######## block 1 ########
--- src/rtl/cpu_core_pkg.sv ---
// cpu_core_pkg: shared types for the 8-bit accumulator-style CPU core.
// Opcode and FSM state enums, JCC condition codes, flag bit positions,
// register-file sizing and a flag helper used by the load-type instructions.
package cpu_core_pkg;

    localparam int unsigned REG_IDX_W = 2;
    localparam int unsigned NUM_REGS  = 4;

    // FLAGS bus layout is {N, C, Z}
    localparam int unsigned FLAG_Z = 0;
    localparam int unsigned FLAG_C = 1;
    localparam int unsigned FLAG_N = 2;

    typedef enum logic [3:0] {
        OP_NOP  = 4'h0,
        OP_MOV  = 4'h1,
        OP_LDI  = 4'h2,
        OP_ADD  = 4'h3,
        OP_ADC  = 4'h4,
        OP_SUB  = 4'h5,
        OP_AND  = 4'h6,
        OP_OR   = 4'h7,
        OP_XOR  = 4'h8,
        OP_LD   = 4'h9,
        OP_ST   = 4'hA,
        OP_JCC  = 4'hB,
        OP_RSVC = 4'hC,
        OP_RSVD = 4'hD,
        OP_RSVE = 4'hE,
        OP_HLT  = 4'hF
    } opcode_e;

    typedef enum logic [2:0] {
        ST_FETCH  = 3'd0,
        ST_OPND0  = 3'd1,
        ST_OPND1  = 3'd2,
        ST_EXEC   = 3'd3,
        ST_MEM    = 3'd4,
        ST_HALTED = 3'd5
    } state_e;

    typedef enum logic [1:0] {
        COND_ALWAYS = 2'b00,
        COND_Z      = 2'b01,
        COND_C      = 2'b10,
        COND_N      = 2'b11
    } cond_e;

    // Flags after MOV/LDI/LD: Z and N from the value, carry passed through
    function automatic logic [2:0] load_flags(input logic [7:0] value, input logic carry);
        return {value[7], carry, (value == 8'h00)};
    endfunction

    // Opcodes followed by at least one operand byte
    function automatic logic needs_operand(input opcode_e op);
        return (op == OP_LDI) || (op == OP_LD) || (op == OP_ST) || (op == OP_JCC);
    endfunction

endpackage

--- src/rtl/cpu_core_alu.sv ---
// cpu_core_alu: purely combinational 8-bit ALU for ADD/ADC/SUB/AND/OR/XOR.
// SUB reports C=1 when no borrow occurred; logic ops clear C.
module cpu_core_alu
    import cpu_core_pkg::*;
(
    input  logic [7:0] lhs,
    input  logic [7:0] rhs,
    input  opcode_e    op,
    input  logic       carry_in,
    output logic [7:0] result,
    output logic       C,
    output logic       Z,
    output logic       N
);

    logic [8:0] sum9_s;

    // Compute result and carry for the selected operation
    always_comb begin
        sum9_s = 9'h000;
        result = lhs;
        C      = carry_in;
        case (op)
            OP_ADD: begin
                sum9_s = {1'b0, lhs} + {1'b0, rhs};
                result = sum9_s[7:0];
                C      = sum9_s[8];
            end
            OP_ADC: begin
                sum9_s = {1'b0, lhs} + {1'b0, rhs} + {8'h00, carry_in};
                result = sum9_s[7:0];
                C      = sum9_s[8];
            end
            OP_SUB: begin
                sum9_s = {1'b0, lhs} - {1'b0, rhs};
                result = sum9_s[7:0];
                C      = ~sum9_s[8];
            end
            OP_AND: begin
                result = lhs & rhs;
                C      = 1'b0;
            end
            OP_OR: begin
                result = lhs | rhs;
                C      = 1'b0;
            end
            OP_XOR: begin
                result = lhs ^ rhs;
                C      = 1'b0;
            end
            default: begin
                result = lhs;
                C      = carry_in;
            end
        endcase
    end

    assign Z = (result == 8'h00);
    assign N = result[7];

endmodule

--- src/rtl/cpu_core.sv ---
// cpu_core: multi-cycle 8-bit CPU with a 4-entry register file.
// Instruction byte = {op[7:4], dst[3:2], src[1:0]}; operands follow the opcode.
// Optional macro CPU_CORE_WAIT_EN adds MEM_READY: any fetch, operand or MEM
// cycle without ready holds all state and memory outputs.
module cpu_core
    import cpu_core_pkg::*;
#(
    parameter int unsigned           ADDR_WIDTH   = 16,
    parameter logic [ADDR_WIDTH-1:0] RESET_VECTOR = {ADDR_WIDTH{1'b0}}
) (
    input  logic                  CLK,
    input  logic                  RST,
    output logic [ADDR_WIDTH-1:0] MEM_ADDR,
    input  logic [7:0]            MEM_RDATA,
    output logic [7:0]            MEM_WDATA,
    output logic                  MEM_WE,
`ifdef CPU_CORE_WAIT_EN
    input  logic                  MEM_READY,
`endif
    output logic                  HALT,
    output logic [2:0]            FLAGS,
    output logic [ADDR_WIDTH-1:0] PC_OUT
);

    state_e                  state_q, state_d;
    logic [ADDR_WIDTH-1:0]   pc_q, pc_d, pc_inc_s;
    logic [ADDR_WIDTH-1:0]   addr_q, addr_d;
    logic [ADDR_WIDTH-1:0]   mem_addr_q, mem_addr_d;
    logic [7:0]              ir_q, ir_d, opnd_q, opnd_d;
    logic [7:0]              mem_wdata_q, mem_wdata_d;
    logic                    mem_we_q, mem_we_d, halt_q, halt_d;
    logic [2:0]              flags_q, flags_d;
    logic [7:0]              regs_q [NUM_REGS];
    logic [7:0]              regs_d [NUM_REGS];
    logic                    ready_s, jcc_taken_s;
    logic [15:0]             full_addr_s;
    opcode_e                 op_s, fetch_op_s;
    logic [REG_IDX_W-1:0]    dst_s, src_s;
    logic [7:0]              alu_result_s;
    logic                    alu_c_s, alu_z_s, alu_n_s;

`ifdef CPU_CORE_WAIT_EN
    assign ready_s = MEM_READY;
`else
    assign ready_s = 1'b1;
`endif

    assign op_s        = opcode_e'(ir_q[7:4]);
    assign dst_s       = ir_q[3:2];
    assign src_s       = ir_q[1:0];
    assign fetch_op_s  = opcode_e'(MEM_RDATA[7:4]);
    assign pc_inc_s    = pc_q + {{(ADDR_WIDTH-1){1'b0}}, 1'b1};
    assign full_addr_s = {MEM_RDATA, opnd_q};

    cpu_core_alu u_alu (
        .lhs      (regs_q[dst_s]),
        .rhs      (regs_q[src_s]),
        .op       (op_s),
        .carry_in (flags_q[FLAG_C]),
        .result   (alu_result_s),
        .C        (alu_c_s),
        .Z        (alu_z_s),
        .N        (alu_n_s)
    );

    // FSM state register
    always_ff @(posedge CLK or posedge RST) begin
        if (RST) begin
            state_q <= ST_FETCH;
        end else begin
            state_q <= state_d;
        end
    end

    // FSM next-state: operand count decides the path, waits hold the state
    always_comb begin
        state_d = state_q;
        case (state_q)
            ST_FETCH: begin
                if (!ready_s)                       state_d = ST_FETCH;
                else if (needs_operand(fetch_op_s)) state_d = ST_OPND0;
                else                                state_d = ST_EXEC;
            end
            ST_OPND0: begin
                if (!ready_s)              state_d = ST_OPND0;
                else if (op_s == OP_LDI)   state_d = ST_EXEC;
                else                       state_d = ST_OPND1;
            end
            ST_OPND1: begin
                if (!ready_s)              state_d = ST_OPND1;
                else if (op_s == OP_JCC)   state_d = ST_EXEC;
                else                       state_d = ST_MEM;
            end
            ST_EXEC: begin
                if (op_s == OP_HLT) state_d = ST_HALTED;
                else                state_d = ST_FETCH;
            end
            ST_MEM: begin
                if (ready_s) state_d = ST_FETCH;
                else         state_d = ST_MEM;
            end
            ST_HALTED: state_d = ST_HALTED;
            default:   state_d = ST_FETCH;
        endcase
    end

    // Evaluate the JCC condition held in the dst field
    always_comb begin
        case (cond_e'(dst_s))
            COND_ALWAYS: jcc_taken_s = 1'b1;
            COND_Z:      jcc_taken_s = flags_q[FLAG_Z];
            COND_C:      jcc_taken_s = flags_q[FLAG_C];
            COND_N:      jcc_taken_s = flags_q[FLAG_N];
            default:     jcc_taken_s = 1'b0;
        endcase
    end

    // Datapath next values and registered memory-interface outputs
    always_comb begin
        pc_d    = pc_q;
        ir_d    = ir_q;
        opnd_d  = opnd_q;
        addr_d  = addr_q;
        regs_d  = regs_q;
        flags_d = flags_q;
        case (state_q)
            ST_FETCH: begin
                if (ready_s) begin
                    ir_d = MEM_RDATA;
                    pc_d = pc_inc_s;
                end else begin
                    ir_d = ir_q;
                end
            end
            ST_OPND0: begin
                if (ready_s) begin
                    opnd_d = MEM_RDATA;
                    pc_d   = pc_inc_s;
                end else begin
                    opnd_d = opnd_q;
                end
            end
            ST_OPND1: begin
                if (ready_s) begin
                    addr_d = full_addr_s[ADDR_WIDTH-1:0];
                    pc_d   = pc_inc_s;
                end else begin
                    addr_d = addr_q;
                end
            end
            ST_EXEC: begin
                case (op_s)
                    OP_MOV: begin
                        regs_d[dst_s] = regs_q[src_s];
                        flags_d       = load_flags(regs_q[src_s], flags_q[FLAG_C]);
                    end
                    OP_LDI: begin
                        regs_d[dst_s] = opnd_q;
                        flags_d       = load_flags(opnd_q, flags_q[FLAG_C]);
                    end
                    OP_ADD, OP_ADC, OP_SUB, OP_AND, OP_OR, OP_XOR: begin
                        regs_d[dst_s] = alu_result_s;
                        flags_d       = {alu_n_s, alu_c_s, alu_z_s};
                    end
                    OP_JCC: begin
                        if (jcc_taken_s) pc_d = addr_q;
                        else             pc_d = pc_q;
                    end
                    default: flags_d = flags_q;
                endcase
            end
            ST_MEM: begin
                if (ready_s && (op_s == OP_LD)) begin
                    regs_d[dst_s] = MEM_RDATA;
                    flags_d       = load_flags(MEM_RDATA, flags_q[FLAG_C]);
                end else begin
                    flags_d = flags_q;
                end
            end
            default: pc_d = pc_q;
        endcase

        // The bus shows the operand address only while in MEM, else the PC
        mem_addr_d  = (state_d == ST_MEM) ? addr_d : pc_d;
        mem_we_d    = (state_d == ST_MEM) && (op_s == OP_ST);
        mem_wdata_d = mem_we_d ? regs_q[src_s] : 8'h00;
        halt_d      = (state_d == ST_HALTED);
    end

    // Datapath and output registers; reset aborts any instruction at once
    always_ff @(posedge CLK or posedge RST) begin
        if (RST) begin
            pc_q        <= RESET_VECTOR;
            ir_q        <= 8'h00;
            opnd_q      <= 8'h00;
            addr_q      <= {ADDR_WIDTH{1'b0}};
            regs_q      <= '{default: 8'h00};
            flags_q     <= 3'b000;
            mem_addr_q  <= RESET_VECTOR;
            mem_we_q    <= 1'b0;
            mem_wdata_q <= 8'h00;
            halt_q      <= 1'b0;
        end else begin
            pc_q        <= pc_d;
            ir_q        <= ir_d;
            opnd_q      <= opnd_d;
            addr_q      <= addr_d;
            regs_q      <= regs_d;
            flags_q     <= flags_d;
            mem_addr_q  <= mem_addr_d;
            mem_we_q    <= mem_we_d;
            mem_wdata_q <= mem_wdata_d;
            halt_q      <= halt_d;
        end
    end

    assign MEM_ADDR  = mem_addr_q;
    assign MEM_WE    = mem_we_q;
    assign MEM_WDATA = mem_wdata_q;
    assign HALT      = halt_q;
    assign FLAGS     = flags_q;
    assign PC_OUT    = pc_q;

endmodule

--- config.mk ---
export PLATFORM = sky130hd
export DESIGN_NAME = cpu_core
export DESIGN_NICKNAME = d
export VERILOG_FILES = /design/src/rtl/cpu_core_pkg.sv /design/src/rtl/cpu_core_alu.sv /design/src/rtl/cpu_core.sv
export SDC_FILE = /design/constraint.sdc
export NUM_CORES = 1
export LEC_CHECK = 0
export ABC_AREA = 0
export CAP_MARGIN = 20
export CORE_ASPECT_RATIO = 0.9
export CORE_MARGIN = 1
export CORE_UTILIZATION = 54
export DETAILED_ROUTE_END_ITERATION = 10
export PLACE_DENSITY = 0.77
export SKIP_CTS_REPAIR_TIMING = 1
export SYNTH_ARGS = -nofsm -noshare
export SYNTH_HDL_FRONTEND = slang
export SYNTH_HIERARCHICAL = 1
export SYNTH_SLANG_ARGS = --single-unit
--- constraint.sdc ---
create_clock -name CLK -period 4.25 [get_ports CLK]
set_clock_uncertainty 0.2 [all_clocks]
set_input_delay 0.85 -clock CLK [delete_from_list [all_inputs] [get_ports CLK]]
set_output_delay 0.85 -clock CLK [all_outputs]
set_load 0.01 [all_outputs]
######## block 2 ########
File: src/rtl/slave_frame_decoder_pkg.sv
// ---------------------------------------------------------------------------
// slave_frame_decoder_pkg
// Shared constants for the I2C-slave frame decoder: opcode field values,
// ASCII display strings for each opcode and the FSM state encodings.
// ---------------------------------------------------------------------------
package slave_frame_decoder_pkg;

  // Opcode field (bits [1:0] of word 0); upper opcode bits are don't-care.
  localparam logic [1:0] OP_ADD = 2'b00;
  localparam logic [1:0] OP_SUB = 2'b01;
  localparam logic [1:0] OP_MUL = 2'b10;
  localparam logic [1:0] OP_NOP = 2'b11;

  // Opcode mnemonics as packed ASCII for the OLED driver.
  localparam logic [31:0] ASC_ADD = 32'h4144_4400; // "ADD\0"
  localparam logic [31:0] ASC_SUB = 32'h5355_4200; // "SUB\0"
  localparam logic [31:0] ASC_MUL = 32'h4D55_4C00; // "MUL\0"
  localparam logic [31:0] ASC_NOP = 32'h6E6F_6F70; // "noop"

  // FSM state encodings, visible on state_out.
  localparam logic [2:0] S_COLLECT = 3'd0;
  localparam logic [2:0] S_DECODE  = 3'd1;
  localparam logic [2:0] S_MULT    = 3'd2;
  localparam logic [2:0] S_UPDATE  = 3'd3;

  // Words per frame: opcode, operand A, operand B, remote result.
  localparam int NUM_WORDS = 4;

  function automatic logic [31:0] op_ascii(input logic [1:0] op);
    logic [31:0] asc;
    unique case (op)
      OP_ADD:  asc = ASC_ADD;
      OP_SUB:  asc = ASC_SUB;
      OP_MUL:  asc = ASC_MUL;
      default: asc = ASC_NOP;
    endcase
    return asc;
  endfunction

endpackage

File: src/rtl/slave_frame_decoder_pulse_sync.sv
// ---------------------------------------------------------------------------
// pulse_sync
// Brings an asynchronous level/pulse into the clk domain through a 2-flop
// synchroniser and emits a one-cycle strobe on its rising edge.
//   clk      in  clock
//   rst_n    in  async active-low reset (all flops to 0)
//   async_i  in  asynchronous input level
//   pulse_o  out one-cycle strobe, high 3 clk edges after async_i rises
//                (registered on the third edge)
// ---------------------------------------------------------------------------
module pulse_sync (
  input  logic clk,
  input  logic rst_n,
  input  logic async_i,
  output logic pulse_o
);

  logic sync1_q, sync2_q, sync3_q;

  // NOTE: sequential state uses non-blocking assignments so every flop
  // samples the pre-edge value of its neighbour; blocking here would
  // collapse the shift chain into a single stage.
  always_ff @(posedge clk or negedge rst_n) begin
    if (!rst_n) begin
      sync1_q <= 1'b0;
      sync2_q <= 1'b0;
      sync3_q <= 1'b0;
    end else begin
      sync1_q <= async_i;
      sync2_q <= sync1_q;
      sync3_q <= sync2_q;
    end
  end

  // sync1 may be metastable; only sync2/sync3 feed logic.
  assign pulse_o = sync2_q & ~sync3_q;

endmodule

File: src/rtl/slave_frame_decoder.sv
// ---------------------------------------------------------------------------
// slave_frame_decoder
// Collects a 4-word frame (opcode, A, B, remote result) from the I2C slave
// receiver, decodes the opcode, runs MUL on an external multiplier over a
// start/done handshake and updates the OLED display registers atomically.
//
// Ports:
//   clk, rst_n          clock, async active-low reset
//   rx_done, rx_data    receive-complete (async to clk) and received word
//   mult_a/b/start      multiplier operands and one-cycle start pulse
//   mult_done/result    multiplier completion pulse and product
//   oled_a/b/result     displayed operands and result
//   oled_opcode         opcode as ASCII
//   frame_valid         one-cycle pulse when oled_* update
//   frame_cnt           completed-frame counter (wraps)
//   word_idx, state_out debug: next expected word, FSM state
//   overrun             sticky: word arrived outside S_COLLECT
//   timeout_err         sticky: partial frame aborted by inter-word timeout
//
// Optional feature: define FRAME_TIMEOUT_EN to abort partial frames whose
// inter-word gap reaches TIMEOUT_CYC clk cycles. Without it timeout_err is 0
// and a partial frame waits indefinitely.
// ---------------------------------------------------------------------------
module slave_frame_decoder
  import slave_frame_decoder_pkg::*;
#(
  parameter int DATA_W      = 32,
  parameter int CNT_W       = 16,
  parameter int TIMEOUT_CYC = 1000000
) (
  input  logic              clk,
  input  logic              rst_n,
  input  logic              rx_done,
  input  logic [DATA_W-1:0] rx_data,
  output logic [DATA_W-1:0] mult_a,
  output logic [DATA_W-1:0] mult_b,
  output logic              mult_start,
  input  logic              mult_done,
  input  logic [DATA_W-1:0] mult_result,
  output logic [DATA_W-1:0] oled_a,
  output logic [DATA_W-1:0] oled_b,
  output logic [DATA_W-1:0] oled_result,
  output logic [31:0]       oled_opcode,
  output logic              frame_valid,
  output logic [CNT_W-1:0]  frame_cnt,
  output logic [1:0]        word_idx,
  output logic [2:0]        state_out,
  output logic              overrun,
  output logic              timeout_err
);

  logic              strobe;
  logic              tmo_expire;
  logic [2:0]        state_q, state_d;
  logic [1:0]        word_idx_q, word_idx_d;
  logic [DATA_W-1:0] word_q [NUM_WORDS];
  logic [DATA_W-1:0] prod_q;
  logic [DATA_W-1:0] mult_a_q, mult_b_q;
  logic              mult_start_q;
  logic [DATA_W-1:0] oled_a_q, oled_b_q, oled_result_q;
  logic [31:0]       oled_opcode_q;
  logic              frame_valid_q;
  logic [CNT_W-1:0]  frame_cnt_q;
  logic              overrun_q;
  logic [1:0]        opcode;

  assign opcode = word_q[0][1:0];

  pulse_sync u_rx_sync (
    .clk     (clk),
    .rst_n   (rst_n),
    .async_i (rx_done),
    .pulse_o (strobe)
  );

  // Next-state logic for the FSM and the word pointer.
  always_comb begin
    // NOTE: defaults first so every path assigns the outputs; a missing
    // branch would otherwise infer a latch.
    state_d    = state_q;
    word_idx_d = word_idx_q;
    case (state_q)
      S_COLLECT: begin
        if (strobe) begin
          word_idx_d = word_idx_q + 2'd1;   // wraps 3 -> 0
          if (word_idx_q == 2'd3) state_d = S_DECODE;
        end else if (tmo_expire) begin
          word_idx_d = 2'd0;
        end
      end
      S_DECODE: state_d = (opcode == OP_MUL) ? S_MULT : S_UPDATE;
      S_MULT:   if (mult_done) state_d = S_UPDATE;
      S_UPDATE: state_d = S_COLLECT;
      default:  state_d = S_COLLECT;
    endcase
  end

  always_ff @(posedge clk or negedge rst_n) begin
    if (!rst_n) begin
      state_q    <= S_COLLECT;
      word_idx_q <= 2'd0;
    end else begin
      state_q    <= state_d;
      word_idx_q <= word_idx_d;
    end
  end

  // Datapath: word capture, multiplier handshake, display registers, flags.
  always_ff @(posedge clk or negedge rst_n) begin
    if (!rst_n) begin
      // NOTE: the small word store is reset on purpose so a reset mid-frame
      // discards partial words; large RAM-style arrays would not be.
      for (int i = 0; i < NUM_WORDS; i++) word_q[i] <= '0;
      prod_q        <= '0;
      mult_a_q      <= '0;
      mult_b_q      <= '0;
      mult_start_q  <= 1'b0;
      oled_a_q      <= '0;
      oled_b_q      <= '0;
      oled_result_q <= '0;
      oled_opcode_q <= '0;
      frame_valid_q <= 1'b0;
      frame_cnt_q   <= '0;
      overrun_q     <= 1'b0;
    end else begin
      mult_start_q  <= 1'b0;
      frame_valid_q <= 1'b0;

      if (state_q == S_COLLECT) begin
        if (strobe) begin
          word_q[word_idx_q] <= rx_data;
        end else if (tmo_expire) begin
          for (int i = 0; i < NUM_WORDS; i++) word_q[i] <= '0;
        end
      end else if (strobe) begin
        // Word dropped: the frame in flight is left untouched.
        overrun_q <= 1'b1;
      end

      case (state_q)
        S_DECODE: begin
          if (opcode == OP_MUL) begin
            mult_a_q     <= word_q[1];
            mult_b_q     <= word_q[2];
            mult_start_q <= 1'b1;
          end
        end
        S_MULT: begin
          if (mult_done) prod_q <= mult_result;
        end
        S_UPDATE: begin
          oled_a_q      <= word_q[1];
          oled_b_q      <= word_q[2];
          oled_opcode_q <= op_ascii(opcode);
          case (opcode)
            OP_MUL:  oled_result_q <= prod_q;
            OP_NOP:  oled_result_q <= DATA_W'(8'hFF);
            default: oled_result_q <= word_q[3];
          endcase
          frame_valid_q <= 1'b1;
          frame_cnt_q   <= frame_cnt_q + 1'b1;
        end
        default: ;
      endcase
    end
  end

`ifdef FRAME_TIMEOUT_EN
  localparam int TMO_W = $clog2(TIMEOUT_CYC + 1);

  logic [TMO_W-1:0] tmo_cnt_q;
  logic             tmo_run;
  logic             timeout_err_q;

  // Only a partially received frame is timed; a strobe restarts the gap.
  assign tmo_run    = (state_q == S_COLLECT) && (word_idx_q != 2'd0);
  // A strobe on the expiry cycle wins: the word is taken, no timeout.
  assign tmo_expire = tmo_run && !strobe && (tmo_cnt_q == TMO_W'(TIMEOUT_CYC));

  always_ff @(posedge clk or negedge rst_n) begin
    if (!rst_n) begin
      tmo_cnt_q     <= '0;
      timeout_err_q <= 1'b0;
    end else begin
      if (!tmo_run || strobe || tmo_expire) tmo_cnt_q <= '0;
      else                                  tmo_cnt_q <= tmo_cnt_q + 1'b1;
      if (tmo_expire) timeout_err_q <= 1'b1;
    end
  end

  assign timeout_err = timeout_err_q;
`else
  assign tmo_expire  = 1'b0;
  assign timeout_err = 1'b0;
`endif

  assign mult_a      = mult_a_q;
  assign mult_b      = mult_b_q;
  assign mult_start  = mult_start_q;
  assign oled_a      = oled_a_q;
  assign oled_b      = oled_b_q;
  assign oled_result = oled_result_q;
  assign oled_opcode = oled_opcode_q;
  assign frame_valid = frame_valid_q;
  assign frame_cnt   = frame_cnt_q;
  assign word_idx    = word_idx_q;
  assign state_out   = state_q;
  assign overrun     = overrun_q;

endmodule

File: config.mk
export PLATFORM = sky130hd
export DESIGN_NAME = slave_frame_decoder
export DESIGN_NICKNAME = d
export VERILOG_FILES = /design/src/rtl/slave_frame_decoder_pkg.sv /design/src/rtl/slave_frame_decoder_pulse_sync.sv /design/src/rtl/slave_frame_decoder.sv
export SDC_FILE = /design/constraint.sdc
export NUM_CORES = 1
export LEC_CHECK = 0
export CAP_MARGIN = 30
export CORE_MARGIN = 4
export CORE_UTILIZATION = 45
export DETAILED_ROUTE_END_ITERATION = 10
export GPL_TIMING_DRIVEN = 1
export PLACE_DENSITY_LB_ADDON = 0.15
export SYNTH_ARGS = -nofsm -noshare
export SYNTH_HDL_FRONTEND = slang
export SYNTH_HIERARCHICAL = 1
export SYNTH_SLANG_ARGS = --single-unit
File: constraint.sdc
create_clock -name clk -period 1.9 [get_ports clk]
set_clock_uncertainty 0.15 [all_clocks]
set_input_delay 0.285 -clock clk [delete_from_list [all_inputs] [get_ports clk]]
set_output_delay 0.285 -clock clk [all_outputs]
set_load 0.01 [all_outputs]
######## block 3 ########
$ cat config.mk
export PLATFORM = sky130hd
export DESIGN_NAME = dff_write_arbiter_flat
export DESIGN_NICKNAME = d
export VERILOG_FILES = /design/src/rtl/dff_arb_pkg.sv /design/src/rtl/dff_write_arbiter_if.sv /design/src/rtl/dff_en_reg.sv /design/src/rtl/dff_write_arbiter.sv /design/src/flat_wrapper.sv
export SDC_FILE = /design/constraint.sdc
export NUM_CORES = 1
export LEC_CHECK = 0
export CAP_MARGIN = 20
export CORE_MARGIN = 5
export CORE_UTILIZATION = 44
export DETAILED_ROUTE_END_ITERATION = 8
export PLACE_DENSITY = 0.95
export SYNTH_ARGS = -nofsm -noshare
export SYNTH_HDL_FRONTEND = slang
export SYNTH_SLANG_ARGS = --single-unit
$ cat constraint.sdc
create_clock -name clk -period 2.47 [get_ports clk]
set_clock_uncertainty 0.1 [all_clocks]
set_input_delay 0.6175 -clock clk [delete_from_list [all_inputs] [get_ports clk]]
set_output_delay 0.6175 -clock clk [all_outputs]
set_load 0.01 [all_outputs]
$ cat src/rtl/dff_arb_pkg.sv
// Shared definitions for the write arbiter slice.
//   arb_state_t  : arbiter FSM states (IDLE, GRANT, RECOVER)
//   DEF_*        : default parameter values used by the interface and the top
package dff_arb_pkg;

  typedef enum logic [1:0] {
    IDLE    = 2'd0,
    GRANT   = 2'd1,
    RECOVER = 2'd2
  } arb_state_t;

  localparam int DEF_NUM_REQ = 4;
  localparam int DEF_WIDTH   = 8;
  localparam int DEF_CNT_W   = 8;

endpackage

$ cat src/rtl/dff_write_arbiter_if.sv
// Requester-side bus of the write arbiter.
//   req_i  : per-requester write request
//   data_i : per-requester write data, slice k belongs to requester k
//   gnt_o  : one-hot grant pulse
// Handshake: a requester raises req_i[k] with data slice k stable and holds
// both until it observes gnt_o[k] high for one cycle. The write is committed
// on the clock edge that ends that grant cycle, using the data present in the
// grant cycle; dropping req_i[k] during the grant cycle does not cancel it.
interface dff_write_arbiter_if
  import dff_arb_pkg::*;
#(
  parameter int NUM_REQ = DEF_NUM_REQ,
  parameter int WIDTH   = DEF_WIDTH
);

  logic [NUM_REQ-1:0]       req_i;
  logic [NUM_REQ*WIDTH-1:0] data_i;
  logic [NUM_REQ-1:0]       gnt_o;

  // master: the requesters; slave: the arbiter
  modport master (output req_i, output data_i, input gnt_o);
  modport slave  (input req_i, input data_i, output gnt_o);

endinterface

$ cat src/rtl/dff_en_reg.sv
// Shared enabled register with asynchronous active-high reset to zero.
//   clk, rst : clock and async reset
//   en       : load enable
//   d / q    : data in / stored value
module dff_en_reg #(
  parameter int WIDTH = 8
) (
  input  logic             clk,
  input  logic             rst,
  input  logic             en,
  input  logic [WIDTH-1:0] d,
  output logic [WIDTH-1:0] q
);

  always_ff @(posedge clk or posedge rst) begin
    if (rst) begin
      q <= '0;
    end else if (en) begin
      q <= d;
    end
  end

endmodule

$ cat src/rtl/dff_write_arbiter.sv
// Round-robin write arbiter in front of one shared enabled register.
//   clk, rst       : clock, asynchronous active-high reset
//   bus (slave)    : req_i / data_i from requesters, gnt_o one-hot pulse back
//   q_o            : shared register contents
//   owner_o        : requester of the last committed write
//   busy_o         : high whenever the FSM is not IDLE
//   write_count_o  : committed writes, wrapping
//   state_o        : current FSM state (debug)
// One write takes IDLE -> GRANT -> RECOVER, so at most one write per 3 cycles.
module dff_write_arbiter
  import dff_arb_pkg::*;
#(
  parameter int NUM_REQ = DEF_NUM_REQ,
  parameter int WIDTH   = DEF_WIDTH,
  parameter int CNT_W   = DEF_CNT_W
) (
  input  logic                       clk,
  input  logic                       rst,
  dff_write_arbiter_if.slave         bus,
  output logic [WIDTH-1:0]           q_o,
  output logic [$clog2(NUM_REQ)-1:0] owner_o,
  output logic                       busy_o,
  output logic [CNT_W-1:0]           write_count_o,
  output arb_state_t                 state_o
);

  localparam int IDX_W = $clog2(NUM_REQ);

  arb_state_t       state_q, state_d;
  logic [IDX_W-1:0] winner_q, winner_d;
  logic [IDX_W-1:0] rr_ptr_q, rr_ptr_d;
  logic [IDX_W-1:0] owner_q, owner_d;
  logic [CNT_W-1:0] cnt_q, cnt_d;
  logic [NUM_REQ-1:0] gnt;
  logic             reg_en;
  logic [WIDTH-1:0] reg_d;

  // First requester found searching upward from ptr, wrapping at NUM_REQ.
  function automatic logic [IDX_W-1:0] rr_pick(input logic [NUM_REQ-1:0] req,
                                               input logic [IDX_W-1:0]   ptr);
    logic [IDX_W-1:0] pick;
    logic             found;
    int               idx;
    pick  = ptr;
    found = 1'b0;
    for (int i = 0; i < NUM_REQ; i++) begin
      idx = (int'(ptr) + i) % NUM_REQ;
      if (!found && req[idx]) begin
        pick  = IDX_W'(idx);
        found = 1'b1;
      end
    end
    return pick;
  endfunction

  always_ff @(posedge clk or posedge rst) begin
    if (rst) begin
      state_q  <= IDLE;
      winner_q <= '0;
      rr_ptr_q <= '0;
      owner_q  <= '0;
      cnt_q    <= '0;
    end else begin
      state_q  <= state_d;
      winner_q <= winner_d;
      rr_ptr_q <= rr_ptr_d;
      owner_q  <= owner_d;
      cnt_q    <= cnt_d;
    end
  end

  always_comb begin
    state_d  = state_q;
    winner_d = winner_q;
    rr_ptr_d = rr_ptr_q;
    owner_d  = owner_q;
    cnt_d    = cnt_q;
    gnt      = '0;
    reg_en   = 1'b0;
    case (state_q)
      IDLE: begin
        if (|bus.req_i) begin
          state_d  = GRANT;
          winner_d = rr_pick(bus.req_i, rr_ptr_q);
        end
      end
      GRANT: begin
        gnt[winner_q] = 1'b1;
        reg_en        = 1'b1;
        state_d       = RECOVER;
        rr_ptr_d      = (winner_q == IDX_W'(NUM_REQ - 1)) ? '0 : winner_q + IDX_W'(1);
        owner_d       = winner_q;
        cnt_d         = cnt_q + CNT_W'(1);
      end
      RECOVER: state_d = IDLE;
      default: state_d = IDLE;
    endcase
  end

  // Data of the latched winner feeds the register; only loaded in GRANT.
  always_comb begin
    reg_d = '0;
    for (int k = 0; k < NUM_REQ; k++) begin
      if (winner_q == IDX_W'(k)) begin
        reg_d = bus.data_i[k*WIDTH +: WIDTH];
      end
    end
  end

  dff_en_reg #(.WIDTH(WIDTH)) u_reg (
    .clk (clk),
    .rst (rst),
    .en  (reg_en),
    .d   (reg_d),
    .q   (q_o)
  );

  assign bus.gnt_o     = gnt;
  assign owner_o       = owner_q;
  assign busy_o        = (state_q != IDLE);
  assign write_count_o = cnt_q;
  assign state_o       = state_q;

endmodule

$ cat src/flat_wrapper.sv
// flat-port wrapper written by rule: the top's interface ports become plain ports
module dff_write_arbiter_flat import dff_arb_pkg::*;
#(
  parameter int NUM_REQ = DEF_NUM_REQ,
  parameter int WIDTH   = DEF_WIDTH,
  parameter int CNT_W   = DEF_CNT_W
)
  (clk, rst, q_o, owner_o, busy_o, write_count_o, state_o, bus_req_i, bus_data_i, bus_gnt_o);
  dff_write_arbiter_if #(.NUM_REQ(NUM_REQ), .WIDTH(WIDTH)) bus_i ();
  input  logic clk;
  input  logic rst;
  output logic [WIDTH-1:0] q_o;
  output logic [$clog2(NUM_REQ)-1:0] owner_o;
  output logic busy_o;
  output logic [CNT_W-1:0] write_count_o;
  output arb_state_t state_o;
  input wire logic [$bits(bus_i.req_i)-1:0] bus_req_i;
  input wire logic [$bits(bus_i.data_i)-1:0] bus_data_i;
  output wire logic [$bits(bus_i.gnt_o)-1:0] bus_gnt_o;
  assign bus_i.req_i = bus_req_i;
  assign bus_i.data_i = bus_data_i;
  assign bus_gnt_o = bus_i.gnt_o;
  dff_write_arbiter #(.NUM_REQ(NUM_REQ), .WIDTH(WIDTH), .CNT_W(CNT_W)) u_core (.clk(clk), .rst(rst), .bus(bus_i), .q_o(q_o), .owner_o(owner_o), .busy_o(busy_o), .write_count_o(write_count_o), .state_o(state_o));
endmodule
### Where the registers sit, block 3

The bar under the picture is 20 um long.
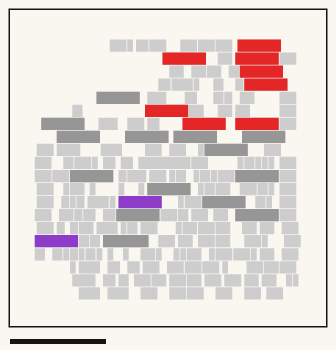
color	netlist name	placed flops
purple	u_core.rr_ptr_q	2
red	u_core.write_count_o	8
Seq. cell area: 602 um^2
final cell utilization of the core: 68.1%

### Drive-strength map, block 3

The bar under the picture is 20 um long.
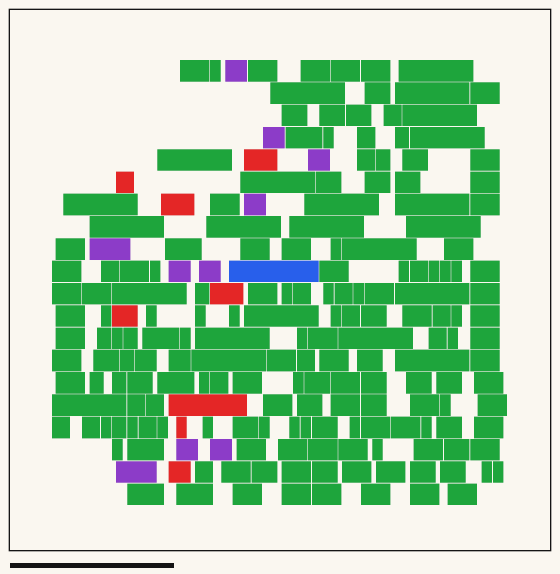
color	size	cells	share	most used
blue	drive 6 and up	1	0.50%	bufinv_16
red	drive 2	8	4.0%	mux2_2
purple	drive 3 to 4	10	5.0%	buf_4
green	drive 1 or less	182	91%	clkdlybuf4s50_1
post-route setup slack: 81.1 ps
Area Growth Syn to Fin: 50.0%
count of non-CTS buffers in the layout: 67
total non-filler cell area in the finished layout: 2060 um^2

==> ds_physical_params.txt, block 3 <==
Physical implementation characteristics

Parameter                              Value

Yosys
  Post-synth mux share    2.46%
  Main combinational cell family by area after synthesis    AND-OR/OR-AND gates
  Post-synth tally of flip-flops with integrated enable    0
  Xor/xnor share of the synthesized area    under 10%
  Number of distinct library cells after synthesis    32

Die
  Die outline width    about 66 um
  Starting density of the core    between 40 and 50%
  Core Rows    20

Outcome
  Result of the run    finished, final reports clean

Routing
  Total Wirelength    3450 um

Critical path
  Crit path buffers/inverters    2
  Worst R2R Path Depth    7

STA
  Final Slew Violations    0

GRT
  Number of antenna violations at the first check in global routing    0
  Met1 usage    between 10% and 20%

Clocking
  Setup fix buffers added after clock tree synthesis    0

Run
  Tool warnings    29
[block 3: Yosys cell counts, types with 4 or more instances]
master    instances  area share [%]
a221oi_1          9             5.7
o21ai_0           4             1.5
xnor2_1           5             3.2
a211o_1           8             5.1
nor2_1           10             2.7
inv_1            16             4.4
dfrtp_1          24              44
ha_1              5             4.5
buf_6             6             4.9
a31oi_1           8             3.6
nand2_1          12             3.3
[block 3: per-stage QoR]
| stage | instances | util, % |
|---|---|---|
| floorplan | 140 | - |
| global placement | 241 | 66.0 |
| detailed placement | 241 | 66.0 |
| CTS | 245 | 67.7 |
| global route | 245 | 68.1 |
| finish | 245 | 68.1 |
[block 3: cell type report]
class / count / area, um^2 / share of cell area, %
repair buffers: 67 / 663 / 32.2
multi-input cells: 90 / 629 / 30.5
flip-flops and latches: 24 / 602 / 29.2
inverters: 16 / 60.1 / 2.91
well taps: 44 / 55.1 / 2.67
clock inverters: 1 / 30.0 / 1.46
clock buffers: 3 / 22.5 / 1.09
[block 3: metal layers]
metal  part of all wire, %  wire length, um
met5                     0                0
met4                   1.2               40
met2                    55             1880
met3                   5.5              188
met1                    39             1340
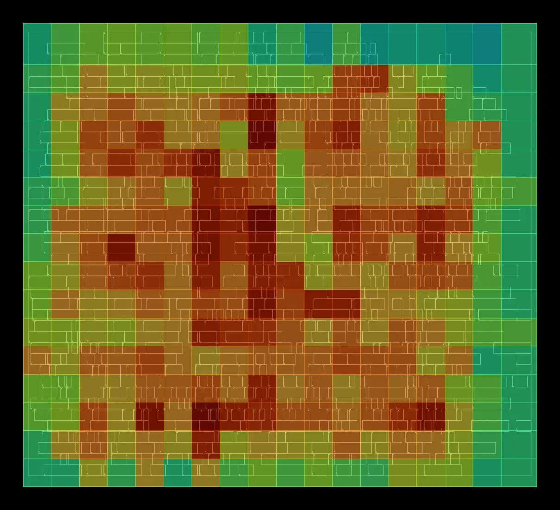
*Routing congestion, block 1*
grt met2 use: 47.7%
detail-routed net length per standard cell: 23.0 um
final cell utilization of the core: 65.4%
met1 usage: 47.1%

==> ds_physical_params.txt, block 1 <==
Physical implementation characteristics

Parameter                              Value

Outcome
  Failing checks    setup timing
  Result of the run    complete, but fails checks

Place
  Number of cells in the design after placement    around 970
  Gp weighted congestion    just under 1

STA
  Post-route setup slack    -0.0435 ps
  Maximum clock frequency    between 200 and 250 MHz
  Count of final setup violators    1

Routing
  Violation count after the first detailed-route iteration    approximately 900

Critical path
  Required arrival time at the worst endpoint    4300 ps
  RR Startpoint    ir_q[2]

Yosys
  Arithmetic-cell share of the synthesized area counting full adders, half adders and majority gates    ~5.2%
  Total cell area reported by yosys after synthesis    7480 um^2
  Share of synthesized area occupied by flip-flops and latches    37.5%

GRT
  Total track usage    approximately 33%
  Overflow left after global routing    0

Finish
  Number of inserted filler cells in the final layout    ~1100

Run
  Tool warnings    between 40 and 50

Clocking
  Clock Tree Root    clkbuf_16
block 1: final cells by class:
type	instances	area (um^2)	share of cell area, %
inverter	37	141	1.61
multi-input combinational	558	4410	50.2
sequential	112	2800	31.9
tap	168	210	2.39
clock inverter	6	67.6	0.770
clock buffer	10	239	2.72
timing repair buffer	100	910	10.4
block 1: worst max-delay path: stages, from the launching register on:
cell and delay (ps):
dfrtp_2 420, mux4_2 580, ha_4 200, fa_2 400, a211oi_4 380, or2_4 210
a311oi_2 100, a21oi_2 200, a21o_1 160, a21oi_2 70, o32a_1 440, buf_4 170
o2bb2ai_2 120, a21o_1 210, mux2_4 270
block 1: routing by layer:
| metal | part of all wire, % | track usage [%] | wire (um) |
|---|---|---|---|
| met3 | 9.9 | 7.36 | 2260 |
| met5 | 0 | 0 | 0 |
| met4 | 2.4 | 11.8 | 558 |
| met2 | 44 | 47.7 | 10100 |
| met1 | 43 | 47.1 | 9880 |
### Drive-strength map, block 2

The bar under the picture is 50 um long.
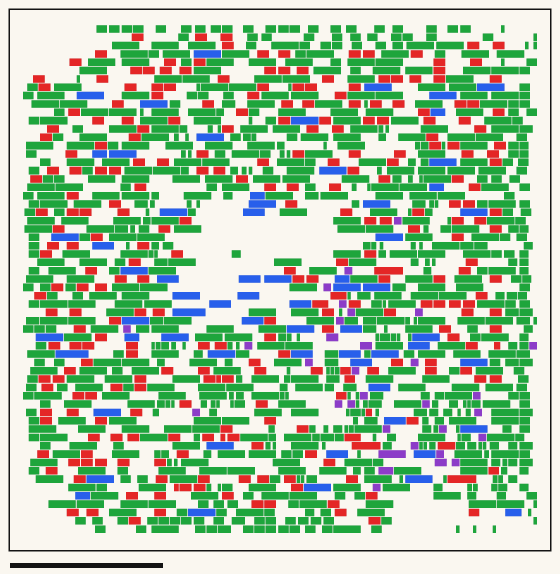
color	size	cells	share	most used
blue	drive 6 and up	64	5.4%	clkbuf_16
green	drive 1 or less	803	68%	dfrtp_1
red	drive 2	280	24%	mux2_2
purple	drive 3 to 4	32	2.7%	buf_4
Area Growth Syn to Fin: 36.6%
total non-filler cell area in the finished layout: 17400 um^2
post-route setup slack: 29.6 ps
count of non-CTS buffers in the layout: 318

### Where the registers sit, block 2

The bar under the picture is 50 um long.
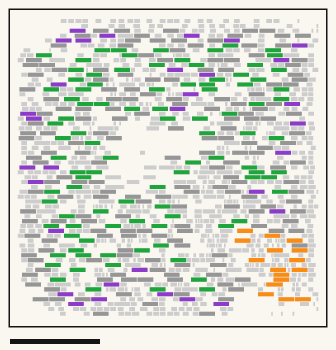
color	netlist name	placed flops	where
purple	oled_b	32	all over the die
orange	frame_cnt	16	bottom right
green	word_q	96	all over the die
fraction of area in registers: 46.8%
Seq. cell area: 8140 um^2

==> ds_physical_params.txt, block 2 <==
Physical implementation characteristics

Parameter                              Value

GRT
  Overflow left after global routing    0
  Peak-usage layer in the global routing report    met2
  Grt met2 use    between 30% and 40%

STA
  Final clock period utilization by the worst path    98.4%
  RSZ-0062 raised after global routing    true
  Final hold violations    0

Yosys
  Synthesized-area fraction occupied by and/or/nand/nor cells    under 10%
  Synthesized area per cell    between 10 and 15 um^2

Die
  Area enclosed by the die boundary    slightly above 30000 um^2
  Starting density of the core    between 40% and 50%

Worst hold path
  Endpoint of the worst hold path    u_rx_sync/sync1_q
  Depth of the worst hold-timing path    1

Routing
  Remaining routing DRC violations    0
  TritonRoute pass-1 iters    5
  DR vias/cell    between 5 and 6
  Total met2 wirelength after detailed routing    ~14000 um

Clocking
  CTS max path bufs    3
  Number of hold-repair buffers added at the cts stage    1
  Number of H-tree levels    2

Run
  # Max-Cap Violations    0

Finish
  Fraction of final layout cells with drive strength greater than 1    a little under a third
  Final cell utilization of the core    between 60% and 70%

Critical path
  RR Startpoint    opcode[0]

Outcome
  Result of the run    finished, final reports clean
block 2: worst max-delay path, stage by stage, from the launching register on:
cell and delay [ps]:
dfrtp_1 370, inv_1 90, ha_2 220, nor2_4 550, a22oi_1 190, a21oi_1 200
block 2: registers in the layout, summed over array words and instances (netlist names):
name,count
word_idx,2
u_rx_sync/sync2_q,1
mult_start,1
oled_opcode,9
oled_result,32
opcode,2
u_rx_sync/sync3_q,1
overrun,1
mult_b,32
u_rx_sync/sync1_q,1
frame_valid,1
mult_a,32
prod_q,32
oled_b,32
state_out,2
frame_cnt,16
oled_a,32
word_q,96
block 2: final cells by class:
class | instances | area (um^2) | share of cell area (%)
Clock buffer | 54 | 1060 | 6.10
Tap cell | 378 | 473 | 2.72
Clock inverter | 5 | 75.1 | 0.432
Timing Repair Buffer | 318 | 3310 | 19.0
Inverter | 15 | 56.3 | 0.324
Multi-Input combinational cell | 462 | 4280 | 24.6
Sequential cell | 325 | 8140 | 46.8

######## block 4 ########
--- config.mk ---
export PLATFORM = sky130hd
export DESIGN_NAME = logicnet_stream_ctrl
export DESIGN_NICKNAME = d
export VERILOG_FILES = /design/src/rtl/logicnet_ctrl_pkg.sv /design/src/rtl/logicnet_result_fifo.sv /design/src/rtl/logicnet_stream_ctrl.sv
export SDC_FILE = /design/constraint.sdc
export NUM_CORES = 1
export LEC_CHECK = 0
export CAP_MARGIN = 20
export CELL_PAD_IN_SITES_DETAIL_PLACEMENT = 1
export CELL_PAD_IN_SITES_GLOBAL_PLACEMENT = 2
export CORE_MARGIN = 2
export CORE_UTILIZATION = 37
export DETAILED_ROUTE_END_ITERATION = 6
export DONT_BUFFER_PORTS = 1
export PLACE_DENSITY_LB_ADDON = 0.1
export SLEW_MARGIN = 20
export SYNTH_ARGS = -nofsm -noshare
export SYNTH_HDL_FRONTEND = slang
export SYNTH_HIERARCHICAL = 1
export SYNTH_SLANG_ARGS = --single-unit
--- constraint.sdc ---
create_clock -name i_clk -period 2.32 [get_ports i_clk]
set_input_delay 0.348 -clock i_clk [delete_from_list [all_inputs] [get_ports i_clk]]
set_output_delay 0.348 -clock i_clk [all_outputs]
set_load 0.005 [all_outputs]
--- src/rtl/logicnet_ctrl_pkg.sv ---
// Shared constants and helpers for the LogicNet stream controller.
// Defaults describe the classification sample network's generated pipeline.
package logicnet_ctrl_pkg;

    localparam int LN_IN_W    = 16;
    localparam int LN_OUT_W   = 2;
    localparam int LN_LATENCY = 3;
    localparam int LN_DEPTH   = 4;

    function automatic int clog2(input int value);
        int r;
        int v;
        r = 0;
        v = value - 1;
        while (v > 0) begin
            r = r + 1;
            v = v >> 1;
        end
        return r;
    endfunction

endpackage

--- src/rtl/logicnet_result_fifo.sv ---
// First-word-fall-through result buffer with synchronous flush.
// Pointers wrap at DEPTH, so DEPTH does not have to be a power of two.
module logicnet_result_fifo
    import logicnet_ctrl_pkg::*;
#(
    parameter int  OUT_W = LN_OUT_W,
    parameter int  DEPTH = LN_DEPTH,
    localparam int PTR_W = (DEPTH > 1) ? clog2(DEPTH) : 1,
    localparam int CNT_W = clog2(DEPTH + 1)
) (
    input  logic             i_clk,
    input  logic             i_rst,
    input  logic             i_push,
    input  logic [OUT_W-1:0] i_push_data,
    input  logic             i_pop,
    input  logic             i_flush,
    output logic [OUT_W-1:0] o_data,
    output logic [CNT_W-1:0] o_count,
    output logic             o_full,
    output logic             o_empty
);

    logic [OUT_W-1:0] r_mem [DEPTH];
    logic [PTR_W-1:0] r_wr_ptr;
    logic [PTR_W-1:0] r_rd_ptr;
    logic [CNT_W-1:0] r_count;
    logic             w_push;
    logic             w_pop;

    function automatic logic [PTR_W-1:0] ptr_inc(input logic [PTR_W-1:0] p);
        return (p == PTR_W'(DEPTH - 1)) ? '0 : p + 1'b1;
    endfunction

    assign w_push  = i_push && !i_flush;
    assign w_pop   = i_pop && !i_flush;
    assign o_data  = r_mem[r_rd_ptr];
    assign o_count = r_count;
    assign o_full  = (r_count == CNT_W'(DEPTH));
    assign o_empty = (r_count == '0);

    always_ff @(posedge i_clk or posedge i_rst) begin
        if (i_rst) begin
            for (int i = 0; i < DEPTH; i++) r_mem[i] <= '0;
        end else if (w_push) begin
            r_mem[r_wr_ptr] <= i_push_data;
        end
    end

    always_ff @(posedge i_clk or posedge i_rst) begin
        if (i_rst) begin
            r_wr_ptr <= '0;
            r_rd_ptr <= '0;
            r_count  <= '0;
        end else if (i_flush) begin
            r_wr_ptr <= '0;
            r_rd_ptr <= '0;
            r_count  <= '0;
        end else begin
            if (w_push) r_wr_ptr <= ptr_inc(r_wr_ptr);
            if (w_pop)  r_rd_ptr <= ptr_inc(r_rd_ptr);
            case ({w_push, w_pop})
                2'b10:   r_count <= r_count + CNT_W'(1);
                2'b01:   r_count <= r_count - CNT_W'(1);
                default: r_count <= r_count;
            endcase
        end
    end

    // Full-with-simultaneous-pop is legal; only an unmatched push into a full buffer is not.
    a_no_overflow: assert property (@(posedge i_clk) disable iff (i_rst)
        !(i_push && o_full && !i_pop && !i_flush));
    a_no_underflow: assert property (@(posedge i_clk) disable iff (i_rst)
        !(i_pop && o_empty && !i_flush));

endmodule

--- src/rtl/logicnet_stream_ctrl.sv ---
// Valid/ready wrapper around a free-running LogicNet LUT pipeline.
// Credits bound in-flight plus buffered samples so results are never dropped.
module logicnet_stream_ctrl
    import logicnet_ctrl_pkg::*;
#(
    parameter int  IN_W    = LN_IN_W,
    parameter int  OUT_W   = LN_OUT_W,
    parameter int  LATENCY = LN_LATENCY,
    parameter int  DEPTH   = LN_DEPTH,
    localparam int OCC_W   = clog2(DEPTH + 1)
) (
    input  logic             i_clk,
    input  logic             i_rst,
    input  logic             i_s_valid,
    output logic             o_s_ready,
    input  logic [IN_W-1:0]  i_s_data,
    output logic [IN_W-1:0]  o_pipe_in_data,
    input  logic [OUT_W-1:0] i_pipe_out_data,
    output logic             o_m_valid,
    input  logic             i_m_ready,
    output logic [OUT_W-1:0] o_m_data,
    input  logic             i_flush,
    output logic [OCC_W-1:0] o_occupancy,
    output logic             o_busy
);

    logic [LATENCY:0] r_vld;
    logic [IN_W-1:0]  r_pipe_in;
    logic [OCC_W-1:0] r_occupancy;
    logic             w_accept;
    logic             w_pop;
    logic             w_fifo_empty;
    logic             w_fifo_full;
    logic [OCC_W-1:0] w_fifo_count;

    // Ready depends only on registered occupancy, never on i_m_ready.
    assign o_s_ready      = !i_rst && !i_flush && (r_occupancy < OCC_W'(DEPTH));
    assign w_accept       = i_s_valid && o_s_ready;
    assign w_pop          = o_m_valid && i_m_ready && !i_flush;
    assign o_m_valid      = !w_fifo_empty;
    assign o_pipe_in_data = r_pipe_in;
    assign o_occupancy    = r_occupancy;
    assign o_busy         = (r_occupancy != '0);

    always_ff @(posedge i_clk or posedge i_rst) begin
        if (i_rst) begin
            r_vld       <= '0;
            r_pipe_in   <= '0;
            r_occupancy <= '0;
        end else if (i_flush) begin
            r_vld       <= '0;
            r_occupancy <= '0;
        end else begin
            r_vld       <= {r_vld[LATENCY-1:0], w_accept};
            if (w_accept) r_pipe_in <= i_s_data;
            r_occupancy <= r_occupancy + OCC_W'(w_accept) - OCC_W'(w_pop);
        end
    end

    logicnet_result_fifo #(
        .OUT_W (OUT_W),
        .DEPTH (DEPTH)
    ) u_fifo (
        .i_clk       (i_clk),
        .i_rst       (i_rst),
        .i_push      (r_vld[LATENCY]),
        .i_push_data (i_pipe_out_data),
        .i_pop       (w_pop),
        .i_flush     (i_flush),
        .o_data      (o_m_data),
        .o_count     (w_fifo_count),
        .o_full      (w_fifo_full),
        .o_empty     (w_fifo_empty)
    );

    a_fifo_within_credit: assert property (@(posedge i_clk) disable iff (i_rst)
        (w_fifo_count <= r_occupancy) && (r_occupancy <= OCC_W'(DEPTH)));
    a_full_means_all_buffered: assert property (@(posedge i_clk) disable iff (i_rst)
        !w_fifo_full || (r_occupancy == OCC_W'(DEPTH)));

endmodule

######## block 5 ########
--- src/rtl/weights_loader.sv ---
// Packs a little-endian byte stream into 32-bit words and writes them to sequential weights-memory port-A addresses.
// Optional running checksum of written words is enabled by defining WEIGHTS_LOADER_CHECKSUM_EN.
module weights_loader #(
    parameter int ADDR_W    = 12,
    parameter int DATA_W    = 32,
    parameter int MAX_WORDS = 4096
) (
    input  logic              clk,
    input  logic              rst,
    input  logic              start,
    input  logic              abort,
    input  logic [ADDR_W:0]   word_count,
    input  logic              in_valid,
    input  logic [7:0]        in_data,
    output logic              in_ready,
    output logic [ADDR_W-1:0] mem_addr,
    output logic [DATA_W-1:0] mem_data,
    output logic              mem_wren,
    output logic              mem_sel,
    output logic              busy,
    output logic              done,
    output logic [DATA_W-1:0] checksum
);
    localparam int CNT_W = ADDR_W + 1;

    typedef enum logic [1:0] {IDLE, FILL, WRITE, DONE} state_t;

    state_t           state;
    logic [1:0]       byte_idx;
    logic [CNT_W-1:0] count;
    logic [CNT_W-1:0] words;

    always_ff @(posedge clk or posedge rst) begin
        if (rst) begin
            state    <= IDLE;
            byte_idx <= '0;
            count    <= '0;
            words    <= '0;
            in_ready <= 1'b0;
            mem_addr <= '0;
            mem_data <= '0;
            mem_wren <= 1'b0;
            mem_sel  <= 1'b1;
            busy     <= 1'b0;
            done     <= 1'b0;
        end else begin
            mem_wren <= 1'b0;
            done     <= 1'b0;
            if (abort) begin
                // Partial word is dropped; words already written stay in memory.
                state    <= IDLE;
                byte_idx <= '0;
                words    <= '0;
                in_ready <= 1'b0;
                busy     <= 1'b0;
                mem_sel  <= 1'b1;
            end else begin
                case (state)
                    IDLE: begin
                        if (start) begin
                            byte_idx <= '0;
                            words    <= '0;
                            mem_addr <= '0;
                            if (word_count == '0) begin
                                state <= DONE;
                                done  <= 1'b1;
                            end else begin
                                count    <= (word_count > CNT_W'(MAX_WORDS)) ? CNT_W'(MAX_WORDS) : word_count;
                                state    <= FILL;
                                in_ready <= 1'b1;
                                busy     <= 1'b1;
                                mem_sel  <= 1'b0;
                            end
                        end
                    end
                    FILL: begin
                        if (in_valid && in_ready) begin
                            mem_data[{byte_idx, 3'b000} +: 8] <= in_data;
                            byte_idx <= byte_idx + 2'd1;
                            if (byte_idx == 2'd3) begin
                                state    <= WRITE;
                                in_ready <= 1'b0;
                                mem_wren <= 1'b1;
                            end
                        end
                    end
                    WRITE: begin
                        words <= words + CNT_W'(1);
                        if (words + CNT_W'(1) == count) begin
                            state   <= DONE;
                            done    <= 1'b1;
                            busy    <= 1'b0;
                            mem_sel <= 1'b1;
                        end else begin
                            mem_addr <= mem_addr + 1'b1;
                            byte_idx <= '0;
                            state    <= FILL;
                            in_ready <= 1'b1;
                        end
                    end
                    default: state <= IDLE;
                endcase
            end
        end
    end

`ifdef WEIGHTS_LOADER_CHECKSUM_EN
    // A write already on the bus completes even if abort arrives in the same cycle, so it is summed.
    always_ff @(posedge clk or posedge rst) begin
        if (rst) begin
            checksum <= '0;
        end else if (state == IDLE && start && !abort) begin
            checksum <= '0;
        end else if (state == WRITE) begin
            checksum <= checksum + mem_data;
        end
    end
`else
    assign checksum = '0;
`endif

endmodule

--- config.mk ---
export PLATFORM = sky130hd
export DESIGN_NAME = weights_loader
export DESIGN_NICKNAME = d
export VERILOG_FILES = /design/src/rtl/weights_loader.sv
export SDC_FILE = /design/constraint.sdc
export NUM_CORES = 1
export LEC_CHECK = 0
export ABC_AREA = 1
export CORE_MARGIN = 2
export CORE_UTILIZATION = 50
export CTS_BUF_LIST = sky130_fd_sc_hd__clkbuf_16
export DETAILED_ROUTE_END_ITERATION = 12
export HOLD_SLACK_MARGIN = 0.08
export PLACE_DENSITY = 0.76
export SLEW_MARGIN = 15
export SYNTH_ARGS = -nofsm -noshare
export SYNTH_HDL_FRONTEND = slang
export SYNTH_SLANG_ARGS = --single-unit
--- constraint.sdc ---
create_clock -name clk -period 4.2 [get_ports clk]
set_input_delay 1.26 -clock clk [delete_from_list [all_inputs] [get_ports clk]]
set_output_delay 1.26 -clock clk [all_outputs]
set_load 0.02 [all_outputs]
######## block 6 ########
--- src/rtl/alu_reservation_station_pkg.sv ---
// Shared types and sizing for the ALU reservation station.
// The RS_ENTRY_t layout is shared by the dispatch, wakeup and issue paths.
package alu_reservation_station_pkg;

  localparam int RS_DEPTH_DEFAULT = 8;
  localparam int PHY_WIDTH        = 6;
  localparam int ROB_WIDTH        = 5;
  localparam int WB_PORTS         = 3;
  localparam int OP_WIDTH         = 4;

  typedef struct packed {
    logic [PHY_WIDTH-1:0] src1_tag;
    logic                 src1_ready;
    logic [PHY_WIDTH-1:0] src2_tag;
    logic                 src2_ready;
    logic [PHY_WIDTH-1:0] prd;
    logic [ROB_WIDTH-1:0] rob_id;
    logic [OP_WIDTH-1:0]  op;
  } RS_ENTRY_t;

  function automatic logic entry_ready(RS_ENTRY_t e);
    return e.src1_ready & e.src2_ready;
  endfunction

endpackage

--- src/rtl/alu_reservation_station_if.sv ---
// Dispatch, wakeup and issue bundle of the ALU reservation station.
// RS_PERF_CNT_EN adds the rs_full_cycles performance counter output.
interface alu_reservation_station_if;
  import alu_reservation_station_pkg::*;

  logic                               flush;
  logic                               dispatch_valid;
  RS_ENTRY_t                          dispatch_entry;
  logic                               rs_full;
  logic [WB_PORTS-1:0]                wb_valid;
  logic [WB_PORTS-1:0][PHY_WIDTH-1:0] wb_prd;
  RS_ENTRY_t                          issue_instruction_alu;
  logic                               issue_alu_valid;
`ifdef RS_PERF_CNT_EN
  logic [31:0]                        rs_full_cycles;

  modport master (
    output flush, dispatch_valid, dispatch_entry, wb_valid, wb_prd,
    input  rs_full, issue_instruction_alu, issue_alu_valid, rs_full_cycles
  );
  modport slave (
    input  flush, dispatch_valid, dispatch_entry, wb_valid, wb_prd,
    output rs_full, issue_instruction_alu, issue_alu_valid, rs_full_cycles
  );
`else
  modport master (
    output flush, dispatch_valid, dispatch_entry, wb_valid, wb_prd,
    input  rs_full, issue_instruction_alu, issue_alu_valid
  );
  modport slave (
    input  flush, dispatch_valid, dispatch_entry, wb_valid, wb_prd,
    output rs_full, issue_instruction_alu, issue_alu_valid
  );
`endif

endinterface

--- src/rtl/alu_reservation_station_rs_wakeup_cmp.sv ---
// Matches one source tag against every wakeup broadcast port.
module rs_wakeup_cmp import alu_reservation_station_pkg::*; (
  input  logic [PHY_WIDTH-1:0]               tag_i,
  input  logic [WB_PORTS-1:0]                wb_valid_i,
  input  logic [WB_PORTS-1:0][PHY_WIDTH-1:0] wb_prd_i,
  output logic                               hit_o
);

  always_comb begin
    hit_o = 1'b0;
    for (int p = 0; p < WB_PORTS; p++) begin
      if (wb_valid_i[p] && (wb_prd_i[p] == tag_i)) hit_o = 1'b1;
    end
  end

endmodule

--- src/rtl/alu_reservation_station.sv ---
// Collapsing, age-ordered ALU reservation station: slot 0 is oldest, oldest ready entry issues.
// Optional macro RS_PERF_CNT_EN adds a saturating count of cycles spent full.
module alu_reservation_station import alu_reservation_station_pkg::*; #(
  parameter int RS_DEPTH = RS_DEPTH_DEFAULT
) (
  input logic                      clk,
  input logic                      rst,
  alu_reservation_station_if.slave rs_if
);

  localparam int CNT_W = $clog2(RS_DEPTH + 1);
  localparam int IDX_W = $clog2(RS_DEPTH);

  RS_ENTRY_t            slots_q [RS_DEPTH];
  RS_ENTRY_t            slots_d [RS_DEPTH];
  RS_ENTRY_t            woken   [RS_DEPTH+1];
  RS_ENTRY_t            disp_woken;
  logic [CNT_W-1:0]     count_q, count_d, tail;
  logic [RS_DEPTH:0]    hit1, hit2;
  logic                 issue_fire, accept, rs_full;
  logic [IDX_W-1:0]     issue_idx;
  RS_ENTRY_t            issue_q;
  logic                 issue_valid_q;

  // Index RS_DEPTH of the comparator array serves the incoming dispatch entry.
  for (genvar g = 0; g <= RS_DEPTH; g++) begin : g_cmp
    logic [PHY_WIDTH-1:0] t1, t2;
    if (g < RS_DEPTH) begin : g_slot
      assign t1 = slots_q[g].src1_tag;
      assign t2 = slots_q[g].src2_tag;
    end else begin : g_disp
      assign t1 = rs_if.dispatch_entry.src1_tag;
      assign t2 = rs_if.dispatch_entry.src2_tag;
    end
    rs_wakeup_cmp u_cmp1 (.tag_i(t1), .wb_valid_i(rs_if.wb_valid), .wb_prd_i(rs_if.wb_prd), .hit_o(hit1[g]));
    rs_wakeup_cmp u_cmp2 (.tag_i(t2), .wb_valid_i(rs_if.wb_valid), .wb_prd_i(rs_if.wb_prd), .hit_o(hit2[g]));
  end

  always_comb begin
    for (int i = 0; i < RS_DEPTH; i++) begin
      woken[i]            = slots_q[i];
      woken[i].src1_ready = slots_q[i].src1_ready | hit1[i];
      woken[i].src2_ready = slots_q[i].src2_ready | hit2[i];
    end
    woken[RS_DEPTH]       = '0;
    disp_woken            = rs_if.dispatch_entry;
    disp_woken.src1_ready = rs_if.dispatch_entry.src1_ready | hit1[RS_DEPTH];
    disp_woken.src2_ready = rs_if.dispatch_entry.src2_ready | hit2[RS_DEPTH];
  end

  // Select uses registered ready bits only, so a wakeup becomes selectable next cycle.
  always_comb begin
    issue_fire = 1'b0;
    issue_idx  = '0;
    for (int i = RS_DEPTH - 1; i >= 0; i--) begin
      if ((CNT_W'(i) < count_q) && entry_ready(slots_q[i])) begin
        issue_fire = 1'b1;
        issue_idx  = IDX_W'(i);
      end
    end
  end

  assign rs_full = (count_q == CNT_W'(RS_DEPTH));
  assign accept  = rs_if.dispatch_valid && !rs_full && !rs_if.flush;
  assign tail    = count_q - CNT_W'(issue_fire);
  assign count_d = count_q + CNT_W'(accept) - CNT_W'(issue_fire);

  always_comb begin
    for (int i = 0; i < RS_DEPTH; i++) begin
      slots_d[i] = woken[i];
      if (issue_fire && (IDX_W'(i) >= issue_idx)) slots_d[i] = woken[i+1];
      if (accept && (CNT_W'(i) == tail)) slots_d[i] = disp_woken;
    end
  end

  always_ff @(posedge clk or negedge rst) begin
    if (!rst) begin
      count_q       <= '0;
      issue_q       <= '0;
      issue_valid_q <= 1'b0;
      for (int i = 0; i < RS_DEPTH; i++) slots_q[i] <= '0;
    end else if (rs_if.flush) begin
      count_q       <= '0;
      issue_valid_q <= 1'b0;
      for (int i = 0; i < RS_DEPTH; i++) slots_q[i] <= '0;
    end else begin
      count_q       <= count_d;
      issue_valid_q <= issue_fire;
      if (issue_fire) issue_q <= slots_q[issue_idx];
      for (int i = 0; i < RS_DEPTH; i++) slots_q[i] <= slots_d[i];
    end
  end

  assign rs_if.rs_full               = rs_full;
  assign rs_if.issue_instruction_alu = issue_q;
  assign rs_if.issue_alu_valid       = issue_valid_q;

`ifdef RS_PERF_CNT_EN
  logic [31:0] full_cycles_q;

  // Survives flush on purpose; only reset clears it.
  always_ff @(posedge clk or negedge rst) begin
    if (!rst) begin
      full_cycles_q <= '0;
    end else if (rs_full && (full_cycles_q != 32'hFFFF_FFFF)) begin
      full_cycles_q <= full_cycles_q + 32'd1;
    end
  end

  assign rs_if.rs_full_cycles = full_cycles_q;
`endif

  assert property (@(posedge clk) disable iff (!rst)
    !(rs_if.dispatch_valid && rs_full && !rs_if.flush))
    else $error("dispatch presented while rs_full; entry dropped");

endmodule

--- src/flat_wrapper.sv ---
// flat-port wrapper written by rule: the top's interface ports become plain ports
module alu_reservation_station_flat import alu_reservation_station_pkg::*;
#(
  parameter int RS_DEPTH = RS_DEPTH_DEFAULT
)
  (clk, rst, rs_if_flush, rs_if_dispatch_valid, rs_if_dispatch_entry, rs_if_wb_valid, rs_if_wb_prd, rs_if_rs_full, rs_if_issue_instruction_alu, rs_if_issue_alu_valid);
  alu_reservation_station_if rs_if_i ();
  input logic clk;
  input logic rst;
  input wire logic [$bits(rs_if_i.flush)-1:0] rs_if_flush;
  input wire logic [$bits(rs_if_i.dispatch_valid)-1:0] rs_if_dispatch_valid;
  input wire logic [$bits(rs_if_i.dispatch_entry)-1:0] rs_if_dispatch_entry;
  input wire logic [$bits(rs_if_i.wb_valid)-1:0] rs_if_wb_valid;
  input wire logic [$bits(rs_if_i.wb_prd)-1:0] rs_if_wb_prd;
  output wire logic [$bits(rs_if_i.rs_full)-1:0] rs_if_rs_full;
  output wire logic [$bits(rs_if_i.issue_instruction_alu)-1:0] rs_if_issue_instruction_alu;
  output wire logic [$bits(rs_if_i.issue_alu_valid)-1:0] rs_if_issue_alu_valid;
  assign rs_if_i.flush = rs_if_flush;
  assign rs_if_i.dispatch_valid = rs_if_dispatch_valid;
  assign rs_if_i.dispatch_entry = rs_if_dispatch_entry;
  assign rs_if_i.wb_valid = rs_if_wb_valid;
  assign rs_if_i.wb_prd = rs_if_wb_prd;
  assign rs_if_rs_full = rs_if_i.rs_full;
  assign rs_if_issue_instruction_alu = rs_if_i.issue_instruction_alu;
  assign rs_if_issue_alu_valid = rs_if_i.issue_alu_valid;
  alu_reservation_station #(.RS_DEPTH(RS_DEPTH)) u_core (.clk(clk), .rst(rst), .rs_if(rs_if_i));
endmodule
--- config.mk ---
export PLATFORM = sky130hd
export DESIGN_NAME = alu_reservation_station_flat
export DESIGN_NICKNAME = d
export VERILOG_FILES = /design/src/rtl/alu_reservation_station_pkg.sv /design/src/rtl/alu_reservation_station_if.sv /design/src/rtl/alu_reservation_station_rs_wakeup_cmp.sv /design/src/rtl/alu_reservation_station.sv /design/src/flat_wrapper.sv
export SDC_FILE = /design/constraint.sdc
export NUM_CORES = 1
export LEC_CHECK = 0
export CAP_MARGIN = 10
export CORE_MARGIN = 2
export CORE_UTILIZATION = 45
export DETAILED_ROUTE_END_ITERATION = 6
export GPL_TIMING_DRIVEN = 0
export RECOVER_POWER = 100
export SETUP_SLACK_MARGIN = 0.2
export SYNTH_ARGS = -nofsm -noshare
export SYNTH_HDL_FRONTEND = slang
export SYNTH_SLANG_ARGS = --single-unit
--- constraint.sdc ---
create_clock -name clk -period 5.25 [get_ports clk]
set_input_delay 1.05 -clock clk [delete_from_list [all_inputs] [get_ports clk]]
set_output_delay 1.05 -clock clk [all_outputs]
set_load 0.02 [all_outputs]
######## block 7 ########
[src/rtl/mult_div_pkg.sv]
`default_nettype none
// mult_div_pkg: op encodings, sequencer states and sizing shared with the control unit.
// Rev 1.0
package mult_div_pkg;

  localparam int MD_WIDTH      = 32;
  localparam int MD_ITERATIONS = MD_WIDTH;

  localparam logic [1:0] MD_OP_NONE = 2'b00;
  localparam logic [1:0] MD_OP_MULT = 2'b01;
  localparam logic [1:0] MD_OP_DIV  = 2'b10;

  typedef enum logic [2:0] {
    ST_IDLE     = 3'd0,
    ST_MULT_RUN = 3'd1,
    ST_DIV_RUN  = 3'd2,
    ST_DIV_FIX  = 3'd3,
    ST_DONE     = 3'd4
  } md_state_e;

endpackage
`default_nettype wire

[src/rtl/mult_div_abs.sv]
`default_nettype none
// mult_div_abs: two's-complement sign/magnitude extract plus conditional negate.
// Rev 1.0
module mult_div_abs #(
  parameter int WIDTH = 32
) (
  input  logic [WIDTH-1:0] i_val,
  input  logic             i_extract,
  input  logic             i_negate,
  output logic [WIDTH-1:0] o_res,
  output logic             o_sign
);

  logic w_flip;

  assign o_sign = i_extract & i_val[WIDTH-1];
  assign w_flip = o_sign ^ i_negate;
  assign o_res  = w_flip ? (~i_val + 1'b1) : i_val;

endmodule
`default_nettype wire

[src/rtl/mult_div_unit.sv]
`default_nettype none
// mult_div_unit: multicycle shift-add multiply / restoring divide for HI/LO.
// Optional unsigned operation: define MULT_DIV_UNSIGNED_EN. Rev 1.0
module mult_div_unit
  import mult_div_pkg::*;
#(
  parameter int WIDTH = MD_WIDTH
) (
  input  logic             clk,
  input  logic             reset,
  input  logic             start,
  input  logic [1:0]       op,
  input  logic             signedn,
  input  logic [WIDTH-1:0] a,
  input  logic [WIDTH-1:0] b,
  output logic             busy,
  output logic             done,
  output logic             div_zero,
  output logic [WIDTH-1:0] hi,
  output logic [WIDTH-1:0] lo
);

  localparam int             CW   = $clog2(WIDTH);
  localparam logic [CW-1:0] LAST = CW'(WIDTH - 1);

  md_state_e          r_state;
  md_state_e          w_next;
  logic [CW-1:0]      r_cnt;
  logic [2*WIDTH-1:0] r_acc;
  logic [WIDTH-1:0]   r_opnd;
  logic [WIDTH-1:0]   r_hi;
  logic [WIDTH-1:0]   r_lo;
  logic               r_sa;
  logic               r_sb;
  logic               r_bzero;
  logic               r_div_zero;

  logic               w_signed;
  logic               w_accept;
  logic               w_last;
  logic [WIDTH-1:0]   w_mag_a;
  logic [WIDTH-1:0]   w_mag_b;
  logic               w_sa;
  logic               w_sb;

`ifdef MULT_DIV_UNSIGNED_EN
  assign w_signed = signedn;
`else
  logic w_unused_signedn;
  assign w_unused_signedn = signedn;
  assign w_signed         = 1'b1;
`endif

  assign w_accept = (r_state == ST_IDLE) && start &&
                    ((op == MD_OP_MULT) || (op == MD_OP_DIV));
  assign w_last   = (r_cnt == LAST);

  mult_div_abs #(.WIDTH(WIDTH)) u_abs_a (
    .i_val(a), .i_extract(w_signed), .i_negate(1'b0), .o_res(w_mag_a), .o_sign(w_sa)
  );
  mult_div_abs #(.WIDTH(WIDTH)) u_abs_b (
    .i_val(b), .i_extract(w_signed), .i_negate(1'b0), .o_res(w_mag_b), .o_sign(w_sb)
  );

  // Multiply: r_acc = {partial, multiplier}; add multiplicand on the low bit, shift right.
  logic [WIDTH:0]     w_msum;
  logic [2*WIDTH-1:0] w_mult_next;
  assign w_msum      = {1'b0, r_acc[2*WIDTH-1:WIDTH]} +
                       (r_acc[0] ? {1'b0, r_opnd} : {(WIDTH+1){1'b0}});
  assign w_mult_next = {w_msum, r_acc[WIDTH-1:1]};

  // Divide: r_acc = {remainder, dividend/quotient}; shift left, trial-subtract divisor.
  logic [WIDTH:0]     w_rshift;
  logic [WIDTH-1:0]   w_sub;
  logic               w_take;
  logic [WIDTH-1:0]   w_new_rem;
  logic [2*WIDTH-1:0] w_div_next;
  assign w_rshift   = {r_acc[2*WIDTH-1:WIDTH], r_acc[WIDTH-1]};
  assign w_take     = (w_rshift >= {1'b0, r_opnd});
  assign w_sub      = w_rshift[WIDTH-1:0] - r_opnd;
  assign w_new_rem  = w_take ? w_sub : w_rshift[WIDTH-1:0];
  assign w_div_next = {w_new_rem, r_acc[WIDTH-2:0], w_take};

  logic [2*WIDTH-1:0] w_prod_fix;
  logic [WIDTH-1:0]   w_quo_fix;
  logic [WIDTH-1:0]   w_rem_fix;
  logic [2:0]         w_unused_fix_signs;

  mult_div_abs #(.WIDTH(2*WIDTH)) u_fix_prod (
    .i_val(w_mult_next), .i_extract(1'b0), .i_negate(r_sa ^ r_sb),
    .o_res(w_prod_fix), .o_sign(w_unused_fix_signs[0])
  );
  mult_div_abs #(.WIDTH(WIDTH)) u_fix_quo (
    .i_val(r_acc[WIDTH-1:0]), .i_extract(1'b0), .i_negate(r_sa ^ r_sb),
    .o_res(w_quo_fix), .o_sign(w_unused_fix_signs[1])
  );
  mult_div_abs #(.WIDTH(WIDTH)) u_fix_rem (
    .i_val(r_acc[2*WIDTH-1:WIDTH]), .i_extract(1'b0), .i_negate(r_sa),
    .o_res(w_rem_fix), .o_sign(w_unused_fix_signs[2])
  );

  always_ff @(posedge clk or posedge reset) begin
    if (reset) begin
      r_state <= ST_IDLE;
    end else begin
      r_state <= w_next;
    end
  end

  always_comb begin
    w_next = r_state;
    case (r_state)
      ST_IDLE: begin
        if (w_accept) begin
          w_next = (op == MD_OP_MULT) ? ST_MULT_RUN : ST_DIV_RUN;
        end
      end
      ST_MULT_RUN: begin
        if (w_last) w_next = ST_DONE;
      end
      ST_DIV_RUN: begin
        if (r_bzero)     w_next = ST_DONE;
        else if (w_last) w_next = ST_DIV_FIX;
      end
      ST_DIV_FIX: w_next = ST_DONE;
      ST_DONE:    w_next = ST_IDLE;
      default:    w_next = ST_IDLE;
    endcase
  end

  always_comb begin
    busy = (r_state != ST_IDLE);
    done = (r_state == ST_DONE);
  end

  always_ff @(posedge clk or posedge reset) begin
    if (reset) begin
      r_cnt      <= '0;
      r_acc      <= '0;
      r_opnd     <= '0;
      r_hi       <= '0;
      r_lo       <= '0;
      r_sa       <= 1'b0;
      r_sb       <= 1'b0;
      r_bzero    <= 1'b0;
      r_div_zero <= 1'b0;
    end else begin
      case (r_state)
        ST_IDLE: begin
          if (w_accept) begin
            r_sa       <= w_sa;
            r_sb       <= w_sb;
            r_div_zero <= 1'b0;
            r_cnt      <= '0;
            r_bzero    <= (op == MD_OP_DIV) && (b == '0);
            if (op == MD_OP_MULT) begin
              r_opnd <= w_mag_a;
              r_acc  <= {{WIDTH{1'b0}}, w_mag_b};
            end else begin
              r_opnd <= w_mag_b;
              r_acc  <= {{WIDTH{1'b0}}, w_mag_a};
            end
          end
        end
        ST_MULT_RUN: begin
          r_acc <= w_mult_next;
          r_cnt <= r_cnt + 1'b1;
          if (w_last) begin
            r_hi <= w_prod_fix[2*WIDTH-1:WIDTH];
            r_lo <= w_prod_fix[WIDTH-1:0];
          end
        end
        ST_DIV_RUN: begin
          if (r_bzero) begin
            r_div_zero <= 1'b1;
          end else begin
            r_acc <= w_div_next;
            r_cnt <= r_cnt + 1'b1;
          end
        end
        ST_DIV_FIX: begin
          r_lo <= w_quo_fix;
          r_hi <= w_rem_fix;
        end
        default: begin
        end
      endcase
    end
  end

  assign hi       = r_hi;
  assign lo       = r_lo;
  assign div_zero = r_div_zero;

endmodule
`default_nettype wire

[config.mk]
export PLATFORM = sky130hd
export DESIGN_NAME = mult_div_unit
export DESIGN_NICKNAME = d
export VERILOG_FILES = /design/src/rtl/mult_div_pkg.sv /design/src/rtl/mult_div_abs.sv /design/src/rtl/mult_div_unit.sv
export SDC_FILE = /design/constraint.sdc
export NUM_CORES = 1
export LEC_CHECK = 0
export ABC_AREA = 1
export CAP_MARGIN = 20
export CORE_UTILIZATION = 35
export DETAILED_ROUTE_END_ITERATION = 10
export GPL_TIMING_DRIVEN = 1
export PLACE_DENSITY = 0.49
export SYNTH_ARGS = -nofsm -noshare
export SYNTH_HDL_FRONTEND = slang
export SYNTH_SLANG_ARGS = --single-unit
export TNS_END_PERCENT = 10
[constraint.sdc]
create_clock -name clk -period 8.3 [get_ports clk]
set_input_delay 1.66 -clock clk [delete_from_list [all_inputs] [get_ports clk]]
set_output_delay 1.66 -clock clk [all_outputs]
set_load 0.05 [all_outputs]

==> gallery <==
Routing congestion.
panel A
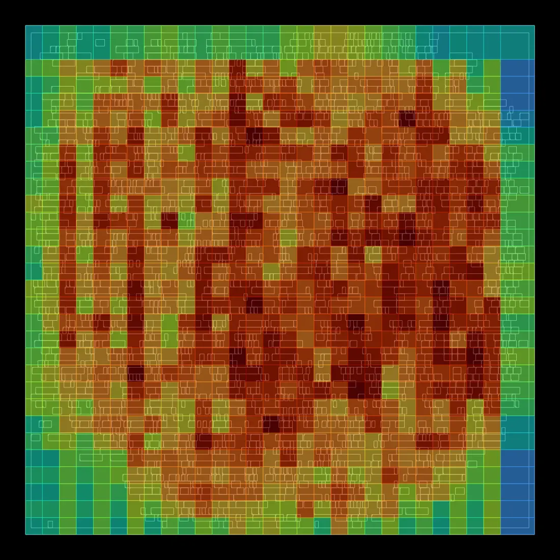
panel B
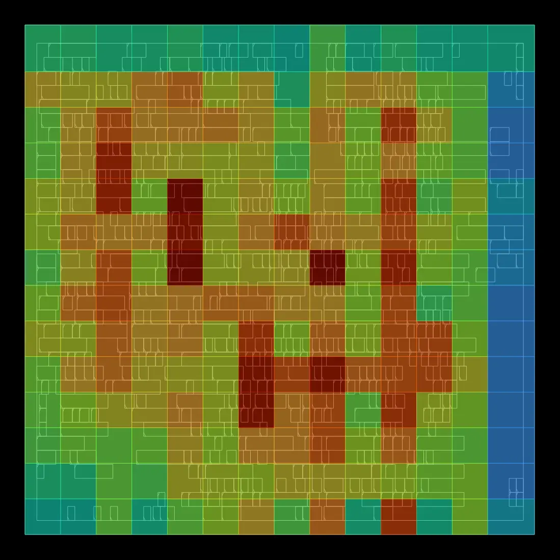
panel C
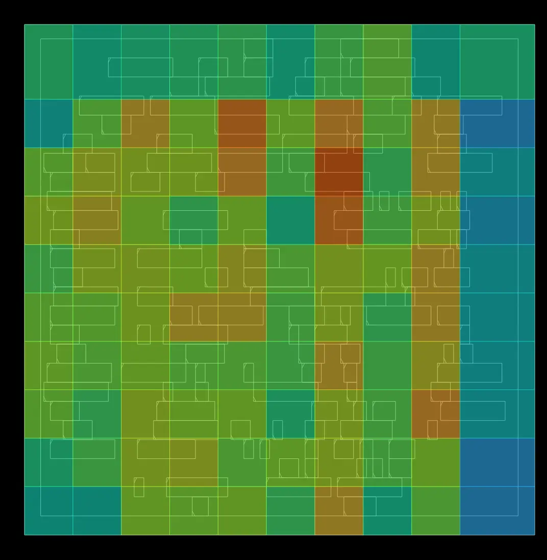
panel D
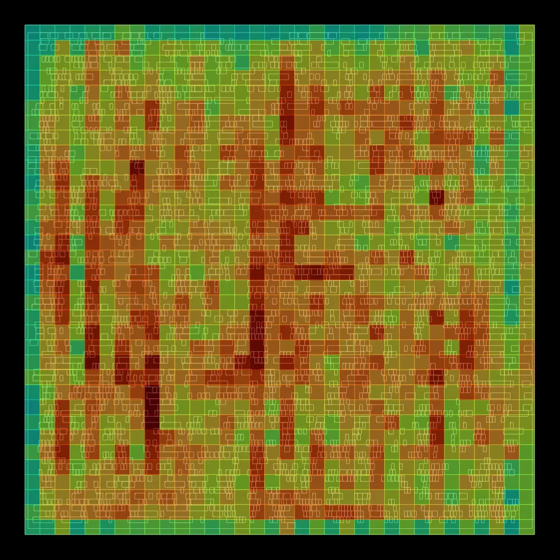
| picture | from |
|---|---|
| panel D | block 7 |
| panel A | block 6 |
| panel B | block 5 |
| panel C | block 4 |

### Where the registers sit, block 5

The bar under the picture is 20 um long.
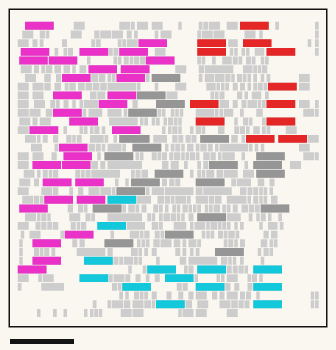
color	netlist name	placed flops
red	mem_addr	12
magenta	mem_data	32
cyan	count	13
not colored	22
Seq. cell area: 1980 um^2
fraction of area in registers: 35.6%
final cell utilization of the core: 63.7%

==> ds_physical_params.txt, block 5 <==
Physical implementation characteristics

Parameter                              Value

Outcome
  Result of the run    finished, final reports clean

Routing
  Total via count after detailed routing    between 4000 and 5000
  Total Wirelength    11300 um
  TritonRoute pass-1 iters    5

Yosys
  Compound-cell area share of the yosys netlist    ~8.6%
  Post-synth tally of flip-flops with integrated enable    0

Critical path
  Highest net fanout along the worst path    13
  Critical path start-end classification    primary input to flip-flop

Die
  Vertical die size    roughly 99 um
  Starting density of the core    between 50 and 60%

STA
  Final hold violations    0

Clocking
  Setup fix buffers added after clock tree synthesis    0

Finish
  Fraction of final layout cells with drive strength greater than 1    around 7.5%
[block 5: flip-flops by register name (all words and copies together), names as in the netlist]
register	cells
busy	1
byte_idx	2
count	13
done	1
in_ready	1
mem_addr	12
mem_data	32
mem_sel	1
mem_wren	1
state	2
words	13
[block 5: per-stage QoR]
step | worst slack [ps] | hold WS (ps)
floorplan | 918 | 466
global placement | 676 | 454
detailed placement | 539 | 468
CTS | 876 | 495
global route | 639 | 509
finish | 849 | 490
[block 5: final timing paths]
| path | depth (start not counted) | start | end | slack (ps) |
|---|---|---|---|---|
| worst max-delay path | 10 | abort | mem_addr[0] | 850 |
| worst min-delay path | 2 | mem_sel | mem_sel | 490 |
| worst max register to register | 8 | byte_idx[0] | mem_addr[0] | 1710 |
| worst min register to register | 2 | mem_sel | mem_sel | 490 |
| max in group asynchronous | 3 | rst | mem_sel | 2520 |
| min in group asynchronous | 3 | rst | count[1] | 1330 |
[block 5: worst register-to-register path, delay by kind of cell (launching register included)]
kind                     cells  cell delay (ps)
buffers and inverters        1               60
adder cells (fa/ha/maj)      1              200
AND-OR/OR-AND                3              690
AND/OR/NAND/NOR              3              940
flip-flops                   1              490
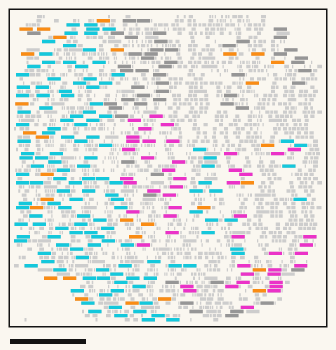
*Where the registers sit, block 6*
The bar under the picture is 50 um long.
color	netlist name	placed flops
orange	u_core.rs_if.issue_instruction_alu	29
magenta	u_core.g_cmp.t1	48
cyan	u_core.slots_q	136
not colored	53
final cell utilization of the core: 51.4%
Seq. cell area: 6660 um^2
fraction of area in registers: 31.8%

==> ds_physical_params.txt, block 6 <==
Physical implementation characteristics

Parameter                              Value

Outcome
  Result of the run    complete, but fails checks
  Failing checks    capacitance limit, slew limit

Clocking
  Clock Tree Root    clkbuf_16

Yosys
  Share of synthesized area occupied by flip-flops and latches    35.9%
  Async set or reset register ratio after synthesis    100%
  Number of register bits inferred by synthesis    roughly 270

STA
  Final Slew Violations    98
  Actual slew at the worst max-slew pin    2810 ps
  Worst clock skew    ~29 ps

Place
  Worst slack after detailed placement    275 ps
  Count of buffers inserted at the top-level ports    between 40 and 50

Worst hold path
  Depth of the worst hold-timing path    1

Critical path
  Crit path buffers/inverters    4
  Category of the worst setup path capture point    flip-flop
  Largest stage delay, worst path    560 ps

Finish
  Area Growth Syn to Fin    12.9%
  Antenna diodes    3

Run
  # Max-Cap Violations    1

Die
  Starting density of the core    approximately 46%

Routing
  Remaining routing DRC violations    0
[block 6: layer usage]
metal	global-route usage, %	share of wire [%]	up-vias	wire length, um
met2	59.0	43	1149	36400
met3	9.78	10	336	8470
met4	27.6	7.4	0	6210
met5	0	0	-	0
met1	50.5	39	8772	32800
li1	-	-	7585	-
[block 6: cells in the mapped netlist (6+ instances only)]
library cell	n	area, um^2
a211oi_1	123	923
nand4_1	54	338
o31ai_1	27	203
nand3_1	6	30.0
clkbuf_2	17	85.1
dfrtp_1	266	6660
a311oi_1	39	342
nand2_1	269	1010
nor4_1	67	419
inv_1	8	30.0
a21oi_1	67	335
a31oi_1	27	169
clkbuf_1	209	785
nor2_1	182	683
a211o_1	27	236
xor2_1	162	1420
o2bb2ai_1	27	236
o21ai_0	20	100
buf_1	37	139
mux2i_1	188	1880
xnor2_1	164	1440
nand2b_1	8	50.1
a22o_1	27	236
buf_2	34	170
nor2b_1	6	37.5
ha_1	11	138
[block 6: worst reg2reg max path, delay by kind of cell (launching register included)]
kind                       cells  cell delay (ps)
and+or+nand+nor                7             1990
DFF                            1              410
AOI/OAI and AO/OA              3              700
adders and majority gates      2              590
buffers and inverters          4             1090
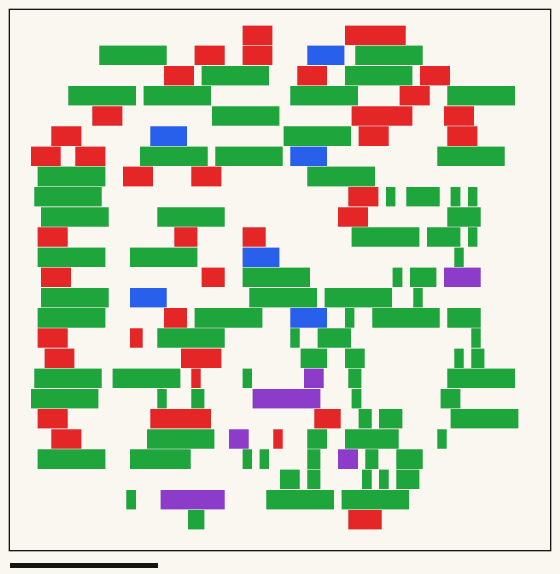
*Drive-strength map, block 4*
The bar under the picture is 20 um long.
color	size	cells	share	most used
green	drive 1 or less	82	63%	dfrtp_1
blue	drive 6 and up	6	4.6%	clkbuf_8
red	drive 2	37	28%	mux2_2
purple	drive 3 to 4	6	4.6%	buf_4
post-route setup slack: 163 ps
Area Growth Syn to Fin: 9.08%
count of non-CTS buffers in the layout: 2
total non-filler cell area in the finished layout: 1910 um^2

==> ds_physical_params.txt, block 4 <==
Physical implementation characteristics

Parameter                              Value

Run
  # Max-Cap Violations    0

Finish
  Top library cells by usage in the layout, fill and taps aside    38 x dfrtp_1, 24 x mux2_2, 8 x inv_1, 8 x nor2_1, 6 x clkbuf_8
  Multi-input gate share of the layout cell area    38.9%
  Clock network area share    between 4 and 5%
  Fraction of final layout cells with drive strength greater than 1    37.4%
  Data buffer area share    less than 1%

Yosys
  Post-synthesis cell area    around 1700 um^2

GRT
  Overflow left after global routing    0
  Maximum number of pins on one net before global-route repair    24

Critical path
  Critical path start-end classification    flip-flop to flip-flop
  End of the worst register-to-register path    o_occupancy[2]

Outcome
  Result of the run    finished, final reports clean

Place
  Gp weighted congestion    0.702

STA
  Final Slew Violations    0

Clocking
  Post-cts gate resize count    0
-- block 4: state kept, by name, summed over array words and instances, names as in the netlist --
register,cells
r_vld,4
u_fifo/r_rd_ptr,2
u_fifo/r_wr_ptr,2
o_pipe_in_data,16
o_occupancy,3
u_fifo/o_count,3
u_fifo/r_mem,8
-- block 4: per-stage QoR --
| step | util (%) | hold slack, ps |
|---|---|---|
| CTS | 41.2 | 24.9 |
| global route | 41.2 | 47.0 |
| global placement | 39.2 | 339 |
| finish | 41.2 | 10.1 |
| detailed placement | 39.2 | 340 |
| floorplan | - | 249 |
-- block 4: worst max-delay path, cell delays in order, from the launching register on --
cell	delay, ps
dfrtp_1	420
nor3_1	300
nor3b_2	80
buf_4	170
ha_4	230
inv_1	50
ha_2	160
inv_2	40
fa_2	340
xnor3_1	180
nor2_1	110
-- block 4: metal layers --
metal,vias up,part of all wire (%),global-route usage (%)
met5,-,0,0
met4,0,1.5,5.56
met1,492,38,14.8
met3,5,6.0,4.83
met2,25,54,21.6
li1,426,-,-
### Drive-strength map, block 7

The bar under the picture is 50 um long.
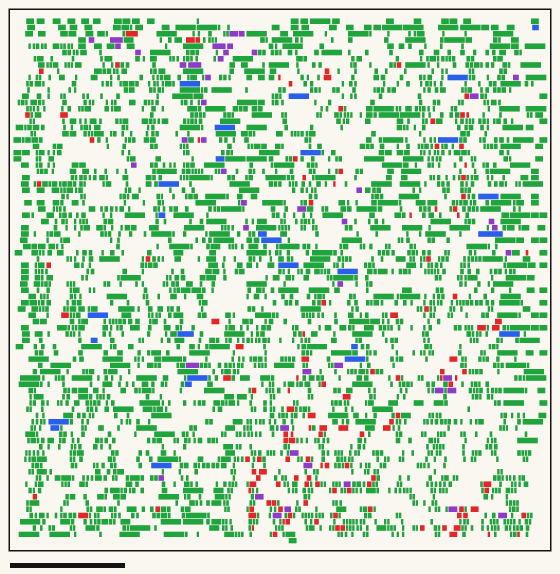
color	size	cells	share	most used
green	drive 1 or less	3011	94%	nand2_1
red	drive 2	131	4.1%	nand2_2
purple	drive 3 to 4	46	1.4%	buf_4
blue	drive 6 and up	27	0.84%	clkbuf_16
Area Growth Syn to Fin: 13.3%
count of non-CTS buffers in the layout: 158
post-route setup slack: 3420 ps

==> ds_physical_params.txt, block 7 <==
Physical implementation characteristics

Parameter                              Value

Yosys
  Nets at Floorplan    about 3300
  Async set or reset register ratio after synthesis    100%
  Synthesized area per cell    ~6.0 um^2
  Xor/xnor share of the synthesized area    about 4.2%
  Count of synthesis-stage warnings from yosys    0

Finish
  Seq. cell area    between 4000 and 5000 um^2
  Most flops, register    r_acc
  Final cell utilization of the core    between 40% and 50%

STA
  Worst clock skew    17.6 ps
  Worst hold margin    between 400 and 500 ps
  Actual slew at the worst max-slew pin    around 1100 ps
  Total negative setup slack    0 ps
  Final clock period utilization by the worst path    around three fifths

Die
  Die outline width    around 230 um

Critical path
  Worst setup path start    op[0]

Outcome
  Result of the run    finished, final reports clean

GRT
  Met1 usage    between 40% and 50%
  Met3 usage in global routing    between 4 and 5%

Worst hold path
  Worst min-delay path category    flip-flop to flip-flop

Place
  Cell area after placement    20900 um^2

Clocking
  Post-cts gate resize count    0
-- block 7: cell type report --
type / count / area share (%)
clock buffer: 19 / 2.02
inverter: 495 / 8.68
sequential: 172 / 20.0
timing repair buffer: 158 / 7.16
multi-input combinational: 2358 / 57.5
tap: 688 / 4.01
clock inverter: 13 / 0.618
-- block 7: cells in the mapped netlist (43+ instances only) --
cell type	n	area (um^2)
o21ai_0	250	1250
xor2_1	71	622
nand2_1	714	2680
nor2_1	374	1400
ha_1	73	913
a21oi_1	198	991
nand3_1	193	966
nand2_2	45	282
dfrtp_1	172	4300
o211ai_1	43	323
inv_1	471	1770
clkbuf_1	91	342
-- block 7: worst min-delay path by stage --
stage,startpoint,to,cells past startpoint
CTS,r_bzero,r_bzero,2
detailed placement,r_bzero,r_bzero,2
global route,lo[10],lo[10],2
global placement,hi[0],hi[0],2
finish,r_bzero,r_bzero,2
floorplan,r_bzero,r_bzero,2

######## block 8 ########
### Placement by cell class, block 8

The bar under the picture is 20 um long.
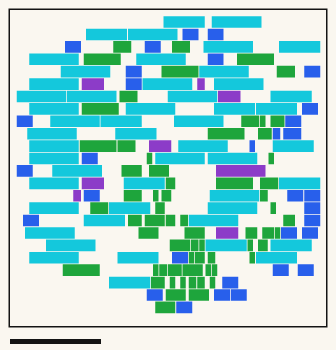

--- config.mk ---
export PLATFORM = sky130hd
export DESIGN_NAME = fifo_sync
export DESIGN_NICKNAME = d
export VERILOG_FILES = /design/src/rtl/fifo_sync.sv
export SDC_FILE = /design/constraint.sdc
export NUM_CORES = 1
export LEC_CHECK = 0
export CAP_MARGIN = 20
export CORE_UTILIZATION = 45
export DETAILED_ROUTE_END_ITERATION = 10
export GPL_TIMING_DRIVEN = 0
export PLACE_DENSITY_LB_ADDON = 0.3
export SKIP_LAST_GASP = 1
export SYNTH_ARGS = -nofsm -noshare
export SYNTH_HDL_FRONTEND = slang
export SYNTH_SLANG_ARGS = --single-unit
--- constraint.sdc ---
create_clock -name clk -period 3.64 [get_ports clk]
set_input_delay 0.91 -clock clk [delete_from_list [all_inputs] [get_ports clk]]
set_output_delay 0.91 -clock clk [all_outputs]
set_load 0.01 [all_outputs]
--- src/rtl/fifo_sync.sv ---
// fifo_sync: single-clock FIFO built on a register array, with a registered read port.
//
// Ports
//   clk          rising-edge clock for all state changes
//   reset_L      asynchronous active-low reset
//   push         write request; data_in is stored when the write is accepted
//   data_in      write data
//   pop          read request
//   data_out     registered read data; holds its value when no pop is accepted
//   valid_out    data_out holds a word popped on the previous edge
//   full         occupancy == DEPTH
//   empty        occupancy == 0
//   almost_full  occupancy >= AF_THRESH
//   almost_empty occupancy <= AE_THRESH
//   count        current occupancy, 0..DEPTH
//   overflow     sticky: a push was rejected because the FIFO was full
//   underflow    sticky: a pop was rejected because the FIFO was empty
module fifo_sync #(
  parameter int unsigned DATA_WIDTH = 8,
  parameter int unsigned DEPTH      = 4,
  parameter int unsigned AF_THRESH  = 3,
  parameter int unsigned AE_THRESH  = 1
) (
  input  logic                    clk,
  input  logic                    reset_L,
  input  logic                    push,
  input  logic [DATA_WIDTH-1:0]   data_in,
  input  logic                    pop,
  output logic [DATA_WIDTH-1:0]   data_out,
  output logic                    valid_out,
  output logic                    full,
  output logic                    empty,
  output logic                    almost_full,
  output logic                    almost_empty,
  output logic [$clog2(DEPTH):0]  count,
  output logic                    overflow,
  output logic                    underflow
);

  localparam int unsigned PW = $clog2(DEPTH);
  localparam int unsigned CW = PW + 1;

  logic [DATA_WIDTH-1:0] mem [DEPTH];
  logic [PW-1:0]         wr_ptr;
  logic [PW-1:0]         rd_ptr;
  logic                  push_ok;
  logic                  pop_ok;
  logic [CW-1:0]         count_next;

  // Flags decode the registered occupancy only.
  assign full         = (count == CW'(DEPTH));
  assign empty        = (count == CW'(0));
  assign almost_full  = (count >= CW'(AF_THRESH));
  assign almost_empty = (count <= CW'(AE_THRESH));

  // A full FIFO still takes a push when a pop frees a slot on the same edge.
  assign pop_ok  = pop && !empty;
  assign push_ok = push && (!full || pop);

  // Occupancy update: simultaneous accepted push and pop cancel out.
  always_comb begin
    count_next = count;
    if (push_ok && !pop_ok) begin
      count_next = count + CW'(1);
    end else if (pop_ok && !push_ok) begin
      count_next = count - CW'(1);
    end
  end

  // Storage array is intentionally not reset.
  always_ff @(posedge clk) begin
    if (push_ok) begin
      mem[wr_ptr] <= data_in;
    end
  end

  // Pointers, occupancy, read register and sticky error flags.
  // Pointers wrap naturally because DEPTH is a power of two.
  always_ff @(posedge clk or negedge reset_L) begin
    if (!reset_L) begin
      wr_ptr    <= '0;
      rd_ptr    <= '0;
      count     <= '0;
      data_out  <= '0;
      valid_out <= 1'b0;
      overflow  <= 1'b0;
      underflow <= 1'b0;
    end else begin
      count     <= count_next;
      valid_out <= pop_ok;
      if (push_ok) begin
        wr_ptr <= wr_ptr + PW'(1);
      end
      if (pop_ok) begin
        // When full with push and pop, wr_ptr == rd_ptr: the old word is read
        // before the new one lands, since both use pre-edge array contents.
        data_out <= mem[rd_ptr];
        rd_ptr   <= rd_ptr + PW'(1);
      end
      if (push && !push_ok) begin
        overflow <= 1'b1;
      end
      if (pop && !pop_ok) begin
        underflow <= 1'b1;
      end
    end
  end

endmodule
######## block 9 ########
[config.mk]
export PLATFORM = sky130hd
export DESIGN_NAME = full_adder_4a_flat
export DESIGN_NICKNAME = d
export VERILOG_FILES = /design/src/rtl/full_adder_4a_if.sv /design/src/rtl/full_adder_4a.sv /design/src/flat_wrapper.sv
export SDC_FILE = /design/constraint.sdc
export NUM_CORES = 1
export LEC_CHECK = 0
export CORE_AREA = 2 2 39 41
export CTS_CLUSTER_DIAMETER = 200
export DETAILED_ROUTE_END_ITERATION = 10
export DIE_AREA = 0 0 41 43
export HOLD_SLACK_MARGIN = 0.05
export PLACE_DENSITY = 0.71
export SYNTH_ARGS = -nofsm -noshare
export SYNTH_HDL_FRONTEND = slang
export SYNTH_SLANG_ARGS = --single-unit
[constraint.sdc]
create_clock -name clk -period 2.04 [get_ports clk]
set_clock_uncertainty 0.05 [all_clocks]
set_input_delay 0.306 -clock clk [delete_from_list [all_inputs] [get_ports clk]]
set_output_delay 0.306 -clock clk [all_outputs]
set_load 0.005 [all_outputs]
[src/rtl/full_adder_4a_if.sv]
// Operand/result bundle for the registered ripple-carry adder.
// Master drives operands and samples results; slave is the adder.
interface full_adder_4a_if #(
  parameter int WIDTH = 4
);
  logic             in_valid;
  logic [WIDTH-1:0] a;
  logic [WIDTH-1:0] b;
  logic             ci;
  logic [WIDTH-1:0] so;
  logic             co;
  logic             ovf;
  logic             out_valid;

  modport master (
    output in_valid, a, b, ci,
    input  so, co, ovf, out_valid
  );

  modport slave (
    input  in_valid, a, b, ci,
    output so, co, ovf, out_valid
  );
endinterface

[src/rtl/full_adder_4a.sv]
// Registered WIDTH-bit ripple-carry adder built from single-bit full-adder cells.
// One-cycle latency, one result per cycle, synchronous active-high reset.
module full_adder_4a_cell (
  input  logic a_i,
  input  logic b_i,
  input  logic c_i,
  output logic s_o,
  output logic c_o
);
  assign s_o = a_i ^ b_i ^ c_i;
  assign c_o = (a_i & b_i) | (a_i & c_i) | (b_i & c_i);
endmodule

module full_adder_4a #(
  parameter int WIDTH = 4
) (
  input  logic           clk,
  input  logic           rst,
  full_adder_4a_if.slave bus
);
  logic [WIDTH:0]   carry;
  logic [WIDTH-1:0] sum;
  logic             co_next;
  logic             ovf_next;

  logic [WIDTH-1:0] so_d, so_q;
  logic             co_d, co_q;
  logic             ovf_d, ovf_q;
  logic             out_valid_d, out_valid_q;

  assign carry[0] = bus.ci;

  for (genvar i = 0; i < WIDTH; i++) begin : g_cell
    full_adder_4a_cell u_cell (
      .a_i (bus.a[i]),
      .b_i (bus.b[i]),
      .c_i (carry[i]),
      .s_o (sum[i]),
      .c_o (carry[i+1])
    );
  end

  assign co_next  = carry[WIDTH];
  // Signed overflow: carry into the MSB disagrees with carry out of it.
  assign ovf_next = carry[WIDTH] ^ carry[WIDTH-1];

  always_comb begin
    so_d        = so_q;
    co_d        = co_q;
    ovf_d       = ovf_q;
    out_valid_d = bus.in_valid;
    if (bus.in_valid) begin
      so_d  = sum;
      co_d  = co_next;
      ovf_d = ovf_next;
    end
  end

  always_ff @(posedge clk) begin
    if (rst) begin
      so_q        <= '0;
      co_q        <= 1'b0;
      ovf_q       <= 1'b0;
      out_valid_q <= 1'b0;
    end else begin
      so_q        <= so_d;
      co_q        <= co_d;
      ovf_q       <= ovf_d;
      out_valid_q <= out_valid_d;
    end
  end

  assign bus.so        = so_q;
  assign bus.co        = co_q;
  assign bus.ovf       = ovf_q;
  assign bus.out_valid = out_valid_q;
endmodule

[src/flat_wrapper.sv]
// flat-port wrapper written by rule: the top's interface ports become plain ports
module full_adder_4a_flat 
#(
  parameter int WIDTH = 4
)
  (clk, rst, bus_in_valid, bus_a, bus_b, bus_ci, bus_so, bus_co, bus_ovf, bus_out_valid);
  full_adder_4a_if #(.WIDTH(WIDTH)) bus_i ();
  input  logic clk;
  input  logic rst;
  input wire logic [$bits(bus_i.in_valid)-1:0] bus_in_valid;
  input wire logic [$bits(bus_i.a)-1:0] bus_a;
  input wire logic [$bits(bus_i.b)-1:0] bus_b;
  input wire logic [$bits(bus_i.ci)-1:0] bus_ci;
  output wire logic [$bits(bus_i.so)-1:0] bus_so;
  output wire logic [$bits(bus_i.co)-1:0] bus_co;
  output wire logic [$bits(bus_i.ovf)-1:0] bus_ovf;
  output wire logic [$bits(bus_i.out_valid)-1:0] bus_out_valid;
  assign bus_i.in_valid = bus_in_valid;
  assign bus_i.a = bus_a;
  assign bus_i.b = bus_b;
  assign bus_i.ci = bus_ci;
  assign bus_so = bus_i.so;
  assign bus_co = bus_i.co;
  assign bus_ovf = bus_i.ovf;
  assign bus_out_valid = bus_i.out_valid;
  full_adder_4a #(.WIDTH(WIDTH)) u_core (.clk(clk), .rst(rst), .bus(bus_i));
endmodule
######## block 10 ########
[config.mk]
export PLATFORM = sky130hd
export DESIGN_NAME = regsel_uop_sequencer
export DESIGN_NICKNAME = d
export VERILOG_FILES = /design/src/rtl/regsel_uop_sequencer.sv
export SDC_FILE = /design/constraint.sdc
export NUM_CORES = 1
export LEC_CHECK = 0
export CORE_AREA = 2 2 41 43
export DETAILED_ROUTE_END_ITERATION = 12
export DIE_AREA = 0 0 43 45
export MAX_ROUTING_LAYER = met4
export PLACE_DENSITY_LB_ADDON = 0.05
export SYNTH_ARGS = -nofsm -noshare
export SYNTH_HDL_FRONTEND = slang
export SYNTH_SLANG_ARGS = --single-unit
export TNS_END_PERCENT = 100
[constraint.sdc]
create_clock -name clk -period 3.3 [get_ports clk]
set_clock_uncertainty 0.15 [all_clocks]
set_input_delay 0.99 -clock clk [delete_from_list [all_inputs] [get_ports clk]]
set_output_delay 0.99 -clock clk [all_outputs]
set_load 0.005 [all_outputs]
[src/rtl/regsel_uop_sequencer.sv]
// -----------------------------------------------------------------------------
// regsel_uop_sequencer
//
// Decode-stage register-file select sequencer. Accepts one instruction per
// instr_valid/instr_ready handshake and issues a registered micro-op holding
// the three register-file MUX selects and a stack-pointer operation. Interrupt
// entry (push PC, push FLAGS) and RTI (pop FLAGS, pop PC) are sequenced over
// two cycles. A downstream stall freezes the whole block.
//
// Ports:
//   clk          rising-edge clock
//   rst_n        asynchronous active-low reset
//   instr        {opcode, ra/brx, rb}
//   instr_valid  instruction presented
//   instr_ready  combinational accept: RUN, not stalled, no interrupt pending
//   int_req      level interrupt request, held until int_ack
//   int_ack      registered one-cycle acknowledge (held while stalled)
//   stall_in     downstream stall, freezes state and all registered outputs
//   uop_valid    uop outputs below are meaningful
//   sd1          write-address select: 0 = IR[ra], 1 = SP_IDX
//   sd2          read-A select: 0 = immediate, 1 = R[ra]
//   sd3          read-B select: 0 = R[rb], 1 = PC+1, 2 = PC, 3 = FLAGS
//   sp_op        00 none, 01 push (SP--), 10 pop (++SP)
//   wa_sp        constant SP register index
//   busy         sequencer is mid multi-cycle operation
// -----------------------------------------------------------------------------
module regsel_uop_sequencer #(
    parameter int OPW       = 4,
    parameter int RAW       = 2,
    parameter int SP_IDX    = 3,
    parameter int OP_STACK  = 7,
    parameter int OP_BRANCH = 11,
    parameter int OP_LDI    = 12,
    localparam int IW       = OPW + 2 * RAW
) (
    input  logic           clk,
    input  logic           rst_n,
    input  logic [IW-1:0]  instr,
    input  logic           instr_valid,
    output logic           instr_ready,
    input  logic           int_req,
    output logic           int_ack,
    input  logic           stall_in,
    output logic           uop_valid,
    output logic           sd1,
    output logic           sd2,
    output logic [1:0]     sd3,
    output logic [1:0]     sp_op,
    output logic [RAW-1:0] wa_sp,
    output logic           busy
);

    // INT_PC is kept as an encoding only; the PC push is issued straight
    // from RUN, so the FSM never enters it.
    typedef enum logic [2:0] {
        RUN     = 3'd0,
        INT_PC  = 3'd1,
        INT_FLG = 3'd2,
        RTI_FLG = 3'd3,
        RTI_PC  = 3'd4
    } state_e;

    localparam logic [OPW-1:0] OPC_STACK  = OPW'(OP_STACK);
    localparam logic [OPW-1:0] OPC_BRANCH = OPW'(OP_BRANCH);
    localparam logic [OPW-1:0] OPC_LDI    = OPW'(OP_LDI);

    localparam logic [1:0] SD3_RB    = 2'd0;
    localparam logic [1:0] SD3_PC1   = 2'd1;
    localparam logic [1:0] SD3_PC    = 2'd2;
    localparam logic [1:0] SD3_FLAGS = 2'd3;

    localparam logic [1:0] SP_NONE = 2'b00;
    localparam logic [1:0] SP_PUSH = 2'b01;
    localparam logic [1:0] SP_POP  = 2'b10;

    state_e     state_q, state_d;
    logic       uop_valid_q, uop_valid_d;
    logic       sd1_q, sd1_d;
    logic       sd2_q, sd2_d;
    logic [1:0] sd3_q, sd3_d;
    logic [1:0] sp_op_q, sp_op_d;
    logic       int_ack_q, int_ack_d;

    logic [OPW-1:0] opcode;
    logic [RAW-1:0] ra;
    logic           unused_rb;

    assign opcode = instr[IW-1 -: OPW];
    assign ra     = instr[2*RAW-1:RAW];
    // rb only steers the datapath MUX directly, not this sequencer.
    assign unused_rb = ^instr[RAW-1:0];

    assign instr_ready = (state_q == RUN) && !stall_in && !int_req;
    assign busy        = (state_q != RUN);
    assign wa_sp       = RAW'(SP_IDX);

    // NOTE: every signal written here gets a default first, so no path
    // through the case statements can leave one unassigned and infer a latch.
    always_comb begin
        state_d     = state_q;
        uop_valid_d = 1'b0;
        sd1_d       = 1'b0;
        sd2_d       = 1'b1;
        sd3_d       = SD3_RB;
        sp_op_d     = SP_NONE;
        int_ack_d   = 1'b0;

        if (stall_in) begin
            // Freeze: hold state and every registered output, including a
            // pending int_ack, so nothing is lost or replayed across a stall.
            state_d     = state_q;
            uop_valid_d = uop_valid_q;
            sd1_d       = sd1_q;
            sd2_d       = sd2_q;
            sd3_d       = sd3_q;
            sp_op_d     = sp_op_q;
            int_ack_d   = int_ack_q;
        end else begin
            unique case (state_q)
                RUN: begin
                    if (int_req) begin
                        // Interrupt wins over instr_valid: push PC now.
                        uop_valid_d = 1'b1;
                        sd1_d       = 1'b1;
                        sd3_d       = SD3_PC;
                        sp_op_d     = SP_PUSH;
                        state_d     = INT_FLG;
                    end else if (instr_valid && instr_ready) begin
                        uop_valid_d = 1'b1;
                        if (opcode == OPC_STACK) begin
                            if (ra == RAW'(0)) begin
                                sd1_d   = 1'b1;
                                sp_op_d = SP_PUSH;
                            end else if (ra == RAW'(1)) begin
                                sd1_d   = 1'b1;
                                sp_op_d = SP_POP;
                            end
                        end else if (opcode == OPC_LDI) begin
                            sd2_d = 1'b0;
                        end else if (opcode == OPC_BRANCH) begin
                            if (ra == RAW'(1)) begin
                                // CALL: push return address
                                sd1_d   = 1'b1;
                                sd3_d   = SD3_PC1;
                                sp_op_d = SP_PUSH;
                            end else if (ra == RAW'(2)) begin
                                // RET: pop PC
                                sd1_d   = 1'b1;
                                sp_op_d = SP_POP;
                            end else if (ra == RAW'(3)) begin
                                // RTI: this uop pops FLAGS, PC pop follows
                                sd1_d   = 1'b1;
                                sp_op_d = SP_POP;
                                state_d = RTI_PC;
                            end
                        end
                    end
                end
                INT_FLG: begin
                    uop_valid_d = 1'b1;
                    sd1_d       = 1'b1;
                    sd3_d       = SD3_FLAGS;
                    sp_op_d     = SP_PUSH;
                    int_ack_d   = 1'b1;
                    state_d     = RUN;
                end
                RTI_PC: begin
                    uop_valid_d = 1'b1;
                    sd1_d       = 1'b1;
                    sp_op_d     = SP_POP;
                    state_d     = RUN;
                end
                default: begin
                    // Unreachable encodings recover to RUN with an idle uop.
                    state_d = RUN;
                end
            endcase
        end
    end

    // NOTE: state registers use non-blocking assignments so every flop
    // samples the pre-edge values regardless of statement order.
    always_ff @(posedge clk or negedge rst_n) begin
        if (!rst_n) begin
            state_q     <= RUN;
            uop_valid_q <= 1'b0;
            sd1_q       <= 1'b0;
            sd2_q       <= 1'b1;
            sd3_q       <= SD3_RB;
            sp_op_q     <= SP_NONE;
            int_ack_q   <= 1'b0;
        end else begin
            state_q     <= state_d;
            uop_valid_q <= uop_valid_d;
            sd1_q       <= sd1_d;
            sd2_q       <= sd2_d;
            sd3_q       <= sd3_d;
            sp_op_q     <= sp_op_d;
            int_ack_q   <= int_ack_d;
        end
    end

    assign uop_valid = uop_valid_q;
    assign sd1       = sd1_q;
    assign sd2       = sd2_q;
    assign sd3       = sd3_q;
    assign sp_op     = sp_op_q;
    assign int_ack   = int_ack_q;

endmodule

######## block 11 ########
[src/rtl/led_matrix_pkg.sv]
// Shared definitions for the LED dot-matrix scroller: display modes,
// default panel geometry and the stored glyph bitmaps.
package led_matrix_pkg;

  typedef enum logic {
    MODE_STATIC = 1'b0,
    MODE_SCROLL = 1'b1
  } mode_e;

  localparam int ROWS = 16;
  localparam int COLS = 16;

  // Number of glyphs physically present in GLYPH_BITMAP.
  localparam int N_GLYPH_STORED = 3;

  // Column-major bitmaps: word [g*COLS + c] is column c of glyph g,
  // bit ROWS-1 is the top pixel.
  localparam logic [ROWS-1:0] GLYPH_BITMAP [N_GLYPH_STORED*COLS] = '{
    16'h8001, 16'hC003, 16'hE007, 16'hF00F, 16'hF81F, 16'hFC3F, 16'hFE7F, 16'hFFFF,
    16'h7FFE, 16'h3FFC, 16'h1FF8, 16'h0FF0, 16'h07E0, 16'h03C0, 16'h0180, 16'h1111,
    16'h0F0F, 16'h1E1E, 16'h3C3C, 16'h7878, 16'hF0F0, 16'hE1E1, 16'hC3C3, 16'h8787,
    16'h1234, 16'h2345, 16'h3456, 16'h4567, 16'h5678, 16'h6789, 16'h789A, 16'h89AB,
    16'hAAAA, 16'h5555, 16'hA5A5, 16'h5A5A, 16'hFF00, 16'h00FF, 16'hABCD, 16'hDCBA,
    16'hCCCC, 16'h3333, 16'hC3C3, 16'h3C3C, 16'h9999, 16'h6666, 16'h9696, 16'h6969
  };

  // The blank glyph always sits just past the last real glyph.
  function automatic int blank_idx(input int n_glyph);
    return n_glyph;
  endfunction

endpackage

[src/rtl/led_matrix_scroller_glyph_rom.sv]
// Combinational glyph ROM: (glyph, column) -> pixel word, blank past the glyph set.
module glyph_rom #(
  parameter int N_GLYPH = 3,
  parameter int ROWS    = led_matrix_pkg::ROWS,
  parameter int COLS    = led_matrix_pkg::COLS
) (
  input  logic [$clog2(N_GLYPH+1)-1:0] g,
  input  logic [$clog2(COLS)-1:0]      c,
  output logic [ROWS-1:0]              word
);
  import led_matrix_pkg::*;

  localparam int STORED_COLS  = led_matrix_pkg::COLS;
  localparam int STORED_WORDS = N_GLYPH_STORED * STORED_COLS;
  localparam int IW           = $clog2(STORED_WORDS);

  logic [IW-1:0] idx;

  // Look up the stored column; anything outside the stored set reads dark.
  always_comb begin
    word = '0;
    idx  = '0;
    if (int'(g) < N_GLYPH && int'(g) < N_GLYPH_STORED && int'(c) < STORED_COLS) begin
      idx  = IW'(int'(g) * STORED_COLS + int'(c));
      word = ROWS'(GLYPH_BITMAP[idx]);
    end
  end

endmodule

[src/rtl/led_matrix_scroller.sv]
// Column-scan driver for the LED dot-matrix: static glyph cycling or
// right-to-left scroll, with all state committed only at frame boundaries.
module led_matrix_scroller #(
  parameter int N_GLYPH       = 3,
  parameter int ROWS          = led_matrix_pkg::ROWS,
  parameter int COLS          = led_matrix_pkg::COLS,
  parameter int DWELL_FRAMES  = 64,
  parameter int SCROLL_FRAMES = 4
) (
  input  logic                         clk,
  input  logic                         rst_n,
  input  logic                         en,
  input  logic                         mode,
  output logic [ROWS-1:0]              row,
  output logic [$clog2(COLS)-1:0]      line,
  output logic [$clog2(N_GLYPH+1)-1:0] glyph_idx,
  output logic                         frame_done
);
  import led_matrix_pkg::*;

  localparam int CW        = $clog2(COLS);
  localparam int GW        = $clog2(N_GLYPH+1);
  localparam int STRIP_LEN = (N_GLYPH + 1) * COLS;
  localparam int OW        = $clog2(STRIP_LEN);
  localparam int FRAME_MAX = (DWELL_FRAMES > SCROLL_FRAMES) ? DWELL_FRAMES : SCROLL_FRAMES;
  localparam int FW        = $clog2(FRAME_MAX) + 1;

  logic [CW-1:0]   col_q, col_d;
  logic [CW-1:0]   line_q, line_d;
  logic [ROWS-1:0] row_q, row_d;
  logic [GW-1:0]   glyph_q, glyph_d;
  logic [OW-1:0]   offset_q, offset_d;
  logic [FW-1:0]   cnt_q, cnt_d;
  mode_e           mode_q, mode_d;
  logic            started_q, started_d;
  logic            frame_done_q, frame_done_d;

  logic            boundary;
  logic [OW:0]     strip_sum;
  logic [OW-1:0]   strip_col;
  logic [GW-1:0]   sel_g;
  logic [CW-1:0]   sel_c;
  logic [ROWS-1:0] rom_word;

  // The very first column 0 after reset opens the first frame rather than ending one.
  assign boundary = en && (col_q == '0) && started_q;

  // Scan counter and frame-boundary commit of mode, dwell/scroll count, glyph and offset.
  always_comb begin
    col_d     = col_q;
    started_d = started_q;
    mode_d    = mode_q;
    glyph_d   = glyph_q;
    offset_d  = offset_q;
    cnt_d     = cnt_q;
    if (en) begin
      col_d     = col_q + CW'(1);
      started_d = 1'b1;
    end
    if (boundary) begin
      if (mode_e'(mode) != mode_q) begin
        mode_d   = mode_e'(mode);
        glyph_d  = '0;
        offset_d = '0;
        cnt_d    = '0;
      end else if (mode_q == MODE_STATIC) begin
        if (cnt_q == FW'(DWELL_FRAMES - 1)) begin
          cnt_d   = '0;
          glyph_d = (glyph_q == GW'(blank_idx(N_GLYPH))) ? '0 : glyph_q + GW'(1);
        end else begin
          cnt_d = cnt_q + FW'(1);
        end
      end else begin
        if (cnt_q == FW'(SCROLL_FRAMES - 1)) begin
          cnt_d    = '0;
          offset_d = (offset_q == OW'(STRIP_LEN - 1)) ? '0 : offset_q + OW'(1);
        end else begin
          cnt_d = cnt_q + FW'(1);
        end
        glyph_d = GW'(offset_d >> CW);
      end
    end
  end

  // Pick the ROM address for the column being loaded, using the state this edge commits.
  always_comb begin
    strip_sum = {1'b0, offset_d} + (OW+1)'(col_q);
    if (strip_sum >= (OW+1)'(STRIP_LEN)) begin
      strip_col = OW'(strip_sum - (OW+1)'(STRIP_LEN));
    end else begin
      strip_col = OW'(strip_sum);
    end
    if (mode_d == MODE_STATIC) begin
      sel_g = glyph_d;
      sel_c = col_q;
    end else begin
      sel_g = GW'(strip_col >> CW);
      sel_c = CW'(strip_col);
    end
  end

  glyph_rom #(
    .N_GLYPH (N_GLYPH),
    .ROWS    (ROWS),
    .COLS    (COLS)
  ) u_rom (
    .g    (sel_g),
    .c    (sel_c),
    .word (rom_word)
  );

  // Output words: panel goes dark and the address holds while scanning is disabled.
  always_comb begin
    line_d       = en ? col_q : line_q;
    row_d        = en ? rom_word : '0;
    frame_done_d = en && (col_q == CW'(COLS - 1));
  end

  // State and output registers.
  always_ff @(posedge clk or negedge rst_n) begin
    if (!rst_n) begin
      col_q        <= '0;
      line_q       <= '0;
      row_q        <= '0;
      glyph_q      <= '0;
      offset_q     <= '0;
      cnt_q        <= '0;
      mode_q       <= MODE_STATIC;
      started_q    <= 1'b0;
      frame_done_q <= 1'b0;
    end else begin
      col_q        <= col_d;
      line_q       <= line_d;
      row_q        <= row_d;
      glyph_q      <= glyph_d;
      offset_q     <= offset_d;
      cnt_q        <= cnt_d;
      mode_q       <= mode_d;
      started_q    <= started_d;
      frame_done_q <= frame_done_d;
    end
  end

  assign row        = row_q;
  assign line       = line_q;
  assign glyph_idx  = glyph_q;
  assign frame_done = frame_done_q;

endmodule

[config.mk]
export PLATFORM = sky130hd
export DESIGN_NAME = led_matrix_scroller
export DESIGN_NICKNAME = d
export VERILOG_FILES = /design/src/rtl/led_matrix_pkg.sv /design/src/rtl/led_matrix_scroller_glyph_rom.sv /design/src/rtl/led_matrix_scroller.sv
export SDC_FILE = /design/constraint.sdc
export NUM_CORES = 1
export LEC_CHECK = 0
export CAP_MARGIN = 40
export CORE_MARGIN = 5
export CORE_UTILIZATION = 54
export DETAILED_ROUTE_END_ITERATION = 12
export PLACE_DENSITY = 0.77
export SYNTH_ARGS = -nofsm -noshare
export SYNTH_HDL_FRONTEND = slang
export SYNTH_SLANG_ARGS = --single-unit
[constraint.sdc]
create_clock -name clk -period 4.5 [get_ports clk]
set_input_delay 0.45 -clock clk [delete_from_list [all_inputs] [get_ports clk]]
set_output_delay 0.45 -clock clk [all_outputs]
set_load 0.03 [all_outputs]

==> layout pictures side by side <==
Placement by cell class.
(a)
The bar under the picture is 20 um long.
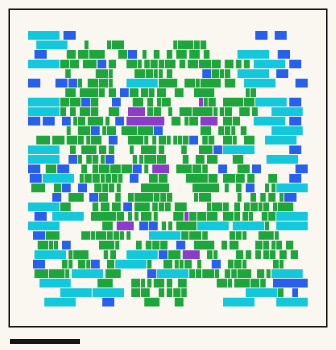
(b)
The bar under the picture is 10 um long.
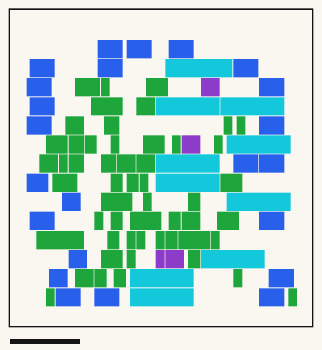
(c)
The bar under the picture is 10 um long.
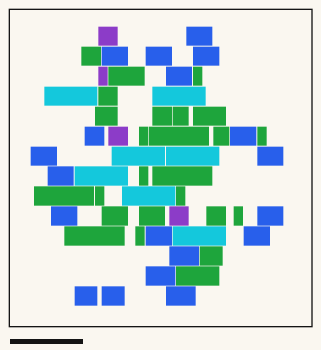
block 9 -> (c)
block 10 -> (b)
block 11 -> (a)
Of these, most cells: (a)

Key to (b):
color	class	cells	share of their area
purple	clock drivers and dummy loads	4	3.1%
blue	other buffers and delay cells	23	26%
cyan	flops	10	30%
green	all other logic	53	41%

### Signal wires on met1, block 10

The bar under the picture is 10 um long. Supply wires on this layer in gray. Cells faint in the background.
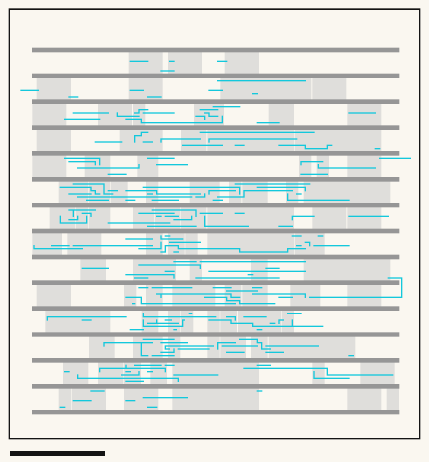
wire length on this layer	602 um
share of all routed wire	46%
met1 usage: 18.8%
total via count after detailed routing: 575
Total Wirelength: 1310 um

==> ds_physical_params.txt, block 10 <==
Physical implementation characteristics

Parameter                              Value

Outcome
  Result of the run    finished, final reports clean

Critical path
  Crit path buffers/inverters    2
  Slowest stage cell on the critical path    clkdlybuf4s50_1

Yosys
  Number of register bits inferred by synthesis    10
  Gate Count Post-Synth    about 66
  Count of synthesis-stage warnings from yosys    0
  Post-synthesis cell area    between 600 and 700 um^2

Finish
  Number of multi-input logic gates    49
  Top library cells by usage in the layout, fill and taps aside    19 x clkdlybuf4s50_1, 9 x dfrtp_1, 8 x nand2_1
  Total number of sequential cells    10

GRT
  Total track usage    about 16%

Clocking
  Number of H-tree levels    1
  Number of hold-repair buffers added at the cts stage    0

Run
  # Max-Cap Violations    0

Die
  Die outline width    between 40 and 50 um

Routing
  Detail Route met3 WL    65 um
-- block 10: cells by family after synthesis --
| family | Yosys count | synth area share, % |
|---|---|---|
| compound gates | 21 | 22.2 |
| fa+ha+maj | 3 | 6.06 |
| buf+inv | 8 | 7.27 |
| flops | 10 | 40.6 |
| mux | 1 | 1.62 |
| other cells | 1 | 0.605 |
| simple gates | 22 | 21.6 |
-- block 10: Yosys cell counts, drive strengths merged --
cell | number | area share (%)
inv | 4 | 2.4
and3b | 1 | 1.4
a31oi | 1 | 1.0
dfrtp | 9 | 36
o311ai | 2 | 2.8
o21ai | 3 | 2.4
dfstp | 1 | 4.2
or2b | 1 | 1.2
a21oi | 7 | 5.7
buf | 3 | 4.2
ha | 3 | 6.1
nand4 | 3 | 4.0
a2bb2oi | 1 | 1.4
mux2i | 1 | 1.6
nand2 | 8 | 4.8
nor3b | 1 | 3.0
nand3b | 1 | 1.2
clkbuf | 1 | 0.61
o21a | 2 | 2.4
a211oi | 1 | 1.2
and4 | 1 | 1.6
nand2b | 1 | 1.0
conb | 1 | 0.61
nand3 | 1 | 0.81
o31ai | 2 | 2.4
a22o | 2 | 2.8
nor2 | 4 | 2.4
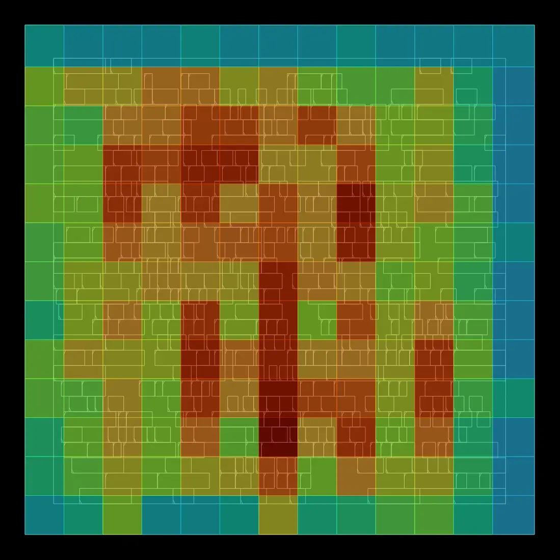
*Routing congestion, block 11*
met1 usage: 36.8%
total track usage: 25.6%
grt met2 use: 38.0%
detail-routed net length per standard cell: 19.4 um

### Where the registers sit, block 11

The bar under the picture is 20 um long.
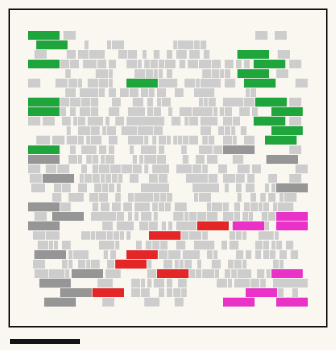
color	netlist name	placed flops
magenta	cnt_q	7
green	row	16
red	offset_q	6
not colored	13
final cell utilization of the core: 65.1%
fraction of area in registers: 25.6%
Seq. cell area: 1050 um^2

==> ds_physical_params.txt, block 11 <==
Physical implementation characteristics

Parameter                              Value

Finish
  Clock network area share    2.59%
  Layout Nets    ~480
  Total non-filler cell area in the finished layout    between 4000 and 5000 um^2
  Total of clock buffers placed in the layout    7
  Data buffer area share    roughly an eighth

Die
  Vertical die size    approximately 90 um
  Number of primary I/O pins    27
  Die outline width    90.2 um
  Starting density of the core    about 55%

Place
  Worst slack after detailed placement    -121 ps

Clocking
  CTS tree    yes
  Number of buffers added by the clock tree synthesis step    5

Outcome
  Result of the run    finished, final reports clean

Yosys
  Most area-consuming cells after synthesis    dfrtp_1 30%, ha_1 6.5%, a21oi_1 4.3%, nand2_1 4.1%, nand3_1 3.3%
  Number of distinct library cells after synthesis    about 78
  Post-synth tally of flip-flops with integrated enable    0

Routing
  Violation count after the first detailed-route iteration    254
  DR vias/cell    6.59

Critical path
  Required arrival time at the worst endpoint    about 4700 ps
  Worst EP arrival    4430 ps

GRT
  Vias in the first global route    about 3400
  Maximum number of pins on one net before global-route repair    23

STA
  Tmin final    4190 ps
-- block 11: layout by cell type, fill, tap and decap left out, types with 4 or more instances in the layout --
master            n
nor2_1           29
o21ai_0          18
nor3_1           12
o31ai_1           7
a21oi_1          30
nor4_1            4
clkbuf_8          5
o21ai_1           7
xnor2_1           8
nand2_1          38
a211oi_1          4
dfrtp_1          42
buf_4            34
and3_1            6
inv_1            16
o21a_1            7
nand2b_1          5
ha_1             18
nor2b_1           5
a22oi_1           4
mux2_2            4
nand3_1          23
clkdlybuf4s50_1  25
or2_2             5
-- block 11: path summary, 6_finish.rpt --
kind	slack, ps	to	startpoint	cells after the start
worst max register to register	310	row[13]	col_q[1]	20
worst min register to register	510	started_q	started_q	1
worst min-delay path	110	cnt_q[3]	rst_n	1
min in group clk	510	started_q	started_q	1
worst max-delay path	310	row[13]	col_q[1]	20
max in group asynchronous	3880	row[15]	rst_n	2
-- block 11: registers in the layout, summed over array words and instances, names as in the netlist --
signal	count
started_q	1
mode_q	1
row	16
offset_q	6
line	4
col_q	4
cnt_q	7
frame_done	1
glyph_idx	2
-- block 11: timing repair --
item	4_1_cts	5_1_grt
gates resized	0	6
setup endpoints to repair	0	16
setup buffers	0	0
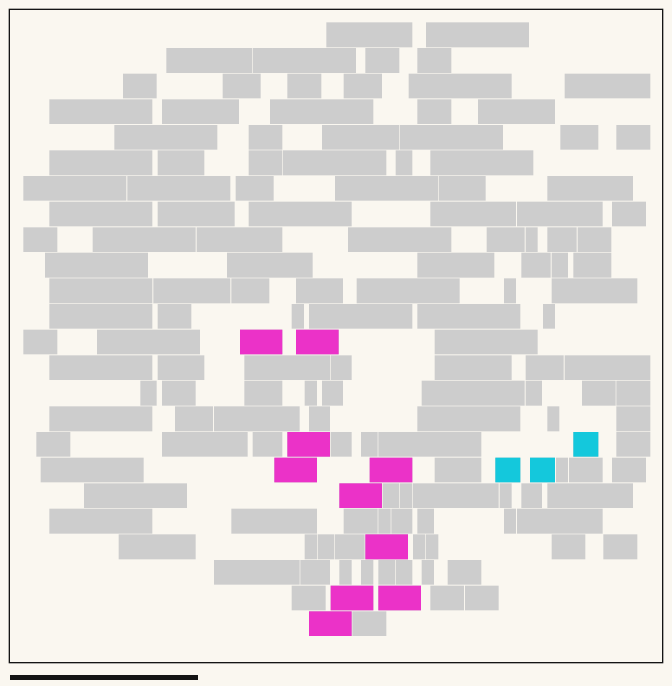
*Selected gate families, block 8*
The bar under the picture is 20 um long.
color	family	cells
cyan	AND-OR and OR-AND gates	3
magenta	adder and majority cells	10
most common cell after layout, fill and taps aside: edfxtp_1
Final Instance Count excl. Fillers: 206
multi-input gate share of the layout cell area: 23.0%

About 'Placement by cell class' of block 8:
color	class	cells	share of their area
blue	other buffers and delay cells	32	13%
green	all other logic	64	25%
purple	clock drivers and dummy loads	8	4.5%
cyan	flops	50	58%
placeable core region: 4350 um^2
Core Rows: 24

==> ds_physical_params.txt, block 8 <==
Physical implementation characteristics

Parameter                              Value

Outcome
  Result of the run    finished, final reports clean

GRT
  First-pass GRT wire length    ~5500 um
  Number of antenna violations at the first check in global routing    0
  Total track usage    15.6%

Finish
  Area Growth Syn to Fin    22.8%
  Final cell utilization of the core    between 50% and 60%

STA
  Count of final setup violators    0
  Slew Limit Headroom    between 40 and 50%
  Maximum clock frequency    between 300 and 400 MHz

Worst hold path
  Depth of the worst hold-timing path    1

Place
  Count of buffers inserted at the top-level ports    29

Yosys
  Async set or reset register ratio after synthesis    a little over a third
  Synthesized area per cell    around 17 um^2
  Gate Count Post-Synth    between 100 and 150

Clocking
  Number of hold-repair buffers added at the cts stage    0
  CTS tree    yes

Critical path
  Required arrival time at the worst endpoint    roughly 2700 ps

Routing
  Total via count after detailed routing    roughly 1100
block 8: cells by family after synthesis:
kind of cell               count (synthesis)  share of synthesized area (%)
buffers and inverters                     11                           2.46
muxes                                     17                           13.8
and+or+nand+nor                           15                           3.56
adders and majority gates                 10                           6.14
xor gates and xnor gates                   5                           2.15
DFF                                       50                           69.3
AOI/OAI and AO/OA                          9                           2.58
block 8: layout by cell type, fill, tap and decap left out:
cell type,n
inv_2,1
xor2_1,1
o21a_1,1
a21oi_1,2
clkbuf_8,5
mux2_1,1
and2_1,4
bufinv_16,1
ha_1,10
edfxtp_1,32
buf_6,1
a21o_1,2
dfrtp_1,18
clkinv_2,2
xnor2_1,4
mux4_2,8
o21ai_0,4
nor2_1,5
buf_2,1
nand2_1,3
clkbuf_1,1
clkdlybuf4s50_1,29
nor2b_1,1
inv_1,7
mux2_2,8
nand2b_1,1
nand3_1,1
block 8: flip-flops by register name, indices dropped and copies added, names as in the netlist:
signal	cells
rd_ptr	2
overflow	1
wr_ptr	2
valid_out	1
underflow	1
mem	32
data_out	8
count	3
block 8: critical path, stage by stage, from the launching register on:
cell and delay (ps):
dfrtp_1 430, inv_1 130, ha_1 190, nand2b_1 110
inv_1 90, clkdlybuf4s50_1 530
### Selected gate families, block 9

The bar under the picture is 10 um long.
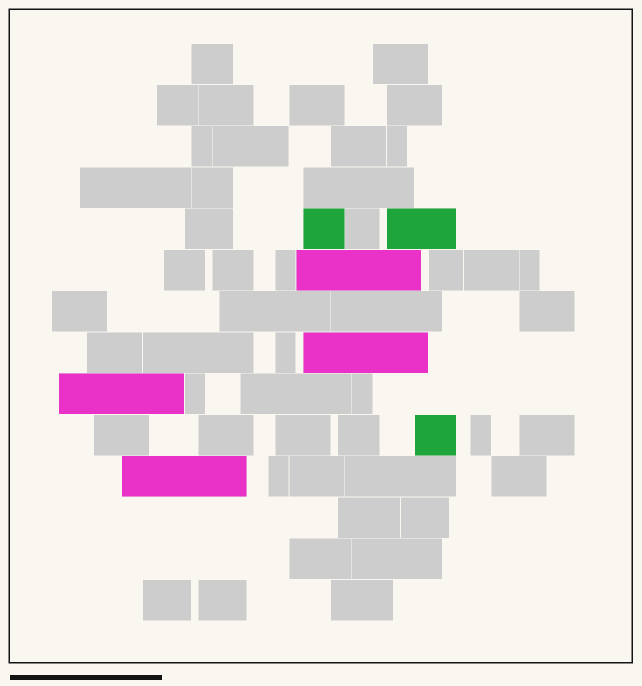
color	family	cells
green	inverting AOI/OAI gates	3
magenta	adder and majority cells	4
multi-input gate share of the layout cell area: 32.2%
Final Instance Count excl. Fillers: 71
most common cell after layout, fill and taps aside: clkdlybuf4s50_1

==> ds_physical_params.txt, block 9 <==
Physical implementation characteristics

Parameter                              Value

STA
  Actual slew at the worst max-slew pin    around 440 ps
  Final hold violations    0
  Tmin final    1970 ps

GRT
  Grt met2 use    ~15%
  Number of antenna violations at the first check in global routing    0
  Overflow left after global routing    0

Outcome
  Result of the run    finished, final reports clean

Critical path
  Crit-path cells    buf_6 > inv_12 > fa_2 > inv_2 > fa_2 > fa_2 > inv_2 > fa_2 > a211oi_2
  Setup slack of the worst register-to-register path    1290 ps
  Endpoint of the worst setup timing path    u_core.bus.so[3]
  Worst setup path start    bus_ci
  Critical path start-end classification    primary input to flip-flop

Finish
  Antenna diodes    0
  Area Growth Syn to Fin    70.9%
  Non-clock inverter count in the final layout    7

Yosys
  Gate Count Post-Synth    33
  Xor/xnor share of the synthesized area    about 2.4%

Routing
  Total Wirelength    700 um
  Total routed wire length on the met1 layer    about 270 um
  Detail-routed net length per standard cell    9.86 um
  Total via count after detailed routing    ~300

Clocking
  CTS max path bufs    2
  Setup fix buffers added after clock tree synthesis    0

Die
  Placeable core region    around 1400 um^2

Place
  Gp weighted congestion    ~0.64
## block 9: sequential cells by signal, summed over array words and instances (netlist names)
register	cells
u_core.bus.ovf	1
u_core.bus.out_valid	1
u_core.bus.so	4
u_core.bus.co	1
## block 9: cell usage after synthesis
library cell,n,share of area (%)
dfxtp_1,7,39
inv_1,7,7.3
fa_1,4,22
a211oi_1,3,6.2
nor2_1,3,3.1
mux2i_1,2,5.5
nor2_2,2,3.5
a21o_1,1,2.1
buf_6,1,3.1
nor2b_4,1,3.8
nor3b_1,1,2.1
xnor2_1,1,2.4
## block 9: through the flow
stage                     util, %  hold WS [ps]  setup WS (ps)
after global placement       42.7           418           -678
after floorplan                 -           321          -31.4
final                        44.7           430           73.5
after detailed placement     42.7           424           -709
after CTS                    43.3           432           28.1
after global routing         44.7           441           19.8
## block 9: worst min-delay path, delay by kind of cell, from the launching register on
family	cells	cell delay, ps
flip-flops	1	300
AND/OR/NAND/NOR	1	80
AND-OR/OR-AND	1	50

######## block 12 ########
### Placement by cell class, block 12

The bar under the picture is 20 um long.
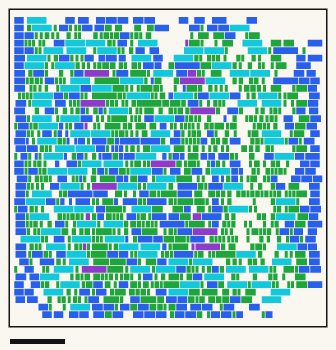
### Selected gate families, block 12

The bar under the picture is 20 um long.
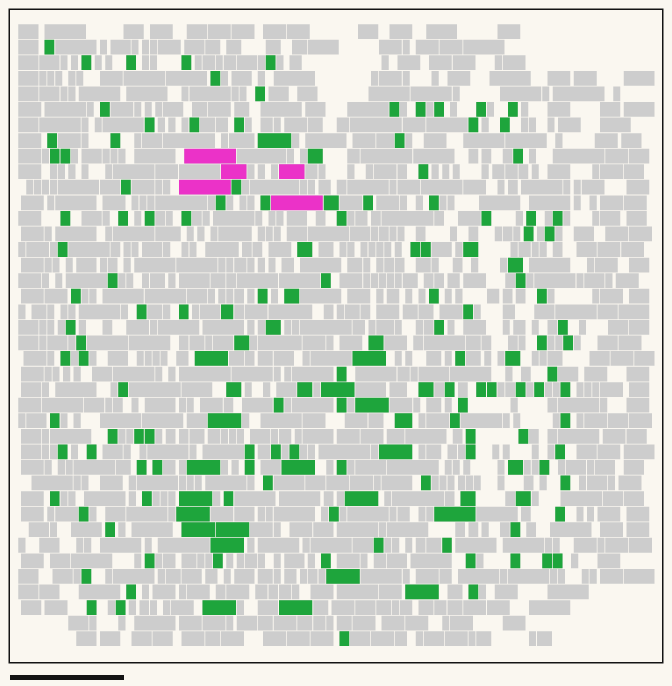
### src/rtl/mem_access_unit.sv
// mem_access_unit: MEM-stage load/store unit driving a req/gnt/rvalid data bus; define MEM_TIMEOUT_EN to add a bus-timeout abort
module mem_access_unit #(
  parameter int DATA_WIDTH     = 32,
  parameter int TIMEOUT_CYCLES = 255
) (
  input  logic                  clk_i,
  input  logic                  rst_i,
  input  logic                  MemRead_i,
  input  logic                  MemWrite_i,
  input  logic [2:0]            funct3_i,
  input  logic [DATA_WIDTH-1:0] alu_result_i,
  input  logic [DATA_WIDTH-1:0] rd_data2_i,
  output logic                  stall_o,
  output logic                  load_valid_o,
  output logic [DATA_WIDTH-1:0] load_data_o,
  output logic                  exc_o,
  output logic [1:0]            exc_cause_o,
  output logic                  dmem_req_o,
  output logic                  dmem_we_o,
  output logic [DATA_WIDTH-1:0] dmem_addr_o,
  output logic [3:0]            dmem_be_o,
  output logic [DATA_WIDTH-1:0] dmem_wdata_o,
  input  logic                  dmem_gnt_i,
  input  logic                  dmem_rvalid_i,
  input  logic [DATA_WIDTH-1:0] dmem_rdata_i
);
  typedef enum logic [1:0] {IDLE, REQ, WAIT_R, DONE} state_t;
  state_t                state_q;
  logic [DATA_WIDTH-1:0] addr_q, wdata_q, data_q;
  logic [2:0]            f3_q;
  logic                  we_q, exc_q;
  logic [1:0]            cause_q;
  logic                  start, illegal, misalign, tmo, done;
  logic [7:0]            b;
  logic [15:0]           h;
  logic [DATA_WIDTH-1:0] ext;
  assign start    = MemRead_i | MemWrite_i;
  assign illegal  = MemWrite_i ? (funct3_i[2] | (funct3_i[1:0] == 2'b11))
                               : ((funct3_i == 3'd3) | (funct3_i[2:1] == 2'b11));
  assign misalign = ((funct3_i[1:0] == 2'b01) & alu_result_i[0]) |
                    ((funct3_i[1:0] == 2'b10) & (|alu_result_i[1:0]));
  assign b   = addr_q[1] ? (addr_q[0] ? dmem_rdata_i[31:24] : dmem_rdata_i[23:16])
                         : (addr_q[0] ? dmem_rdata_i[15:8]  : dmem_rdata_i[7:0]);
  assign h   = addr_q[1] ? dmem_rdata_i[31:16] : dmem_rdata_i[15:0];
  assign ext = (f3_q[1:0] == 2'b00) ? {{24{~f3_q[2] & b[7]}}, b} :
               (f3_q[1:0] == 2'b01) ? {{16{~f3_q[2] & h[15]}}, h} : dmem_rdata_i;
`ifdef MEM_TIMEOUT_EN
  localparam int CW = $clog2(TIMEOUT_CYCLES + 1);
  logic [CW-1:0] cnt_q;
  assign tmo = cnt_q == CW'(TIMEOUT_CYCLES - 1);
  // bus-wait cycle counter, cleared whenever the unit is not waiting on the bus
  always_ff @(posedge clk_i)
    cnt_q <= (rst_i || !(state_q == REQ || state_q == WAIT_R)) ? '0 : cnt_q + 1'b1;
`else
  assign tmo = 1'b0;
`endif
  // access sequencer: latch the instruction, run one bus transaction, report in DONE
  always_ff @(posedge clk_i) begin
    if (rst_i) begin
      state_q <= IDLE;
      addr_q  <= '0;
      wdata_q <= '0;
      data_q  <= '0;
      f3_q    <= '0;
      we_q    <= 1'b0;
      exc_q   <= 1'b0;
      cause_q <= '0;
    end else begin
      case (state_q)
        IDLE: if (start) begin
          addr_q  <= alu_result_i;
          wdata_q <= rd_data2_i;
          f3_q    <= funct3_i;
          we_q    <= MemWrite_i;
          data_q  <= '0;
          exc_q   <= illegal | misalign;
          cause_q <= illegal ? 2'd3 : {1'b0, MemWrite_i};
          state_q <= (illegal | misalign) ? DONE : REQ;
        end
        REQ: if (dmem_gnt_i) state_q <= we_q ? DONE : WAIT_R;
          else if (tmo) begin
            exc_q   <= 1'b1;
            cause_q <= 2'd2;
            state_q <= DONE;
          end
        WAIT_R: if (dmem_rvalid_i) begin
            data_q  <= ext;
            state_q <= DONE;
          end else if (tmo) begin
            exc_q   <= 1'b1;
            cause_q <= 2'd2;
            state_q <= DONE;
          end
        default: state_q <= IDLE;
      endcase
    end
  end
  assign done         = state_q == DONE;
  assign stall_o      = ~rst_i & ((state_q == REQ) | (state_q == WAIT_R) | ((state_q == IDLE) & start));
  assign dmem_req_o   = state_q == REQ;
  assign dmem_we_o    = dmem_req_o & we_q;
  assign dmem_addr_o  = dmem_req_o ? {addr_q[DATA_WIDTH-1:2], 2'b00} : '0;
  assign dmem_be_o    = !dmem_req_o ? 4'b0000 :
                        (f3_q[1:0] == 2'b00) ? 4'b0001 << addr_q[1:0] :
                        (f3_q[1:0] == 2'b01) ? (addr_q[1] ? 4'b1100 : 4'b0011) : 4'b1111;
  assign dmem_wdata_o = !dmem_req_o ? '0 :
                        (f3_q[1:0] == 2'b00) ? {4{wdata_q[7:0]}} :
                        (f3_q[1:0] == 2'b01) ? {2{wdata_q[15:0]}} : wdata_q;
  assign load_valid_o = done & ~we_q & ~exc_q;
  assign load_data_o  = load_valid_o ? data_q : '0;
  assign exc_o        = done & exc_q;
  assign exc_cause_o  = exc_o ? cause_q : 2'd0;
endmodule

### config.mk
export PLATFORM = sky130hd
export DESIGN_NAME = mem_access_unit
export DESIGN_NICKNAME = d
export VERILOG_FILES = /design/src/rtl/mem_access_unit.sv
export SDC_FILE = /design/constraint.sdc
export NUM_CORES = 1
export LEC_CHECK = 0
export ABC_AREA = 1
export CAP_MARGIN = 20
export CORE_UTILIZATION = 45
export CTS_CLUSTER_DIAMETER = 200
export CTS_CLUSTER_SIZE = 20
export DETAILED_ROUTE_END_ITERATION = 16
export GPL_TIMING_DRIVEN = 0
export PLACE_DENSITY = 0.86
export SKIP_CTS_REPAIR_TIMING = 1
export SLEW_MARGIN = 10
export SYNTH_ARGS = -nofsm -noshare
export SYNTH_HDL_FRONTEND = slang
export SYNTH_SLANG_ARGS = --single-unit
### constraint.sdc
create_clock -name clk_i -period 1.8 [get_ports clk_i]
set_input_delay 0.36 -clock clk_i [delete_from_list [all_inputs] [get_ports clk_i]]
set_output_delay 0.36 -clock clk_i [all_outputs]
set_load 0.05 [all_outputs]
==> ds_physical_params.txt <==
Physical implementation characteristics

Parameter                              Value

Outcome
  Result of the run    complete, but fails checks
  Failing checks    setup timing

Critical path
  Required arrival time at the worst endpoint    1440 ps
  Critical path's top delay family    buffers and inverters
  CP Launch Type    flip-flop
  Worst EP arrival    1740 ps
  Setup slack of the worst register-to-register path    30 ps
  Stages on worst setup path    7

GRT
  First-pass GRT wire length    30900 um

STA
  Final clock period utilization by the worst path    117%
  Final Slew Violations    0
  Count of final setup violators    101
  Post-route setup slack    -304 ps

Routing
  Total via count after detailed routing    just under 7000
  Total met2 wirelength after detailed routing    10600 um
  Total Wirelength    21900 um
  Violation count after the first detailed-route iteration    554
  Total routed wire length on the met1 layer    just over 8000 um

Die
  Number of primary I/O pins    roughly 210
  Die outline width    ~110 um

Yosys
  Compound-cell area share of the yosys netlist    ~15%
  Most area-consuming cells after synthesis    dfxtp_1 37%, nand2_1 21%, a21oi_1 11%, inv_1 7.8%, nand3_1 4.4%
  Xor/xnor share of the synthesized area    0%
  Async set or reset register ratio after synthesis    0%
  Synth top cell by count    nand2_1
  Dominant flop cell    dfxtp_1
  Synthesized area per cell    approximately 6.2 um^2

Clocking
  Insertion delay to the later sink of the worst-skew pair    350 ps
  Clock Tree Root    clkbuf_16

Place
  Count of buffers inserted at the top-level ports    around 210
## Picture notes: 'Placement by cell class' of block 12
color	class	cells	share of their area
cyan	flops	105	23%
blue	other buffers and delay cells	292	32%
green	all other logic	742	42%
purple	clock drivers and dummy loads	16	2.8%
Core Rows: 40
total non-filler cell area in the finished layout: 9600 um^2
placeable core region: 12100 um^2
final cell utilization of the core: 79.2%
fraction of area in registers: 22.0%

## Picture notes: 'Selected gate families' of block 12
color	family	cells
green	inverting AOI/OAI gates	159
magenta	adder and majority cells	5
most common cell after layout, fill and taps aside: nand2_1
multi-input gate share of the layout cell area: 35.6%
Final Instance Count excl. Fillers: 1323

## final timing paths
check / start / endpoint
max: state_q[1] / dmem_wdata_o[12]
min: MemWrite_i / we_q
max reg2reg: state_q[0] / data_q[25]
min reg2reg: data_q[27] / data_q[27]
## state kept, by name, summed over array words and instances (netlist names)
| register | cells |
|---|---|
| addr_q | 32 |
| data_q | 32 |
| wdata_q | 32 |
| f3_q | 3 |
| cause_q | 2 |
| state_q | 2 |
| exc_q | 1 |
| we_q | 1 |
## report_power, final
group / total, mW / switching [mW] / internal, mW
combinational: 7.47 / 4.64 / 2.83
clock: 1.83 / 0.906 / 0.924
sequential: 3.19 / 0.382 / 2.81
total: 12.5 / 5.93 / 6.56
## stage by stage
step | std cells | hold WS, ps | cell area (um^2) | total power, mW | worst slack, ps
after global placement | 1283 | 451 | 8590 | 9.09 | -1050
after global routing | 1323 | 429 | 9600 | 13.1 | -353
after floorplan | 907 | 442 | 6290 | 7.41 | -261
after detailed placement | 1283 | 454 | 8590 | 9.18 | -1050
final | 1323 | 409 | 9600 | 12.5 | -304
after CTS | 1299 | 465 | 8850 | 11.0 | -1260


==> notes/layouts.md <==
Pictures saved along the way, in no particular order.

Placement by cell class.
picture 1
The bar under the picture is 50 um long.
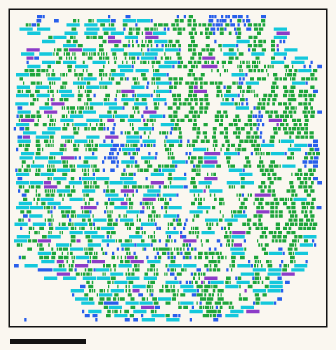
picture 2
The bar under the picture is 20 um long.
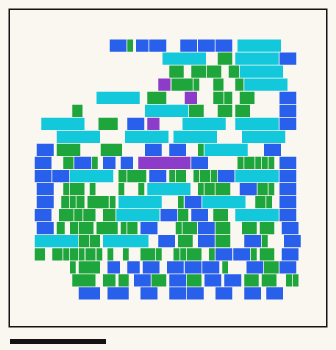
picture 3
The bar under the picture is 20 um long.
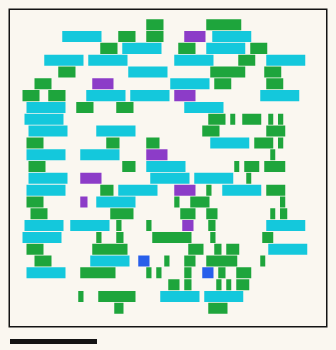
picture 4
The bar under the picture is 50 um long.
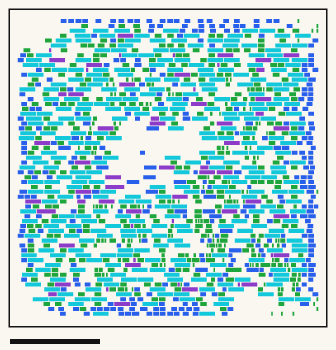
picture 5
The bar under the picture is 50 um long.
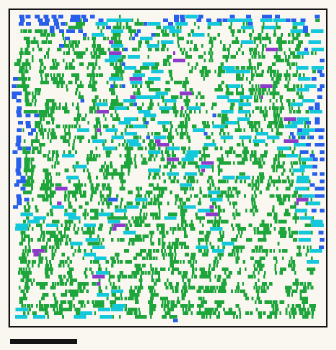
picture 6
The bar under the picture is 50 um long.
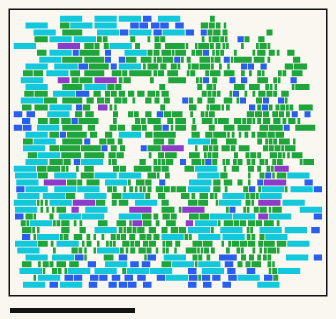
picture 5 -> block 7
picture 1 -> block 6
picture 3 -> block 4
picture 2 -> block 3
picture 4 -> block 2
picture 6 -> block 1
The one with the fewest sequential cells is picture 2.
The one with the most cells is picture 5.


==> layout pictures side by side <==
Routing congestion.
image #1
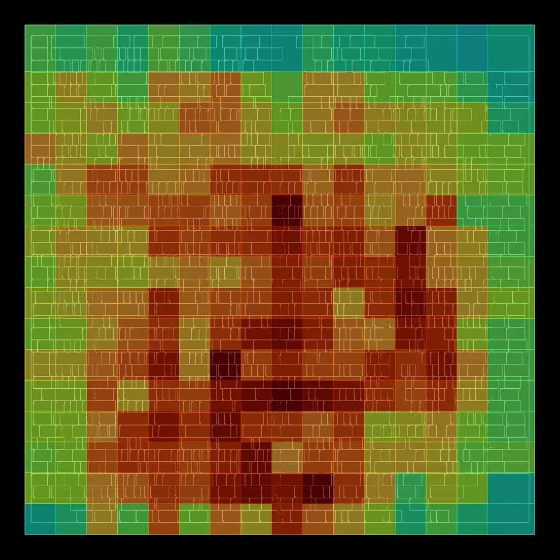
image #2
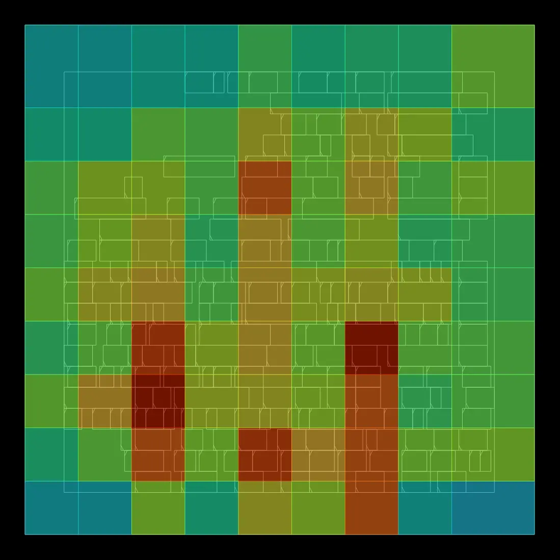
image #3
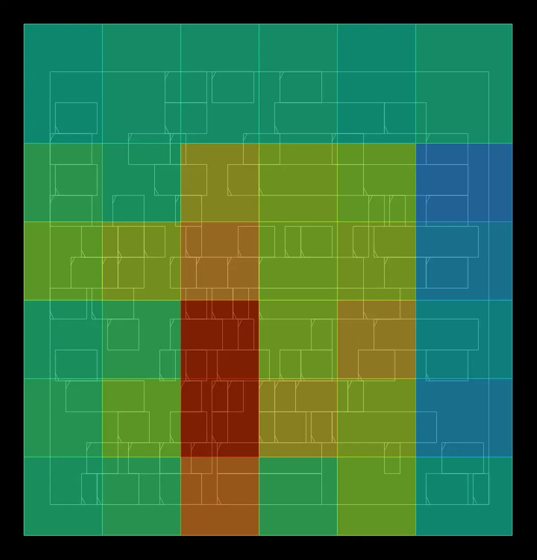
image #4
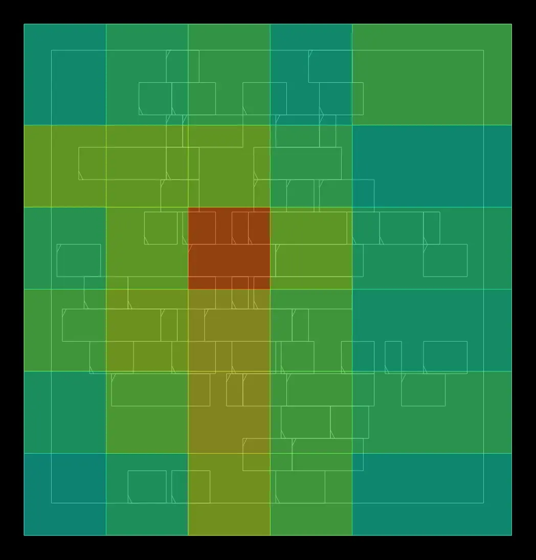
image #5
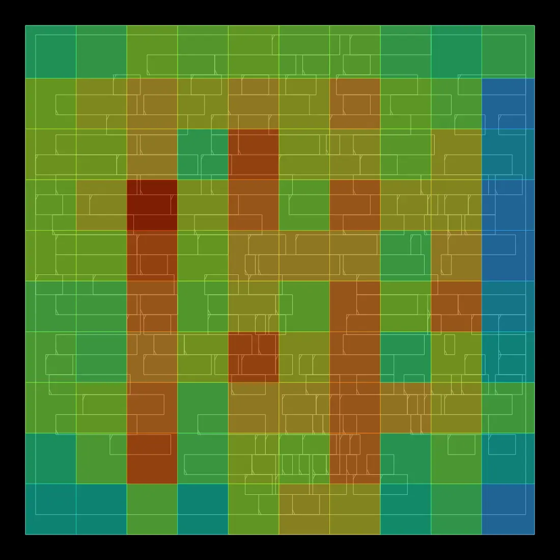
image #6
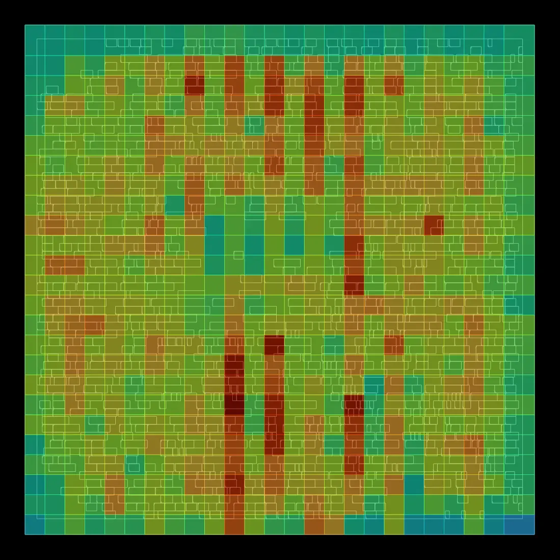
The one with the lowest track usage is image #4.
The one with the lowest utilization is image #4.
| picture | from |
|---|---|
| image #5 | block 8 |
| image #4 | block 9 |
| image #3 | block 10 |
| image #2 | block 3 |
| image #1 | block 12 |
| image #6 | block 2 |

Power is estimated from default activity; no workload was simulated.
